==================== design 1
==> design_1/clocks.png <==
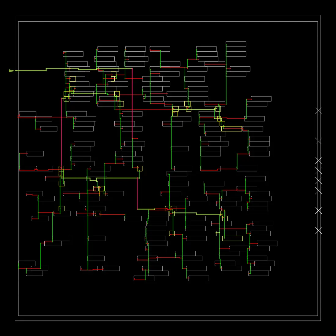

**config.mk**
```make
export PLATFORM = sky130hd
export DESIGN_NAME = vram_slot_arbiter
export DESIGN_NICKNAME = d
export VERILOG_FILES = /design/src/rtl/vram_slot_arbiter.sv
export SDC_FILE = /design/constraint.sdc
export NUM_CORES = 1
export LEC_CHECK = 0
export ABC_AREA = 1
export CAP_MARGIN = 20
export CORE_MARGIN = 1.5
export CORE_UTILIZATION = 24
export CTS_BUF_LIST = sky130_fd_sc_hd__clkbuf_4
export DETAILED_ROUTE_END_ITERATION = 8
export PLACE_DENSITY = 0.42
export SYNTH_ARGS = -nofsm -noshare
export SYNTH_HDL_FRONTEND = slang
export SYNTH_SLANG_ARGS = --single-unit
```
**constraint.sdc**
```tcl
create_clock -name clock -period 2.86 [get_ports clock]
set_input_delay 0.429 -clock clock [delete_from_list [all_inputs] [get_ports clock]]
set_output_delay 0.429 -clock clock [all_outputs]
set_load 0.05 [all_outputs]
```
**src/rtl/vram_slot_arbiter.sv**
```systemverilog
// vram_slot_arbiter: shares the single VRAM port between the BG fetch
// pipeline (char_cycle slots 1, 5, 7 while bg_active) and a small queue of
// CPU reads/writes that issue in the remaining free slots.
// Build option: VRAM_DISP_LOCKOUT_EN -- when defined, no CPU access issues
// while bg_active = 1 (strict active-display behaviour).
module vram_slot_arbiter #(
  parameter int ADDR_W     = 16,
  parameter int DATA_W     = 16,
  parameter int FIFO_DEPTH = 4
) (
  input  logic              clock,
  input  logic              reset,
  input  logic              clock_en,
  input  logic [2:0]        char_cycle,
  input  logic              bg_active,
  input  logic [ADDR_W-1:0] bg_addr,
  input  logic              cpu_req,
  input  logic              cpu_we,
  input  logic [ADDR_W-1:0] cpu_addr,
  input  logic [DATA_W-1:0] cpu_wdata,
  output logic              cpu_full,
  output logic              cpu_rvalid,
  output logic [DATA_W-1:0] cpu_rdata,
  output logic [ADDR_W-1:0] MA,
  output logic [DATA_W-1:0] MD_out,
  output logic              vram_we,
  input  logic [DATA_W-1:0] MD_in
);

  localparam int PTR_W = $clog2(FIFO_DEPTH);
  localparam int CNT_W = PTR_W + 1;

  // Request queue storage and control
  logic              fifo_we_r    [FIFO_DEPTH];
  logic [ADDR_W-1:0] fifo_addr_r  [FIFO_DEPTH];
  logic [DATA_W-1:0] fifo_wdata_r [FIFO_DEPTH];
  logic [PTR_W-1:0]  wr_ptr_r;
  logic [PTR_W-1:0]  rd_ptr_r;
  logic [CNT_W-1:0]  count_r;
  logic [CNT_W-1:0]  count_next_s;
  logic              cpu_full_r;

  // Read return path
  logic              rd_pending_r;
  logic              cpu_rvalid_r;
  logic [DATA_W-1:0] cpu_rdata_r;

  // Slot and grant decode
  logic              bg_slot_s;
  logic              free_slot_s;
  logic              fifo_empty_s;
  logic              grant_s;
  logic              push_s;
  logic              head_we_s;
  logic [ADDR_W-1:0] head_addr_s;
  logic [DATA_W-1:0] head_wdata_s;
  logic [ADDR_W-1:0] ma_s;
  logic [DATA_W-1:0] md_out_s;

  assign bg_slot_s = bg_active &&
                     ((char_cycle == 3'd1) || (char_cycle == 3'd5) || (char_cycle == 3'd7));

`ifdef VRAM_DISP_LOCKOUT_EN
  assign free_slot_s = !bg_active;
`else
  assign free_slot_s = !bg_slot_s;
`endif

  assign fifo_empty_s = (count_r == {CNT_W{1'b0}});
  assign head_we_s    = fifo_we_r[rd_ptr_r];
  assign head_addr_s  = fifo_addr_r[rd_ptr_r];
  assign head_wdata_s = fifo_wdata_r[rd_ptr_r];

  // A write strobe only ever follows a grant, and grant excludes BG slots.
  assign grant_s = free_slot_s && !fifo_empty_s && clock_en;
  // A pop in the same clock never makes room for a push while full.
  assign push_s  = cpu_req && !cpu_full_r;

  // Address/data mux: BG fetch has priority, then the queue head, else idle zero.
  always_comb begin
    ma_s     = {ADDR_W{1'b0}};
    md_out_s = {DATA_W{1'b0}};
    if (bg_slot_s) begin
      ma_s = bg_addr;
    end else if (!fifo_empty_s) begin
      ma_s     = head_addr_s;
      md_out_s = head_wdata_s;
    end else begin
      ma_s     = {ADDR_W{1'b0}};
      md_out_s = {DATA_W{1'b0}};
    end
  end

  // Next occupancy from the push/pop pair; simultaneous push and pop cancel.
  always_comb begin
    count_next_s = count_r;
    if (push_s && !grant_s) begin
      count_next_s = count_r + CNT_W'(1);
    end else if (!push_s && grant_s) begin
      count_next_s = count_r - CNT_W'(1);
    end else begin
      count_next_s = count_r;
    end
  end

  // Queue payload capture; contents are don't-care until pushed.
  always_ff @(posedge clock) begin
    if (push_s) begin
      fifo_we_r[wr_ptr_r]    <= cpu_we;
      fifo_addr_r[wr_ptr_r]  <= cpu_addr;
      fifo_wdata_r[wr_ptr_r] <= cpu_wdata;
    end
  end

  // Queue pointers, occupancy and registered full flag.
  always_ff @(posedge clock or posedge reset) begin
    if (reset) begin
      wr_ptr_r   <= {PTR_W{1'b0}};
      rd_ptr_r   <= {PTR_W{1'b0}};
      count_r    <= {CNT_W{1'b0}};
      cpu_full_r <= 1'b0;
    end else begin
      if (push_s) begin
        wr_ptr_r <= wr_ptr_r + PTR_W'(1);
      end
      if (grant_s) begin
        rd_ptr_r <= rd_ptr_r + PTR_W'(1);
      end
      count_r    <= count_next_s;
      cpu_full_r <= (count_next_s == CNT_W'(FIFO_DEPTH));
    end
  end

  // Read return: MD_in for a granted read is captured on the next enabled tick,
  // even if that tick is a BG slot (MD_in still belongs to the CPU address).
  always_ff @(posedge clock or posedge reset) begin
    if (reset) begin
      rd_pending_r <= 1'b0;
      cpu_rvalid_r <= 1'b0;
      cpu_rdata_r  <= {DATA_W{1'b0}};
    end else begin
      cpu_rvalid_r <= 1'b0;
      if (clock_en) begin
        rd_pending_r <= grant_s && !head_we_s;
        if (rd_pending_r) begin
          cpu_rvalid_r <= 1'b1;
          cpu_rdata_r  <= MD_in;
        end
      end
    end
  end

  assign MA         = ma_s;
  assign MD_out     = md_out_s;
  assign vram_we    = grant_s && head_we_s;
  assign cpu_full   = cpu_full_r;
  assign cpu_rvalid = cpu_rvalid_r;
  assign cpu_rdata  = cpu_rdata_r;

endmodule

```
==================== design 2
**src/rtl/vector_cop_pkg.sv**
```systemverilog
// vector_cop_pkg: shared vector op word type and width, used by the op queue and the control unit
package vector_cop_pkg;
  localparam int VSI_OP_W = 34;
  typedef struct packed {
    logic [31:0] op;
    logic        lmul;
    logic        sew;
  } vsi_op_t;
endpackage

```
**src/rtl/vector_op_queue_if.sv**
```systemverilog
// vector_op_queue_if: host push side, coprocessor issue side, flush and status; slave = queue, master = host/cop
interface vector_op_queue_if #(parameter int DEPTH = 4);
  localparam int AW = $clog2(DEPTH);
  logic [31:0] host_op;
  logic        host_lmul;
  logic        host_sew;
  logic        host_valid;
  logic        host_ready;
  logic        flush;
  logic [31:0] vsi_op;
  logic        vsi_lmul;
  logic        vsi_sew;
  logic        vsi_op_valid;
  logic        vsi_op_ready;
  logic        vsi_cop_idle;
  logic        sys_idle;
  logic [AW:0] q_count;
  logic [15:0] issued_cnt;
  modport slave (
    input  host_op, host_lmul, host_sew, host_valid, flush, vsi_op_ready, vsi_cop_idle,
    output host_ready, vsi_op, vsi_lmul, vsi_sew, vsi_op_valid, sys_idle, q_count, issued_cnt
  );
  modport master (
    output host_op, host_lmul, host_sew, host_valid, flush, vsi_op_ready, vsi_cop_idle,
    input  host_ready, vsi_op, vsi_lmul, vsi_sew, vsi_op_valid, sys_idle, q_count, issued_cnt
  );
endinterface

```
**src/rtl/vop_fifo_core.sv**
```systemverilog
// vop_fifo_core: W-bit x DEPTH fifo; push/pop/flush in, full/empty/count/head (zero when empty) out
module vop_fifo_core #(
  parameter int W     = 34,
  parameter int DEPTH = 4
) (
  input  logic                     clk,
  input  logic                     rst_n,
  input  logic                     push,
  input  logic                     pop,
  input  logic                     flush,
  input  logic [W-1:0]             din,
  output logic                     full,
  output logic                     empty,
  output logic [$clog2(DEPTH):0]   count,
  output logic [W-1:0]             head
);
  localparam int AW = $clog2(DEPTH);
  localparam int CW = AW + 1;
  logic [W-1:0]  mem_q [DEPTH];
  logic [AW-1:0] wr_ptr_q, wr_ptr_d, rd_ptr_q, rd_ptr_d;
  logic [CW-1:0] count_q, count_d;
  logic          do_push, do_pop;
  always_comb begin
    full     = count_q == CW'(DEPTH);
    empty    = count_q == '0;
    do_push  = push & ~full & ~flush;
    do_pop   = pop & ~empty & ~flush;
    wr_ptr_d = flush ? '0 : do_push ? wr_ptr_q + AW'(1) : wr_ptr_q;
    rd_ptr_d = flush ? '0 : do_pop ? rd_ptr_q + AW'(1) : rd_ptr_q;
    count_d  = flush ? '0 :
               (do_push & ~do_pop) ? count_q + CW'(1) :
               (do_pop & ~do_push) ? count_q - CW'(1) : count_q;
    count    = count_q;
    head     = empty ? '0 : mem_q[rd_ptr_q];
  end
  always_ff @(posedge clk or negedge rst_n) begin
    if (!rst_n) begin
      wr_ptr_q <= '0;
      rd_ptr_q <= '0;
      count_q  <= '0;
    end else begin
      wr_ptr_q <= wr_ptr_d;
      rd_ptr_q <= rd_ptr_d;
      count_q  <= count_d;
    end
  end
  always_ff @(posedge clk) begin
    if (do_push) mem_q[wr_ptr_q] <= din;
  end
endmodule

```
**src/rtl/vector_op_queue.sv**
```systemverilog
// vector_op_queue: issue fifo between host and coprocessor; vsi_clk/vsi_rst_n plus bus (slave) carrying handshakes and status
module vector_op_queue
  import vector_cop_pkg::*;
#(
  parameter int DEPTH = 4
) (
  input  logic                vsi_clk,
  input  logic                vsi_rst_n,
  vector_op_queue_if.slave    bus
);
  localparam int AW = $clog2(DEPTH);
  logic          en_q, en_d;
  logic [15:0]   issued_q, issued_d;
  logic          host_ready, op_valid, push, pop, full, empty;
  logic [AW:0]   count;
  vsi_op_t       din, head;
  always_comb begin
    din            = '{op: bus.host_op, lmul: bus.host_lmul, sew: bus.host_sew};
    host_ready     = en_q & ~full & ~bus.flush;
    op_valid       = ~empty & ~bus.flush;
    push           = bus.host_valid & host_ready;
    pop            = op_valid & bus.vsi_op_ready;
    issued_d       = pop ? issued_q + 16'd1 : issued_q;
    en_d           = 1'b1;
    bus.host_ready   = host_ready;
    bus.vsi_op_valid = op_valid;
    bus.vsi_op       = head.op;
    bus.vsi_lmul     = head.lmul;
    bus.vsi_sew      = head.sew;
    bus.sys_idle     = en_q & empty & bus.vsi_cop_idle;
    bus.q_count      = count;
    bus.issued_cnt   = issued_q;
  end
  always_ff @(posedge vsi_clk or negedge vsi_rst_n) begin
    if (!vsi_rst_n) begin
      en_q     <= 1'b0;
      issued_q <= '0;
    end else begin
      en_q     <= en_d;
      issued_q <= issued_d;
    end
  end
  vop_fifo_core #(.W(VSI_OP_W), .DEPTH(DEPTH)) u_fifo (
    .clk   (vsi_clk),
    .rst_n (vsi_rst_n),
    .push  (push),
    .pop   (pop),
    .flush (bus.flush),
    .din   (din),
    .full  (full),
    .empty (empty),
    .count (count),
    .head  (head)
  );
endmodule

```
**src/flat_wrapper.sv**
```systemverilog
// flat-port wrapper written by rule: the top's interface ports become plain ports
module vector_op_queue_flat import vector_cop_pkg::*;
#(
  parameter int DEPTH = 4
)
  (vsi_clk, vsi_rst_n, bus_host_op, bus_host_lmul, bus_host_sew, bus_host_valid, bus_flush, bus_vsi_op_ready, bus_vsi_cop_idle, bus_host_ready, bus_vsi_op, bus_vsi_lmul, bus_vsi_sew, bus_vsi_op_valid, bus_sys_idle, bus_q_count, bus_issued_cnt);
  vector_op_queue_if #(.DEPTH(DEPTH)) bus_i ();
  input  logic vsi_clk;
  input  logic vsi_rst_n;
  input wire logic [$bits(bus_i.host_op)-1:0] bus_host_op;
  input wire logic [$bits(bus_i.host_lmul)-1:0] bus_host_lmul;
  input wire logic [$bits(bus_i.host_sew)-1:0] bus_host_sew;
  input wire logic [$bits(bus_i.host_valid)-1:0] bus_host_valid;
  input wire logic [$bits(bus_i.flush)-1:0] bus_flush;
  input wire logic [$bits(bus_i.vsi_op_ready)-1:0] bus_vsi_op_ready;
  input wire logic [$bits(bus_i.vsi_cop_idle)-1:0] bus_vsi_cop_idle;
  output wire logic [$bits(bus_i.host_ready)-1:0] bus_host_ready;
  output wire logic [$bits(bus_i.vsi_op)-1:0] bus_vsi_op;
  output wire logic [$bits(bus_i.vsi_lmul)-1:0] bus_vsi_lmul;
  output wire logic [$bits(bus_i.vsi_sew)-1:0] bus_vsi_sew;
  output wire logic [$bits(bus_i.vsi_op_valid)-1:0] bus_vsi_op_valid;
  output wire logic [$bits(bus_i.sys_idle)-1:0] bus_sys_idle;
  output wire logic [$bits(bus_i.q_count)-1:0] bus_q_count;
  output wire logic [$bits(bus_i.issued_cnt)-1:0] bus_issued_cnt;
  assign bus_i.host_op = bus_host_op;
  assign bus_i.host_lmul = bus_host_lmul;
  assign bus_i.host_sew = bus_host_sew;
  assign bus_i.host_valid = bus_host_valid;
  assign bus_i.flush = bus_flush;
  assign bus_i.vsi_op_ready = bus_vsi_op_ready;
  assign bus_i.vsi_cop_idle = bus_vsi_cop_idle;
  assign bus_host_ready = bus_i.host_ready;
  assign bus_vsi_op = bus_i.vsi_op;
  assign bus_vsi_lmul = bus_i.vsi_lmul;
  assign bus_vsi_sew = bus_i.vsi_sew;
  assign bus_vsi_op_valid = bus_i.vsi_op_valid;
  assign bus_sys_idle = bus_i.sys_idle;
  assign bus_q_count = bus_i.q_count;
  assign bus_issued_cnt = bus_i.issued_cnt;
  vector_op_queue #(.DEPTH(DEPTH)) u_core (.vsi_clk(vsi_clk), .vsi_rst_n(vsi_rst_n), .bus(bus_i));
endmodule
```
**config.mk**
```make
export PLATFORM = sky130hd
export DESIGN_NAME = vector_op_queue_flat
export DESIGN_NICKNAME = d
export VERILOG_FILES = /design/src/rtl/vector_cop_pkg.sv /design/src/rtl/vector_op_queue_if.sv /design/src/rtl/vop_fifo_core.sv /design/src/rtl/vector_op_queue.sv /design/src/flat_wrapper.sv
export SDC_FILE = /design/constraint.sdc
export NUM_CORES = 1
export LEC_CHECK = 0
export ABC_AREA = 0
export CORE_ASPECT_RATIO = 1.25
export CORE_MARGIN = 3
export CORE_UTILIZATION = 56
export CTS_BUF_LIST = sky130_fd_sc_hd__clkbuf_2
export CTS_CLUSTER_SIZE = 12
export DETAILED_ROUTE_END_ITERATION = 8
export GPL_TIMING_DRIVEN = 0
export PLACE_DENSITY = 0.84
export SYNTH_ARGS = -nofsm -noshare
export SYNTH_HDL_FRONTEND = slang
export SYNTH_SLANG_ARGS = --single-unit
```
**constraint.sdc**
```tcl
create_clock -name vsi_clk -period 3.3 [get_ports vsi_clk]
set_input_delay 0.66 -clock vsi_clk [delete_from_list [all_inputs] [get_ports vsi_clk]]
set_output_delay 0.66 -clock vsi_clk [all_outputs]
set_load 0.02 [all_outputs]
```
==================== design 3
### config.mk
export PLATFORM = sky130hd
export DESIGN_NAME = seq_multiplier
export DESIGN_NICKNAME = d
export VERILOG_FILES = /design/src/rtl/seq_multiplier.sv
export SDC_FILE = /design/constraint.sdc
export NUM_CORES = 1
export LEC_CHECK = 0
export CORE_ASPECT_RATIO = 1.75
export CORE_MARGIN = 2
export CORE_UTILIZATION = 54
export CTS_BUF_LIST = sky130_fd_sc_hd__clkbuf_2 sky130_fd_sc_hd__clkbuf_4 sky130_fd_sc_hd__clkbuf_8
export DETAILED_ROUTE_END_ITERATION = 10
export PLACE_DENSITY_LB_ADDON = 0.15
export SLEW_MARGIN = 20
export SYNTH_ARGS = -nofsm -noshare
export SYNTH_HDL_FRONTEND = slang
export SYNTH_SLANG_ARGS = --single-unit
### constraint.sdc
create_clock -name clock -period 4.7 [get_ports clock]
set_input_delay 0.47 -clock clock [delete_from_list [all_inputs] [get_ports clock]]
set_output_delay 0.47 -clock clock [all_outputs]
set_load 0.01 [all_outputs]
### src/rtl/seq_multiplier.sv
// seq_multiplier: iterative shift-add multiplier with start/busy/done handshake, LENGTH_v cycles per product.
// Optional SIGNED_MUL_EN adds an is_signed input for two's-complement operands.
module seq_multiplier #(
  parameter int LENGTH_v = 8
) (
  input  logic                  clock,
  input  logic                  reset,
  input  logic                  start,
`ifdef SIGNED_MUL_EN
  input  logic                  is_signed,
`endif
  input  logic [LENGTH_v-1:0]   A,
  input  logic [LENGTH_v-1:0]   B,
  output logic                  busy,
  output logic                  done,
  output logic [2*LENGTH_v-1:0] P
);
  localparam int CW = $clog2(LENGTH_v + 1);
  localparam logic [CW-1:0] LEN_C = CW'(LENGTH_v);
  typedef enum logic {IDLE, RUN} state_t;
  state_t                state_q;
  logic [LENGTH_v-1:0]   mcand_q;
  logic [2*LENGTH_v-1:0] mplier_q, acc_q, acc_d, prod_c, p_q;
  logic [CW-1:0]         cnt_q;
  logic                  busy_q, done_q, neg_q, sgn;
  logic [LENGTH_v-1:0]   a_mag, b_mag;
`ifdef SIGNED_MUL_EN
  assign sgn = is_signed;
`else
  assign sgn = 1'b0;
`endif
  // Signed mode multiplies magnitudes; the most negative value's magnitude still fits unsigned.
  always_comb begin
    a_mag  = (sgn && A[LENGTH_v-1]) ? -A : A;
    b_mag  = (sgn && B[LENGTH_v-1]) ? -B : B;
    acc_d  = acc_q + (mcand_q[0] ? mplier_q : '0);
    prod_c = neg_q ? -acc_d : acc_d;
  end
  always_ff @(posedge clock or negedge reset) begin
    if (!reset) begin
      state_q  <= IDLE;
      mcand_q  <= '0;
      mplier_q <= '0;
      acc_q    <= '0;
      cnt_q    <= '0;
      neg_q    <= 1'b0;
      busy_q   <= 1'b0;
      done_q   <= 1'b0;
      p_q      <= '0;
    end else begin
      done_q <= 1'b0;
      if (state_q == IDLE) begin
        if (start) begin
          mcand_q  <= a_mag;
          mplier_q <= {{LENGTH_v{1'b0}}, b_mag};
          acc_q    <= '0;
          cnt_q    <= LEN_C;
          neg_q    <= sgn && (A[LENGTH_v-1] ^ B[LENGTH_v-1]);
          busy_q   <= 1'b1;
          state_q  <= RUN;
        end
      end else begin
        acc_q    <= acc_d;
        mcand_q  <= mcand_q >> 1;
        mplier_q <= mplier_q << 1;
        cnt_q    <= cnt_q - 1'b1;
        if (cnt_q == 1) begin
          p_q     <= prod_c;
          done_q  <= 1'b1;
          busy_q  <= 1'b0;
          state_q <= IDLE;
        end
      end
    end
  end
  assign busy = busy_q;
  assign done = done_q;
  assign P    = p_q;
endmodule
==> design_1/layer_met1.png <==
The bar under the picture is 50 microns long. Cells faint in the background.
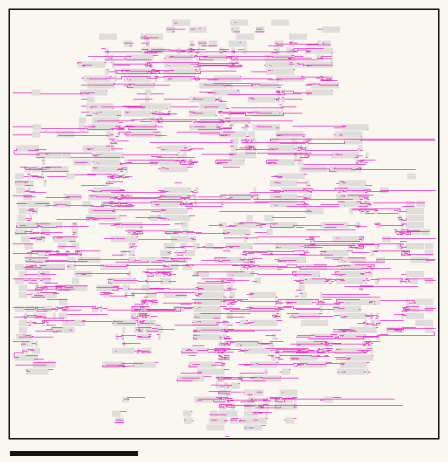
nets with wire on the layer = 660
share of all routed wire = 43%
longest straight run = 69.0 microns

Notes on design_1/clocks.png above:
CLK BUF: 18
CTS sink count: 158
flop count: 158
Worst Clk Skew: 0.0199 ns

==> impl_metrics.tcl, design 1 <==
# metrics dict for downstream scripts
set metrics [dict create \
    switching_share_pct 43.9 \
    status "complete, but fails checks" \
    drv_cap 0 \
    synth_top_area_share_pct 61.6 \
    topCellsByArea "edfxtp_1 (62%), dfrtp_1 (10%), nor2_1 (6.1%), o21ai_0 (4.8%), nand2_1 (4.7%)" \
    diodes 3 \
    hold_viol 0 \
    drc 16 \
    comb_power_mw 5.83 \
    synth_warnings 0 \
    setup_violations 0 \
    pg_clk_mw 1.35 \
    rr_worst_depth 4 \
    ys_sh_xor_pct 0.680 \
    async_flop_share_pct 16.5 \
    rows 59 \
    cts_tree "done" \
    violations "design-rule violations" \
    cts_root_buf "clkbuf_4" \
    nNetsFinal 763 \
    stdcell_count 1034 \
    gr-usage-met3_pct 4.18 \
    adder_share_pct 1.36 \
    syn_nets 629 \
    grt_use_total_pct 12.2 \
]
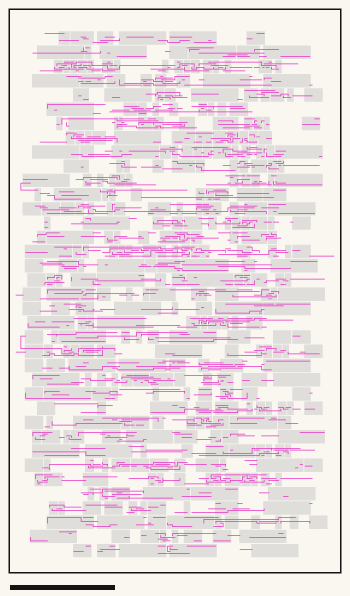
(design_3/layer_met1.png)
The bar under the picture is 20 microns long. Cells faint in the background.
wire length on this layer = 2,920 microns
main direction = horizontal
share of all routed wire = 42%
nets with wire on the layer = 378
Via Count: 2,598
routed wire length: 6880 microns
met1 GRT Util: 27.9%

==> impl_metrics.tcl, design 3 <==
# metrics dict for downstream scripts
set metrics [dict create \
    syn_avg_cell_area_sq_um 9.34 \
    clkTransAtPathRegs_ns 0.06 \
    timing.hold.ws_ns 0.0671 \
    fp_util_pct 56.1 \
    ys_top_cells_by_count "nand2_1 (70), dfrtp_1 (63), o21ai_0 (48), a21oi_1 (19), mux2i_1 (18)" \
    status "finished, final reports clean" \
    holdBufCountCts 0 \
    switching_share_pct 37.2 \
    synth_top_cell_by_count "nand2_1" \
    drtIter0Drc 143 \
    nNetsFinal 422 \
    pg_clk_mw 0.418 \
    place.gp.congestion 0.939 \
    logic_area_sq_mm 0.00162 \
    port_buffers 36 \
    crit_arrival_ns 3.22 \
    flop_cell "dfrtp_1" \
]
==> design_2/layer_met1.png <==
The bar under the picture is 20 microns long. Cells faint in the background.
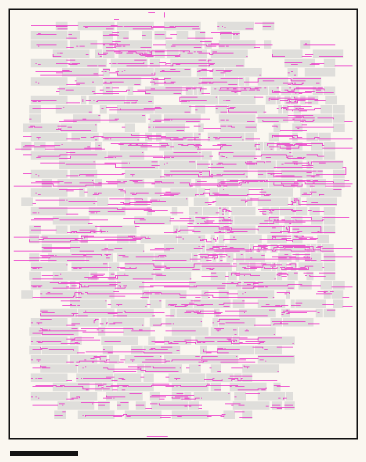
longest straight run = 28.1 microns
wire length on this layer = 4,620 microns
main direction = horizontal

==> impl_metrics.tcl, design 2 <==
# metrics dict for downstream scripts
set metrics [dict create \
    seq_area_sq_mm 0.00469 \
    rows 43 \
    holdBufCountCts 0 \
    place.gp.congestion 0.801 \
    cp-start-kind "primary input" \
    fin_crit_sh_pct 97.0 \
    hold_viol 0 \
    required_ns 2.64 \
    insertion_delay_ns 0.68 \
    diodes 1 \
    critPathSlowestCell "clkdlybuf4s50_1" \
    muxShareOfSynthArea_pct 12.6 \
    worstMarginPinSlew_ns 1.10 \
    grt_pass1_vias 3597 \
    timing.hold.ws_ns 0.509 \
    rr_worst_depth 9 \
    crit_arrival_ns 2.54 \
    drive_gt1_share_pct 22.0 \
    status "finished, final reports clean" \
    die_w_microns 102 \
    port_buffers 95 \
    drc 0 \
    clkbuf_count 18 \
    syn_to_final_growth_pct 23.9 \
    num-nonclk-buffers 115 \
    pre_cts_slack_ns -0.0295 \
    ys_chip_area_sq_mm 0.00642 \
    r2r_end "u_core.u_fifo.count[2]$_DFFE_PN0P_" \
    logic_gates 152 \
    slowest_delay_ns 0.63 \
    place_area_sq_mm 0.00763 \
    grtUsageMet2_pct 34.0 \
]

==================== design 4
==> design_4/clocks.png <==
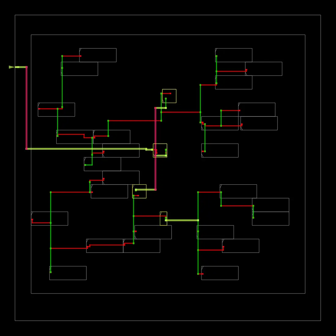

**src/rtl/alu_pkg.sv**
```systemverilog
`default_nettype none
// ============================================================================
//  Module      : alu_pkg
//  Description : Shared opcode constants, controller state encoding, default
//                latencies and small helpers for the ALU issue controller.
//  Revision    : 1.0 - initial release
// ============================================================================
package alu_pkg;

    // Operation field and register index widths
    localparam int OPER_W = 7;
    localparam int REG_W  = 5;
    localparam int CNT_W  = 5;

    // Opcodes understood by the ALU; every other code is illegal
    localparam logic [OPER_W-1:0] OP_ADD = 7'h01;
    localparam logic [OPER_W-1:0] OP_SUB = 7'h02;
    localparam logic [OPER_W-1:0] OP_MUL = 7'h03;
    localparam logic [OPER_W-1:0] OP_DIV = 7'h04;

    // Default multi-cycle latencies
    localparam int DEF_MUL_LAT = 4;
    localparam int DEF_DIV_LAT = 16;

    // Controller occupancy states
    typedef enum logic [0:0] {
        ST_IDLE = 1'b0,
        ST_EXEC = 1'b1
    } state_e;

    // True for the four opcodes the ALU implements
    function automatic logic is_legal_op(input logic [OPER_W-1:0] op);
        return (op == OP_ADD) || (op == OP_SUB) || (op == OP_MUL) || (op == OP_DIV);
    endfunction

    // A source register hits a forwarding source when both name the same
    // non-zero register; register 0 is hard-wired and never forwards.
    function automatic logic fwd_hit(input logic             src_vld,
                                     input logic [REG_W-1:0] src_rd,
                                     input logic [REG_W-1:0] rs);
        return src_vld && (src_rd != '0) && (rs == src_rd);
    endfunction

endpackage
`default_nettype wire

```
**src/rtl/alu_lat_lut.sv**
```systemverilog
`default_nettype none
// ============================================================================
//  Module      : alu_lat_lut
//  Description : Combinational opcode -> latency / illegal-flag lookup.
//                Single-cycle ops and illegal codes report a latency of 1.
//  Revision    : 1.0 - initial release
// ============================================================================
module alu_lat_lut
    import alu_pkg::*;
#(
    parameter int MUL_LAT = DEF_MUL_LAT,
    parameter int DIV_LAT = DEF_DIV_LAT
) (
    input  logic [OPER_W-1:0] oper,
    output logic [CNT_W-1:0]  lat,
    output logic              illegal
);

    localparam logic [CNT_W-1:0] c_LAT_ONE = 5'd1;
    localparam logic [CNT_W-1:0] c_LAT_MUL = CNT_W'(MUL_LAT);
    localparam logic [CNT_W-1:0] c_LAT_DIV = CNT_W'(DIV_LAT);

    // Decode the opcode into its execution latency and legality
    always_comb begin
        lat     = c_LAT_ONE;
        illegal = 1'b0;
        case (oper)
            OP_ADD:  lat = c_LAT_ONE;
            OP_SUB:  lat = c_LAT_ONE;
            OP_MUL:  lat = c_LAT_MUL;
            OP_DIV:  lat = c_LAT_DIV;
            default: begin
                lat     = c_LAT_ONE;
                illegal = 1'b1;
            end
        endcase
    end

endmodule
`default_nettype wire

```
**src/rtl/alu_issue_ctrl.sv**
```systemverilog
`default_nettype none
// ============================================================================
//  Module      : alu_issue_ctrl
//  Description : Single-issue ALU controller. Accepts one instruction at a
//                time, times its execution latency with a down-counter,
//                pulses out_valid on completion and selects operand
//                forwarding from the completing / last completed result.
//  Revision    : 1.0 - initial release
// ============================================================================
module alu_issue_ctrl
    import alu_pkg::*;
#(
    parameter int MUL_LAT = DEF_MUL_LAT,   // 2..15
    parameter int DIV_LAT = DEF_DIV_LAT    // 2..31
) (
    input  logic              clk,
    input  logic              rst,
    // instruction offer
    input  logic              in_valid,
    output logic              in_ready,
    input  logic [OPER_W-1:0] in_oper,
    input  logic [REG_W-1:0]  in_rd,
    input  logic [REG_W-1:0]  in_rs1,
    input  logic [REG_W-1:0]  in_rs2,
    // ALU control
    output logic [OPER_W-1:0] alu_oper,
    output logic              alu_fwd1,
    output logic              alu_fwd2,
    output logic              alu_cap,
    // completion
    output logic              out_valid,
    output logic [REG_W-1:0]  out_rd,
    output logic              out_illegal,
    output logic              busy
);

    localparam logic [0:0] c_ST_IDLE = ST_IDLE;
    localparam logic [0:0] c_ST_EXEC = ST_EXEC;

    // Registered state
    logic [0:0]        r_state;
    logic [CNT_W-1:0]  r_cnt;
    logic [OPER_W-1:0] r_alu_oper;
    logic              r_fwd1;
    logic              r_fwd2;
    logic [REG_W-1:0]  r_rd;
    logic              r_illegal;
    logic [REG_W-1:0]  r_last_rd;
    logic              r_last_vld;

    // Combinational helpers
    logic [CNT_W-1:0]  w_lat;
    logic              w_lut_illegal;
    logic              w_done;
    logic              w_ready;
    logic              w_issue;
    logic              w_src_vld;
    logic [REG_W-1:0]  w_src_rd;
    logic              w_fwd1;
    logic              w_fwd2;

    alu_lat_lut #(
        .MUL_LAT (MUL_LAT),
        .DIV_LAT (DIV_LAT)
    ) u_lat_lut (
        .oper    (in_oper),
        .lat     (w_lat),
        .illegal (w_lut_illegal)
    );

    // Completion, handshake and forwarding-source selection
    always_comb begin
        w_done  = (r_state == c_ST_EXEC) && (r_cnt == '0);
        w_ready = (r_state == c_ST_IDLE) || w_done;
        w_issue = in_valid && w_ready;
        // An instruction completing this cycle is the freshest result, but an
        // illegal one produces no result, so it falls back to the last legal one.
        if (w_done && !r_illegal) begin
            w_src_vld = 1'b1;
            w_src_rd  = r_rd;
        end else begin
            w_src_vld = r_last_vld;
            w_src_rd  = r_last_rd;
        end
        w_fwd1 = fwd_hit(w_src_vld, w_src_rd, in_rs1);
        w_fwd2 = fwd_hit(w_src_vld, w_src_rd, in_rs2);
    end

    // Occupancy FSM with latency down-counter and issue-time ALU controls
    always_ff @(posedge clk) begin
        if (rst) begin
            r_state    <= c_ST_IDLE;
            r_cnt      <= '0;
            r_alu_oper <= '0;
            r_fwd1     <= 1'b0;
            r_fwd2     <= 1'b0;
            r_rd       <= '0;
            r_illegal  <= 1'b0;
        end else if (w_issue) begin
            r_state    <= c_ST_EXEC;
            r_cnt      <= w_lat - 5'd1;
            r_alu_oper <= w_lut_illegal ? '0 : in_oper;
            r_fwd1     <= w_fwd1;
            r_fwd2     <= w_fwd2;
            r_rd       <= in_rd;
            r_illegal  <= w_lut_illegal;
        end else if (w_done) begin
            r_state    <= c_ST_IDLE;
            r_cnt      <= '0;
            r_alu_oper <= '0;
            r_fwd1     <= 1'b0;
            r_fwd2     <= 1'b0;
            r_rd       <= '0;
            r_illegal  <= 1'b0;
        end else if (r_state == c_ST_EXEC) begin
            r_cnt      <= r_cnt - 5'd1;
        end
    end

    // Remember the destination of the most recent legal completion
    always_ff @(posedge clk) begin
        if (rst) begin
            r_last_rd  <= '0;
            r_last_vld <= 1'b0;
        end else if (w_done && !r_illegal) begin
            r_last_rd  <= r_rd;
            r_last_vld <= 1'b1;
        end
    end

    // Outputs
    assign in_ready    = w_ready;
    assign alu_oper    = r_alu_oper;
    assign alu_fwd1    = r_fwd1;
    assign alu_fwd2    = r_fwd2;
    assign out_valid   = w_done;
    assign out_rd      = r_rd;
    assign out_illegal = r_illegal;
    assign alu_cap     = w_done && !r_illegal;
    assign busy        = (r_state != c_ST_IDLE);

endmodule
`default_nettype wire

```
**config.mk**
```make
export PLATFORM = sky130hd
export DESIGN_NAME = alu_issue_ctrl
export DESIGN_NICKNAME = d
export VERILOG_FILES = /design/src/rtl/alu_pkg.sv /design/src/rtl/alu_lat_lut.sv /design/src/rtl/alu_issue_ctrl.sv
export SDC_FILE = /design/constraint.sdc
export NUM_CORES = 1
export LEC_CHECK = 0
export CORE_MARGIN = 3
export CORE_UTILIZATION = 46
export DETAILED_ROUTE_END_ITERATION = 10
export PLACE_DENSITY = 0.87
export SYNTH_ARGS = -nofsm -noshare
export SYNTH_HDL_FRONTEND = slang
export SYNTH_SLANG_ARGS = --single-unit
```
**constraint.sdc**
```tcl
create_clock -name clk -period 2.59 [get_ports clk]
set_input_delay 0.259 -clock clk [delete_from_list [all_inputs] [get_ports clk]]
set_output_delay 0.259 -clock clk [all_outputs]
set_load 0.005 [all_outputs]
```
==================== design 5
## src/rtl/bin2bcd_seq.sv

```systemverilog
// Sequential binary-to-BCD converter using shift-and-add-3, one bit per clock.
// A start pulse in IDLE captures bin; WIDTH cycles later the packed BCD result
// and overflow flag are written together, with a one-cycle done pulse.
//
// Ports:
//   clk    - clock, rising edge
//   rst    - synchronous active-high reset
//   start  - conversion request, sampled only in IDLE
//   bin    - unsigned binary input, captured when start is accepted
//   busy   - high while a conversion is in progress
//   done   - one-cycle pulse when bcd/ovf are updated
//   bcd    - packed BCD result (digit 0 in [3:0]), held between conversions
//   ovf    - any digit at index >= SHOW of the latest result is nonzero
module bin2bcd_seq #(
    parameter int unsigned WIDTH  = 16,
    parameter int unsigned DIGITS = 5,
    parameter int unsigned SHOW   = 4
) (
    input  logic                  clk,
    input  logic                  rst,
    input  logic                  start,
    input  logic [WIDTH-1:0]      bin,
    output logic                  busy,
    output logic                  done,
    output logic [4*DIGITS-1:0]   bcd,
    output logic                  ovf
);

    localparam int unsigned BCD_W = 4 * DIGITS;
    localparam int unsigned CNT_W = (WIDTH > 1) ? $clog2(WIDTH) : 1;
    localparam logic [CNT_W-1:0] LAST = CNT_W'(WIDTH - 1);

    typedef enum logic {
        IDLE  = 1'b0,
        SHIFT = 1'b1
    } state_t;

    state_t            state, state_nxt;
    logic [WIDTH-1:0]  sh, sh_nxt;
    logic [BCD_W-1:0]  scratch, scratch_nxt;
    logic [CNT_W-1:0]  cnt, cnt_nxt;
    logic              busy_nxt, done_nxt, ovf_nxt;
    logic [BCD_W-1:0]  bcd_nxt;

    logic [BCD_W-1:0]  adj;
    logic [BCD_W-1:0]  shifted;
    logic              ovf_c;

    // Add-3 correction on every digit in parallel; digits stay <= 9 so no carry
    always_comb begin
        adj = scratch;
        for (int i = 0; i < int'(DIGITS); i++) begin
            if (scratch[4*i +: 4] >= 4'd5) begin
                adj[4*i +: 4] = scratch[4*i +: 4] + 4'd3;
            end
        end
    end

    // Corrected scratch shifted left, taking the next binary MSB into digit 0
    assign shifted = {adj[BCD_W-2:0], sh[WIDTH-1]};

    // Digits above the displayable range
    assign ovf_c = (shifted >> (4 * SHOW)) != '0;

    // Next-state and output logic
    always_comb begin
        state_nxt   = state;
        sh_nxt      = sh;
        scratch_nxt = scratch;
        cnt_nxt     = cnt;
        busy_nxt    = busy;
        done_nxt    = 1'b0;
        bcd_nxt     = bcd;
        ovf_nxt     = ovf;

        case (state)
            IDLE: begin
                if (start) begin
                    sh_nxt      = bin;
                    scratch_nxt = '0;
                    cnt_nxt     = '0;
                    busy_nxt    = 1'b1;
                    state_nxt   = SHIFT;
                end
            end
            SHIFT: begin
                sh_nxt      = sh << 1;
                scratch_nxt = shifted;
                cnt_nxt     = cnt + CNT_W'(1);
                if (cnt == LAST) begin
                    bcd_nxt   = shifted;
                    ovf_nxt   = ovf_c;
                    done_nxt  = 1'b1;
                    busy_nxt  = 1'b0;
                    cnt_nxt   = '0;
                    state_nxt = IDLE;
                end
            end
            default: begin
                state_nxt = IDLE;
            end
        endcase
    end

    // State and output registers
    always_ff @(posedge clk) begin
        if (rst) begin
            state   <= IDLE;
            sh      <= '0;
            scratch <= '0;
            cnt     <= '0;
            busy    <= 1'b0;
            done    <= 1'b0;
            bcd     <= '0;
            ovf     <= 1'b0;
        end else begin
            state   <= state_nxt;
            sh      <= sh_nxt;
            scratch <= scratch_nxt;
            cnt     <= cnt_nxt;
            busy    <= busy_nxt;
            done    <= done_nxt;
            bcd     <= bcd_nxt;
            ovf     <= ovf_nxt;
        end
    end

endmodule

```

## config.mk

```make
export PLATFORM = sky130hd
export DESIGN_NAME = bin2bcd_seq
export DESIGN_NICKNAME = d
export VERILOG_FILES = /design/src/rtl/bin2bcd_seq.sv
export SDC_FILE = /design/constraint.sdc
export NUM_CORES = 1
export LEC_CHECK = 0
export ABC_CLOCK_PERIOD_IN_PS = 2050
export CAP_MARGIN = 15
export CORE_AREA = 10 10 98 100
export DETAILED_ROUTE_END_ITERATION = 8
export DIE_AREA = 0 0 108 110
export PLACE_DENSITY = 0.71
export SYNTH_ARGS = -nofsm -noshare
export SYNTH_HDL_FRONTEND = slang
export SYNTH_SLANG_ARGS = --single-unit
```

## constraint.sdc

```tcl
create_clock -name clk -period 2.05 [get_ports clk]
set_input_delay 0.615 -clock clk [delete_from_list [all_inputs] [get_ports clk]]
set_output_delay 0.615 -clock clk [all_outputs]
set_load 0.05 [all_outputs]
```

==================== design 6
--- config.mk ---
export PLATFORM = sky130hd
export DESIGN_NAME = mem_arbiter
export DESIGN_NICKNAME = d
export VERILOG_FILES = /design/src/rtl/mem_arbiter.sv
export SDC_FILE = /design/constraint.sdc
export NUM_CORES = 1
export LEC_CHECK = 0
export CAP_MARGIN = 40
export CORE_AREA = 2 2 105 107
export CTS_BUF_LIST = sky130_fd_sc_hd__clkbuf_16
export DETAILED_ROUTE_END_ITERATION = 16
export DIE_AREA = 0 0 107 109
export PLACE_DENSITY = 0.63
export RECOVER_POWER = 100
export REMOVE_ABC_BUFFERS = 1
export SYNTH_ARGS = -nofsm -noshare
export SYNTH_HDL_FRONTEND = slang
export SYNTH_SLANG_ARGS = --single-unit
--- constraint.sdc ---
create_clock -name clk -period 2.32 [get_ports clk]
set_clock_uncertainty 0.1 [all_clocks]
set_input_delay 0.348 -clock clk [delete_from_list [all_inputs] [get_ports clk]]
set_output_delay 0.348 -clock clk [all_outputs]
set_load 0.01 [all_outputs]
--- src/rtl/mem_arbiter.sv ---
// Two-master (fetch, data) to one-slave memory arbiter with a registered grant FSM,
// data-run fairness limit and an ack watchdog that aborts stalled transactions with err.
module mem_arbiter #(
  parameter int unsigned MAX_DATA_RUN = 4,
  parameter int unsigned TIMEOUT      = 64
) (
  input  logic        clk,
  input  logic        rst,
  // Fetch port
  input  logic        i_stb,
  input  logic [29:0] i_adr,
  output logic [31:0] i_dat,
  output logic        i_ack,
  output logic        i_err,
  // Data port
  input  logic        d_stb,
  input  logic        d_we,
  input  logic [3:0]  d_sel,
  input  logic [29:0] d_adr,
  input  logic [31:0] d_wdat,
  output logic [31:0] d_rdat,
  output logic        d_ack,
  output logic        d_err,
  // Memory port
  output logic        m_stb,
  output logic        m_we,
  output logic [3:0]  m_sel,
  output logic [29:0] m_adr,
  output logic [31:0] m_wdat,
  input  logic [31:0] m_dat_i,
  input  logic        m_ack
);

  localparam logic [3:0] RunMax  = 4'(MAX_DATA_RUN);
  localparam logic [7:0] TmoLast = 8'(TIMEOUT - 1);

  typedef enum logic [1:0] {StIdle, StGntI, StGntD} state_e;

  state_e     state_q, state_d;
  logic [3:0] run_cnt_q, run_cnt_d;
  logic [7:0] tmo_cnt_q, tmo_cnt_d;

  logic gnt_i, gnt_d, stb_gnt, tmo_hit;

  always_comb begin
    gnt_i   = (state_q == StGntI);
    gnt_d   = (state_q == StGntD);
    stb_gnt = (gnt_i & i_stb) | (gnt_d & d_stb);
    // Ack in the expiry cycle takes priority over the timeout.
    tmo_hit = (gnt_i | gnt_d) & (tmo_cnt_q == TmoLast) & ~m_ack;
  end

  always_comb begin
    state_d   = state_q;
    run_cnt_d = run_cnt_q;
    tmo_cnt_d = tmo_cnt_q;
    unique case (state_q)
      StIdle: begin
        tmo_cnt_d = 8'd0;
        if (d_stb && !(i_stb && run_cnt_q == RunMax)) begin
          state_d = StGntD;
          if (i_stb && run_cnt_q != RunMax) run_cnt_d = run_cnt_q + 4'd1;
        end else if (i_stb) begin
          state_d   = StGntI;
          run_cnt_d = 4'd0;
        end
      end
      StGntI, StGntD: begin
        // Drop of the granted stb is a silent abort: no ack, no err.
        if (m_ack || tmo_hit || !stb_gnt) begin
          state_d   = StIdle;
          tmo_cnt_d = 8'd0;
        end else begin
          tmo_cnt_d = tmo_cnt_q + 8'd1;
        end
      end
      default: state_d = StIdle;
    endcase
  end

  always_ff @(posedge clk) begin
    if (rst) begin
      state_q   <= StIdle;
      run_cnt_q <= 4'd0;
      tmo_cnt_q <= 8'd0;
    end else begin
      state_q   <= state_d;
      run_cnt_q <= run_cnt_d;
      tmo_cnt_q <= tmo_cnt_d;
    end
  end

  always_comb begin
    m_stb  = stb_gnt & ~rst;
    m_we   = 1'b0;
    m_sel  = 4'h0;
    m_adr  = 30'h0;
    m_wdat = 32'h0;
    if (gnt_d) begin
      m_we   = d_we;
      m_sel  = d_sel;
      m_adr  = d_adr;
      m_wdat = d_wdat;
    end else if (gnt_i) begin
      m_sel  = 4'hf;
      m_adr  = i_adr;
    end
    i_ack  = gnt_i & m_ack & ~rst;
    d_ack  = gnt_d & m_ack & ~rst;
    i_err  = gnt_i & i_stb & tmo_hit & ~rst;
    d_err  = gnt_d & d_stb & tmo_hit & ~rst;
    i_dat  = m_dat_i;
    d_rdat = m_dat_i;
  end

endmodule

==> design_4/layer_met1.png <==
The bar under the picture is 20 microns long. Cells faint in the background.
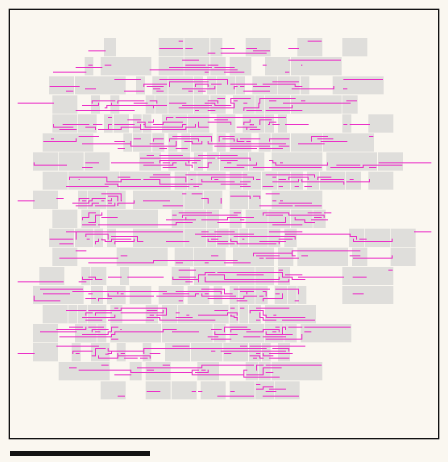
main direction = horizontal
longest straight run = 17.5 microns
nets with wire on the layer = 213

## Picture notes: design_4/clocks.png
CTS Buf Count: 3
flop count: 27

==> impl_metrics.tcl, design 4 <==
# metrics dict for downstream scripts
set metrics [dict create \
    status "finished, final reports clean" \
    min_path_cells 1 \
    rrSetupSlack_ns 0.41 \
    synth_warnings 0 \
    dp_hpwl_microns 2750 \
    edf_count 0 \
    grt-ovfl-total 0 \
    pg_clk_mw 0.185 \
    r2r_start "r_cnt[1]$_SDFFE_PP0P_" \
    grt_max_degree 23 \
    fin_area_sq_mm 0.00189 \
    pwr-share-clk_pct 20.9 \
    hold_viol 0 \
    comb_power_mw 0.238 \
    worstMarginPinSlew_ns 0.418 \
    layout.cells.most_common "clkdlybuf4s50_1" \
    postRouteAntennaNets 0 \
    top_area_cell "dfxtp_1" \
    pre_cts_slack_ns 0.397 \
    grt_pass1_vias 1391 \
    path_class "reg -> out" \
    setup_tns_ns 0 \
    syn_to_final_growth_pct 35.2 \
]
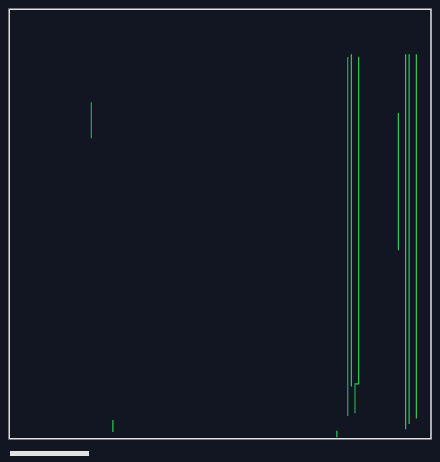
(design_6/layer_met4.png)
The bar under the picture is 20 microns long.
wire length on this layer = 596 microns
nets with wire on the layer = 9
longest straight run = 95.2 microns

==> impl_metrics.tcl, design 6 <==
# metrics dict for downstream scripts
set metrics [dict create \
    status "finished, final reports clean" \
    maxPowerGroup "combinational cells" \
    numSynthFlops 14 \
    p_comb_share_pct 52.7 \
    hp-class "reg -> reg" \
    setup.worst_path.start "state_q[1]$_SDFFE_PP0P_" \
    gr-usage-met3_pct 24.0 \
    cts_resized 63 \
    pg_seq_mw 0.254 \
    synth_warnings 0 \
    critPathSlowestCell "dfxtp_4" \
    drive_gt1_share_pct 7.69 \
    clkTransAtPathRegs_ns 0.04 \
    nFillCells 1107 \
    highest_layer "met5" \
    rrSetupSlack_ns 0.23 \
    topCellsByArea "buf_4 (26%), dfxtp_1 (15%), a22o_1 (14%), and2_1 (12%), ha_1 (4.7%)" \
    pwr-share-clk_pct 26.5 \
    grt-ovfl-total 0 \
    power_mw 1.22 \
    syn_inst 237 \
    crit_path_max_fanout 12 \
    seq_area_sq_um 285 \
    grt_pass1_vias 2395 \
    top_register "tmo_cnt_q" \
    flops 14 \
]
==> design_5/layer_met3.png <==
The bar under the picture is 20 microns long.
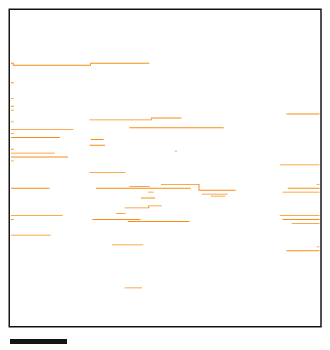
share of all routed wire = 7.4%
wire length on this layer = 513 microns
longest straight run = 32.7 microns
nets with wire on the layer = 35
main direction = horizontal

==> design_5/layer_met1.png <==
The bar under the picture is 20 microns long. Cells faint in the background.
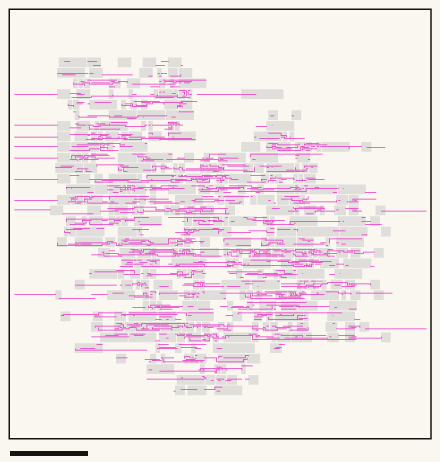
share of all routed wire = 45%
main direction = horizontal
longest straight run = 26.7 microns
wire length on this layer = 3,120 microns

==> impl_metrics.tcl, design 5 <==
# metrics dict for downstream scripts
set metrics [dict create \
    status "finished, final reports clean" \
    fin_crit_sh_pct 82.9 \
    htree_levels 3 \
    grtUsageMet2_pct 18.7 \
    port_buffers 41 \
    worstMarginPinSlew_ns 0.506 \
    setup_tns_ns 0 \
    simple_gate_area_share_pct 19.8 \
    highest_layer "met4" \
    crit_path_max_fanout 5 \
    layout.cells.most_common "dfxtp_1" \
    insertion_delay_ns 0.35 \
    num-nonclk-inverters 20 \
    slew_violations 0 \
    crit_end "scratch[14]$_SDFFE_PP0P_" \
    critPathTopFamily "AND-OR/OR-AND gates" \
    seq_area_share_pct 34.4 \
    setup.worst_path.start "scratch[12]$_SDFFE_PP0P_" \
    rrSetupSlack_ns 0.35 \
    layout_top_cells "dfxtp_1 (63), nor2_1 (50), a21oi_1 (33), buf_4 (33), inv_1 (18)" \
]

==> notes/layouts.md <==
Pictures saved along the way, in no particular order.

Signal wires on met2.
image #1
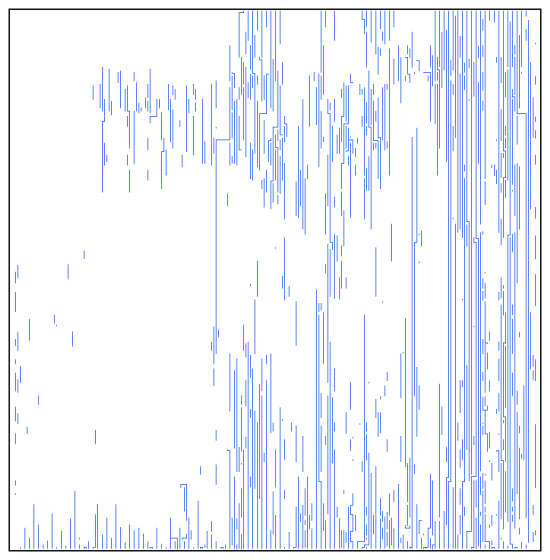
image #2
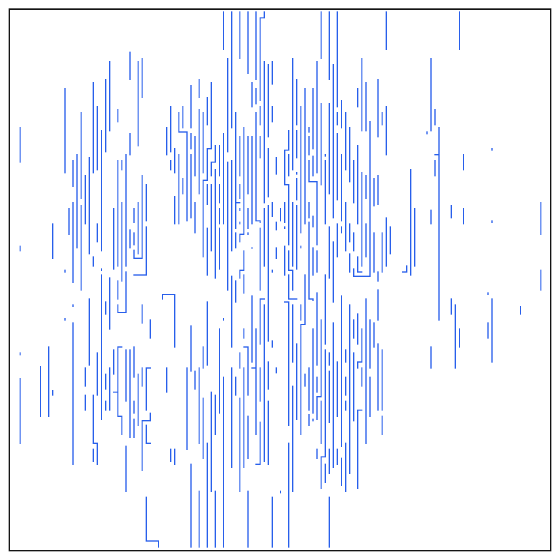
image #3
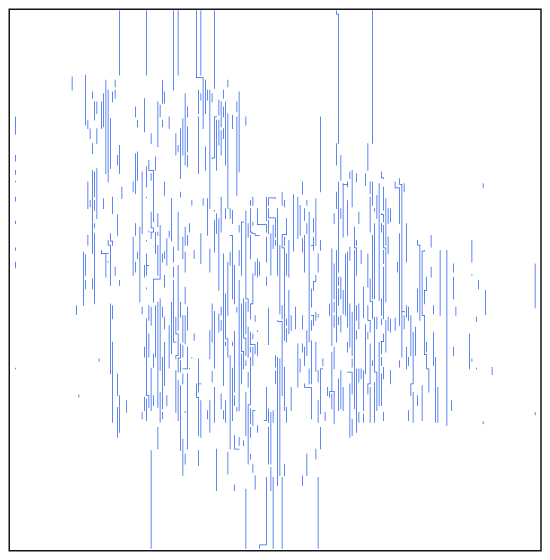
| from | picture |
|---|---|
| design 4 | image #2 |
| design 6 | image #1 |
| design 5 | image #3 |


==================== design 7
### config.mk
export PLATFORM = sky130hd
export DESIGN_NAME = gpio_tick_ctrl
export DESIGN_NICKNAME = d
export VERILOG_FILES = /design/src/rtl/gpio_tick_ctrl.sv
export SDC_FILE = /design/constraint.sdc
export NUM_CORES = 1
export LEC_CHECK = 0
export ABC_AREA = 1
export CAP_MARGIN = 20
export CORE_MARGIN = 2
export CORE_UTILIZATION = 45
export CTS_CLUSTER_DIAMETER = 60
export CTS_CLUSTER_SIZE = 8
export DETAILED_ROUTE_END_ITERATION = 7
export GPL_TIMING_DRIVEN = 1
export PLACE_DENSITY = 0.83
export SYNTH_ARGS = -nofsm -noshare
export SYNTH_HDL_FRONTEND = slang
export SYNTH_SLANG_ARGS = --single-unit
### constraint.sdc
create_clock -name mclk -period 1.8 [get_ports mclk]
set_input_delay 0.36 -clock mclk [delete_from_list [all_inputs] [get_ports mclk]]
set_output_delay 0.36 -clock mclk [all_outputs]
set_load 0.05 [all_outputs]
### src/rtl/gpio_tick_ctrl.sv
// rtl/gpio_tick_ctrl.sv - run/step/fast clock-enable generator with GPIO latch and tick counter
module gpio_tick_ctrl #(
  parameter int DIV_W     = 26,
  parameter int GPIO_W    = 8,
  parameter int DB_CYCLES = 1000000
) (
  input  logic              mclk,
  input  logic              Resetn,
  input  logic [1:0]        mode_i,
  input  logic              step_i,
  input  logic [DIV_W-1:0]  div_i,
  input  logic [GPIO_W-1:0] gpio_i,
  output logic              tick_o,
  output logic [GPIO_W-1:0] gpio_o,
  output logic [15:0]       tick_cnt_o,
  output logic [1:0]        state_o
);

  localparam int DB_W = (DB_CYCLES > 1) ? $clog2(DB_CYCLES) : 1;
  localparam logic [DB_W-1:0] DB_LAST = DB_W'(DB_CYCLES - 1);

  typedef enum logic [1:0] {
    S_HALT = 2'b00,
    S_RUN  = 2'b01,
    S_STEP = 2'b10,
    S_FAST = 2'b11
  } state_e;

  state_e              state_q, state_d;
  logic [DIV_W-1:0]    cnt_q, cnt_d;
  logic                tick_q, tick_d;
  logic [GPIO_W-1:0]   gpio_q;
  logic [15:0]         tick_cnt_q;
  logic                sync1_q, sync2_q;
  logic [DB_W-1:0]     db_cnt_q, db_cnt_d;
  logic                db_lvl_q, db_lvl_d;
  logic                db_rise;

  always_ff @(posedge mclk or negedge Resetn) begin
    if (!Resetn) begin
      sync1_q <= 1'b0;
      sync2_q <= 1'b0;
    end else begin
      sync1_q <= step_i;
      sync2_q <= sync1_q;
    end
  end

  // Level flips only after DB_CYCLES consecutive disagreeing samples; any agreement restarts.
  always_comb begin
    db_cnt_d = '0;
    db_lvl_d = db_lvl_q;
    db_rise  = 1'b0;
    if (sync2_q != db_lvl_q) begin
      if (db_cnt_q == DB_LAST) begin
        db_lvl_d = sync2_q;
        db_rise  = sync2_q;
      end else begin
        db_cnt_d = db_cnt_q + DB_W'(1);
      end
    end
  end

  always_ff @(posedge mclk or negedge Resetn) begin
    if (!Resetn) begin
      db_cnt_q <= '0;
      db_lvl_q <= 1'b0;
    end else begin
      db_cnt_q <= db_cnt_d;
      db_lvl_q <= db_lvl_d;
    end
  end

  always_ff @(posedge mclk or negedge Resetn) begin
    if (!Resetn) begin
      state_q <= S_HALT;
      cnt_q   <= '0;
      tick_q  <= 1'b0;
    end else begin
      state_q <= state_d;
      cnt_q   <= cnt_d;
      tick_q  <= tick_d;
    end
  end

  always_comb begin
    state_d = state_e'(mode_i);
    cnt_d   = '0;
    tick_d  = 1'b0;
    case (state_q)
      S_RUN: begin
        if (cnt_q >= div_i) begin
          tick_d = 1'b1;
        end else begin
          cnt_d = cnt_q + DIV_W'(1);
        end
      end
      S_STEP:  tick_d = db_rise;
      S_FAST:  tick_d = 1'b1;
      default: tick_d = 1'b0;
    endcase
    if (state_d != state_q) begin
      cnt_d = '0;
    end
  end

  // The core consumes gpio_i at the edge where its clock enable is high.
  always_ff @(posedge mclk or negedge Resetn) begin
    if (!Resetn) begin
      gpio_q     <= '0;
      tick_cnt_q <= '0;
    end else if (tick_q) begin
      gpio_q     <= gpio_i;
      tick_cnt_q <= tick_cnt_q + 16'd1;
    end
  end

  assign tick_o     = tick_q;
  assign gpio_o     = gpio_q;
  assign tick_cnt_o = tick_cnt_q;
  assign state_o    = state_q;

endmodule

==================== design 8
### config.mk
export PLATFORM = sky130hd
export DESIGN_NAME = led_bin_sequencer
export DESIGN_NICKNAME = d
export VERILOG_FILES = /design/src/rtl/led_seq_pkg.sv /design/src/rtl/led_next_bin.sv /design/src/rtl/led_bin_sequencer.sv
export SDC_FILE = /design/constraint.sdc
export NUM_CORES = 1
export LEC_CHECK = 0
export ABC_AREA = 1
export CORE_ASPECT_RATIO = 1.4
export CORE_MARGIN = 5
export CORE_UTILIZATION = 40
export CTS_BUF_LIST = sky130_fd_sc_hd__clkbuf_16
export DETAILED_ROUTE_END_ITERATION = 12
export DONT_BUFFER_PORTS = 1
export GPL_ROUTABILITY_DRIVEN = 0
export GPL_TIMING_DRIVEN = 0
export PLACE_DENSITY = 0.65
export REMOVE_ABC_BUFFERS = 1
export SLEW_MARGIN = 10
export SYNTH_ARGS = -nofsm -noshare
export SYNTH_HDL_FRONTEND = slang
export SYNTH_SLANG_ARGS = --single-unit
### constraint.sdc
create_clock -name clk -period 5.8 [get_ports clk]
set_input_delay 1.16 -clock clk [delete_from_list [all_inputs] [get_ports clk]]
set_output_delay 1.16 -clock clk [all_outputs]
set_load 0.005 [all_outputs]
### src/rtl/led_seq_pkg.sv
// led_seq_pkg: state encoding and width constants shared by the
// LED bin sequencer and its next-bin finder.
package led_seq_pkg;

    localparam int LEDS_DEF    = 50;
    localparam int BIN_QTY_DEF = 12;

    localparam int CNT_W    = $clog2(LEDS_DEF);
    localparam int BIN_W    = $clog2(BIN_QTY_DEF);
    localparam int LEDCNT_W = $clog2(LEDS_DEF + 1);

    typedef enum logic [1:0] {
        IDLE = 2'd0,
        EMIT = 2'd1,
        PAD  = 2'd2
    } seq_state_e;

endpackage

### src/rtl/led_next_bin.sv
// led_next_bin: lowest-index bin at or after 'start' with a nonzero count.
// Instantiated only when LEDSEQ_SKIP_ZERO_EN is defined.
module led_next_bin
    import led_seq_pkg::*;
#(
    parameter int BIN_QTY = BIN_QTY_DEF,
    parameter int CW      = CNT_W,
    parameter int BW      = BIN_W
) (
    input  logic [BIN_QTY*CW-1:0] counts,
    input  logic [BW:0]           start,
    output logic                  found,
    output logic [BW-1:0]         idx
);

    // Walk downwards so the lowest qualifying bin is the last one written.
    always_comb begin
        found = 1'b0;
        idx   = '0;
        for (int i = BIN_QTY - 1; i >= 0; i--) begin
            if (i >= int'(start) && counts[i*CW +: CW] != '0) begin
                found = 1'b1;
                idx   = BW'(i);
            end
        end
    end

endmodule

### src/rtl/led_bin_sequencer.sv
// led_bin_sequencer: expands a frame of per-bin LED counts into LEDS
// per-LED transfers. Optional LEDSEQ_SKIP_ZERO_EN removes zero-bin bubbles.
module led_bin_sequencer
    import led_seq_pkg::*;
#(
    parameter int LEDS    = LEDS_DEF,
    parameter int BIN_QTY = BIN_QTY_DEF
) (
    input  logic                                clk,
    input  logic                                rst,
    input  logic [BIN_QTY*$clog2(LEDS)-1:0]     LEDCount_i,
    input  logic                                data_v,
    output logic [$clog2(BIN_QTY)-1:0]          ledBin_o,
    output logic                                ledOn_o,
    output logic                                ledValid_o,
    input  logic                                ledReady_i,
    output logic                                ledLast_o,
    output logic                                busy_o,
    output logic                                overrun_o
);

    localparam int CW = $clog2(LEDS);
    localparam int BW = $clog2(BIN_QTY);
    localparam int LW = $clog2(LEDS + 1);

    seq_state_e          state_q, state_d;
    logic [BW-1:0]       ptr_q, ptr_d;
    logic [LW-1:0]       lcnt_q, lcnt_d;
    logic [BIN_QTY*CW-1:0] cnt_q, cnt_d;
    logic                ovr_q, ovr_d;

    logic [CW-1:0]       cur;
    logic                xfer;
    logic                last_x;
    logic                adv_pad;
    logic [BW-1:0]       adv_ptr;

    assign cur    = cnt_q[int'(ptr_q)*CW +: CW];
    assign xfer   = ledValid_o && ledReady_i;
    assign last_x = xfer && (lcnt_q == LW'(LEDS - 1));

`ifdef LEDSEQ_SKIP_ZERO_EN
    logic [BIN_QTY*CW-1:0] nb_counts;
    logic [BW:0]           nb_start;
    logic                  nb_found;
    logic [BW-1:0]         nb_idx;

    // In IDLE search the incoming frame from bin 0, otherwise the latched
    // counts strictly after the current bin.
    always_comb begin
        nb_counts = cnt_q;
        nb_start  = {1'b0, ptr_q} + 1'b1;
        if (state_q == IDLE) begin
            nb_counts = LEDCount_i;
            nb_start  = '0;
        end
    end

    led_next_bin #(
        .BIN_QTY (BIN_QTY),
        .CW      (CW),
        .BW      (BW)
    ) u_next_bin (
        .counts (nb_counts),
        .start  (nb_start),
        .found  (nb_found),
        .idx    (nb_idx)
    );

    always_comb begin
        adv_pad = !nb_found;
        adv_ptr = nb_idx;
    end
`else
    always_comb begin
        adv_pad = (ptr_q == BW'(BIN_QTY - 1));
        adv_ptr = ptr_q + 1'b1;
    end
`endif

    always_ff @(posedge clk or negedge rst) begin
        if (!rst) begin
            state_q <= IDLE;
            ptr_q   <= '0;
            lcnt_q  <= '0;
            cnt_q   <= '0;
            ovr_q   <= 1'b0;
        end else begin
            state_q <= state_d;
            ptr_q   <= ptr_d;
            lcnt_q  <= lcnt_d;
            cnt_q   <= cnt_d;
            ovr_q   <= ovr_d;
        end
    end

    always_comb begin
        state_d = state_q;
        ptr_d   = ptr_q;
        lcnt_d  = lcnt_q;
        cnt_d   = cnt_q;
        ovr_d   = ovr_q;
        unique case (state_q)
            IDLE: begin
                if (data_v) begin
                    cnt_d  = LEDCount_i;
                    lcnt_d = '0;
                    ovr_d  = 1'b0;
                    ptr_d  = '0;
                    state_d = EMIT;
`ifdef LEDSEQ_SKIP_ZERO_EN
                    ptr_d   = nb_idx;
                    state_d = nb_found ? EMIT : PAD;
`endif
                end
            end
            EMIT: begin
                // An empty bin is a bubble cycle spent moving the pointer.
                if (cur == '0) begin
                    ptr_d   = adv_pad ? '0 : adv_ptr;
                    state_d = adv_pad ? PAD : EMIT;
                end else if (xfer) begin
                    cnt_d[int'(ptr_q)*CW +: CW] = cur - 1'b1;
                    lcnt_d = lcnt_q + 1'b1;
                    if (last_x) begin
                        state_d = IDLE;
                    end else if (cur == CW'(1)) begin
                        ptr_d   = adv_pad ? '0 : adv_ptr;
                        state_d = adv_pad ? PAD : EMIT;
                    end
                end
            end
            PAD: begin
                if (xfer) begin
                    lcnt_d = lcnt_q + 1'b1;
                    if (last_x) state_d = IDLE;
                end
            end
            default: state_d = IDLE;
        endcase
        if (data_v && state_q != IDLE) ovr_d = 1'b1;
    end

    always_comb begin
        ledValid_o = 1'b0;
        ledOn_o    = 1'b0;
        ledBin_o   = '0;
        unique case (state_q)
            EMIT: begin
                if (cur != '0) begin
                    ledValid_o = 1'b1;
                    ledOn_o    = 1'b1;
                    ledBin_o   = ptr_q;
                end
            end
            PAD:     ledValid_o = 1'b1;
            default: ledValid_o = 1'b0;
        endcase
        ledLast_o = ledValid_o && (lcnt_q == LW'(LEDS - 1));
        busy_o    = (state_q != IDLE);
        overrun_o = ovr_q;
    end

endmodule
==================== design 9
### config.mk
export PLATFORM = sky130hd
export DESIGN_NAME = da2_axi_ctrl
export DESIGN_NICKNAME = d
export VERILOG_FILES = /design/src/rtl/da2_axi_ctrl_pkg.sv /design/src/rtl/da2_spi_tx.sv /design/src/rtl/da2_axi_ctrl.sv
export SDC_FILE = /design/constraint.sdc
export NUM_CORES = 1
export LEC_CHECK = 0
export CAP_MARGIN = 0
export CELL_PAD_IN_SITES_DETAIL_PLACEMENT = 1
export CELL_PAD_IN_SITES_GLOBAL_PLACEMENT = 2
export CORE_MARGIN = 2
export CORE_UTILIZATION = 33
export DETAILED_ROUTE_END_ITERATION = 16
export PLACE_DENSITY = 0.82
export SKIP_CTS_REPAIR_TIMING = 1
export SLEW_MARGIN = 20
export SYNTH_ARGS = -nofsm -noshare
export SYNTH_HDL_FRONTEND = slang
export SYNTH_HIERARCHICAL = 1
export SYNTH_SLANG_ARGS = --single-unit
export TNS_END_PERCENT = 30
### constraint.sdc
create_clock -name s_axi_aclk -period 2.8 [get_ports s_axi_aclk]
set_input_delay 0.56 -clock s_axi_aclk [delete_from_list [all_inputs] [get_ports s_axi_aclk]]
set_output_delay 0.56 -clock s_axi_aclk [all_outputs]
set_load 0.05 [all_outputs]
### src/rtl/da2_axi_ctrl_pkg.sv
// Shared definitions for the Pmod DA2 AXI4-Lite controller:
// register offsets, register bit positions and AXI response codes.
package da2_axi_ctrl_pkg;

    localparam logic [3:0] OFFSET_CH0    = 4'h0;
    localparam logic [3:0] OFFSET_CH1    = 4'h4;
    localparam logic [3:0] OFFSET_STATUS = 4'h8;
    localparam logic [3:0] OFFSET_CONFIG = 4'hC;

    localparam int CFG_BUF_EN      = 0;
    localparam int CFG_REFRESH     = 1;
    localparam int CFG_PD_A        = 2;
    localparam int CFG_PD_B        = 4;
    localparam int CFG_REFRESH_ALL = 6;

    localparam int ST_BUSY         = 0;
    localparam int ST_DATA_INVALID = 1;
    localparam int ST_PENDING      = 2;

    localparam logic [1:0] RESP_OKAY   = 2'b00;
    localparam logic [1:0] RESP_SLVERR = 2'b10;

    function automatic logic [15:0] dac_frame(input logic [1:0] pd,
                                              input logic [11:0] code);
        return {2'b00, pd, code};
    endfunction

endpackage

### src/rtl/da2_spi_tx.sv
// Dual-lane 16-bit serialiser for the DAC121S101 pair: CS framing,
// SCK divider and two parallel MSB-first shift registers.
module da2_spi_tx #(
    parameter int SCK_DIV = 3
) (
    input  logic        clk,
    input  logic        rst,
    input  logic        start,
    input  logic [15:0] frame_a,
    input  logic [15:0] frame_b,
    output logic        sck,
    output logic        cs,
    output logic        da,
    output logic        db,
    output logic        busy
);

    localparam logic [1:0] S_IDLE   = 2'd0;
    localparam logic [1:0] S_SHIFT  = 2'd1;
    localparam logic [1:0] S_CS_GAP = 2'd2;

    localparam int CW = (SCK_DIV < 2) ? 1 : $clog2(SCK_DIV + 1);
    localparam logic [CW-1:0] DIV_LAST = CW'(SCK_DIV - 1);

    logic [1:0]    state_q, state_d;
    logic [CW-1:0] div_q, div_d;
    logic [5:0]    phase_q, phase_d;
    logic [15:0]   sr_a_q, sr_a_d;
    logic [15:0]   sr_b_q, sr_b_d;
    logic          sck_q, sck_d;
    logic          cs_q, cs_d;

    // phase 0 is a high lead-in after CS falls; odd phases are SCK low,
    // even phases SCK high; data advances on every low->high step.
    always_comb begin
        state_d = state_q;
        div_d   = div_q;
        phase_d = phase_q;
        sr_a_d  = sr_a_q;
        sr_b_d  = sr_b_q;
        sck_d   = sck_q;
        cs_d    = cs_q;
        case (state_q)
            S_IDLE: begin
                if (start) begin
                    state_d = S_SHIFT;
                    cs_d    = 1'b0;
                    sck_d   = 1'b1;
                    sr_a_d  = frame_a;
                    sr_b_d  = frame_b;
                    div_d   = '0;
                    phase_d = '0;
                end
            end
            S_SHIFT: begin
                if (div_q == DIV_LAST) begin
                    div_d = '0;
                    if (phase_q == 6'd32) begin
                        state_d = S_CS_GAP;
                        cs_d    = 1'b1;
                    end else begin
                        phase_d = phase_q + 6'd1;
                        if (phase_q[0]) begin
                            sck_d  = 1'b1;
                            sr_a_d = {sr_a_q[14:0], 1'b0};
                            sr_b_d = {sr_b_q[14:0], 1'b0};
                        end else begin
                            sck_d = 1'b0;
                        end
                    end
                end else begin
                    div_d = div_q + CW'(1);
                end
            end
            S_CS_GAP: begin
                if (div_q == CW'(1)) begin
                    state_d = S_IDLE;
                    div_d   = '0;
                end else begin
                    div_d = div_q + CW'(1);
                end
            end
            default: state_d = S_IDLE;
        endcase
    end

    always_ff @(posedge clk or posedge rst) begin
        if (rst) begin
            state_q <= S_IDLE;
            div_q   <= '0;
            phase_q <= '0;
            sr_a_q  <= '0;
            sr_b_q  <= '0;
            sck_q   <= 1'b1;
            cs_q    <= 1'b1;
        end else begin
            state_q <= state_d;
            div_q   <= div_d;
            phase_q <= phase_d;
            sr_a_q  <= sr_a_d;
            sr_b_q  <= sr_b_d;
            sck_q   <= sck_d;
            cs_q    <= cs_d;
        end
    end

    assign sck  = sck_q;
    assign cs   = cs_q;
    assign da   = sr_a_q[15];
    assign db   = sr_b_q[15];
    assign busy = (state_q != S_IDLE);

endmodule

### src/rtl/da2_axi_ctrl.sv
// AXI4-Lite slave for the Digilent Pmod DA2 with immediate or
// buffered channel updates and merged transfer requests.
module da2_axi_ctrl #(
    parameter int DUAL_MODE          = 1,
    parameter int SCK_DIV            = 3,
    parameter int C_S_AXI_ADDR_WIDTH = 4,
    parameter int C_S_AXI_DATA_WIDTH = 32
) (
    input  logic                            s_axi_aclk,
    input  logic                            s_axi_areset,
    input  logic [C_S_AXI_ADDR_WIDTH-1:0]   s_axi_awaddr,
    input  logic [2:0]                      s_axi_awprot,
    input  logic                            s_axi_awvalid,
    output logic                            s_axi_awready,
    input  logic [C_S_AXI_DATA_WIDTH-1:0]   s_axi_wdata,
    input  logic [C_S_AXI_DATA_WIDTH/8-1:0] s_axi_wstrb,
    input  logic                            s_axi_wvalid,
    output logic                            s_axi_wready,
    output logic [1:0]                      s_axi_bresp,
    output logic                            s_axi_bvalid,
    input  logic                            s_axi_bready,
    input  logic [C_S_AXI_ADDR_WIDTH-1:0]   s_axi_araddr,
    input  logic [2:0]                      s_axi_arprot,
    input  logic                            s_axi_arvalid,
    output logic                            s_axi_arready,
    output logic [C_S_AXI_DATA_WIDTH-1:0]   s_axi_rdata,
    output logic [1:0]                      s_axi_rresp,
    output logic                            s_axi_rvalid,
    input  logic                            s_axi_rready,
    output logic                            SCK,
    output logic                            CS,
    output logic                            DA,
    output logic                            DB
);
    import da2_axi_ctrl_pkg::*;

    localparam int AW = C_S_AXI_ADDR_WIDTH;
    localparam int DW = C_S_AXI_DATA_WIDTH;
    localparam bit DUAL = (DUAL_MODE != 0);

    logic          rdy_en_q;
    logic          aw_lat_q, aw_lat_d, w_lat_q, w_lat_d;
    logic [AW-1:0] awaddr_q, awaddr_d;
    logic [DW-1:0] wdata_q, wdata_d;
    logic          bvalid_q, bvalid_d, rvalid_q, rvalid_d;
    logic [1:0]    bresp_q, bresp_d, rresp_q, rresp_d;
    logic [DW-1:0] rdata_q, rdata_d;
    logic [11:0]   act_a_q, act_a_d, act_b_q, act_b_d;
    logic [11:0]   buf_a_q, buf_a_d, buf_b_q, buf_b_d;
    logic [1:0]    pd_a_q, pd_a_d, pd_b_q, pd_b_d;
    logic [1:0]    pda_act_q, pda_act_d, pdb_act_q, pdb_act_d;
    logic          buf_en_q, buf_en_d, ref_all_q, ref_all_d;
    logic          dinv_q, dinv_d, pend_q, pend_d;

    logic          we, wr_ch0, wr_ch1, wr_cfg, req, start;
    logic          ar_hs, rd_ok, tx_busy, tx_da, tx_db;
    logic          cfg_buf, cfg_all, pd_chg;
    logic [1:0]    cfg_pda, cfg_pdb;
    logic [11:0]   code;
    logic [DW-1:0] rd_val;
    logic          unused_ok;

    assign s_axi_awready = rdy_en_q & ~aw_lat_q & ~bvalid_q;
    assign s_axi_wready  = rdy_en_q & ~w_lat_q & ~bvalid_q;
    assign s_axi_arready = rdy_en_q & ~rvalid_q;

    assign we      = aw_lat_q & w_lat_q & ~bvalid_q;
    assign wr_ch0  = (awaddr_q == AW'(OFFSET_CH0));
    assign wr_ch1  = (awaddr_q == AW'(OFFSET_CH1)) && DUAL;
    assign wr_cfg  = (awaddr_q == AW'(OFFSET_CONFIG));
    assign code    = wdata_q[11:0];
    assign cfg_buf = wdata_q[CFG_BUF_EN];
    assign cfg_all = wdata_q[CFG_REFRESH_ALL];
    assign cfg_pda = wdata_q[CFG_PD_A+:2];
    assign cfg_pdb = wdata_q[CFG_PD_B+:2];
    assign pd_chg  = {cfg_pda, cfg_pdb} != {pda_act_q, pdb_act_q};
    assign ar_hs   = s_axi_arvalid & s_axi_arready;
    assign start   = pend_q & ~tx_busy;

    always_comb begin
        aw_lat_d = we ? 1'b0 : (aw_lat_q | (s_axi_awvalid & s_axi_awready));
        w_lat_d  = we ? 1'b0 : (w_lat_q | (s_axi_wvalid & s_axi_wready));
        awaddr_d = (s_axi_awvalid & s_axi_awready) ? s_axi_awaddr : awaddr_q;
        wdata_d  = (s_axi_wvalid & s_axi_wready) ? s_axi_wdata : wdata_q;
        bvalid_d = bvalid_q ? ~s_axi_bready : we;
        bresp_d  = bresp_q;
        if (we)
            bresp_d = (wr_ch0 | wr_ch1 | wr_cfg) ? RESP_OKAY : RESP_SLVERR;
    end

    // CH writes keep the buffer in step even when unbuffered, so a later
    // switch to buffered mode starts from the live codes.
    always_comb begin
        act_a_d   = act_a_q;
        act_b_d   = act_b_q;
        buf_a_d   = buf_a_q;
        buf_b_d   = buf_b_q;
        pd_a_d    = pd_a_q;
        pd_b_d    = pd_b_q;
        pda_act_d = pda_act_q;
        pdb_act_d = pdb_act_q;
        buf_en_d  = buf_en_q;
        ref_all_d = ref_all_q;
        dinv_d    = dinv_q;
        req       = 1'b0;
        if (we && wr_ch0) begin
            buf_a_d = code;
            if (code != act_a_q) begin
                if (buf_en_q) dinv_d = 1'b1;
                else begin act_a_d = code; req = 1'b1; end
            end
        end
        if (we && wr_ch1) begin
            buf_b_d = code;
            if (code != act_b_q) begin
                if (buf_en_q) dinv_d = 1'b1;
                else begin act_b_d = code; req = 1'b1; end
            end
        end
        if (we && wr_cfg) begin
            buf_en_d  = cfg_buf;
            ref_all_d = cfg_all;
            pd_a_d    = cfg_pda;
            pd_b_d    = cfg_pdb;
            if (pd_chg && cfg_buf) dinv_d = 1'b1;
            if (pd_chg && !cfg_buf) begin
                pda_act_d = cfg_pda;
                pdb_act_d = cfg_pdb;
                req       = 1'b1;
            end
            if (wdata_q[CFG_REFRESH]) begin
                if (cfg_buf) begin
                    act_a_d   = buf_a_q;
                    act_b_d   = buf_b_q;
                    pda_act_d = cfg_pda;
                    pdb_act_d = cfg_pdb;
                    dinv_d    = 1'b0;
                    if (pd_chg || cfg_all || buf_a_q != act_a_q ||
                        buf_b_q != act_b_q)
                        req = 1'b1;
                end else if (cfg_all) begin
                    req = 1'b1;
                end
            end
        end
        pend_d = (pend_q & ~start) | req;
    end

    always_comb begin
        rd_val = '0;
        rd_ok  = 1'b1;
        if (s_axi_araddr == AW'(OFFSET_CH0)) begin
            rd_val[11:0] = buf_en_q ? buf_a_q : act_a_q;
        end else if (s_axi_araddr == AW'(OFFSET_CH1) && DUAL) begin
            rd_val[11:0] = buf_en_q ? buf_b_q : act_b_q;
        end else if (s_axi_araddr == AW'(OFFSET_STATUS)) begin
            rd_val[ST_BUSY]         = tx_busy;
            rd_val[ST_DATA_INVALID] = dinv_q;
            rd_val[ST_PENDING]      = pend_q;
        end else if (s_axi_araddr == AW'(OFFSET_CONFIG)) begin
            rd_val[CFG_BUF_EN]      = buf_en_q;
            rd_val[CFG_PD_A+:2]     = pd_a_q;
            rd_val[CFG_PD_B+:2]     = pd_b_q;
            rd_val[CFG_REFRESH_ALL] = ref_all_q;
        end else begin
            rd_ok = 1'b0;
        end
        rvalid_d = rvalid_q ? ~s_axi_rready : ar_hs;
        rdata_d  = ar_hs ? rd_val : rdata_q;
        rresp_d  = ar_hs ? (rd_ok ? RESP_OKAY : RESP_SLVERR) : rresp_q;
    end

    always_ff @(posedge s_axi_aclk or posedge s_axi_areset) begin
        if (s_axi_areset) begin
            rdy_en_q  <= 1'b0;
            aw_lat_q  <= 1'b0;
            w_lat_q   <= 1'b0;
            awaddr_q  <= '0;
            wdata_q   <= '0;
            bvalid_q  <= 1'b0;
            bresp_q   <= RESP_OKAY;
            rvalid_q  <= 1'b0;
            rresp_q   <= RESP_OKAY;
            rdata_q   <= '0;
            act_a_q   <= '0;
            act_b_q   <= '0;
            buf_a_q   <= '0;
            buf_b_q   <= '0;
            pd_a_q    <= '0;
            pd_b_q    <= '0;
            pda_act_q <= '0;
            pdb_act_q <= '0;
            buf_en_q  <= 1'b0;
            ref_all_q <= 1'b0;
            dinv_q    <= 1'b0;
            pend_q    <= 1'b0;
        end else begin
            rdy_en_q  <= 1'b1;
            aw_lat_q  <= aw_lat_d;
            w_lat_q   <= w_lat_d;
            awaddr_q  <= awaddr_d;
            wdata_q   <= wdata_d;
            bvalid_q  <= bvalid_d;
            bresp_q   <= bresp_d;
            rvalid_q  <= rvalid_d;
            rresp_q   <= rresp_d;
            rdata_q   <= rdata_d;
            act_a_q   <= act_a_d;
            act_b_q   <= act_b_d;
            buf_a_q   <= buf_a_d;
            buf_b_q   <= buf_b_d;
            pd_a_q    <= pd_a_d;
            pd_b_q    <= pd_b_d;
            pda_act_q <= pda_act_d;
            pdb_act_q <= pdb_act_d;
            buf_en_q  <= buf_en_d;
            ref_all_q <= ref_all_d;
            dinv_q    <= dinv_d;
            pend_q    <= pend_d;
        end
    end

    da2_spi_tx #(.SCK_DIV(SCK_DIV)) u_tx (
        .clk     (s_axi_aclk),
        .rst     (s_axi_areset),
        .start   (start),
        .frame_a (dac_frame(pda_act_q, act_a_q)),
        .frame_b (DUAL ? dac_frame(pdb_act_q, act_b_q) : 16'h0000),
        .sck     (SCK),
        .cs      (CS),
        .da      (tx_da),
        .db      (tx_db),
        .busy    (tx_busy)
    );

    assign DA = tx_da;
    assign DB = DUAL ? tx_db : 1'b0;

    assign s_axi_bvalid = bvalid_q;
    assign s_axi_bresp  = bresp_q;
    assign s_axi_rvalid = rvalid_q;
    assign s_axi_rresp  = rresp_q;
    assign s_axi_rdata  = rdata_q;

    assign unused_ok = ^{s_axi_awprot, s_axi_arprot, s_axi_wstrb,
                         wdata_q[DW-1:12]};

endmodule

==> design_9/layer_met4.png <==
The bar under the picture is 50 microns long.
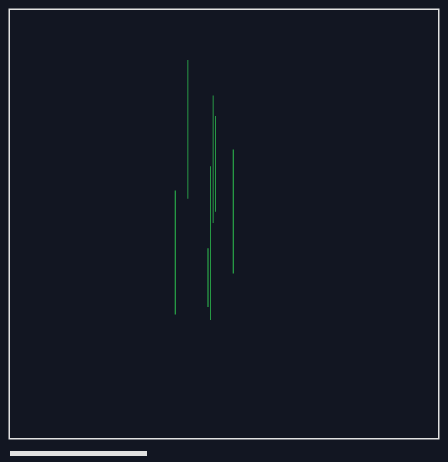
share of all routed wire = 1.6%
nets with wire on the layer = 7
wire length on this layer = 298 microns
main direction = vertical

==> impl_metrics.tcl, design 9 <==
# metrics dict for downstream scripts
set metrics [dict create \
    status "finished, final reports clean" \
    topCellsByArea "dfrtp_1 (45%), mux2_2 (11%), mux2i_1 (6.4%), mux2_4 (5.5%), xnor2_1 (4.1%)" \
    clock_area_share_pct 7.06 \
    crit_buf_inv 2 \
    postRouteAntennaNets 0 \
    adder_share_pct 0.820 \
    met2_wirelength_microns 8870 \
    end_kind "register" \
    path_depth 8 \
    drtIter0Drc 200 \
    r2r_start "u_tx/state_q[0]$_DFFE_PP0P_" \
    gr-usage-met3_pct 3.94 \
    min_period_ns 2.54 \
    grt_max_degree 45 \
    die_w_microns 156 \
    slew_violations 0 \
    port_buffers 49 \
    path_class "reg -> reg" \
    warnings 59 \
    cts_buffers 17 \
    largestRegisters "u_tx/sr_a_q (16), u_tx/sr_b_q (16)" \
    flop_cell "dfrtp_1" \
    netlist_area_sq_mm 0.00763 \
    layout.cells.most_common "dfrtp_1" \
    nNetsFinal 797 \
    crit_end "u_tx/sr_a_q[11]$_DFFE_PP0P_" \
    setup.worst_path.start "u_tx/state_q[0]$_DFFE_PP0P_" \
    ys_sh_xor_pct 5.97 \
    place_inst 1001 \
    drc 0 \
    wl_microns 19100 \
    r2r_end "u_tx/sr_a_q[11]$_DFFE_PP0P_" \
    logic_gates 491 \
    ys_seq_share_pct 45.6 \
    pre_cts_slack_ns 0.236 \
    comb_area_share_pct 42.1 \
    worstMarginPinSlew_ns 0.864 \
    cts_root_buf "clkbuf_16" \
]
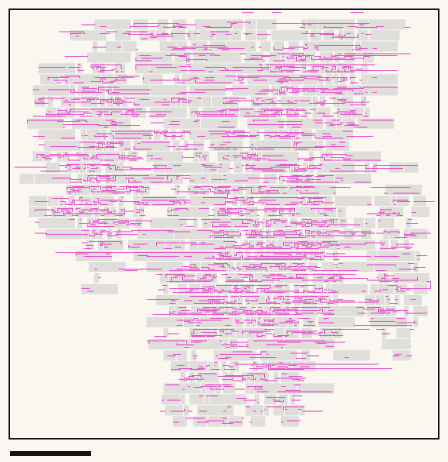
(design_7/layer_met1.png)
The bar under the picture is 20 microns long. Cells faint in the background.
wire length on this layer = 4,720 microns
main direction = horizontal

==> impl_metrics.tcl, design 7 <==
# metrics dict for downstream scripts
set metrics [dict create \
    crit_end "cnt_q[12]$_DFF_PN0_" \
    cts_sinks 76 \
    clkbuf_count 9 \
    nFillCells 772 \
    synth_warnings 0 \
    io_pins 66 \
    largestClassByArea "multi-input combinational cells" \
    fin_skew_ns 0.00979 \
    cp-start-kind "primary input" \
    avgRoutedWirePerCell_microns 15.4 \
    status "complete, but fails checks" \
    grt_pass1_vias 4305 \
    drc 2 \
    fin_area_sq_mm 0.00631 \
    ys_seq_share_pct 41.0 \
    cts_buffer_depth 2 \
    setup_violations 4 \
    place.gp.congestion 0.928 \
    slew_violations 0 \
    violations "design-rule violations, negative setup slack" \
    ys_cells 576 \
    fin_ws_ns -0.0195 \
    diodes 0 \
    end_kind "register" \
    stdcell_count 815 \
    syn_nets 644 \
]
==> design_8/layer_met3.png <==
The bar under the picture is 20 microns long.
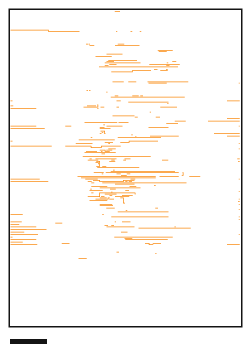
wire length on this layer = 1,580 microns
longest straight run = 45.1 microns
share of all routed wire = 6.5%
nets with wire on the layer = 139

==> impl_metrics.tcl, design 8 <==
# metrics dict for downstream scripts
set metrics [dict create \
    top_register "cnt_q" \
    r2r_start "ptr_q[2]$_DFFE_PN0P_" \
    hp-start "cnt_q[52]$_DFFE_PN0P_" \
    clkbuf_count 9 \
    nFillCells 1989 \
    top_logic_kind "simple AND/OR/NAND/NOR gates" \
    min_period_ns 5.19 \
    path_cells "inv_1 > ha_1 > inv_1 > a21oi_1 > nand2_1 > xor2_2 > nand2_1 > inv_1 > ha_1 > clkinv_1 > nor2_2 > inv_1 > nand2_1 > nand2_1 > nand2_1 > nand2_1 > a21oi_1 > a21boi_1" \
    postCtsSetupBuffers 0 \
    topCellsByArea "dfrtp_1 (29%), nand2_1 (16%), nand3_1 (8.1%), inv_1 (6.2%), nor2_1 (5.6%)" \
    logic_gates 866 \
    ys_chip_area_sq_mm 0.00735 \
    synth_warnings 0 \
    crit_buf_inv 5 \
    end_kind "register" \
    finish.utilization_pct 43.1 \
    status "finished, final reports clean" \
    insertion_delay_ns 0.36 \
    numSynthFlops 85 \
    muxShareOfSynthArea_pct 0 \
    grtUsageMet2_pct 38.2 \
    antenna_found_initial 0 \
    flops 85 \
    critPathTopFamily "simple AND/OR/NAND/NOR gates" \
    top_area_cell "dfrtp_1" \
]

==================== design 10
==> design_10/layer_met1.png <==
The bar under the picture is 20 microns long. Cells faint in the background.
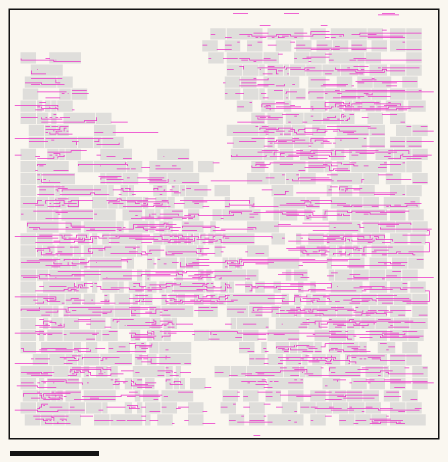

[config.mk]
export PLATFORM = sky130hd
export DESIGN_NAME = ram_bank_router_flat
export DESIGN_NICKNAME = d
export VERILOG_FILES = /design/src/rtl/ram_bank_router_pkg.sv /design/src/rtl/ram_bank_router_if.sv /design/src/rtl/ram_bank_router_decoder.sv /design/src/rtl/ram_bank_router.sv /design/src/flat_wrapper.sv
export SDC_FILE = /design/constraint.sdc
export NUM_CORES = 1
export LEC_CHECK = 0
export CORE_MARGIN = 2
export CORE_UTILIZATION = 40
export DETAILED_ROUTE_END_ITERATION = 10
export GPL_ROUTABILITY_DRIVEN = 0
export GPL_TIMING_DRIVEN = 0
export PLACE_DENSITY = 0.94
export SLEW_MARGIN = 20
export SYNTH_ARGS = -nofsm -noshare
export SYNTH_HDL_FRONTEND = slang
export SYNTH_SLANG_ARGS = --single-unit
[constraint.sdc]
create_clock -name clk -period 6.1 [get_ports clk]
set_input_delay 0.61 -clock clk [delete_from_list [all_inputs] [get_ports clk]]
set_output_delay 0.61 -clock clk [all_outputs]
set_load 0.03 [all_outputs]
[src/rtl/ram_bank_router_pkg.sv]
// Shared types and helpers for the RAM bank router.
//   state_e  : router FSM states
//   bank_w() : bank index width for a given bank count, never below 1
//   CNT_W    : width of the read-latency counter (read latency is 1..7)
package ram_bank_router_pkg;

    typedef enum logic [1:0] {
        StIdle,
        StAccess,
        StWait,
        StResp
    } state_e;

    localparam int unsigned CNT_W = 3;

    function automatic int unsigned bank_w(input int unsigned n);
        return (n <= 2) ? 1 : $clog2(n);
    endfunction

endpackage

[src/rtl/ram_bank_router_if.sv]
// Request/response handshake between the memory-access controller and the router.
//   req_valid/req_ready : request handshake (ready only while the router is idle)
//   req_we/bank/addr/wdata : request payload; req_bank is one bit wider than needed so
//                         out-of-range indices can always be expressed
//   rsp_valid/rsp_ready : response handshake, response held until taken
//   rsp_err/rsp_rdata   : response payload
// Modports: master = controller side, slave = router side.
interface ram_bank_router_if #(
    parameter int unsigned NUM_BANKS = 8,
    parameter int unsigned ADDR_W    = 8,
    parameter int unsigned DATA_W    = 16
);
    import ram_bank_router_pkg::*;

    localparam int unsigned BANK_W = bank_w(NUM_BANKS);

    logic              req_valid;
    logic              req_ready;
    logic              req_we;
    logic [BANK_W:0]   req_bank;
    logic [ADDR_W-1:0] req_addr;
    logic [DATA_W-1:0] req_wdata;
    logic              rsp_valid;
    logic              rsp_ready;
    logic              rsp_err;
    logic [DATA_W-1:0] rsp_rdata;

    modport master (
        output req_valid, req_we, req_bank, req_addr, req_wdata, rsp_ready,
        input  req_ready, rsp_valid, rsp_err, rsp_rdata
    );

    modport slave (
        input  req_valid, req_we, req_bank, req_addr, req_wdata, rsp_ready,
        output req_ready, rsp_valid, rsp_err, rsp_rdata
    );

endinterface

[src/rtl/ram_bank_router_decoder.sv]
// Combinational bank index decoder.
//   idx_i      : bank index (may exceed NUM_BANKS-1)
//   onehot_o   : one-hot enable for the addressed bank, all zero when out of range
//   in_range_o : index addresses an existing bank
module onehot_bank_decoder #(
    parameter int unsigned NUM_BANKS = 8,
    parameter int unsigned IDX_W     = 4
) (
    input  logic [IDX_W-1:0]     idx_i,
    output logic [NUM_BANKS-1:0] onehot_o,
    output logic                 in_range_o
);

    always_comb begin
        onehot_o = '0;
        for (int unsigned i = 0; i < NUM_BANKS; i++) begin
            onehot_o[i] = (idx_i == IDX_W'(i));
        end
        in_range_o = |onehot_o;
    end

endmodule

[src/rtl/ram_bank_router.sv]
// Routes a single request stream to one of NUM_BANKS synchronous RAM banks.
//   clk, rst    : clock and synchronous active-high reset
//   bus         : controller-facing request/response handshake (slave side)
//   bank_en     : registered one-hot bank enable, asserted for one cycle per access
//   bank_we     : write enable, broadcast
//   bank_addr   : word address, broadcast
//   bank_wdata  : write data, broadcast
//   bank_rdata  : flattened read data, bank i at [i*DATA_W +: DATA_W]
// Out-of-range bank indices get an error response without touching any bank. Reads wait
// RD_LAT cycles after the enable cycle before sampling the addressed bank's data.
module ram_bank_router
    import ram_bank_router_pkg::*;
#(
    parameter int unsigned NUM_BANKS = 8,
    parameter int unsigned ADDR_W    = 8,
    parameter int unsigned DATA_W    = 16,
    parameter int unsigned RD_LAT    = 1
) (
    input  logic                        clk,
    input  logic                        rst,
    ram_bank_router_if.slave            bus,
    output logic [NUM_BANKS-1:0]        bank_en,
    output logic                        bank_we,
    output logic [ADDR_W-1:0]           bank_addr,
    output logic [DATA_W-1:0]           bank_wdata,
    input  logic [NUM_BANKS*DATA_W-1:0] bank_rdata
);

    localparam int unsigned BANK_W = bank_w(NUM_BANKS);
    localparam int unsigned IDX_W  = BANK_W + 1;
    // WAIT lasts RD_LAT cycles, ending on the cycle the counter reads zero.
    localparam logic [CNT_W-1:0] CntLoad = CNT_W'(RD_LAT - 1);

    state_e               state_q;
    logic [IDX_W-1:0]     bank_q;
    logic                 we_q;
    logic [CNT_W-1:0]     cnt_q;
    logic                 req_ready_q;
    logic [NUM_BANKS-1:0] bank_en_q;
    logic                 bank_we_q;
    logic [ADDR_W-1:0]    bank_addr_q;
    logic [DATA_W-1:0]    bank_wdata_q;
    logic                 rsp_valid_q;
    logic                 rsp_err_q;
    logic [DATA_W-1:0]    rsp_rdata_q;

    logic [NUM_BANKS-1:0] dec_onehot;
    logic                 dec_in_range;
    logic [DATA_W-1:0]    rd_slice;

    onehot_bank_decoder #(
        .NUM_BANKS (NUM_BANKS),
        .IDX_W     (IDX_W)
    ) u_decoder (
        .idx_i      (bus.req_bank),
        .onehot_o   (dec_onehot),
        .in_range_o (dec_in_range)
    );

    // Read data of the latched bank; bank_q is always in range when this is sampled.
    always_comb begin
        rd_slice = '0;
        for (int unsigned i = 0; i < NUM_BANKS; i++) begin
            if (bank_q == IDX_W'(i)) begin
                rd_slice = bank_rdata[i*DATA_W +: DATA_W];
            end
        end
    end

    always_ff @(posedge clk) begin
        if (rst) begin
            state_q      <= StIdle;
            bank_q       <= '0;
            we_q         <= 1'b0;
            cnt_q        <= '0;
            req_ready_q  <= 1'b1;
            bank_en_q    <= '0;
            bank_we_q    <= 1'b0;
            bank_addr_q  <= '0;
            bank_wdata_q <= '0;
            rsp_valid_q  <= 1'b0;
            rsp_err_q    <= 1'b0;
            rsp_rdata_q  <= '0;
        end else begin
            case (state_q)
                StIdle: begin
                    if (bus.req_valid) begin
                        req_ready_q <= 1'b0;
                        bank_q      <= bus.req_bank;
                        we_q        <= bus.req_we;
                        if (dec_in_range) begin
                            state_q      <= StAccess;
                            bank_en_q    <= dec_onehot;
                            bank_we_q    <= bus.req_we;
                            bank_addr_q  <= bus.req_addr;
                            bank_wdata_q <= bus.req_wdata;
                        end else begin
                            // Illegal index: answer straight away, no bank touched.
                            state_q     <= StResp;
                            rsp_valid_q <= 1'b1;
                            rsp_err_q   <= 1'b1;
                            rsp_rdata_q <= '0;
                        end
                    end
                end
                StAccess: begin
                    bank_en_q    <= '0;
                    bank_we_q    <= 1'b0;
                    bank_addr_q  <= '0;
                    bank_wdata_q <= '0;
                    if (we_q) begin
                        state_q     <= StResp;
                        rsp_valid_q <= 1'b1;
                        rsp_err_q   <= 1'b0;
                        rsp_rdata_q <= '0;
                    end else begin
                        state_q <= StWait;
                        cnt_q   <= CntLoad;
                    end
                end
                StWait: begin
                    if (cnt_q == '0) begin
                        state_q     <= StResp;
                        rsp_valid_q <= 1'b1;
                        rsp_err_q   <= 1'b0;
                        rsp_rdata_q <= rd_slice;
                    end else begin
                        cnt_q <= cnt_q - CNT_W'(1);
                    end
                end
                StResp: begin
                    if (bus.rsp_ready) begin
                        state_q     <= StIdle;
                        req_ready_q <= 1'b1;
                        rsp_valid_q <= 1'b0;
                        rsp_err_q   <= 1'b0;
                        rsp_rdata_q <= '0;
                    end
                end
                default: begin
                    state_q <= StIdle;
                end
            endcase
        end
    end

    assign bus.req_ready = req_ready_q;
    assign bus.rsp_valid = rsp_valid_q;
    assign bus.rsp_err   = rsp_err_q;
    assign bus.rsp_rdata = rsp_rdata_q;
    assign bank_en       = bank_en_q;
    assign bank_we       = bank_we_q;
    assign bank_addr     = bank_addr_q;
    assign bank_wdata    = bank_wdata_q;

endmodule
[src/flat_wrapper.sv]
// flat-port wrapper written by rule: the top's interface ports become plain ports
module ram_bank_router_flat import ram_bank_router_pkg::*;
#(
    parameter int unsigned NUM_BANKS = 8,
    parameter int unsigned ADDR_W    = 8,
    parameter int unsigned DATA_W    = 16,
    parameter int unsigned RD_LAT    = 1
)
  (clk, rst, bank_en, bank_we, bank_addr, bank_wdata, bank_rdata, bus_req_valid, bus_req_we, bus_req_bank, bus_req_addr, bus_req_wdata, bus_rsp_ready, bus_req_ready, bus_rsp_valid, bus_rsp_err, bus_rsp_rdata);
  ram_bank_router_if #(.NUM_BANKS(NUM_BANKS), .ADDR_W(ADDR_W), .DATA_W(DATA_W)) bus_i ();
  input  logic clk;
  input  logic rst;
  output logic [NUM_BANKS-1:0] bank_en;
  output logic bank_we;
  output logic [ADDR_W-1:0] bank_addr;
  output logic [DATA_W-1:0] bank_wdata;
  input  logic [NUM_BANKS*DATA_W-1:0] bank_rdata;
  input wire logic [$bits(bus_i.req_valid)-1:0] bus_req_valid;
  input wire logic [$bits(bus_i.req_we)-1:0] bus_req_we;
  input wire logic [$bits(bus_i.req_bank)-1:0] bus_req_bank;
  input wire logic [$bits(bus_i.req_addr)-1:0] bus_req_addr;
  input wire logic [$bits(bus_i.req_wdata)-1:0] bus_req_wdata;
  input wire logic [$bits(bus_i.rsp_ready)-1:0] bus_rsp_ready;
  output wire logic [$bits(bus_i.req_ready)-1:0] bus_req_ready;
  output wire logic [$bits(bus_i.rsp_valid)-1:0] bus_rsp_valid;
  output wire logic [$bits(bus_i.rsp_err)-1:0] bus_rsp_err;
  output wire logic [$bits(bus_i.rsp_rdata)-1:0] bus_rsp_rdata;
  assign bus_i.req_valid = bus_req_valid;
  assign bus_i.req_we = bus_req_we;
  assign bus_i.req_bank = bus_req_bank;
  assign bus_i.req_addr = bus_req_addr;
  assign bus_i.req_wdata = bus_req_wdata;
  assign bus_i.rsp_ready = bus_rsp_ready;
  assign bus_req_ready = bus_i.req_ready;
  assign bus_rsp_valid = bus_i.rsp_valid;
  assign bus_rsp_err = bus_i.rsp_err;
  assign bus_rsp_rdata = bus_i.rsp_rdata;
  ram_bank_router #(.NUM_BANKS(NUM_BANKS), .ADDR_W(ADDR_W), .DATA_W(DATA_W), .RD_LAT(RD_LAT)) u_core (.clk(clk), .rst(rst), .bus(bus_i), .bank_en(bank_en), .bank_we(bank_we), .bank_addr(bank_addr), .bank_wdata(bank_wdata), .bank_rdata(bank_rdata));
endmodule
==================== design 11
==> config.mk <==
export PLATFORM = sky130hd
export DESIGN_NAME = dcache_ctrl
export DESIGN_NICKNAME = d
export VERILOG_FILES = /design/src/rtl/dcache_ctrl.sv
export SDC_FILE = /design/constraint.sdc
export NUM_CORES = 2
export LEC_CHECK = 0
export CAP_MARGIN = 20
export CORE_ASPECT_RATIO = 0.9
export CORE_MARGIN = 2
export CORE_UTILIZATION = 50
export CTS_BUF_LIST = sky130_fd_sc_hd__clkbuf_16
export CTS_CLUSTER_DIAMETER = 120
export DETAILED_ROUTE_END_ITERATION = 12
export PLACE_DENSITY = 0.69
export SLEW_MARGIN = 20
export SYNTH_ARGS = -nofsm -noshare
export SYNTH_HDL_FRONTEND = slang
export SYNTH_SLANG_ARGS = --single-unit
==> constraint.sdc <==
create_clock -name clk -period 12.7 [get_ports clk]
set_clock_uncertainty 0.2 [all_clocks]
set_input_delay 2.54 -clock clk [delete_from_list [all_inputs] [get_ports clk]]
set_output_delay 2.54 -clock clk [all_outputs]
set_load 0.03 [all_outputs]
==> src/rtl/dcache_ctrl.sv <==
// Blocking direct-mapped write-through / write-allocate data cache between the
// LSQ and the tagged memory bus; at most one memory transaction in flight.
module dcache_ctrl #(
  parameter int CACHE_LINES = 32,
  parameter int IDX_W       = 5
) (
  input  logic        clk,
  input  logic        reset,
  input  logic [1:0]  lsq_command,
  input  logic [31:0] lsq_addr,
  input  logic [31:0] lsq_store_data,
  output logic [3:0]  lsq_response,
  output logic [3:0]  lsq_tag,
  output logic [63:0] lsq_data_out,
  output logic [1:0]  proc2mem_command,
  output logic [31:0] proc2mem_addr,
  output logic [63:0] proc2mem_data,
  input  logic [3:0]  mem2proc_response,
  input  logic [63:0] mem2proc_data,
  input  logic [3:0]  mem2proc_tag
);
  localparam logic [1:0] BUS_NONE  = 2'd0;
  localparam logic [1:0] BUS_LOAD  = 2'd1;
  localparam logic [1:0] BUS_STORE = 2'd2;
  localparam int TAG_W = 32 - IDX_W - 3;

  typedef enum logic [1:0] {IDLE, FILL_REQ, FILL_WAIT, STORE_REQ} state_t;
  state_t state, next_state;

  logic [CACHE_LINES-1:0] line_valid;
  logic [TAG_W-1:0]       line_tag  [CACHE_LINES];
  logic [63:0]            line_data [CACHE_LINES];

  logic [3:0]  next_tag, mem_tag, req_id;
  logic        req_is_store;
  logic [31:3] req_block;
  logic        req_word;
  logic [31:0] req_data;

  logic [IDX_W-1:0] lsq_idx, req_idx;
  logic [TAG_W-1:0] lsq_line_tag;
  logic             lsq_hit, lsq_is_load, lsq_is_store, fill_done;
  logic             accept, load_hit, line_we;
  logic [IDX_W-1:0] line_wr_idx;
  logic [TAG_W-1:0] line_wr_tag;
  logic [63:0]      line_wr_data;
  logic             unused_addr_bits;

  function automatic logic [63:0] merge_word(input logic [63:0] line, input logic sel,
                                             input logic [31:0] word);
    merge_word = sel ? {word, line[31:0]} : {line[63:32], word};
  endfunction

  function automatic logic [31:0] pick_word(input logic [63:0] line, input logic sel);
    pick_word = sel ? line[63:32] : line[31:0];
  endfunction

  assign lsq_idx          = lsq_addr[IDX_W+2:3];
  assign lsq_line_tag     = lsq_addr[31:IDX_W+3];
  assign req_idx          = req_block[IDX_W+2:3];
  assign lsq_is_load      = (lsq_command == BUS_LOAD);
  assign lsq_is_store     = (lsq_command == BUS_STORE);
  assign lsq_hit          = line_valid[lsq_idx] && (line_tag[lsq_idx] == lsq_line_tag);
  assign unused_addr_bits = ^lsq_addr[1:0];
  // A zero mem_tag means nothing is outstanding, so a zero bus tag can never match.
  assign fill_done = (state == FILL_WAIT) && (mem_tag != 4'd0) && (mem2proc_tag == mem_tag);

  always_ff @(posedge clk) begin
    if (reset) state <= IDLE;
    else       state <= next_state;
  end

  always_comb begin
    next_state = state;
    case (state)
      IDLE: begin
        if (accept) begin
          if (lsq_hit)                        next_state = lsq_is_store ? STORE_REQ : IDLE;
          else if (mem2proc_response != 4'd0) next_state = FILL_WAIT;
          else                                next_state = FILL_REQ;
        end
      end
      FILL_REQ:  if (mem2proc_response != 4'd0) next_state = FILL_WAIT;
      FILL_WAIT: if (fill_done) next_state = req_is_store ? STORE_REQ : IDLE;
      STORE_REQ: if (mem2proc_response != 4'd0) next_state = IDLE;
      default:   next_state = IDLE;
    endcase
  end

  always_comb begin
    lsq_response     = 4'd0;
    proc2mem_command = BUS_NONE;
    proc2mem_addr    = 32'd0;
    proc2mem_data    = 64'd0;
    accept           = 1'b0;
    load_hit         = 1'b0;
    line_we          = 1'b0;
    line_wr_idx      = lsq_idx;
    line_wr_tag      = lsq_line_tag;
    line_wr_data     = 64'd0;
    case (state)
      IDLE: begin
        if (lsq_is_load || lsq_is_store) begin
          accept       = 1'b1;
          lsq_response = next_tag;
          if (lsq_hit && lsq_is_load) begin
            load_hit = 1'b1;
          end else if (lsq_hit) begin
            line_we      = 1'b1;
            line_wr_data = merge_word(line_data[lsq_idx], lsq_addr[2], lsq_store_data);
          end else begin
            proc2mem_command = BUS_LOAD;
            proc2mem_addr    = {lsq_addr[31:3], 3'b000};
          end
        end
      end
      FILL_REQ: begin
        proc2mem_command = BUS_LOAD;
        proc2mem_addr    = {req_block, 3'b000};
      end
      FILL_WAIT: begin
        if (fill_done) begin
          line_we      = 1'b1;
          line_wr_idx  = req_idx;
          line_wr_tag  = req_block[31:IDX_W+3];
          line_wr_data = req_is_store ? merge_word(mem2proc_data, req_word, req_data)
                                      : mem2proc_data;
        end
      end
      STORE_REQ: begin
        proc2mem_command = BUS_STORE;
        proc2mem_addr    = {req_block, 3'b000};
        proc2mem_data    = line_data[req_idx];
      end
      default: ;
    endcase
  end

  // lsq_tag / lsq_data_out default to zero so every completion is a one-cycle pulse.
  always_ff @(posedge clk) begin
    if (reset) begin
      line_valid   <= '0;
      next_tag     <= 4'd1;
      mem_tag      <= 4'd0;
      req_id       <= 4'd0;
      req_is_store <= 1'b0;
      req_block    <= '0;
      req_word     <= 1'b0;
      req_data     <= 32'd0;
      lsq_tag      <= 4'd0;
      lsq_data_out <= 64'd0;
    end else begin
      lsq_tag      <= 4'd0;
      lsq_data_out <= 64'd0;
      if (accept) begin
        next_tag     <= (next_tag == 4'd15) ? 4'd1 : next_tag + 4'd1;
        req_id       <= next_tag;
        req_is_store <= lsq_is_store;
        req_block    <= lsq_addr[31:3];
        req_word     <= lsq_addr[2];
        req_data     <= lsq_store_data;
      end
      if (load_hit) begin
        lsq_tag      <= next_tag;
        lsq_data_out <= {32'd0, pick_word(line_data[lsq_idx], lsq_addr[2])};
      end
      if (proc2mem_command == BUS_LOAD && mem2proc_response != 4'd0)
        mem_tag <= mem2proc_response;
      if (line_we)
        line_valid[line_wr_idx] <= 1'b1;
      if (fill_done && !req_is_store) begin
        lsq_tag      <= req_id;
        lsq_data_out <= {32'd0, pick_word(mem2proc_data, req_word)};
      end
      if (state == STORE_REQ && mem2proc_response != 4'd0)
        lsq_tag <= req_id;
    end
  end

  always_ff @(posedge clk) begin
    if (line_we && !reset) begin
      line_tag[line_wr_idx]  <= line_wr_tag;
      line_data[line_wr_idx] <= line_wr_data;
    end
  end

endmodule

==================== design 12
--- src/rtl/CONF_item_pack.sv ---
`default_nettype none
// ============================================================================
// Package     : CONF_item_pack
// Description : Shared widths and types for the CONF configuration port and
//               the arbiter that multiplexes requesters onto it.
//               c_addr_WIDTH  - CONF address width
//               c_data_WIDTH  - CONF data width
//               conf_arb_state_t - arbiter FSM state
// Revision    : 1.0 - initial release
// ============================================================================
package CONF_item_pack;

   localparam int c_addr_WIDTH = 16;
   localparam int c_data_WIDTH = 32;

   typedef enum logic [0:0] {
      CONF_ARB_IDLE = 1'b0,
      CONF_ARB_SEND = 1'b1
   } conf_arb_state_t;

endpackage
`default_nettype wire

--- src/rtl/conf_rr_pick.sv ---
`default_nettype none
// ============================================================================
// Module      : conf_rr_pick
// Description : Combinational round-robin picker. Returns the first set bit
//               of req, searching upward from rr_ptr and wrapping modulo
//               N_REQ (works for non-power-of-2 N_REQ).
// Ports       : req     in  N_REQ          request vector
//               rr_ptr  in  clog2(N_REQ)   search start index (< N_REQ)
//               grant   out clog2(N_REQ)   selected index (0 when no request)
//               any_req out 1              at least one request bit set
// Revision    : 1.0 - initial release
// ============================================================================
module conf_rr_pick #(
   parameter int N_REQ = 4
) (
   input  logic [N_REQ-1:0]         req,
   input  logic [$clog2(N_REQ)-1:0] rr_ptr,
   output logic [$clog2(N_REQ)-1:0] grant,
   output logic                     any_req
);

   localparam int IDX_W = $clog2(N_REQ);
   localparam int CND_W = IDX_W + 1;

   // One extra bit so rr_ptr + offset cannot overflow before the wrap.
   logic [CND_W-1:0] cand;

   // Walk offsets from the far end down to 0 so the last hit, which is the
   // one that sticks, is the candidate closest to rr_ptr.
   always_comb begin
      grant   = '0;
      cand    = '0;
      any_req = |req;
      for (int i = N_REQ - 1; i >= 0; i--) begin
         cand = {1'b0, rr_ptr} + CND_W'(i);
         if (cand >= CND_W'(N_REQ)) begin
            cand = cand - CND_W'(N_REQ);
         end
         if (req[cand[IDX_W-1:0]]) begin
            grant = cand[IDX_W-1:0];
         end
      end
   end

endmodule
`default_nettype wire

--- src/rtl/conf_arbiter.sv ---
`default_nettype none
// ============================================================================
// Module      : conf_arbiter
// Description : Shares one CONF write port between N_REQ requesters with
//               round-robin arbitration and one outstanding write. The
//               captured write is held on c_addr/c_data/c_valid until
//               c_ready; an optional timeout aborts a write never accepted.
// Ports       : clk        in  1                 clock, posedge
//               rst_n      in  1                 async active-low reset
//               req_valid  in  N_REQ             per-requester write pending
//               req_addr   in  N_REQ*addr width  packed, slice i = req i
//               req_data   in  N_REQ*data width  packed, slice i = req i
//               req_ready  out N_REQ             completion pulse to grantee
//               req_err    out N_REQ             timeout flag with req_ready
//               c_addr     out addr width        CONF address (registered)
//               c_data     out data width        CONF data (registered)
//               c_valid    out 1                 CONF write valid (registered)
//               c_ready    in  1                 CONF slave accepts the write
//               busy       out 1                 write in flight
//               grant_id   out clog2(N_REQ)      current / last grantee
// Revision    : 1.0 - initial release
// ============================================================================
module conf_arbiter
   import CONF_item_pack::*;
#(
   parameter int N_REQ   = 4,
   parameter int TIMEOUT = 256
) (
   input  logic                             clk,
   input  logic                             rst_n,
   input  logic [N_REQ-1:0]                 req_valid,
   input  logic [N_REQ*c_addr_WIDTH-1:0]    req_addr,
   input  logic [N_REQ*c_data_WIDTH-1:0]    req_data,
   output logic [N_REQ-1:0]                 req_ready,
   output logic [N_REQ-1:0]                 req_err,
   output logic [c_addr_WIDTH-1:0]          c_addr,
   output logic [c_data_WIDTH-1:0]          c_data,
   output logic                             c_valid,
   input  logic                             c_ready,
   output logic                             busy,
   output logic [$clog2(N_REQ)-1:0]         grant_id
);

   localparam int IDX_W = $clog2(N_REQ);
   localparam int CNT_W = (TIMEOUT > 0) ? (($clog2(TIMEOUT + 1) > 0) ? $clog2(TIMEOUT + 1) : 1) : 1;
   localparam bit TO_EN = (TIMEOUT > 0);
   // Last SEND cycle index before the write is abandoned.
   localparam logic [CNT_W-1:0] TO_LAST = CNT_W'((TIMEOUT > 0) ? (TIMEOUT - 1) : 0);

   conf_arb_state_t          state_q, state_d;
   logic [c_addr_WIDTH-1:0]  c_addr_q, c_addr_d;
   logic [c_data_WIDTH-1:0]  c_data_q, c_data_d;
   logic                     c_valid_q, c_valid_d;
   logic [IDX_W-1:0]         grant_q, grant_d;
   logic [IDX_W-1:0]         rr_ptr_q, rr_ptr_d;
   logic [CNT_W-1:0]         cnt_q, cnt_d;

   logic [IDX_W-1:0]         pick;
   logic                     any_req;
   logic                     in_send;
   logic                     xfer;
   logic                     tmo;
   logic                     done;

   conf_rr_pick #(
      .N_REQ   (N_REQ)
   ) u_pick (
      .req     (req_valid),
      .rr_ptr  (rr_ptr_q),
      .grant   (pick),
      .any_req (any_req)
   );

   assign in_send = (state_q == CONF_ARB_SEND);
   assign xfer    = in_send && c_valid_q && c_ready;
   // A c_ready on the final cycle is a real transfer, so it masks the timeout.
   assign tmo     = TO_EN && in_send && !c_ready && (cnt_q == TO_LAST);
   assign done    = xfer || tmo;

   // Completion pulses are combinational so the requester sees them in the
   // same cycle the CONF slave accepts the write.
   always_comb begin
      req_ready = '0;
      req_err   = '0;
      for (int i = 0; i < N_REQ; i++) begin
         req_ready[i] = done && (grant_q == IDX_W'(i));
         req_err[i]   = tmo  && (grant_q == IDX_W'(i));
      end
   end

   always_comb begin
      state_d   = state_q;
      c_addr_d  = c_addr_q;
      c_data_d  = c_data_q;
      c_valid_d = c_valid_q;
      grant_d   = grant_q;
      rr_ptr_d  = rr_ptr_q;
      cnt_d     = cnt_q;
      case (state_q)
         CONF_ARB_IDLE: begin
            if (any_req) begin
               c_addr_d  = req_addr[int'(pick) * c_addr_WIDTH +: c_addr_WIDTH];
               c_data_d  = req_data[int'(pick) * c_data_WIDTH +: c_data_WIDTH];
               c_valid_d = 1'b1;
               grant_d   = pick;
               cnt_d     = '0;
               state_d   = CONF_ARB_SEND;
            end
         end
         CONF_ARB_SEND: begin
            if (done) begin
               c_valid_d = 1'b0;
               // Next search starts just past the grantee; explicit wrap
               // keeps non-power-of-2 N_REQ in range.
               rr_ptr_d  = (grant_q == IDX_W'(N_REQ - 1)) ? '0 : grant_q + IDX_W'(1);
               cnt_d     = '0;
               state_d   = CONF_ARB_IDLE;
            end else if (TO_EN) begin
               cnt_d = cnt_q + CNT_W'(1);
            end
         end
         default: begin
            state_d   = CONF_ARB_IDLE;
            c_valid_d = 1'b0;
         end
      endcase
   end

   always_ff @(posedge clk or negedge rst_n) begin
      if (!rst_n) begin
         state_q   <= CONF_ARB_IDLE;
         c_addr_q  <= '0;
         c_data_q  <= '0;
         c_valid_q <= 1'b0;
         grant_q   <= '0;
         rr_ptr_q  <= '0;
         cnt_q     <= '0;
      end else begin
         state_q   <= state_d;
         c_addr_q  <= c_addr_d;
         c_data_q  <= c_data_d;
         c_valid_q <= c_valid_d;
         grant_q   <= grant_d;
         rr_ptr_q  <= rr_ptr_d;
         cnt_q     <= cnt_d;
      end
   end

   assign c_addr   = c_addr_q;
   assign c_data   = c_data_q;
   assign c_valid  = c_valid_q;
   assign busy     = in_send;
   assign grant_id = grant_q;

endmodule
`default_nettype wire
--- config.mk ---
export PLATFORM = sky130hd
export DESIGN_NAME = conf_arbiter
export DESIGN_NICKNAME = d
export VERILOG_FILES = /design/src/rtl/CONF_item_pack.sv /design/src/rtl/conf_rr_pick.sv /design/src/rtl/conf_arbiter.sv
export SDC_FILE = /design/constraint.sdc
export NUM_CORES = 1
export LEC_CHECK = 0
export CORE_UTILIZATION = 34
export DETAILED_ROUTE_END_ITERATION = 6
export PLACE_DENSITY = 0.85
export REMOVE_ABC_BUFFERS = 1
export SLEW_MARGIN = 20
export SYNTH_ARGS = -nofsm -noshare
export SYNTH_HDL_FRONTEND = slang
export SYNTH_SLANG_ARGS = --single-unit
--- constraint.sdc ---
create_clock -name clk -period 2.6 [get_ports clk]
set_input_delay 0.39 -clock clk [delete_from_list [all_inputs] [get_ports clk]]
set_output_delay 0.39 -clock clk [all_outputs]
set_load 0.1 [all_outputs]
==================== design 13
--- src/rtl/phrase_pkg.sv ---
// Shared types and default sizing for the phrase window buffer.
package phrase_pkg;

    typedef enum logic [1:0] {
        EMPTY = 2'd0,
        FILL  = 2'd1,
        HOLD  = 2'd2,
        SLIDE = 2'd3
    } state_t;

    localparam int DEF_NOTE_W  = 6;
    localparam int DEF_DEPTH   = 16;
    localparam int DEF_TIMEOUT = 1024;

endpackage

--- src/rtl/phrase_shift_reg.sv ---
// Newest-first note window: slot 0 sits in the low bits, shifting drops the oldest slot.
module phrase_shift_reg #(
    parameter int NOTE_W = 6,
    parameter int DEPTH  = 16
) (
    input  logic                     clk,
    input  logic                     reset_n,
    input  logic                     zero,
    input  logic                     shift_en,
    input  logic [NOTE_W-1:0]        note_in,
    output logic [NOTE_W*DEPTH-1:0]  notes_flat
);

    logic [NOTE_W*DEPTH-1:0] slots;

    // Empty slots shift in as zero, so slots at index >= count stay zero without masking.
    always_ff @(posedge clk or negedge reset_n) begin
        if (!reset_n) begin
            slots <= '0;
        end else if (zero) begin
            slots <= '0;
        end else if (shift_en) begin
            slots <= {slots[NOTE_W*(DEPTH-1)-1:0], note_in};
        end
    end

    assign notes_flat = slots;

endmodule

--- src/rtl/phrase_window_buffer.sv ---
// Note capture window with stop-when-full/ack and sliding modes plus idle timeout.
// Handshake: a note is taken on a cycle where note_valid & note_ready; note_ready depends only on state and clear.
module phrase_window_buffer
    import phrase_pkg::*;
#(
    parameter int NOTE_W  = DEF_NOTE_W,
    parameter int DEPTH   = DEF_DEPTH,
    parameter int TIMEOUT = DEF_TIMEOUT,
    localparam int CNT_W  = $clog2(DEPTH + 1)
) (
    input  logic                     clk,
    input  logic                     reset_n,
    input  logic                     clear,
    input  logic                     slide_mode,
    input  logic [NOTE_W-1:0]        note_in,
    input  logic                     note_valid,
    output logic                     note_ready,
    output logic [NOTE_W*DEPTH-1:0]  notes_flat,
    output logic [CNT_W-1:0]         count,
    output logic                     full,
    output logic                     phrase_valid,
    output logic                     phrase_timeout,
    input  logic                     phrase_ack,
    output logic [1:0]               fsm_state
);

    localparam int IDLE_W = (TIMEOUT < 2) ? 1 : $clog2(TIMEOUT + 1);

    state_t              state, state_next;
    logic [CNT_W-1:0]    count_next;
    logic [IDLE_W-1:0]   idle, idle_next;
    logic                tmo, tmo_next;
    logic                mode_lat, mode_next;
    logic                accept;
    logic                zero;

    assign note_ready     = !clear && (state != HOLD);
    assign accept         = note_valid && note_ready;
    assign zero           = clear || ((state == HOLD) && phrase_ack);
    assign full           = (count == CNT_W'(DEPTH));
    assign phrase_valid   = (state == HOLD) || (state == SLIDE);
    assign phrase_timeout = tmo;
    assign fsm_state      = state;

    phrase_shift_reg #(
        .NOTE_W (NOTE_W),
        .DEPTH  (DEPTH)
    ) u_shift (
        .clk        (clk),
        .reset_n    (reset_n),
        .zero       (zero),
        .shift_en   (accept),
        .note_in    (note_in),
        .notes_flat (notes_flat)
    );

    always_comb begin
        state_next = state;
        count_next = count;
        idle_next  = idle;
        tmo_next   = tmo;
        mode_next  = mode_lat;
        if (clear) begin
            state_next = EMPTY;
            count_next = '0;
            idle_next  = '0;
            tmo_next   = 1'b0;
        end else begin
            case (state)
                EMPTY: begin
                    if (accept) begin
                        state_next = FILL;
                        count_next = CNT_W'(1);
                        idle_next  = '0;
                        mode_next  = slide_mode;
                    end
                end
                FILL: begin
                    if (accept) begin
                        count_next = count + 1'b1;
                        idle_next  = '0;
                        if (count == CNT_W'(DEPTH - 1)) begin
                            state_next = mode_lat ? SLIDE : HOLD;
                        end
                    end else if (TIMEOUT != 0) begin
                        // This idle cycle is the TIMEOUT-th since the last note landed in slot 0.
                        if (32'(idle) == TIMEOUT - 1) begin
                            state_next = HOLD;
                            tmo_next   = 1'b1;
                            idle_next  = '0;
                        end else begin
                            idle_next = idle + 1'b1;
                        end
                    end
                end
                HOLD: begin
                    if (phrase_ack) begin
                        state_next = EMPTY;
                        count_next = '0;
                        tmo_next   = 1'b0;
                    end
                end
                SLIDE: begin
                    state_next = SLIDE;
                end
                default: begin
                    state_next = EMPTY;
                end
            endcase
        end
    end

    always_ff @(posedge clk or negedge reset_n) begin
        if (!reset_n) begin
            state    <= EMPTY;
            count    <= '0;
            idle     <= '0;
            tmo      <= 1'b0;
            mode_lat <= 1'b0;
        end else begin
            state    <= state_next;
            count    <= count_next;
            idle     <= idle_next;
            tmo      <= tmo_next;
            mode_lat <= mode_next;
        end
    end

endmodule

--- config.mk ---
export PLATFORM = sky130hd
export DESIGN_NAME = phrase_window_buffer
export DESIGN_NICKNAME = d
export VERILOG_FILES = /design/src/rtl/phrase_pkg.sv /design/src/rtl/phrase_shift_reg.sv /design/src/rtl/phrase_window_buffer.sv
export SDC_FILE = /design/constraint.sdc
export NUM_CORES = 1
export LEC_CHECK = 0
export CAP_MARGIN = 20
export CORE_MARGIN = 1
export CORE_UTILIZATION = 49
export CTS_CLUSTER_DIAMETER = 80
export DETAILED_ROUTE_END_ITERATION = 8
export MAX_ROUTING_LAYER = met4
export PLACE_DENSITY = 0.75
export SETUP_SLACK_MARGIN = 0.1
export SLEW_MARGIN = 15
export SYNTH_ARGS = -nofsm -noshare
export SYNTH_HDL_FRONTEND = slang
export SYNTH_SLANG_ARGS = --single-unit
--- constraint.sdc ---
create_clock -name clk -period 2.4 [get_ports clk]
set_input_delay 0.48 -clock clk [delete_from_list [all_inputs] [get_ports clk]]
set_output_delay 0.48 -clock clk [all_outputs]
set_load 0.1 [all_outputs]
==> design_10/clocks.png <==
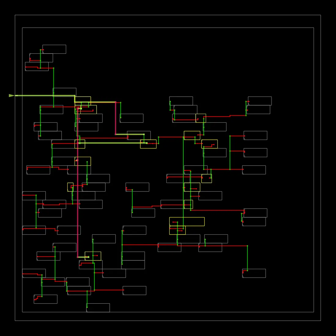
Clock group: 0.358 mW
CLK BUF: 9
Worst Clk Skew: 0.00790 ns
CTS Buf Count: 9
flop count: 62

About design_10/layer_met1.png:
main direction = horizontal
longest straight run = 28.5 microns
wire length on this layer = 4,440 microns
Via Count: 3,721
routed wire length: 12,300 microns
met1 GRT Util: 25.2%

==> impl_metrics.tcl, design 10 <==
# metrics dict for downstream scripts
set metrics [dict create \
    status "finished, final reports clean" \
    crit_arrival_ns 2.66 \
    finish.utilization_pct 71.0 \
    place_area_sq_mm 0.00567 \
    stdcell_count 686 \
    dr.pass1.iters 4 \
    setup.worst_path.start "bus_req_bank[3]" \
    rows 33 \
    ys_seq_share_pct 36.3 \
    timing.hold.ws_ns 0.452 \
    numSynthFlops 62 \
    syn_inst 354 \
    slowest_delay_ns 0.64 \
    p_switching_mw 0.613 \
    antenna_found_initial 0 \
    htree_levels 3 \
    async_flop_share_pct 0 \
    min_period_ns 2.39 \
    syn_to_final_growth_pct 71.3 \
    setup_violations 0 \
    worstMarginPinSlew_ns 0.663 \
    crit_path_max_fanout 10 \
    max_freq_mhz 418 \
    adder_share_pct 2.19 \
    gr-usage-met3_pct 8.61 \
]
==> design_13/clocks.png <==
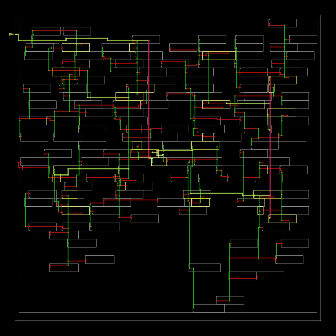
CTS sink count: 116
CTS Buf Count: 17

==> design_13/layer_met2.png <==
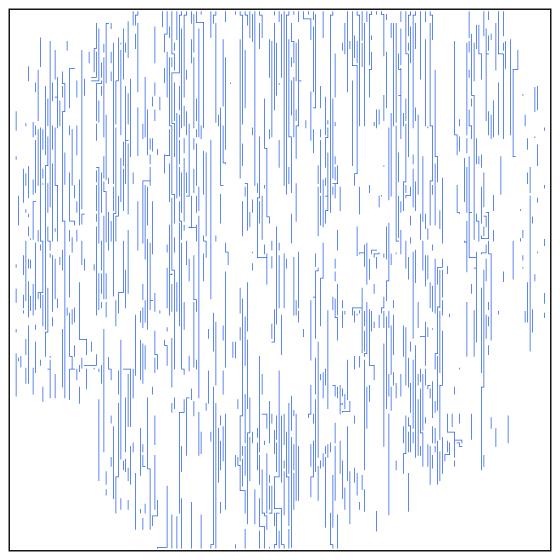
longest straight run = 37.2 microns
nets with wire on the layer = 510
main direction = vertical

==> impl_metrics.tcl, design 13 <==
# metrics dict for downstream scripts
set metrics [dict create \
    fin_skew_ns 0.00615 \
    worstMarginPinSlew_ns 0.583 \
    hp-class "reg -> reg" \
    clock_area_share_pct 8.33 \
    edf_count 0 \
    cts_buffer_depth 2 \
    place_area_sq_mm 0.00613 \
    grt-busiest-layer "met2" \
    max-vdd-ir-drop_v 0.000526 \
    slowest_delay_ns 0.52 \
    stdcell_count 725 \
    r2r_end "idle[10]$_DFFE_PN0P_" \
    clkTransAtPathRegs_ns 0.05 \
    timing.hold.ws_ns 0.501 \
    grtUsageMet2_pct 37.2 \
    syn_to_final_growth_pct 37.4 \
    nFillCells 742 \
    synthAoiAreaFrac_pct 20.0 \
    min_path_cells 1 \
    highest_layer "met4" \
    largest_reg_flops 96 \
    vias_per_cell 5.42 \
    antenna_found_initial 0 \
    comb_power_mw 1.16 \
    ys_chip_area_sq_mm 0.00490 \
    place_inst 689 \
    status "finished, final reports clean" \
    min_period_ns 2.22 \
    flop_cell "dfrtp_1" \
    simple_gate_area_share_pct 14.1 \
    power_density_mw_per_mm2 827 \
    path_depth 3 \
    adder_share_pct 2.30 \
    cts_tree "done" \
    pg_seq_mw 2.09 \
    dr_wl_met3_microns 513 \
    setup_tns_ns 0 \
    top_logic_kind "AND-OR/OR-AND gates" \
    ys_sh_xor_pct 0.179 \
    required_ns 1.92 \
    fin_ws_ns 0.175 \
    grt_use_total_pct 25.1 \
    critPathSlowestCell "dfrtp_4" \
    maxPowerGroup "clock" \
]
==> design_11/layer_met1.png <==
The bar under the picture is 200 microns long. Cells faint in the background.
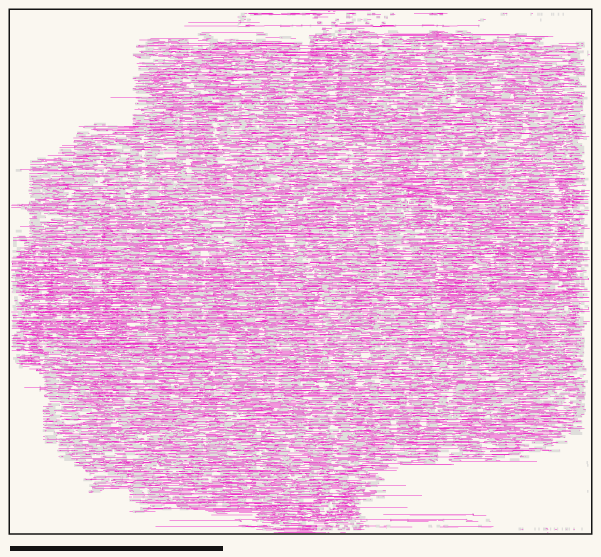
share of all routed wire = 38%
nets with wire on the layer = 6,463
longest straight run = 124 microns
wire length on this layer = 148 mm
met1 GRT Util: 41.8%
Via Count: 72,500
routed wire length: 391,000 microns

==> impl_metrics.tcl, design 11 <==
# metrics dict for downstream scripts
set metrics [dict create \
    ys_chip_area_sq_mm 0.132 \
    fin_crit_sh_pct 83.2 \
    comb_area_share_pct 29.0 \
    place.gp.congestion 0.826 \
    r2r_end "line_data[7][14]$_DFFE_PP_" \
    maxPowerGroup "registers" \
    nNetsFinal 6722 \
    status "finished, final reports clean" \
    buffer_area_share_pct 3.03 \
    grt-ovfl-total 0 \
    worstMarginPinSlew_ns 1.15 \
    grt-busiest-layer "met2" \
    layout.cells.most_common "edfxtp_1" \
    hp-class "reg -> reg" \
    rows 179 \
    numSynthFlops 2966 \
    vias_per_cell 7.00 \
    rr_worst_depth 11 \
]
==> design_12/layer_met1.png <==
The bar under the picture is 20 microns long. Cells faint in the background.
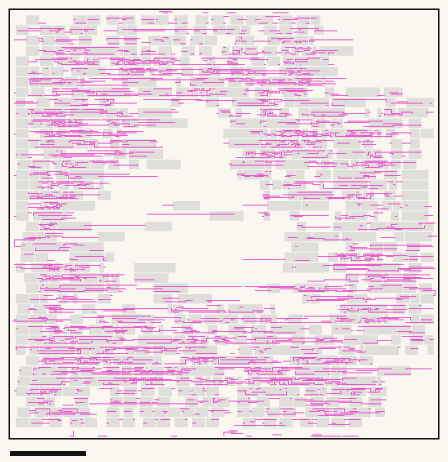
wire length on this layer = 5,810 microns
share of all routed wire = 38%
longest straight run = 29.4 microns
Via Count: 4,697
routed wire length: 15,200 microns

==> design_12/clocks.png <==
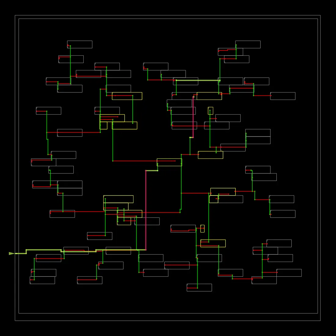
Clock group: 1.30 mW
Worst Clk Skew: 0.00946 ns
CTS sink count: 63

==> impl_metrics.tcl, design 12 <==
# metrics dict for downstream scripts
set metrics [dict create \
    postRouteAntennaNets 0 \
    fin_area_sq_mm 0.00739 \
    status "finished, final reports clean" \
    p_comb_share_pct 67.4 \
    rsz0062_at_grt "yes" \
    ys_sh_xor_pct 0.210 \
    logic_area_sq_mm 0.00243 \
    syn_avg_cell_area_sq_um 9.73 \
    power_mw 9.31 \
    min_period_ns 2.57 \
    dr.pass1.iters 4 \
    dr_wl_met3_microns 1060 \
    worstMarginPinSlew_ns 0.732 \
    grt_use_total_pct 23.8 \
    io_pins 259 \
    grt_max_degree 58 \
]

==> screenshots <==
The metal 4 layer.
Plate I
The bar under the picture is 20 microns long.
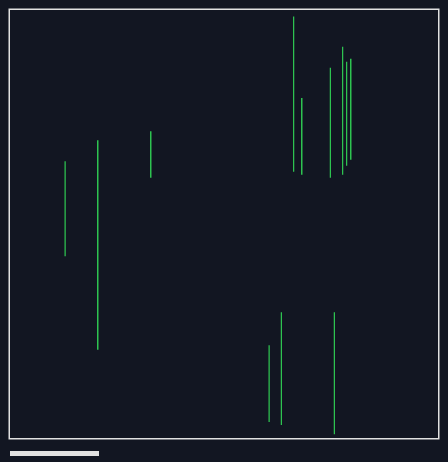
Plate II
The bar under the picture is 20 microns long.
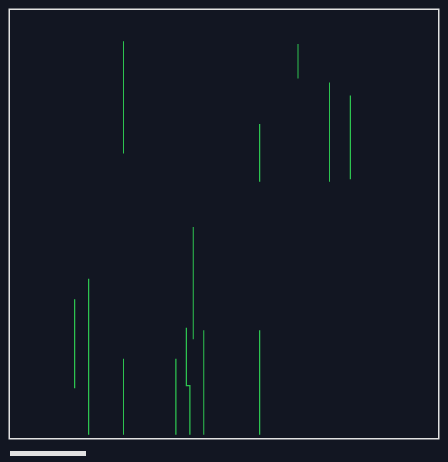
Plate III
The bar under the picture is 200 microns long.
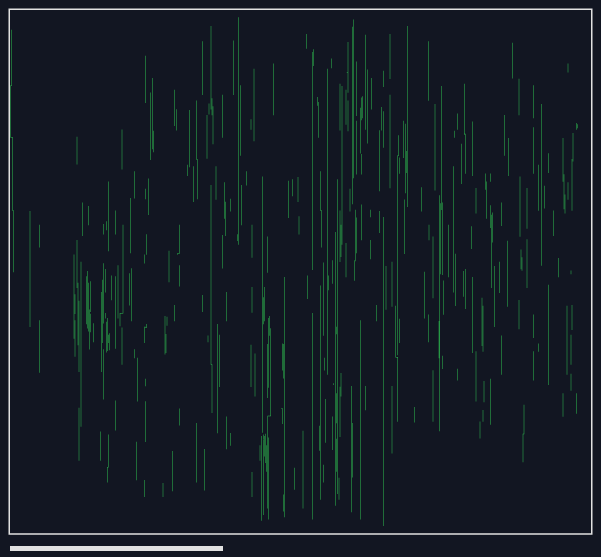
Plate IV
The bar under the picture is 20 microns long.
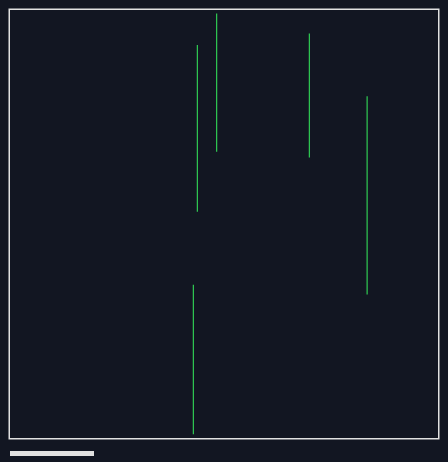
Of these, largest die: Plate III
| picture | from |
|---|---|
| Plate III | design 11 |
| Plate I | design 10 |
| Plate II | design 12 |
| Plate IV | design 13 |

Key to Plate IV:
wire length on this layer = 184 microns
share of all routed wire = 1.5%


==================== design 14
==> design_14/sizes.png <==
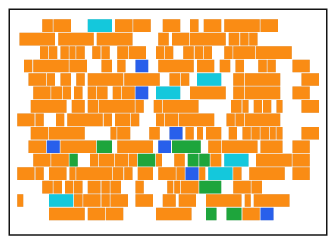

`src/rtl/keypad_entry_ctrl.sv`:
```
// rtl/keypad_entry_ctrl.sv - assembles scanner key events into multi-digit entries handed off on valid/ready
// Optional inactivity timeout is built only when ENTRY_TIMEOUT_EN is defined.
module keypad_entry_ctrl #(
    parameter int MAX_DIGITS  = 4,
    parameter int TIMEOUT_CYC = 1000
) (
    input  logic                           clk,
    input  logic                           rst,
    input  logic                           key_valid,
    input  logic [3:0]                     key_code,
    output logic                           out_valid,
    input  logic                           out_ready,
    output logic [4*MAX_DIGITS-1:0]        out_digits,
    output logic [$clog2(MAX_DIGITS+1)-1:0] out_count,
    output logic [3:0]                     out_cmd,
    output logic                           busy,
    output logic                           overflow,
    output logic                           key_dropped,
    output logic                           timeout
);

    localparam int DW = 4 * MAX_DIGITS;
    localparam int CW = $clog2(MAX_DIGITS + 1);

    if (MAX_DIGITS < 1 || MAX_DIGITS > 8 || TIMEOUT_CYC < 1) begin : g_param_check
        $error("keypad_entry_ctrl: illegal MAX_DIGITS or TIMEOUT_CYC");
    end

    typedef enum logic [1:0] {
        S_IDLE  = 2'd0,
        S_ENTRY = 2'd1,
        S_HOLD  = 2'd2
    } state_t;

    state_t          state_q;
    logic            kv_q;
    logic [DW-1:0]   buffer_q;
    logic [CW-1:0]   count_q;
    logic [3:0]      cmd_q;
    logic            out_valid_q;
    logic            busy_q;
    logic            overflow_q;
    logic            key_dropped_q;
    logic            timeout_q;

    logic            ev;
    logic            is_digit;
    logic            buf_full;
    logic [DW-1:0]   buffer_d;
    logic [CW-1:0]   count_d;
    logic            idle_expired;

    assign ev       = key_valid & ~kv_q;
    assign is_digit = (key_code <= 4'd9);
    assign buf_full = (count_q == CW'(MAX_DIGITS));
    // Shift written as a whole-vector shift so MAX_DIGITS=1 needs no empty slice.
    assign buffer_d = (buffer_q << 4) | DW'(key_code);
    assign count_d  = count_q + CW'(1);

`ifdef ENTRY_TIMEOUT_EN
    localparam int TW = (TIMEOUT_CYC > 1) ? $clog2(TIMEOUT_CYC) : 1;
    logic [TW-1:0] idle_cnt_q;

    assign idle_expired = (state_q == S_ENTRY) && (idle_cnt_q == TW'(TIMEOUT_CYC - 1));

    always_ff @(posedge clk) begin
        if (rst || state_q != S_ENTRY || ev || idle_expired) begin
            idle_cnt_q <= '0;
        end else begin
            idle_cnt_q <= idle_cnt_q + TW'(1);
        end
    end
`else
    assign idle_expired = 1'b0;
`endif

    always_ff @(posedge clk) begin
        if (rst) begin
            state_q       <= S_IDLE;
            kv_q          <= 1'b1;
            buffer_q      <= '0;
            count_q       <= '0;
            cmd_q         <= 4'h0;
            out_valid_q   <= 1'b0;
            busy_q        <= 1'b0;
            overflow_q    <= 1'b0;
            key_dropped_q <= 1'b0;
            timeout_q     <= 1'b0;
        end else begin
            kv_q          <= key_valid;
            overflow_q    <= 1'b0;
            key_dropped_q <= 1'b0;
            timeout_q     <= 1'b0;
            case (state_q)
                S_IDLE, S_ENTRY: begin
                    if (ev) begin
                        if (is_digit) begin
                            if (buf_full) begin
                                overflow_q <= 1'b1;
                            end else begin
                                buffer_q <= buffer_d;
                                count_q  <= count_d;
                                state_q  <= S_ENTRY;
                                busy_q   <= 1'b1;
                            end
                        end else if (key_code == 4'hE) begin
                            buffer_q <= '0;
                            count_q  <= '0;
                            state_q  <= S_IDLE;
                            busy_q   <= 1'b0;
                        end else if (key_code == 4'hF) begin
                            // '#' on an empty buffer is silently ignored.
                            if (count_q != '0) begin
                                cmd_q       <= key_code;
                                out_valid_q <= 1'b1;
                                state_q     <= S_HOLD;
                                busy_q      <= 1'b1;
                            end
                        end else begin
                            cmd_q       <= key_code;
                            out_valid_q <= 1'b1;
                            state_q     <= S_HOLD;
                            busy_q      <= 1'b1;
                        end
                    end else if (idle_expired) begin
                        buffer_q  <= '0;
                        count_q   <= '0;
                        state_q   <= S_IDLE;
                        busy_q    <= 1'b0;
                        timeout_q <= 1'b1;
                    end
                end
                S_HOLD: begin
                    if (ev) begin
                        key_dropped_q <= 1'b1;
                    end
                    if (out_ready) begin
                        buffer_q    <= '0;
                        count_q     <= '0;
                        cmd_q       <= 4'h0;
                        out_valid_q <= 1'b0;
                        state_q     <= S_IDLE;
                        busy_q      <= 1'b0;
                    end
                end
                default: begin
                    buffer_q    <= '0;
                    count_q     <= '0;
                    cmd_q       <= 4'h0;
                    out_valid_q <= 1'b0;
                    state_q     <= S_IDLE;
                    busy_q      <= 1'b0;
                end
            endcase
        end
    end

    assign out_valid   = out_valid_q;
    assign out_digits  = buffer_q;
    assign out_count   = count_q;
    assign out_cmd     = cmd_q;
    assign busy        = busy_q;
    assign overflow    = overflow_q;
    assign key_dropped = key_dropped_q;
    assign timeout     = timeout_q;

endmodule

```
`config.mk`:
```
export PLATFORM = sky130hd
export DESIGN_NAME = keypad_entry_ctrl
export DESIGN_NICKNAME = d
export VERILOG_FILES = /design/src/rtl/keypad_entry_ctrl.sv
export SDC_FILE = /design/constraint.sdc
export NUM_CORES = 1
export LEC_CHECK = 0
export CAP_MARGIN = 10
export CORE_ASPECT_RATIO = 0.7
export CORE_MARGIN = 1
export CORE_UTILIZATION = 50
export CTS_CLUSTER_DIAMETER = 200
export DETAILED_ROUTE_END_ITERATION = 6
export PLACE_DENSITY_LB_ADDON = 0.2
export SYNTH_ARGS = -nofsm -noshare
export SYNTH_HDL_FRONTEND = slang
export SYNTH_SLANG_ARGS = --single-unit
```
`constraint.sdc`:
```
create_clock -name clk -period 2.4 [get_ports clk]
set_input_delay 0.24 -clock clk [delete_from_list [all_inputs] [get_ports clk]]
set_output_delay 0.24 -clock clk [all_outputs]
set_load 0.03 [all_outputs]
```
==================== design 15
### config.mk
export PLATFORM = sky130hd
export DESIGN_NAME = uart_rx_core
export DESIGN_NICKNAME = d
export VERILOG_FILES = /design/src/rtl/uart_defs.sv /design/src/rtl/uart_baud_cnt.sv /design/src/rtl/uart_rx_core.sv
export SDC_FILE = /design/constraint.sdc
export NUM_CORES = 1
export LEC_CHECK = 0
export CORE_ASPECT_RATIO = 0.7
export CORE_MARGIN = 10
export CORE_UTILIZATION = 55
export CTS_BUF_LIST = sky130_fd_sc_hd__clkbuf_4 sky130_fd_sc_hd__clkbuf_8 sky130_fd_sc_hd__clkbuf_16
export CTS_CLUSTER_DIAMETER = 150
export CTS_CLUSTER_SIZE = 24
export DETAILED_ROUTE_END_ITERATION = 8
export PLACE_DENSITY = 0.83
export SKIP_LAST_GASP = 1
export SYNTH_ARGS = -nofsm -noshare
export SYNTH_HDL_FRONTEND = slang
export SYNTH_SLANG_ARGS = --single-unit
export TNS_END_PERCENT = 30
### constraint.sdc
create_clock -name clk -period 7.9 [get_ports clk]
set_input_delay 0.79 -clock clk [delete_from_list [all_inputs] [get_ports clk]]
set_output_delay 0.79 -clock clk [all_outputs]
set_load 0.01 [all_outputs]
### src/rtl/uart_defs.sv
// Shared UART types: receiver state encoding, status flags and divider floor.
package uart_defs;

  localparam int MIN_DIVIDER = 4;

  typedef enum logic [1:0] {
    RX_IDLE,
    RX_SHIFT,
    RX_PARITY,
    RX_STOP
  } RXState_t;

  typedef struct packed {
    logic overrun_error;
    logic framing_error;
    logic parity_error;
  } RXStatus_t;

endpackage

### src/rtl/uart_baud_cnt.sv
// Bit-period down-counter: loads a full or half period (divider clamped to
// MIN_DIVIDER), counts down to zero and holds there.
module uart_baud_cnt
  import uart_defs::*;
#(
  parameter int DIV_W = 16
) (
  input  logic             clk,
  input  logic             rst_n,
  input  logic             load_i,
  input  logic             half_i,
  input  logic [DIV_W-1:0] divider_i,
  output logic             zero_o
);

  logic [DIV_W-1:0] cnt_q, cnt_d;
  logic [DIV_W-1:0] eff_div;
  logic [DIV_W-1:0] reload;

  assign eff_div = (divider_i < DIV_W'(MIN_DIVIDER)) ? DIV_W'(MIN_DIVIDER) : divider_i;
  assign reload  = half_i ? ((eff_div >> 1) - DIV_W'(1)) : (eff_div - DIV_W'(1));
  assign zero_o  = (cnt_q == '0);

  always_comb begin
    cnt_d = cnt_q;
    if (load_i) begin
      cnt_d = reload;
    end else if (!zero_o) begin
      cnt_d = cnt_q - DIV_W'(1);
    end
  end

  always_ff @(posedge clk or negedge rst_n) begin
    if (!rst_n) begin
      cnt_q <= '0;
    end else begin
      cnt_q <= cnt_d;
    end
  end

endmodule

### src/rtl/uart_rx_core.sv
// UART receive engine: synchronises rx, validates the start bit, samples
// data/parity/stop mid-bit and hands each word to the FIFO over valid/ready.
//
// state     | meaning
// RX_IDLE   | waiting for a start edge, or validating one (pending_q)
// RX_SHIFT  | sampling DATA_W data bits, LSB first
// RX_PARITY | sampling the parity bit
// RX_STOP   | sampling the stop bit, then delivering the word
module uart_rx_core
  import uart_defs::*;
#(
  parameter int DATA_W      = 8,
  parameter int DIV_W       = 16,
  parameter int SYNC_STAGES = 2
) (
  input  logic              clk,
  input  logic              rst_n,
  input  logic              rx_en,
  input  logic [DIV_W-1:0]  divider,
  input  logic              parity_en,
  input  logic              parity_odd,
  input  logic              flush,
  input  logic              rx,
  output logic [DATA_W-1:0] data_o,
  output logic              valid_o,
  input  logic              ready_i,
  output logic              parity_error_o,
  output logic              framing_error_o,
  output logic              overrun_error_o,
  output logic              busy_o
);

  localparam int IDX_W = $clog2(DATA_W + 1);

  logic [SYNC_STAGES-1:0] sync_q;
  logic                   rxs, rxs_prev_q, fell;

  RXState_t          state_q, state_d;
  logic              pending_q, pending_d;
  logic [IDX_W-1:0]  idx_q, idx_d;
  logic [DATA_W-1:0] shift_q, shift_d;
  logic              par_err_q, par_err_d;
  logic              armed_q, armed_d;
  logic [DATA_W-1:0] data_q, data_d;
  logic              valid_q, valid_d;
  RXStatus_t         status_q, status_d;

  logic cnt_load, cnt_half, cnt_zero;

  // Reset to ones so the line reads idle while held in reset.
  always_ff @(posedge clk or negedge rst_n) begin
    if (!rst_n) begin
      sync_q     <= '1;
      rxs_prev_q <= 1'b1;
    end else begin
      sync_q     <= {sync_q[SYNC_STAGES-2:0], rx};
      rxs_prev_q <= rxs;
    end
  end

  assign rxs  = sync_q[SYNC_STAGES-1];
  assign fell = rxs_prev_q & ~rxs;

  uart_baud_cnt #(.DIV_W(DIV_W)) u_baud_cnt (
    .clk       (clk),
    .rst_n     (rst_n),
    .load_i    (cnt_load),
    .half_i    (cnt_half),
    .divider_i (divider),
    .zero_o    (cnt_zero)
  );

  always_comb begin
    state_d   = state_q;
    pending_d = pending_q;
    idx_d     = idx_q;
    shift_d   = shift_q;
    par_err_d = par_err_q;
    armed_d   = armed_q | rxs;
    data_d    = data_q;
    valid_d   = valid_q;
    status_d  = '0;
    cnt_load  = 1'b0;
    cnt_half  = 1'b0;

    if (valid_q && ready_i) begin
      valid_d = 1'b0;
    end

    case (state_q)
      RX_IDLE: begin
        if (pending_q) begin
          if (cnt_zero) begin
            pending_d = 1'b0;
            if (!rxs) begin
              state_d   = RX_SHIFT;
              cnt_load  = 1'b1;
              idx_d     = '0;
              par_err_d = 1'b0;
            end
          end
        end else if (rx_en && armed_q && fell) begin
          pending_d = 1'b1;
          cnt_load  = 1'b1;
          cnt_half  = 1'b1;
        end
      end
      RX_SHIFT: begin
        if (cnt_zero) begin
          shift_d  = {rxs, shift_q[DATA_W-1:1]};
          idx_d    = idx_q + IDX_W'(1);
          cnt_load = 1'b1;
          if (idx_q == IDX_W'(DATA_W - 1)) begin
            state_d = parity_en ? RX_PARITY : RX_STOP;
          end
        end
      end
      RX_PARITY: begin
        if (cnt_zero) begin
          par_err_d = (^shift_q) ^ rxs ^ parity_odd;
          cnt_load  = 1'b1;
          state_d   = RX_STOP;
        end
      end
      RX_STOP: begin
        if (cnt_zero) begin
          state_d = RX_IDLE;
          if (!rxs) begin
            armed_d = 1'b0;
          end
          // A word still waiting is only overrun if it is not being taken now.
          if (!valid_q || ready_i) begin
            data_d                 = shift_q;
            valid_d                = 1'b1;
            status_d.parity_error  = par_err_q;
            status_d.framing_error = ~rxs;
          end else begin
            status_d.overrun_error = 1'b1;
          end
        end
      end
      default: state_d = RX_IDLE;
    endcase

    if (flush || !rx_en) begin
      state_d   = RX_IDLE;
      pending_d = 1'b0;
      valid_d   = 1'b0;
      data_d    = data_q;
      status_d  = '0;
    end
  end

  always_ff @(posedge clk or negedge rst_n) begin
    if (!rst_n) begin
      state_q   <= RX_IDLE;
      pending_q <= 1'b0;
      idx_q     <= '0;
      shift_q   <= '0;
      par_err_q <= 1'b0;
      armed_q   <= 1'b1;
      data_q    <= '0;
      valid_q   <= 1'b0;
      status_q  <= '0;
    end else begin
      state_q   <= state_d;
      pending_q <= pending_d;
      idx_q     <= idx_d;
      shift_q   <= shift_d;
      par_err_q <= par_err_d;
      armed_q   <= armed_d;
      data_q    <= data_d;
      valid_q   <= valid_d;
      status_q  <= status_d;
    end
  end

  assign data_o          = data_q;
  assign valid_o         = valid_q;
  assign parity_error_o  = status_q.parity_error;
  assign framing_error_o = status_q.framing_error;
  assign overrun_error_o = status_q.overrun_error;
  assign busy_o          = (state_q != RX_IDLE) || pending_q;

endmodule

==================== design 16
$ cat src/rtl/alu_issue_stage_if.sv
// alu_issue_stage_if: bundles the command, ALU, result and preload buses
// of alu_issue_stage.
//   cmd_*  : command handshake and fields (valid/ready)
//   alu_*  : operand/function outputs to the ALU, y/z returned from it
//   res_*  : result handshake and payload (valid/ready)
//   ld_*   : external register preload
// slave is the stage side, master the environment side.
interface alu_issue_stage_if #(
  parameter int unsigned WIDTH = 32,
  parameter int unsigned AW    = 5
);
  logic             cmd_valid;
  logic             cmd_ready;
  logic [2:0]       cmd_f;
  logic [AW-1:0]    cmd_rs;
  logic [AW-1:0]    cmd_rt;
  logic [AW-1:0]    cmd_rd;
  logic             cmd_use_imm;
  logic [WIDTH-1:0] cmd_imm;

  logic [WIDTH-1:0] alu_a;
  logic [WIDTH-1:0] alu_b;
  logic [2:0]       alu_f;
  logic [WIDTH-1:0] alu_y;
  logic             alu_z;

  logic             res_valid;
  logic             res_ready;
  logic [WIDTH-1:0] res_data;
  logic             res_zero;
  logic [AW-1:0]    res_rd;

  logic             ld_en;
  logic [AW-1:0]    ld_addr;
  logic [WIDTH-1:0] ld_data;

  modport slave (
    input  cmd_valid, cmd_f, cmd_rs, cmd_rt, cmd_rd, cmd_use_imm, cmd_imm,
    output cmd_ready,
    output alu_a, alu_b, alu_f,
    input  alu_y, alu_z,
    output res_valid, res_data, res_zero, res_rd,
    input  res_ready,
    input  ld_en, ld_addr, ld_data
  );

  modport master (
    output cmd_valid, cmd_f, cmd_rs, cmd_rt, cmd_rd, cmd_use_imm, cmd_imm,
    input  cmd_ready,
    input  alu_a, alu_b, alu_f,
    output alu_y, alu_z,
    input  res_valid, res_data, res_zero, res_rd,
    output res_ready,
    output ld_en, ld_addr, ld_data
  );
endinterface

$ cat src/rtl/alu_issue_stage.sv
// alu_issue_stage: register file plus ACCEPT -> EX -> RES pipeline in front
// of an external combinational ALU.
//   clk   : rising-edge clock
//   rst_n : synchronous active-low reset
//   bus   : alu_issue_stage_if.slave (command, ALU, result, preload buses)
// EX registers drive alu_a/b/f directly; the ALU result is captured into RES
// and written back to reg[rd] on the same edge. EX results are forwarded to
// the operand read so dependent commands issue back to back.
module alu_issue_stage #(
  parameter int unsigned WIDTH = 32,
  parameter int unsigned NREG  = 32,
  parameter int unsigned AW    = 5
) (
  input logic               clk,
  input logic               rst_n,
  alu_issue_stage_if.slave  bus
);

  logic [WIDTH-1:0] regs [NREG];
  logic             ex_valid;
  logic [AW-1:0]    ex_rd;

  logic             ex_adv;
  logic             accept;
  logic             wb_en;
  logic             ld_we;
  logic [WIDTH-1:0] op_a;
  logic [WIDTH-1:0] op_b;

  // EX moves into RES whenever RES is empty or being drained this cycle
  assign ex_adv        = ex_valid && (!bus.res_valid || bus.res_ready);
  assign bus.cmd_ready = rst_n && (!ex_valid || ex_adv);
  assign accept        = bus.cmd_valid && bus.cmd_ready;
  assign wb_en         = ex_adv && (ex_rd != '0);
  // preload loses to a writeback aimed at the same register
  assign ld_we         = bus.ld_en && (bus.ld_addr != '0) &&
                         !(wb_en && (ex_rd == bus.ld_addr));

  // Operand read: r0, then EX forward, then same-cycle preload, then file
  function automatic logic [WIDTH-1:0] read_op(input logic [AW-1:0] addr);
    logic [WIDTH-1:0] val;
    if (addr == '0) begin
      val = '0;
    end else if (ex_adv && (ex_rd == addr)) begin
      val = bus.alu_y;
    end else if (bus.ld_en && (bus.ld_addr == addr)) begin
      val = bus.ld_data;
    end else begin
      val = regs[addr];
    end
    return val;
  endfunction

  // Operand selection for the command being offered
  always_comb begin
    op_a = read_op(bus.cmd_rs);
    op_b = bus.cmd_use_imm ? bus.cmd_imm : read_op(bus.cmd_rt);
  end

  // Register file: preload and writeback
  always_ff @(posedge clk) begin
    if (!rst_n) begin
      for (int unsigned i = 0; i < NREG; i++) begin
        regs[i] <= '0;
      end
    end else begin
      if (ld_we) begin
        regs[bus.ld_addr] <= bus.ld_data;
      end
      if (wb_en) begin
        regs[ex_rd] <= bus.alu_y;
      end
    end
  end

  // EX stage: holds the ALU inputs until the entry advances
  always_ff @(posedge clk) begin
    if (!rst_n) begin
      ex_valid  <= 1'b0;
      ex_rd     <= '0;
      bus.alu_a <= '0;
      bus.alu_b <= '0;
      bus.alu_f <= 3'b000;
    end else if (accept) begin
      ex_valid  <= 1'b1;
      ex_rd     <= bus.cmd_rd;
      bus.alu_a <= op_a;
      bus.alu_b <= op_b;
      bus.alu_f <= bus.cmd_f;
    end else if (ex_adv) begin
      ex_valid  <= 1'b0;
    end
  end

  // RES stage: captures the ALU result when EX advances
  always_ff @(posedge clk) begin
    if (!rst_n) begin
      bus.res_valid <= 1'b0;
      bus.res_data  <= '0;
      bus.res_zero  <= 1'b0;
      bus.res_rd    <= '0;
    end else if (ex_adv) begin
      bus.res_valid <= 1'b1;
      bus.res_data  <= bus.alu_y;
      bus.res_zero  <= bus.alu_z;
      bus.res_rd    <= ex_rd;
    end else if (bus.res_valid && bus.res_ready) begin
      bus.res_valid <= 1'b0;
    end
  end

endmodule
$ cat src/flat_wrapper.sv
// flat-port wrapper written by rule: the top's interface ports become plain ports
module alu_issue_stage_flat 
#(
  parameter int unsigned WIDTH = 32,
  parameter int unsigned NREG  = 32,
  parameter int unsigned AW    = 5
)
  (clk, rst_n, bus_cmd_valid, bus_cmd_f, bus_cmd_rs, bus_cmd_rt, bus_cmd_rd, bus_cmd_use_imm, bus_cmd_imm, bus_cmd_ready, bus_alu_a, bus_alu_b, bus_alu_f, bus_alu_y, bus_alu_z, bus_res_valid, bus_res_data, bus_res_zero, bus_res_rd, bus_res_ready, bus_ld_en, bus_ld_addr, bus_ld_data);
  alu_issue_stage_if #(.WIDTH(WIDTH), .AW(AW)) bus_i ();
  input logic clk;
  input logic rst_n;
  input wire logic [$bits(bus_i.cmd_valid)-1:0] bus_cmd_valid;
  input wire logic [$bits(bus_i.cmd_f)-1:0] bus_cmd_f;
  input wire logic [$bits(bus_i.cmd_rs)-1:0] bus_cmd_rs;
  input wire logic [$bits(bus_i.cmd_rt)-1:0] bus_cmd_rt;
  input wire logic [$bits(bus_i.cmd_rd)-1:0] bus_cmd_rd;
  input wire logic [$bits(bus_i.cmd_use_imm)-1:0] bus_cmd_use_imm;
  input wire logic [$bits(bus_i.cmd_imm)-1:0] bus_cmd_imm;
  output wire logic [$bits(bus_i.cmd_ready)-1:0] bus_cmd_ready;
  output wire logic [$bits(bus_i.alu_a)-1:0] bus_alu_a;
  output wire logic [$bits(bus_i.alu_b)-1:0] bus_alu_b;
  output wire logic [$bits(bus_i.alu_f)-1:0] bus_alu_f;
  input wire logic [$bits(bus_i.alu_y)-1:0] bus_alu_y;
  input wire logic [$bits(bus_i.alu_z)-1:0] bus_alu_z;
  output wire logic [$bits(bus_i.res_valid)-1:0] bus_res_valid;
  output wire logic [$bits(bus_i.res_data)-1:0] bus_res_data;
  output wire logic [$bits(bus_i.res_zero)-1:0] bus_res_zero;
  output wire logic [$bits(bus_i.res_rd)-1:0] bus_res_rd;
  input wire logic [$bits(bus_i.res_ready)-1:0] bus_res_ready;
  input wire logic [$bits(bus_i.ld_en)-1:0] bus_ld_en;
  input wire logic [$bits(bus_i.ld_addr)-1:0] bus_ld_addr;
  input wire logic [$bits(bus_i.ld_data)-1:0] bus_ld_data;
  assign bus_i.cmd_valid = bus_cmd_valid;
  assign bus_i.cmd_f = bus_cmd_f;
  assign bus_i.cmd_rs = bus_cmd_rs;
  assign bus_i.cmd_rt = bus_cmd_rt;
  assign bus_i.cmd_rd = bus_cmd_rd;
  assign bus_i.cmd_use_imm = bus_cmd_use_imm;
  assign bus_i.cmd_imm = bus_cmd_imm;
  assign bus_cmd_ready = bus_i.cmd_ready;
  assign bus_alu_a = bus_i.alu_a;
  assign bus_alu_b = bus_i.alu_b;
  assign bus_alu_f = bus_i.alu_f;
  assign bus_i.alu_y = bus_alu_y;
  assign bus_i.alu_z = bus_alu_z;
  assign bus_res_valid = bus_i.res_valid;
  assign bus_res_data = bus_i.res_data;
  assign bus_res_zero = bus_i.res_zero;
  assign bus_res_rd = bus_i.res_rd;
  assign bus_i.res_ready = bus_res_ready;
  assign bus_i.ld_en = bus_ld_en;
  assign bus_i.ld_addr = bus_ld_addr;
  assign bus_i.ld_data = bus_ld_data;
  alu_issue_stage #(.WIDTH(WIDTH), .NREG(NREG), .AW(AW)) u_core (.clk(clk), .rst_n(rst_n), .bus(bus_i));
endmodule
$ cat config.mk
export PLATFORM = sky130hd
export DESIGN_NAME = alu_issue_stage_flat
export DESIGN_NICKNAME = d
export VERILOG_FILES = /design/src/rtl/alu_issue_stage_if.sv /design/src/rtl/alu_issue_stage.sv /design/src/flat_wrapper.sv
export SDC_FILE = /design/constraint.sdc
export NUM_CORES = 2
export LEC_CHECK = 0
export CORE_MARGIN = 4
export CORE_UTILIZATION = 55
export DETAILED_ROUTE_END_ITERATION = 7
export HOLD_SLACK_MARGIN = 0.12
export PLACE_DENSITY = 0.81
export RECOVER_POWER = 100
export SYNTH_ARGS = -nofsm -noshare
export SYNTH_HDL_FRONTEND = slang
export SYNTH_SLANG_ARGS = --single-unit
$ cat constraint.sdc
create_clock -name clk -period 10.6 [get_ports clk]
set_input_delay 2.12 -clock clk [delete_from_list [all_inputs] [get_ports clk]]
set_output_delay 2.12 -clock clk [all_outputs]
set_load 0.005 [all_outputs]
==================== design 17
**src/rtl/spi_pkg.sv**
```systemverilog
// rtl/spi_pkg.sv - shared SPI constants and FSM state encoding
package spi_pkg;

  localparam int DEF_DATA_WIDTH = 8;
  localparam int DEF_CLK_DIV    = 4;

  // Mode 0: sclk idles low, data sampled on the rising edge.
  localparam logic CPOL = 1'b0;
  localparam logic CPHA = 1'b0;

  typedef enum logic [2:0] {
    ST_IDLE,
    ST_SETUP,
    ST_HIGH,
    ST_LOW,
    ST_TRAIL,
    ST_GAP
  } spi_state_e;

endpackage

```
**src/rtl/spi_master_if.sv**
```systemverilog
// rtl/spi_master_if.sv - byte stream and SPI pin bundle for spi_master
interface spi_master_if #(
  parameter int DATA_WIDTH = spi_pkg::DEF_DATA_WIDTH
);

  logic                  tx_valid;
  logic                  tx_ready;
  logic [DATA_WIDTH-1:0] tx_data;
  logic                  rx_valid;
  logic [DATA_WIDTH-1:0] rx_data;
  logic                  busy;
  logic                  cs;
  logic                  sclk;
  logic                  mosi;
  logic                  miso;

  modport master (
    input  tx_valid, tx_data, miso,
    output tx_ready, rx_valid, rx_data, busy, cs, sclk, mosi
  );

  modport slave (
    output tx_valid, tx_data, miso,
    input  tx_ready, rx_valid, rx_data, busy, cs, sclk, mosi
  );

endinterface

```
**src/rtl/spi_clk_div.sv**
```systemverilog
// rtl/spi_clk_div.sv - free-running 0..CLK_DIV-1 counter with terminal-count tick
module spi_clk_div
  import spi_pkg::*;
#(
  parameter int CLK_DIV = DEF_CLK_DIV
) (
  input  logic clk,
  input  logic rst,
  input  logic clear,
  output logic tick
);

  localparam int CW = (CLK_DIV < 2) ? 1 : $clog2(CLK_DIV);
  localparam logic [CW-1:0] TERM = CW'(CLK_DIV - 1);

  if (CLK_DIV < 2) begin : g_bad_div
    $error("spi_clk_div: CLK_DIV must be at least 2");
  end

  logic [CW-1:0] cnt_q, cnt_d;

  assign tick = (cnt_q == TERM);

  // Next count: restart on clear or after the terminal count.
  always_comb begin
    cnt_d = cnt_q + CW'(1);
    if (clear || tick) begin
      cnt_d = '0;
    end
  end

  // Counter register.
  always_ff @(posedge clk or posedge rst) begin
    if (rst) begin
      cnt_q <= '0;
    end else begin
      cnt_q <= cnt_d;
    end
  end

endmodule

```
**src/rtl/spi_master.sv**
```systemverilog
// rtl/spi_master.sv - SPI mode-0 master, MSB first; SPI_MASTER_BURST_EN keeps cs low across queued bytes
module spi_master
  import spi_pkg::*;
#(
  parameter int DATA_WIDTH = DEF_DATA_WIDTH,
  parameter int CLK_DIV    = DEF_CLK_DIV
) (
  input logic          clk,
  input logic          rst,
  spi_master_if.master bus
);

  localparam int BW = $clog2(DATA_WIDTH + 1);
  localparam logic [BW-1:0] LAST_BIT = BW'(DATA_WIDTH);

  if (DATA_WIDTH < 2) begin : g_bad_width
    $error("spi_master: DATA_WIDTH must be at least 2");
  end

  spi_state_e            state_q, state_d;
  logic [DATA_WIDTH-1:0] shift_q, shift_d;
  logic [DATA_WIDTH-1:0] rx_data_q, rx_data_d;
  logic [BW-1:0]         bit_cnt_q, bit_cnt_d;
  logic                  cs_q, cs_d;
  logic                  sclk_q, sclk_d;
  logic                  mosi_q, mosi_d;
  logic                  rx_valid_q, rx_valid_d;
  logic                  tick;
  logic                  div_clear;
  logic                  tx_ready;
  logic                  load;

  // Divider restarts whenever the FSM moves, so every state lasts whole half-periods.
  assign div_clear = (state_q == ST_IDLE) || (state_d != state_q);

  spi_clk_div #(
    .CLK_DIV(CLK_DIV)
  ) u_clk_div (
    .clk  (clk),
    .rst  (rst),
    .clear(div_clear),
    .tick (tick)
  );

  assign bus.tx_ready = tx_ready;
  assign bus.rx_valid = rx_valid_q;
  assign bus.rx_data  = rx_data_q;
  assign bus.busy     = (state_q != ST_IDLE);
  assign bus.cs       = cs_q;
  assign bus.sclk     = sclk_q;
  assign bus.mosi     = mosi_q;

  // Next state and next values of every output register.
  always_comb begin
    state_d    = state_q;
    shift_d    = shift_q;
    bit_cnt_d  = bit_cnt_q;
    cs_d       = cs_q;
    sclk_d     = sclk_q;
    mosi_d     = mosi_q;
    rx_data_d  = rx_data_q;
    rx_valid_d = 1'b0;
    tx_ready   = 1'b0;
    load       = 1'b0;

    case (state_q)
      ST_IDLE: begin
        tx_ready = 1'b1;
        load     = bus.tx_valid;
      end

      // Rising sclk edge: shift miso in at the LSB, the next mosi bit surfaces at the MSB.
      ST_SETUP, ST_LOW: begin
        if (tick) begin
          state_d   = ST_HIGH;
          sclk_d    = ~CPOL;
          shift_d   = {shift_q[DATA_WIDTH-2:0], bus.miso};
          bit_cnt_d = bit_cnt_q + BW'(1);
        end
      end

      ST_HIGH: begin
        if (tick) begin
          sclk_d = CPOL;
          if (bit_cnt_q < LAST_BIT) begin
            state_d = ST_LOW;
            mosi_d  = shift_q[DATA_WIDTH-1];
          end else begin
            state_d = ST_TRAIL;
          end
        end
      end

      ST_TRAIL: begin
        if (tick) begin
          rx_valid_d = 1'b1;
          rx_data_d  = shift_q;
`ifdef SPI_MASTER_BURST_EN
          tx_ready = 1'b1;
          load     = bus.tx_valid;
          if (!bus.tx_valid) begin
            cs_d    = 1'b1;
            state_d = ST_GAP;
          end
`else
          cs_d    = 1'b1;
          state_d = ST_GAP;
`endif
        end
      end

      ST_GAP: begin
        if (tick) begin
          state_d = ST_IDLE;
        end
      end

      default: begin
        state_d = ST_IDLE;
      end
    endcase

    // Frame start, shared by IDLE acceptance and burst continuation.
    if (load) begin
      state_d   = ST_SETUP;
      shift_d   = bus.tx_data;
      bit_cnt_d = '0;
      cs_d      = 1'b0;
      mosi_d    = bus.tx_data[DATA_WIDTH-1];
    end
  end

  // FSM state register.
  always_ff @(posedge clk or posedge rst) begin
    if (rst) begin
      state_q <= ST_IDLE;
    end else begin
      state_q <= state_d;
    end
  end

  // Datapath and pin registers; reset drops cs and parks sclk/mosi immediately.
  always_ff @(posedge clk or posedge rst) begin
    if (rst) begin
      shift_q    <= '0;
      rx_data_q  <= '0;
      bit_cnt_q  <= '0;
      cs_q       <= 1'b1;
      sclk_q     <= CPOL;
      mosi_q     <= 1'b0;
      rx_valid_q <= 1'b0;
    end else begin
      shift_q    <= shift_d;
      rx_data_q  <= rx_data_d;
      bit_cnt_q  <= bit_cnt_d;
      cs_q       <= cs_d;
      sclk_q     <= sclk_d;
      mosi_q     <= mosi_d;
      rx_valid_q <= rx_valid_d;
    end
  end

endmodule

```
**src/flat_wrapper.sv**
```systemverilog
// flat-port wrapper written by rule: the top's interface ports become plain ports
module spi_master_flat import spi_pkg::*;
#(
  parameter int DATA_WIDTH = DEF_DATA_WIDTH,
  parameter int CLK_DIV    = DEF_CLK_DIV
)
  (clk, rst, bus_tx_valid, bus_tx_data, bus_miso, bus_tx_ready, bus_rx_valid, bus_rx_data, bus_busy, bus_cs, bus_sclk, bus_mosi);
  spi_master_if #(.DATA_WIDTH(DATA_WIDTH)) bus_i ();
  input logic clk;
  input logic rst;
  input wire logic [$bits(bus_i.tx_valid)-1:0] bus_tx_valid;
  input wire logic [$bits(bus_i.tx_data)-1:0] bus_tx_data;
  input wire logic [$bits(bus_i.miso)-1:0] bus_miso;
  output wire logic [$bits(bus_i.tx_ready)-1:0] bus_tx_ready;
  output wire logic [$bits(bus_i.rx_valid)-1:0] bus_rx_valid;
  output wire logic [$bits(bus_i.rx_data)-1:0] bus_rx_data;
  output wire logic [$bits(bus_i.busy)-1:0] bus_busy;
  output wire logic [$bits(bus_i.cs)-1:0] bus_cs;
  output wire logic [$bits(bus_i.sclk)-1:0] bus_sclk;
  output wire logic [$bits(bus_i.mosi)-1:0] bus_mosi;
  assign bus_i.tx_valid = bus_tx_valid;
  assign bus_i.tx_data = bus_tx_data;
  assign bus_i.miso = bus_miso;
  assign bus_tx_ready = bus_i.tx_ready;
  assign bus_rx_valid = bus_i.rx_valid;
  assign bus_rx_data = bus_i.rx_data;
  assign bus_busy = bus_i.busy;
  assign bus_cs = bus_i.cs;
  assign bus_sclk = bus_i.sclk;
  assign bus_mosi = bus_i.mosi;
  spi_master #(.DATA_WIDTH(DATA_WIDTH), .CLK_DIV(CLK_DIV)) u_core (.clk(clk), .rst(rst), .bus(bus_i));
endmodule
```
**config.mk**
```make
export PLATFORM = sky130hd
export DESIGN_NAME = spi_master_flat
export DESIGN_NICKNAME = d
export VERILOG_FILES = /design/src/rtl/spi_pkg.sv /design/src/rtl/spi_master_if.sv /design/src/rtl/spi_clk_div.sv /design/src/rtl/spi_master.sv /design/src/flat_wrapper.sv
export SDC_FILE = /design/constraint.sdc
export NUM_CORES = 1
export LEC_CHECK = 0
export CAP_MARGIN = 5
export CELL_PAD_IN_SITES_DETAIL_PLACEMENT = 1
export CELL_PAD_IN_SITES_GLOBAL_PLACEMENT = 2
export CORE_MARGIN = 2
export CORE_UTILIZATION = 33
export DETAILED_ROUTE_END_ITERATION = 10
export PLACE_DENSITY = 0.81
export RECOVER_POWER = 25
export SLEW_MARGIN = 15
export SYNTH_ARGS = -nofsm -noshare
export SYNTH_HDL_FRONTEND = slang
export SYNTH_SLANG_ARGS = --single-unit
```
**constraint.sdc**
```tcl
create_clock -name clk -period 1.7 [get_ports clk]
set_input_delay 0.425 -clock clk [delete_from_list [all_inputs] [get_ports clk]]
set_output_delay 0.425 -clock clk [all_outputs]
set_load 0.02 [all_outputs]
```
==> design_17/layer_met2.png <==
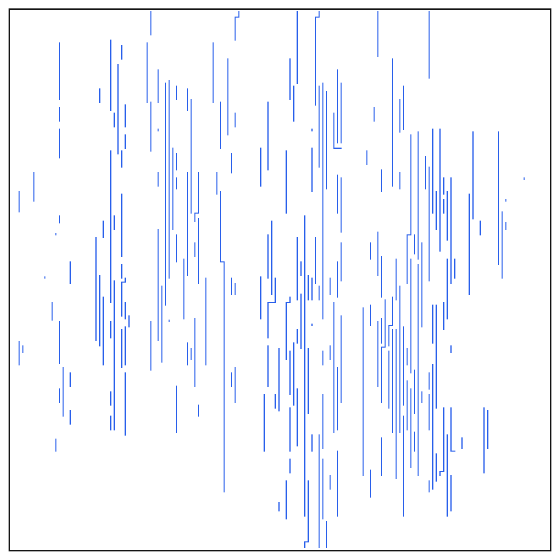
nets with wire on the layer = 144
wire length on this layer = 1,440 microns
longest straight run = 37.7 microns
main direction = vertical
Via Count: 1,006
grt met2 use: 23.9%
routed wire length: 2990 microns

==> impl_metrics.tcl, design 17 <==
# metrics dict for downstream scripts
set metrics [dict create \
    crit_arrival_ns 1.22 \
    comb_area_share_pct 30.5 \
    cts_sinks 29 \
    grt-ovfl-total 0 \
    stdcell_count 204 \
    postCtsSetupBuffers 0 \
    min_path_cells 1 \
    diodes 0 \
    ys_sh_xor_pct 1.30 \
    dp_hpwl_microns 2090 \
    hp-start "u_core.u_clk_div.cnt_q[0]$_DFF_PP0_" \
    p_switching_mw 0.908 \
    grt_use_total_pct 14.7 \
    warnings 27 \
    buffer_area_share_pct 18.4 \
    io_pins 26 \
    flop_cell "dfrtp_1" \
    leakage_nw 0.960 \
    layout.cells.most_common "dfrtp_1" \
    synth_top_area_share_pct 52.0 \
    status "finished, final reports clean" \
    vias_per_cell 4.93 \
    clock_area_share_pct 7.23 \
    r2r_end "u_core.bus.mosi$_DFFE_PP0P_" \
]
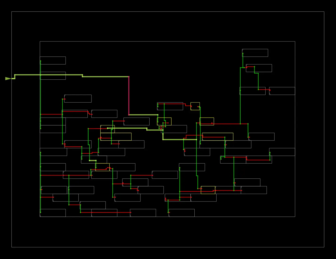
(design_15/clocks.png)
Clock group: 0.215 mW
flop count: 48
CTS sink count: 48

==> impl_metrics.tcl, design 15 <==
# metrics dict for downstream scripts
set metrics [dict create \
    r2r_end "u_baud_cnt.cnt_q[10]$_DFFE_PN0P_" \
    power_density_mw_per_mm2 182 \
    syn_avg_cell_area_sq_um 9.76 \
    place_inst 431 \
    drv_cap 0 \
    drc 0 \
    nNetsFinal 394 \
    power_mw 0.679 \
    fin_crit_sh_pct 51.4 \
    clock_area_share_pct 3.69 \
    top_logic_kind "simple AND/OR/NAND/NOR gates" \
    crit_arrival_ns 4.28 \
    num-nonclk-inverters 9 \
    seq_area_share_pct 32.3 \
    max_freq_mhz 246 \
    dr.pass1.iters 5 \
    required_ns 8.12 \
    rows 23 \
    postCtsSetupBuffers 0 \
    grt-busiest-layer "met2" \
    crit_path_max_fanout 11 \
    diodes 0 \
    hold_viol 0 \
    crit_buf_inv 1 \
    grt_pass1_wl_microns 13800 \
    top_register "u_baud_cnt.cnt_q" \
    stdcell_count 439 \
    rrSetupSlack_ns 3.90 \
    max-vdd-ir-drop_v 0.000138 \
    layout.cells.most_common "dfrtp_1" \
    synth_top_area_share_pct 34.1 \
    dp_hpwl_microns 6460 \
    internal_power_mw 0.471 \
    status "finished, final reports clean" \
    grt_pass1_vias 2708 \
]
==> design_14/clocks.png <==
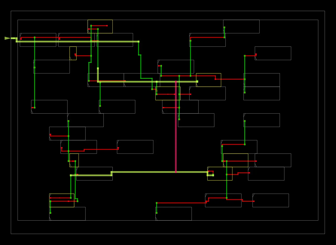
Latency at later pin: 0.28 ns
CLK BUF: 7
flop count: 30
Clock group: 0.414 mW

Notes on design_14/sizes.png above:
orange -> _0 and _1 cells  # cells 172
cyan -> _6 and larger  # cells 6
blue -> _3 and _4 cells  # cells 7
green -> _2 cells  # cells 9
Repair and plain buffers: 41
Final Cell Area: 0.00181 sq mm
Layout area overhead: 35.3%
final setup margin: 0.391 ns

==> impl_metrics.tcl, design 14 <==
# metrics dict for downstream scripts
set metrics [dict create \
    status "finished, final reports clean" \
    rrSetupSlack_ns 0.39 \
    gr-usage-met1_pct 32.2 \
    clock_area_share_pct 5.03 \
    crit_arrival_ns 2.22 \
    ys_cells 157 \
    grt_max_degree 29 \
    nNetsFinal 203 \
    port_buffers 34 \
    slew_violations 0 \
    cts_root_buf "clkbuf_8" \
    avgRoutedWirePerCell_microns 15.2 \
    layout_top_cells "clkdlybuf4s50_1 (34), dfxtp_1 (30), a21oi_1 (26)" \
    grt_pass1_vias 1172 \
    syn_avg_cell_area_sq_um 8.54 \
    nFillCells 184 \
    comb_power_mw 0.181 \
    power_mw 1.12 \
    critPathTopFamily "AND-OR/OR-AND gates" \
    seq_area_share_pct 33.1 \
    gr-usage-met3_pct 9.09 \
    adder_share_pct 1.87 \
    place.gp.congestion 0.802 \
    fin_skew_ns 0.00345 \
    cts_sinks 30 \
    cts_resized 0 \
    setup_violations 0 \
    seq_area_sq_um 601 \
    buffer_area_share_pct 21.7 \
    grt_pass1_wl_microns 5400 \
    path_depth 4 \
    hp-start "state_q[0]$_SDFFE_PP0P_" \
    internal_power_mw 0.809 \
    ys_sh_xor_pct 0 \
    setup_tns_ns 0 \
    fp_util_pct 53.7 \
    dp_hpwl_microns 2270 \
    p_comb_share_pct 16.1 \
    netlist_area_sq_mm 0.00134 \
]
==> design_16/clocks.png <==
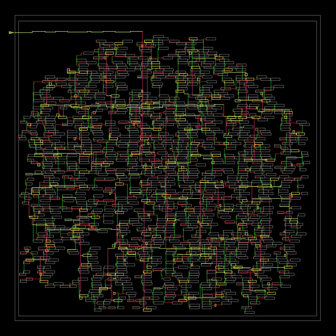
CTS sink count: 1,136
Clock group: 4.38 mW
Worst Clk Skew: 0.0230 ns
CTS Buf Count: 117

==> design_16/layer_met4.png <==
The bar under the picture is 100 microns long.
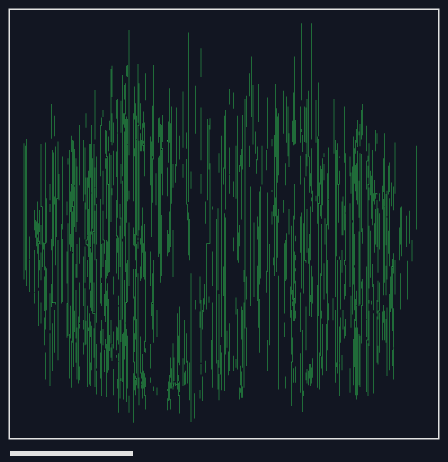
share of all routed wire = 9.8%
longest straight run = 187 microns

==> impl_metrics.tcl, design 16 <==
# metrics dict for downstream scripts
set metrics [dict create \
    diodes 13 \
    synth_top_cell_by_count "edfxtp_1" \
    slew_headroom_pct -134 \
    critPathTopFamily "buffers and inverters" \
    hold_path_end "u_core.bus.res_rd[2]$_SDFFE_PN0P_" \
    grt_max_degree 136 \
    hp-class "reg -> reg" \
    status "complete, but fails checks" \
    ys_sh_xor_pct 0.342 \
    switching_share_pct 26.3 \
    dr_wl_met3_microns 43700 \
    slew_violations 1619 \
    cts_resized 0 \
    max-vdd-ir-drop_v 0.000143 \
    setup.worst_path.start "rst_n" \
    drv_cap 50 \
    violations "max-capacitance violations, max-slew violations" \
]

## Gallery

Signal wires on met3.
panel A
The bar under the picture is 100 microns long.
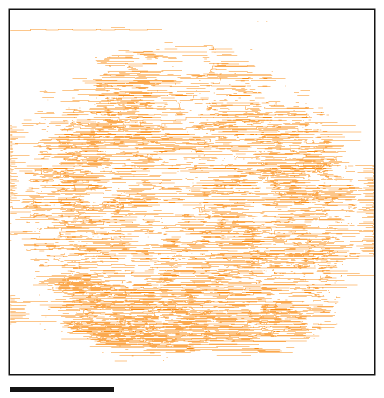
panel B
The bar under the picture is 20 microns long.
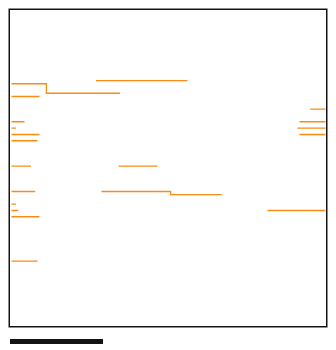
panel C
The bar under the picture is 20 microns long.
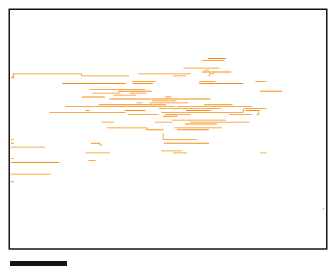
panel D
The bar under the picture is 20 microns long.
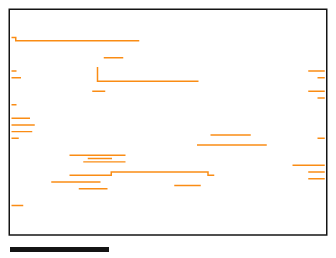
panel A -> design 16
panel C -> design 15
panel B -> design 17
panel D -> design 14
The one with the smallest die is panel D.

Key to panel A:
main direction = horizontal
nets with wire on the layer = 1,081
longest straight run = 192 microns
wire length on this layer = 43.7 mm


==================== design 18
==> design_18/clocks.png <==
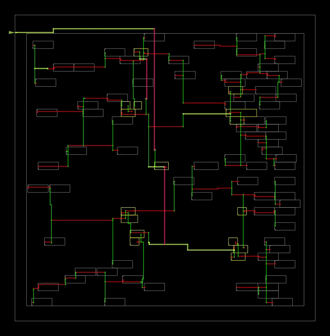

===== src/rtl/regfile_access_arbiter_pkg.sv =====
// Shared constants for the register-file access arbiter.
package regfile_pkg;

  localparam int NUM_REQ_DEF = 4;
  localparam int ADDR_W_DEF  = 5;
  localparam int DATA_W_DEF  = 32;

  // Transaction kind as carried on req_write.
  localparam logic OP_READ  = 1'b0;
  localparam logic OP_WRITE = 1'b1;

  // Next round-robin position after index idx, wrapping at n.
  function automatic int wrap_inc(input int idx, input int n);
    return (idx + 1 >= n) ? 0 : idx + 1;
  endfunction

endpackage


===== src/rtl/regfile_access_arbiter_rr.sv =====
// Combinational round-robin picker: scans req starting at ptr, upward with wrap,
// and grants the first requester found (one-hot gnt plus its encoded index).
module rr_arbiter #(
  parameter int NUM_REQ = 4,
  parameter int IDX_W   = $clog2(NUM_REQ)
) (
  input  logic [NUM_REQ-1:0] req,
  input  logic [IDX_W-1:0]   ptr,
  output logic [NUM_REQ-1:0] gnt,
  output logic [IDX_W-1:0]   idx
);

  logic           found;
  logic [IDX_W:0] cand;

  // Priority scan from ptr; the first requesting slot wins.
  always_comb begin
    gnt   = '0;
    idx   = '0;
    found = 1'b0;
    cand  = '0;
    for (int k = 0; k < NUM_REQ; k++) begin
      cand = {1'b0, ptr} + (IDX_W+1)'(k);
      if (cand >= (IDX_W+1)'(NUM_REQ)) begin
        cand = cand - (IDX_W+1)'(NUM_REQ);
      end
      if (!found && req[cand[IDX_W-1:0]]) begin
        found                 = 1'b1;
        gnt[cand[IDX_W-1:0]]  = 1'b1;
        idx                   = cand[IDX_W-1:0];
      end
    end
  end

endmodule


===== src/rtl/regfile_access_arbiter.sv =====
// Shares one register-file port between NUM_REQ requesters.
// Handshake: a requester raises req_valid with stable write/addr/wdata and keeps
// them until req_ready is seen high in the same cycle; that cycle is the accept.
// Accept in cycle T -> register-file access in T+1 -> read response pulse in T+2.
module regfile_access_arbiter
  import regfile_pkg::*;
#(
  parameter int NUM_REQ = NUM_REQ_DEF,
  parameter int ADDR_W  = ADDR_W_DEF,
  parameter int DATA_W  = DATA_W_DEF
) (
  input  logic                      clk,
  input  logic                      reset,
  input  logic [NUM_REQ-1:0]        req_valid,
  input  logic [NUM_REQ-1:0]        req_write,
  input  logic [NUM_REQ*ADDR_W-1:0] req_addr,
  input  logic [NUM_REQ*DATA_W-1:0] req_wdata,
  output logic [NUM_REQ-1:0]        req_ready,
  output logic [NUM_REQ-1:0]        rsp_valid,
  output logic [DATA_W-1:0]         rsp_rdata,
  output logic [ADDR_W-1:0]         rf_addr,
  output logic [DATA_W-1:0]         rf_wdata,
  output logic                      rf_wEnable,
  output logic                      rf_rEnable,
  input  logic [DATA_W-1:0]         rf_rdata
);

  localparam int IDX_W = $clog2(NUM_REQ);

  logic [IDX_W-1:0]   rr_ptr;
  logic [IDX_W-1:0]   tag;
  logic [NUM_REQ-1:0] gnt;
  logic [IDX_W-1:0]   gnt_idx;
  logic               accept;
  logic               sel_write;
  logic [ADDR_W-1:0]  sel_addr;
  logic [DATA_W-1:0]  sel_wdata;

  rr_arbiter #(
    .NUM_REQ (NUM_REQ),
    .IDX_W   (IDX_W)
  ) u_arb (
    .req (req_valid),
    .ptr (rr_ptr),
    .gnt (gnt),
    .idx (gnt_idx)
  );

  // No grants while reset is held low.
  assign req_ready = reset ? gnt : '0;
  assign accept    = |req_ready;

  // Select the granted requester's transaction fields.
  always_comb begin
    sel_write = req_write[gnt_idx];
    sel_addr  = req_addr[int'(gnt_idx)*ADDR_W +: ADDR_W];
    sel_wdata = req_wdata[int'(gnt_idx)*DATA_W +: DATA_W];
  end

  // Round-robin pointer moves past the winner only on an accept.
  always_ff @(posedge clk) begin
    if (!reset) begin
      rr_ptr <= '0;
    end else if (accept) begin
      rr_ptr <= IDX_W'(wrap_inc(int'(gnt_idx), NUM_REQ));
    end
  end

  // Stage 1: drive the register-file port for one cycle per accepted transaction.
  always_ff @(posedge clk) begin
    if (!reset) begin
      rf_wEnable <= 1'b0;
      rf_rEnable <= 1'b0;
      rf_addr    <= '0;
      rf_wdata   <= '0;
      tag        <= '0;
    end else begin
      rf_wEnable <= accept && (sel_write == OP_WRITE);
      rf_rEnable <= accept && (sel_write == OP_READ);
      if (accept) begin
        rf_addr  <= sel_addr;
        rf_wdata <= sel_wdata;
        tag      <= gnt_idx;
      end
    end
  end

  // Stage 2: capture read data and pulse the originating requester's rsp_valid.
  always_ff @(posedge clk) begin
    if (!reset) begin
      rsp_valid <= '0;
      rsp_rdata <= '0;
    end else begin
      rsp_valid <= rf_rEnable ? (NUM_REQ'(1) << tag) : '0;
      if (rf_rEnable) begin
        rsp_rdata <= rf_rdata;
      end
    end
  end

endmodule

===== config.mk =====
export PLATFORM = sky130hd
export DESIGN_NAME = regfile_access_arbiter
export DESIGN_NICKNAME = d
export VERILOG_FILES = /design/src/rtl/regfile_access_arbiter_pkg.sv /design/src/rtl/regfile_access_arbiter_rr.sv /design/src/rtl/regfile_access_arbiter.sv
export SDC_FILE = /design/constraint.sdc
export NUM_CORES = 1
export LEC_CHECK = 0
export CAP_MARGIN = 30
export CORE_AREA = 4 4 104 106
export DETAILED_ROUTE_END_ITERATION = 10
export DIE_AREA = 0 0 108 110
export DONT_BUFFER_PORTS = 1
export PLACE_DENSITY = 0.73
export SLEW_MARGIN = 20
export SYNTH_ARGS = -nofsm -noshare
export SYNTH_HDL_FRONTEND = slang
export SYNTH_SLANG_ARGS = --single-unit
export TNS_END_PERCENT = 1

===== constraint.sdc =====
create_clock -name clk -period 8.8 [get_ports clk]
set_input_delay 0.88 -clock clk [delete_from_list [all_inputs] [get_ports clk]]
set_output_delay 0.88 -clock clk [all_outputs]
set_load 0.01 [all_outputs]

==================== design 19
## config.mk

```make
export PLATFORM = sky130hd
export DESIGN_NAME = debounce_bank
export DESIGN_NICKNAME = d
export VERILOG_FILES = /design/src/rtl/debounce_bank.sv
export SDC_FILE = /design/constraint.sdc
export NUM_CORES = 1
export LEC_CHECK = 0
export CELL_PAD_IN_SITES_DETAIL_PLACEMENT = 0
export CELL_PAD_IN_SITES_GLOBAL_PLACEMENT = 2
export CORE_MARGIN = 2
export CORE_UTILIZATION = 36
export DETAILED_ROUTE_END_ITERATION = 7
export GPL_TIMING_DRIVEN = 0
export HOLD_SLACK_MARGIN = 0.02
export PLACE_DENSITY = 0.79
export SYNTH_ARGS = -nofsm -noshare
export SYNTH_HDL_FRONTEND = slang
export SYNTH_SLANG_ARGS = --single-unit
```

## constraint.sdc

```tcl
create_clock -name i_clk -period 2.1 [get_ports i_clk]
set_clock_uncertainty 0.2 [all_clocks]
set_input_delay 0.315 -clock i_clk [delete_from_list [all_inputs] [get_ports i_clk]]
set_output_delay 0.315 -clock i_clk [all_outputs]
set_load 0.01 [all_outputs]
```

## src/rtl/debounce_bank.sv

```systemverilog
// debounce_bank: per-channel 2-flop synchroniser, tick-sampled stability filter and edge pulses.
// Define DEBOUNCE_REPEAT_EN to build the hold-to-repeat pulse generator; otherwise o_repeat is 0.
module debounce_bank #(
   parameter int unsigned CHANNELS     = 5,
   parameter int unsigned TICK_DIV     = 12500,
   parameter int unsigned STABLE_CNT   = 4,
   parameter int unsigned REPEAT_DELAY = 40,
   parameter int unsigned REPEAT_RATE  = 10
) (
   input  logic                i_clk,
   input  logic                i_rst_n,
   input  logic [CHANNELS-1:0] i_raw,
   output logic [CHANNELS-1:0] o_level,
   output logic [CHANNELS-1:0] o_pressed,
   output logic [CHANNELS-1:0] o_released,
   output logic [CHANNELS-1:0] o_repeat,
   output logic                o_tick
);

   localparam int unsigned TW = (TICK_DIV > 1) ? $clog2(TICK_DIV) : 1;
   localparam int unsigned SW = (STABLE_CNT > 1) ? $clog2(STABLE_CNT) : 1;
   localparam logic [TW-1:0] TickLast   = TW'(TICK_DIV - 1);
   localparam logic [SW-1:0] StableLast = SW'(STABLE_CNT - 1);

   logic [CHANNELS-1:0]         r_sync1, r_sync2;
   logic [TW-1:0]               r_tick_cnt, w_tick_cnt_d;
   logic                        r_tick, w_tick_wrap;
   logic [CHANNELS-1:0][SW-1:0] r_stab, w_stab_d;
   logic [CHANNELS-1:0]         r_level, w_level_d;
   logic [CHANNELS-1:0]         r_pressed, w_pressed_d;
   logic [CHANNELS-1:0]         r_released, w_released_d;
   logic [CHANNELS-1:0]         w_toggle;

   always_comb begin
      w_tick_wrap  = (r_tick_cnt == TickLast);
      w_tick_cnt_d = w_tick_wrap ? '0 : r_tick_cnt + TW'(1);
   end

   // Filter only advances on the registered tick; any sample equal to the level restarts it.
   always_comb begin
      w_stab_d     = r_stab;
      w_level_d    = r_level;
      w_pressed_d  = '0;
      w_released_d = '0;
      w_toggle     = '0;
      for (int i = 0; i < int'(CHANNELS); i++) begin
         if (r_tick) begin
            if (r_sync2[i] == r_level[i]) begin
               w_stab_d[i] = '0;
            end else if (r_stab[i] == StableLast) begin
               w_stab_d[i]     = '0;
               w_level_d[i]    = r_sync2[i];
               w_pressed_d[i]  = r_sync2[i];
               w_released_d[i] = ~r_sync2[i];
               w_toggle[i]     = 1'b1;
            end else begin
               w_stab_d[i] = r_stab[i] + SW'(1);
            end
         end
      end
   end

   always_ff @(posedge i_clk or negedge i_rst_n) begin
      if (!i_rst_n) begin
         r_sync1    <= '0;
         r_sync2    <= '0;
         r_tick_cnt <= '0;
         r_tick     <= 1'b0;
         r_stab     <= '0;
         r_level    <= '0;
         r_pressed  <= '0;
         r_released <= '0;
      end else begin
         r_sync1    <= i_raw;
         r_sync2    <= r_sync1;
         r_tick_cnt <= w_tick_cnt_d;
         r_tick     <= w_tick_wrap;
         r_stab     <= w_stab_d;
         r_level    <= w_level_d;
         r_pressed  <= w_pressed_d;
         r_released <= w_released_d;
      end
   end

   assign o_level    = r_level;
   assign o_pressed  = r_pressed;
   assign o_released = r_released;
   assign o_tick     = r_tick;

`ifdef DEBOUNCE_REPEAT_EN
   localparam int unsigned RMax = (REPEAT_DELAY > REPEAT_RATE) ? REPEAT_DELAY : REPEAT_RATE;
   localparam int unsigned RW   = $clog2(RMax + 1);
   localparam logic [RW-1:0] RepDelay = RW'(REPEAT_DELAY);
   localparam logic [RW-1:0] RepRate  = RW'(REPEAT_RATE);
   localparam logic [RW-1:0] RepMax   = RW'(RMax);

   logic [CHANNELS-1:0][RW-1:0] r_rep_cnt, w_rep_cnt_d, w_rep_inc;
   logic [CHANNELS-1:0]         r_rep_run, w_rep_run_d;
   logic [CHANNELS-1:0]         r_repeat, w_repeat_d;

   // r_rep_run marks that the first (delayed) pulse has gone out; later pulses use the rate.
   always_comb begin
      w_rep_cnt_d = r_rep_cnt;
      w_rep_run_d = r_rep_run;
      w_repeat_d  = '0;
      w_rep_inc   = r_rep_cnt;
      for (int i = 0; i < int'(CHANNELS); i++) begin
         w_rep_inc[i] = (r_rep_cnt[i] == RepMax) ? RepMax : r_rep_cnt[i] + RW'(1);
         if (!r_level[i] || w_toggle[i]) begin
            w_rep_cnt_d[i] = '0;
            w_rep_run_d[i] = 1'b0;
         end else if (r_tick) begin
            if (w_rep_inc[i] == (r_rep_run[i] ? RepRate : RepDelay)) begin
               w_rep_cnt_d[i] = '0;
               w_rep_run_d[i] = 1'b1;
               w_repeat_d[i]  = 1'b1;
            end else begin
               w_rep_cnt_d[i] = w_rep_inc[i];
            end
         end
      end
   end

   always_ff @(posedge i_clk or negedge i_rst_n) begin
      if (!i_rst_n) begin
         r_rep_cnt <= '0;
         r_rep_run <= '0;
         r_repeat  <= '0;
      end else begin
         r_rep_cnt <= w_rep_cnt_d;
         r_rep_run <= w_rep_run_d;
         r_repeat  <= w_repeat_d;
      end
   end

   assign o_repeat = r_repeat;
`else
   assign o_repeat = '0;
`endif

endmodule

```

==================== design 20
`config.mk`:
```
export PLATFORM = sky130hd
export DESIGN_NAME = alu_cmd_sequencer
export DESIGN_NICKNAME = d
export VERILOG_FILES = /design/src/rtl/alu_pkg.sv /design/src/rtl/alu_cmd_sequencer.sv
export SDC_FILE = /design/constraint.sdc
export NUM_CORES = 1
export LEC_CHECK = 0
export CAP_MARGIN = 15
export CORE_UTILIZATION = 40
export DETAILED_ROUTE_END_ITERATION = 12
export PLACE_DENSITY = 0.88
export SETUP_SLACK_MARGIN = 0.3
export SYNTH_ARGS = -nofsm -noshare
export SYNTH_HDL_FRONTEND = slang
export SYNTH_SLANG_ARGS = --single-unit
export TNS_END_PERCENT = 100
```
`constraint.sdc`:
```
create_clock -name clk -period 1.7 [get_ports clk]
set_input_delay 0.17 -clock clk [delete_from_list [all_inputs] [get_ports clk]]
set_output_delay 0.17 -clock clk [all_outputs]
set_load 0.01 [all_outputs]
```
`src/rtl/alu_pkg.sv`:
```
// Shared definitions for the 4-bit ALU datapath: operand widths, opcode map
// and the command sequencer state encoding.
package alu_pkg;

    localparam int ALU_IN_W  = 4;
    localparam int ALU_OUT_W = 8;

    localparam logic [2:0] OP_ADD = 3'b000;
    localparam logic [2:0] OP_SUB = 3'b001;
    localparam logic [2:0] OP_MUL = 3'b010;
    localparam logic [2:0] OP_AND = 3'b011;
    localparam logic [2:0] OP_OR  = 3'b100;
    localparam logic [2:0] OP_NOT = 3'b101;
    localparam logic [2:0] OP_INC = 3'b110;
    localparam logic [2:0] OP_DEC = 3'b111;

    typedef enum logic [1:0] {
        IDLE = 2'd0,
        EXEC = 2'd1,
        RESP = 2'd2
    } seq_state_e;

endpackage

```
`src/rtl/alu_cmd_sequencer.sv`:
```
// Command sequencer in front of an external combinational ALU: registers
// operands, waits one cycle for the ALU to settle, then returns the result.
module alu_cmd_sequencer
    import alu_pkg::*;
#(
    parameter int TAG_W = 4,
    parameter int CNT_W = 8
) (
    input  logic                 clk,
    input  logic                 rst,
    input  logic                 cmd_valid,
    output logic                 cmd_ready,
    input  logic [ALU_IN_W-1:0]  cmd_a,
    input  logic [ALU_IN_W-1:0]  cmd_b,
    input  logic [2:0]           cmd_sel,
    input  logic                 cmd_chain,
    input  logic [TAG_W-1:0]     cmd_tag,
    output logic [ALU_IN_W-1:0]  alu_a,
    output logic [ALU_IN_W-1:0]  alu_b,
    output logic [2:0]           alu_sel,
    input  logic [ALU_OUT_W-1:0] alu_out,
    input  logic                 alu_zero,
    output logic                 rsp_valid,
    input  logic                 rsp_ready,
    output logic [ALU_OUT_W-1:0] rsp_data,
    output logic                 rsp_zero,
    output logic [TAG_W-1:0]     rsp_tag,
    output logic [CNT_W-1:0]     op_count
);

    seq_state_e           state_q, state_d;
    logic [ALU_IN_W-1:0]  a_q, a_d;
    logic [ALU_IN_W-1:0]  b_q, b_d;
    logic [2:0]           sel_q, sel_d;
    logic [TAG_W-1:0]     tag_q, tag_d;
    logic [ALU_OUT_W-1:0] rsp_data_q, rsp_data_d;
    logic                 rsp_zero_q, rsp_zero_d;
    logic [TAG_W-1:0]     rsp_tag_q, rsp_tag_d;
    logic [CNT_W-1:0]     cnt_q, cnt_d;
    logic [ALU_OUT_W-1:0] last_q, last_d;

    // Handshake flags come from state only, so rsp_ready never reaches cmd_ready.
    assign cmd_ready = (state_q == IDLE);
    assign rsp_valid = (state_q == RESP);

    always_comb begin
        state_d    = state_q;
        a_d        = a_q;
        b_d        = b_q;
        sel_d      = sel_q;
        tag_d      = tag_q;
        rsp_data_d = rsp_data_q;
        rsp_zero_d = rsp_zero_q;
        rsp_tag_d  = rsp_tag_q;
        cnt_d      = cnt_q;
        last_d     = last_q;
        case (state_q)
            IDLE: begin
                if (cmd_valid) begin
                    a_d     = cmd_chain ? last_q[ALU_IN_W-1:0] : cmd_a;
                    b_d     = cmd_b;
                    sel_d   = cmd_sel;
                    tag_d   = cmd_tag;
                    state_d = EXEC;
                end
            end
            EXEC: begin
                rsp_data_d = alu_out;
                rsp_zero_d = alu_zero;
                rsp_tag_d  = tag_q;
                last_d     = alu_out;
                state_d    = RESP;
            end
            RESP: begin
                if (rsp_ready) begin
                    cnt_d   = cnt_q + CNT_W'(1);
                    state_d = IDLE;
                end
            end
            default: state_d = IDLE;
        endcase
    end

    always_ff @(posedge clk) begin
        if (rst) begin
            state_q    <= IDLE;
            a_q        <= '0;
            b_q        <= '0;
            sel_q      <= '0;
            tag_q      <= '0;
            rsp_data_q <= '0;
            rsp_zero_q <= 1'b0;
            rsp_tag_q  <= '0;
            cnt_q      <= '0;
            last_q     <= '0;
        end else begin
            state_q    <= state_d;
            a_q        <= a_d;
            b_q        <= b_d;
            sel_q      <= sel_d;
            tag_q      <= tag_d;
            rsp_data_q <= rsp_data_d;
            rsp_zero_q <= rsp_zero_d;
            rsp_tag_q  <= rsp_tag_d;
            cnt_q      <= cnt_d;
            last_q     <= last_d;
        end
    end

    assign alu_a    = a_q;
    assign alu_b    = b_q;
    assign alu_sel  = sel_q;
    assign rsp_data = rsp_data_q;
    assign rsp_zero = rsp_zero_q;
    assign rsp_tag  = rsp_tag_q;
    assign op_count = cnt_q;

endmodule
```
==================== design 21
==> config.mk <==
export PLATFORM = sky130hd
export DESIGN_NAME = ir_key_dispatcher_flat
export DESIGN_NICKNAME = d
export VERILOG_FILES = /design/src/rtl/ir_pkg.sv /design/src/rtl/ir_key_dispatcher_if.sv /design/src/rtl/key_debouncer.sv /design/src/rtl/ir_key_dispatcher.sv /design/src/flat_wrapper.sv
export SDC_FILE = /design/constraint.sdc
export NUM_CORES = 1
export LEC_CHECK = 0
export ABC_AREA = 1
export ABC_CLOCK_PERIOD_IN_PS = 7370
export CAP_MARGIN = 20
export CORE_UTILIZATION = 30
export CTS_BUF_LIST = sky130_fd_sc_hd__clkbuf_8
export DETAILED_ROUTE_END_ITERATION = 8
export PLACE_DENSITY = 0.55
export SYNTH_ARGS = -nofsm -noshare
export SYNTH_HDL_FRONTEND = slang
export SYNTH_SLANG_ARGS = --single-unit
==> constraint.sdc <==
create_clock -name clk25 -period 7.37 [get_ports clk25]
set_input_delay 1.1055 -clock clk25 [delete_from_list [all_inputs] [get_ports clk25]]
set_output_delay 1.1055 -clock clk25 [all_outputs]
set_load 0.01 [all_outputs]
==> src/rtl/ir_pkg.sv <==
// Shared types and helpers for the IR key dispatcher.
package ir_pkg;

   localparam logic [15:0] NEC_ADDR_DEFAULT = 16'h0707;

   typedef enum logic [1:0] {
      IDLE   = 2'd0,
      SEND   = 2'd1,
      HOLD   = 2'd2,
      REPEAT = 2'd3
   } disp_state_e;

   // NEC frame as the encoder expects it: {~C, C, address}
   function automatic logic [31:0] nec_frame(input logic [7:0] c, input logic [15:0] addr);
      return {~c, c, addr};
   endfunction

endpackage

==> src/rtl/ir_key_dispatcher_if.sv <==
// Frame request channel between the key dispatcher and ir_encoder.
interface ir_key_dispatcher_if;
   logic [31:0] cmd;
   logic        valid;
   logic        repeat_frame;
   logic        ready;

   modport master (output cmd, output valid, output repeat_frame, input ready);
   modport slave  (input cmd, input valid, input repeat_frame, output ready);
endinterface

==> src/rtl/key_debouncer.sv <==
// One key: 2-FF synchroniser, consecutive-cycle debounce, press pulse.
module key_debouncer #(
   parameter int DEBOUNCE_CYCLES = 250000
) (
   input  logic clk25,
   input  logic rst,
   input  logic key_raw,
   output logic key_deb,
   output logic press
);

   localparam int CNT_W = (DEBOUNCE_CYCLES > 1) ? $clog2(DEBOUNCE_CYCLES) : 1;

   logic             sync_1;
   logic             sync_2;
   logic [CNT_W-1:0] cnt;

   // synchronise, count cycles of disagreement, flip after the full run
   always_ff @(posedge clk25 or posedge rst) begin
      if (rst) begin
         sync_1  <= 1'b0;
         sync_2  <= 1'b0;
         cnt     <= '0;
         key_deb <= 1'b0;
         press   <= 1'b0;
      end else begin
         sync_1 <= key_raw;
         sync_2 <= sync_1;
         press  <= 1'b0;
         if (sync_2 == key_deb) begin
            cnt <= '0;
         end else if (cnt == CNT_W'(DEBOUNCE_CYCLES - 1)) begin
            cnt     <= '0;
            key_deb <= sync_2;
            press   <= sync_2;
         end else begin
            cnt <= cnt + 1'b1;
         end
      end
   end

endmodule

==> src/rtl/ir_key_dispatcher.sv <==
// Key-to-NEC dispatcher: debounced keys -> frame requests for ir_encoder.
// Optional hold-to-repeat is built when IR_DISPATCH_REPEAT_EN is defined.
//
// state  | meaning
// IDLE   | waiting for a press event
// SEND   | first frame offered, waiting for ready
// HOLD   | frame taken; waiting for release (or repeat interval)
// REPEAT | NEC repeat code offered, waiting for ready
module ir_key_dispatcher
   import ir_pkg::*;
#(
   parameter int                   N_KEYS          = 4,
   parameter int                   DEBOUNCE_CYCLES = 250000,
   parameter int                   REPEAT_CYCLES   = 2700000,
   parameter logic [15:0]          NEC_ADDR        = NEC_ADDR_DEFAULT,
   parameter logic [N_KEYS*8-1:0]  CMD_TABLE       = {8'h65, 8'h61, 8'h60, 8'h62}
) (
   input  logic                clk25,
   input  logic                rst,
   input  logic [N_KEYS-1:0]   key,
   ir_key_dispatcher_if.master enc,
   output logic                busy,
   output logic [7:0]          dropped
);

   localparam int IDX_W = (N_KEYS > 1) ? $clog2(N_KEYS) : 1;

   logic [N_KEYS-1:0] key_deb;
   logic [N_KEYS-1:0] press;
   logic              sel_hit;
   logic [IDX_W-1:0]  sel_idx;
   logic [4:0]        press_cnt;
   logic [4:0]        drop_inc;
   logic [8:0]        drop_sum;
   disp_state_e       state;
   disp_state_e       state_nxt;
   logic              load;
   logic [IDX_W-1:0]  key_idx;
   logic [31:0]       cmd_q;
   logic              held;
   logic              timer_done;

   genvar gi;
   generate
      for (gi = 0; gi < N_KEYS; gi++) begin : g_key
         key_debouncer #(.DEBOUNCE_CYCLES(DEBOUNCE_CYCLES)) u_deb (
            .clk25   (clk25),
            .rst     (rst),
            .key_raw (key[gi]),
            .key_deb (key_deb[gi]),
            .press   (press[gi])
         );
      end
   endgenerate

   // lowest-index press wins; count all presses for the drop counter
   always_comb begin
      sel_hit   = 1'b0;
      sel_idx   = '0;
      press_cnt = '0;
      for (int i = N_KEYS - 1; i >= 0; i--) begin
         if (press[i]) begin
            sel_hit   = 1'b1;
            sel_idx   = IDX_W'(i);
            press_cnt = press_cnt + 5'd1;
         end
      end
   end

   assign held = key_deb[key_idx];

`ifdef IR_DISPATCH_REPEAT_EN
   localparam int TMR_W = (REPEAT_CYCLES > 2) ? $clog2(REPEAT_CYCLES) : 1;
   logic [TMR_W-1:0] timer;

   // repeat interval runs only while holding; zero on entry to HOLD
   always_ff @(posedge clk25 or posedge rst) begin
      if (rst)                timer <= '0;
      else if (state == HOLD) timer <= timer + 1'b1;
      else                    timer <= '0;
   end

   assign timer_done       = (timer == TMR_W'(REPEAT_CYCLES - 1));
   assign enc.repeat_frame = (state == REPEAT);
`else
   assign timer_done       = 1'b0;
   assign enc.repeat_frame = 1'b0;
`endif

   // state register
   always_ff @(posedge clk25 or posedge rst) begin
      if (rst) state <= IDLE;
      else     state <= state_nxt;
   end

   // next-state decode
   always_comb begin
      state_nxt = state;
      load      = 1'b0;
      case (state)
         IDLE: begin
            if (sel_hit) begin
               state_nxt = SEND;
               load      = 1'b1;
            end
         end
         SEND:   if (enc.ready) state_nxt = HOLD;
         HOLD: begin
            if (!held)           state_nxt = IDLE;
            else if (timer_done) state_nxt = REPEAT;
         end
         REPEAT: if (enc.ready) state_nxt = HOLD;
         default: state_nxt = IDLE;
      endcase
   end

   // latch the selected key and its frame when leaving IDLE
   always_ff @(posedge clk25 or posedge rst) begin
      if (rst) begin
         key_idx <= '0;
         cmd_q   <= '0;
      end else if (load) begin
         key_idx <= sel_idx;
         cmd_q   <= nec_frame(CMD_TABLE[{sel_idx, 3'b000} +: 8], NEC_ADDR);
      end
   end

   // the accepted press in IDLE is not a drop; everything else is
   always_comb begin
      drop_inc = press_cnt;
      if (state == IDLE && sel_hit) drop_inc = press_cnt - 5'd1;
      drop_sum = {1'b0, dropped} + {4'b0000, drop_inc};
   end

   // saturating drop counter, cleared only by reset
   always_ff @(posedge clk25 or posedge rst) begin
      if (rst) dropped <= '0;
      else     dropped <= drop_sum[8] ? 8'hFF : drop_sum[7:0];
   end

   assign enc.valid = (state == SEND) || (state == REPEAT);
   assign enc.cmd   = cmd_q;
   assign busy      = (state != IDLE);

endmodule
==> src/flat_wrapper.sv <==
// flat-port wrapper written by rule: the top's interface ports become plain ports
module ir_key_dispatcher_flat import ir_pkg::*;
#(
   parameter int                   N_KEYS          = 4,
   parameter int                   DEBOUNCE_CYCLES = 250000,
   parameter int                   REPEAT_CYCLES   = 2700000,
   parameter logic [15:0]          NEC_ADDR        = NEC_ADDR_DEFAULT,
   parameter logic [N_KEYS*8-1:0]  CMD_TABLE       = {8'h65, 8'h61, 8'h60, 8'h62}
)
  (clk25, rst, key, busy, dropped, enc_cmd, enc_valid, enc_repeat_frame, enc_ready);
  ir_key_dispatcher_if enc_i ();
  input  logic clk25;
  input  logic rst;
  input  logic [N_KEYS-1:0] key;
  output logic busy;
  output logic [7:0] dropped;
  output wire logic [$bits(enc_i.cmd)-1:0] enc_cmd;
  output wire logic [$bits(enc_i.valid)-1:0] enc_valid;
  output wire logic [$bits(enc_i.repeat_frame)-1:0] enc_repeat_frame;
  input wire logic [$bits(enc_i.ready)-1:0] enc_ready;
  assign enc_cmd = enc_i.cmd;
  assign enc_valid = enc_i.valid;
  assign enc_repeat_frame = enc_i.repeat_frame;
  assign enc_i.ready = enc_ready;
  ir_key_dispatcher #(.N_KEYS(N_KEYS), .DEBOUNCE_CYCLES(DEBOUNCE_CYCLES), .REPEAT_CYCLES(REPEAT_CYCLES), .NEC_ADDR(NEC_ADDR), .CMD_TABLE(CMD_TABLE)) u_core (.clk25(clk25), .rst(rst), .key(key), .enc(enc_i), .busy(busy), .dropped(dropped));
endmodule
==> design_18/layer_met2.png <==
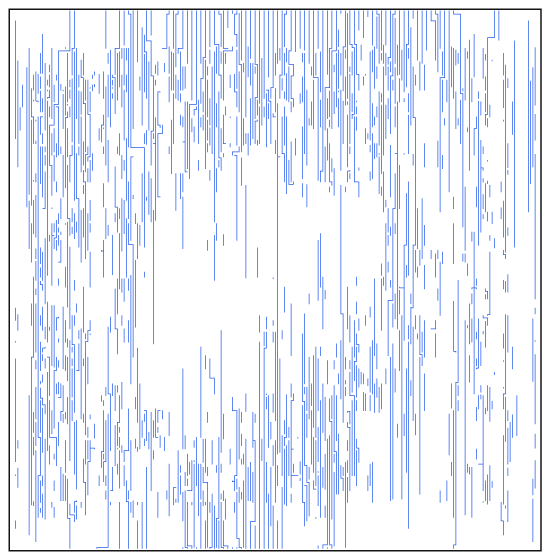
main direction = vertical
longest straight run = 71.4 microns
nets with wire on the layer = 639
wire length on this layer = 8,100 microns

Notes on design_18/clocks.png above:
Clock group: 0.290 mW
CLK BUF: 9
CTS sink count: 79
CTS Buf Count: 9
flop count: 79

==> impl_metrics.tcl, design 18 <==
# metrics dict for downstream scripts
set metrics [dict create \
    gr-usage-met1_pct 30.0 \
    pre_cts_slack_ns 4.31 \
    adder_share_pct 1.91 \
    top_area_cell "dfxtp_1" \
    comb_area_share_pct 60.9 \
    status "finished, final reports clean" \
    muxShareOfSynthArea_pct 18.0 \
    cts_root_buf "clkbuf_8" \
    grt_max_degree 90 \
    flop_cell "dfxtp_1" \
    stdcell_count 688 \
    slew_headroom_pct 33.7 \
    fin_crit_sh_pct 50.8 \
    buffer_area_share_pct 2.44 \
    syn_inst 588 \
    highest_layer "met4" \
    synth_cell_types 47 \
    timing.hold.ws_ns 0.489 \
    logic_area_sq_mm 0.00331 \
    warnings 33 \
]
==> design_20/clocks.png <==
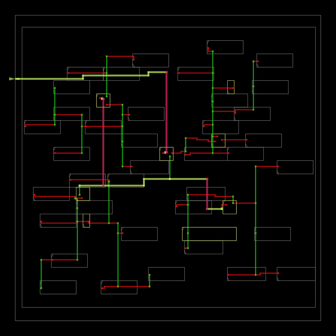
Worst Clk Skew: 0.00596 ns
Clock group: 0.594 mW
Latency at later pin: 0.33 ns

==> impl_metrics.tcl, design 20 <==
# metrics dict for downstream scripts
set metrics [dict create \
    syn_inst 159 \
    crit_arrival_ns 1.14 \
    num-nonclk-inverters 2 \
    drive_gt1_share_pct 10.6 \
    leakage_nw 1.10 \
    seq_power_share_pct 52.6 \
    power_density_mw_per_mm2 815 \
    netlist_area_sq_mm 0.00145 \
    seq_area_sq_um 771 \
    grt_max_degree 21 \
    status "finished, final reports clean" \
    grt_pass1_wl_microns 5550 \
    synthAoiAreaFrac_pct 9.99 \
    buffer_area_share_pct 29.8 \
    path_class "reg -> out" \
    fp_util_pct 42.5 \
    hp-class "in -> reg" \
    syn_avg_cell_area_sq_um 9.14 \
    drc 0 \
    logic_area_sq_um 659 \
    async_flop_share_pct 0 \
    port_buffers 62 \
    rows 21 \
    postCtsSetupBuffers 0 \
]
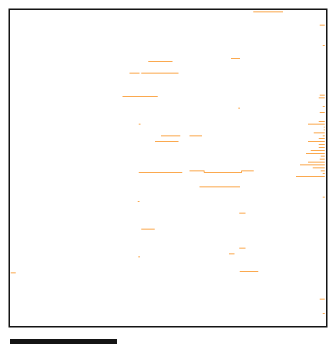
(design_21/layer_met3.png)
The bar under the picture is 50 microns long.
longest straight run = 20.0 microns
wire length on this layer = 288 microns

==> design_21/layer_met2.png <==
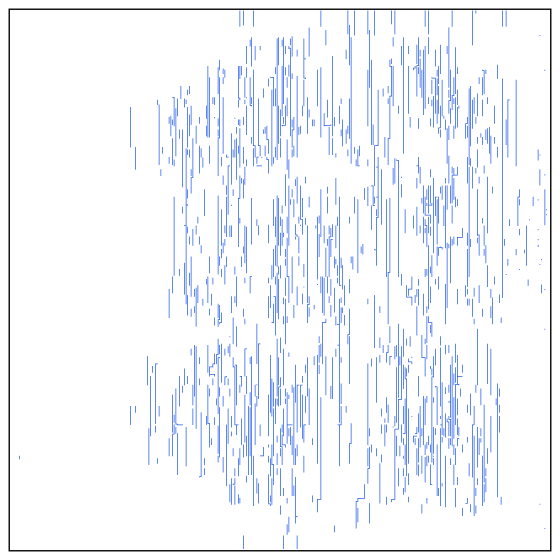
main direction = vertical
longest straight run = 59.8 microns

==> impl_metrics.tcl, design 21 <==
# metrics dict for downstream scripts
set metrics [dict create \
    min_period_ns 2.92 \
    largest_reg_flops 72 \
    switching_share_pct 24.8 \
    crit_end "u_core.dropped[2]$_DFF_PP0_" \
    cts_sinks 106 \
    setup_tns_ns 0 \
    seq_area_sq_mm 0.00265 \
    pg_seq_mw 0.598 \
    grt_max_degree 58 \
    path_class "reg -> reg" \
    layout_top_cells "nand2_1 (217), nor2_1 (172), dfrtp_1 (106)" \
    drive_gt1_share_pct 7.45 \
    grt_pass1_wl_microns 22300 \
    comb_area_share_pct 44.2 \
    max_freq_mhz 343 \
    simple_gate_area_share_pct 35.3 \
    status "finished, final reports clean" \
    fp.dieH_microns 147 \
    grt_use_total_pct 12.7 \
    dr.pass1.iters 4 \
    grt-ovfl-total 0 \
]
==> design_19/clocks.png <==
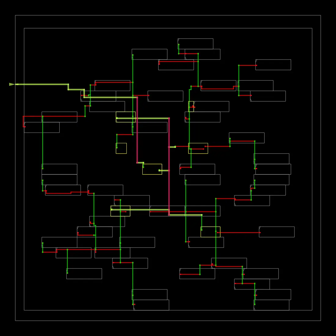
CTS sink count: 50
CTS Buf Count: 5

==> design_19/sizes.png <==
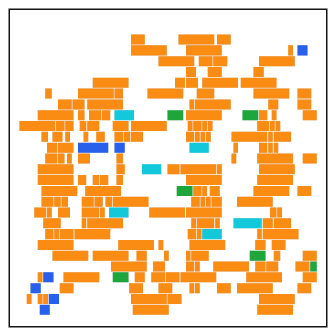
green -> _2 cells  # cells 6
blue -> _3 and _4 cells  # cells 7
cyan -> _6 and larger  # cells 6
orange -> _0 and _1 cells  # cells 186

==> impl_metrics.tcl, design 19 <==
# metrics dict for downstream scripts
set metrics [dict create \
    synth_cell_types 31 \
    clock_area_share_pct 3.22 \
    required_ns 2.05 \
    end_kind "register" \
    logic_gates 107 \
    setup_violations 0 \
    wl_microns 3480 \
    pg_clk_mw 0.522 \
    htree_levels 2 \
    critPathTopFamily "simple AND/OR/NAND/NOR gates" \
    flop_cell "dfrtp_1" \
    ys_cells 170 \
    async_flop_share_pct 100 \
    drive_gt1_share_pct 9.27 \
    syn_to_final_growth_pct 21.0 \
    warnings 27 \
    adder_share_pct 4.27 \
    logic_area_sq_um 734 \
    status "finished, final reports clean" \
    ys_top_cells_by_count "dfrtp_1 (50), nand2_1 (16), nor3b_1 (10), inv_1 (9), xnor2_1 (9)" \
    drv_cap 0 \
    syn_inst 170 \
    drc 0 \
    holdBufCountCts 1 \
    pre_cts_slack_ns 0.242 \
    grt_pass1_vias 1443 \
    gr-usage-met1_pct 13.5 \
]


## Gallery

Signal wires on met3.
(a)
The bar under the picture is 20 microns long.
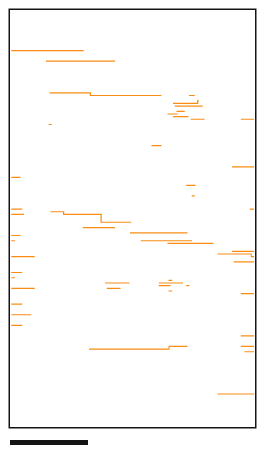
(b)
The bar under the picture is 20 microns long.
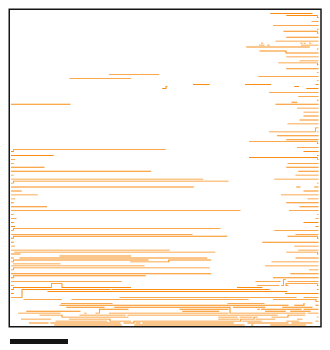
(c)
The bar under the picture is 20 microns long.
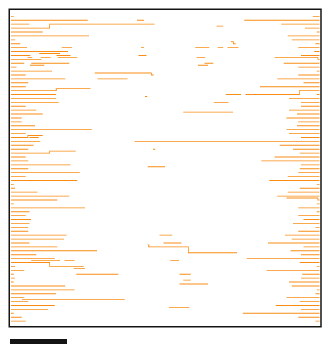
(d)
The bar under the picture is 20 microns long.
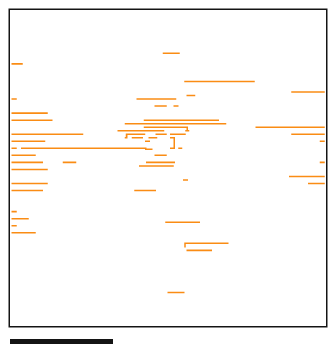
(e)
The bar under the picture is 50 microns long.
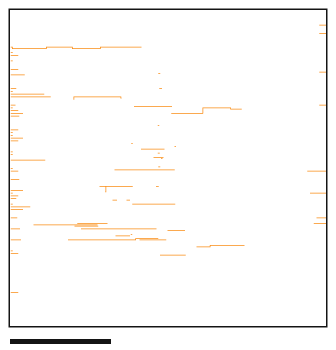
(f)
The bar under the picture is 50 microns long.
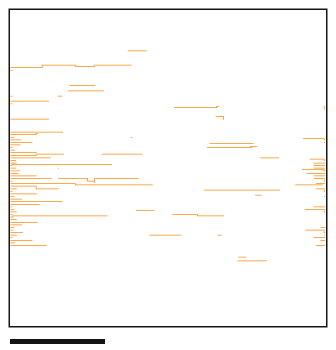
- smallest die: (d)
design 3: (a)
design 1: (f)
design 18: (c)
design 9: (e)
design 4: (d)
design 6: (b)

Key to (c):
main direction = horizontal
longest straight run = 64.1 microns
share of all routed wire = 12%
nets with wire on the layer = 185
wire length on this layer = 1,910 microns


==> screenshots <==
Signal wires on met3.
picture 1
The bar under the picture is 20 microns long.
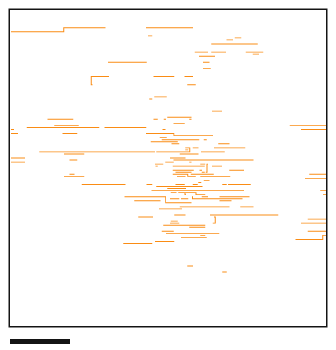
picture 2
The bar under the picture is 20 microns long.
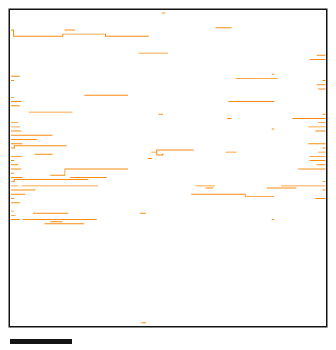
picture 3
The bar under the picture is 20 microns long.
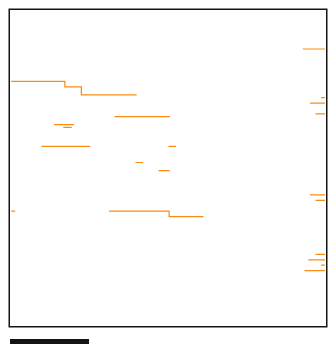
picture 4
The bar under the picture is 20 microns long.
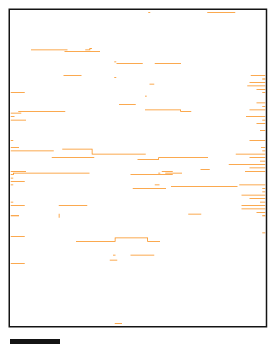
picture 5
The bar under the picture is 200 microns long.
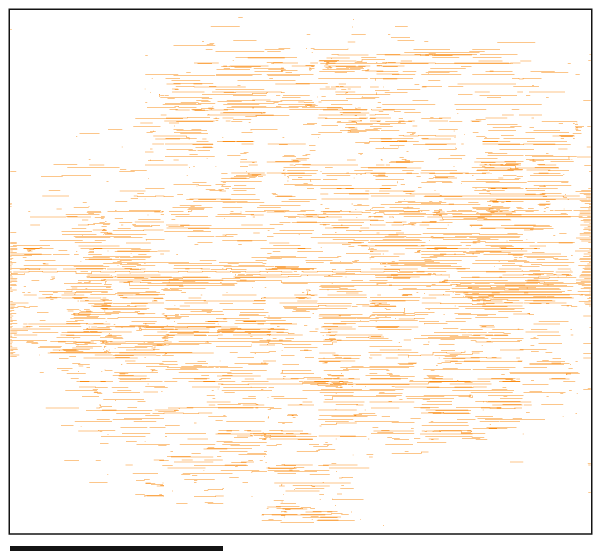
picture 6
The bar under the picture is 20 microns long.
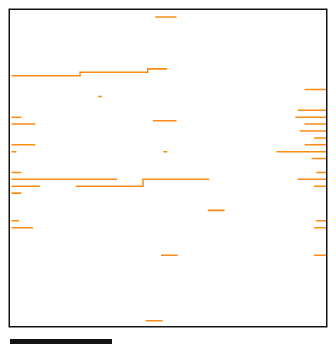
- smallest die: picture 6
picture 1: design 7
picture 4: design 2
picture 2: design 13
picture 3: design 19
picture 6: design 20
picture 5: design 11

No activity file was given, so power comes from the tool's default toggle rates.
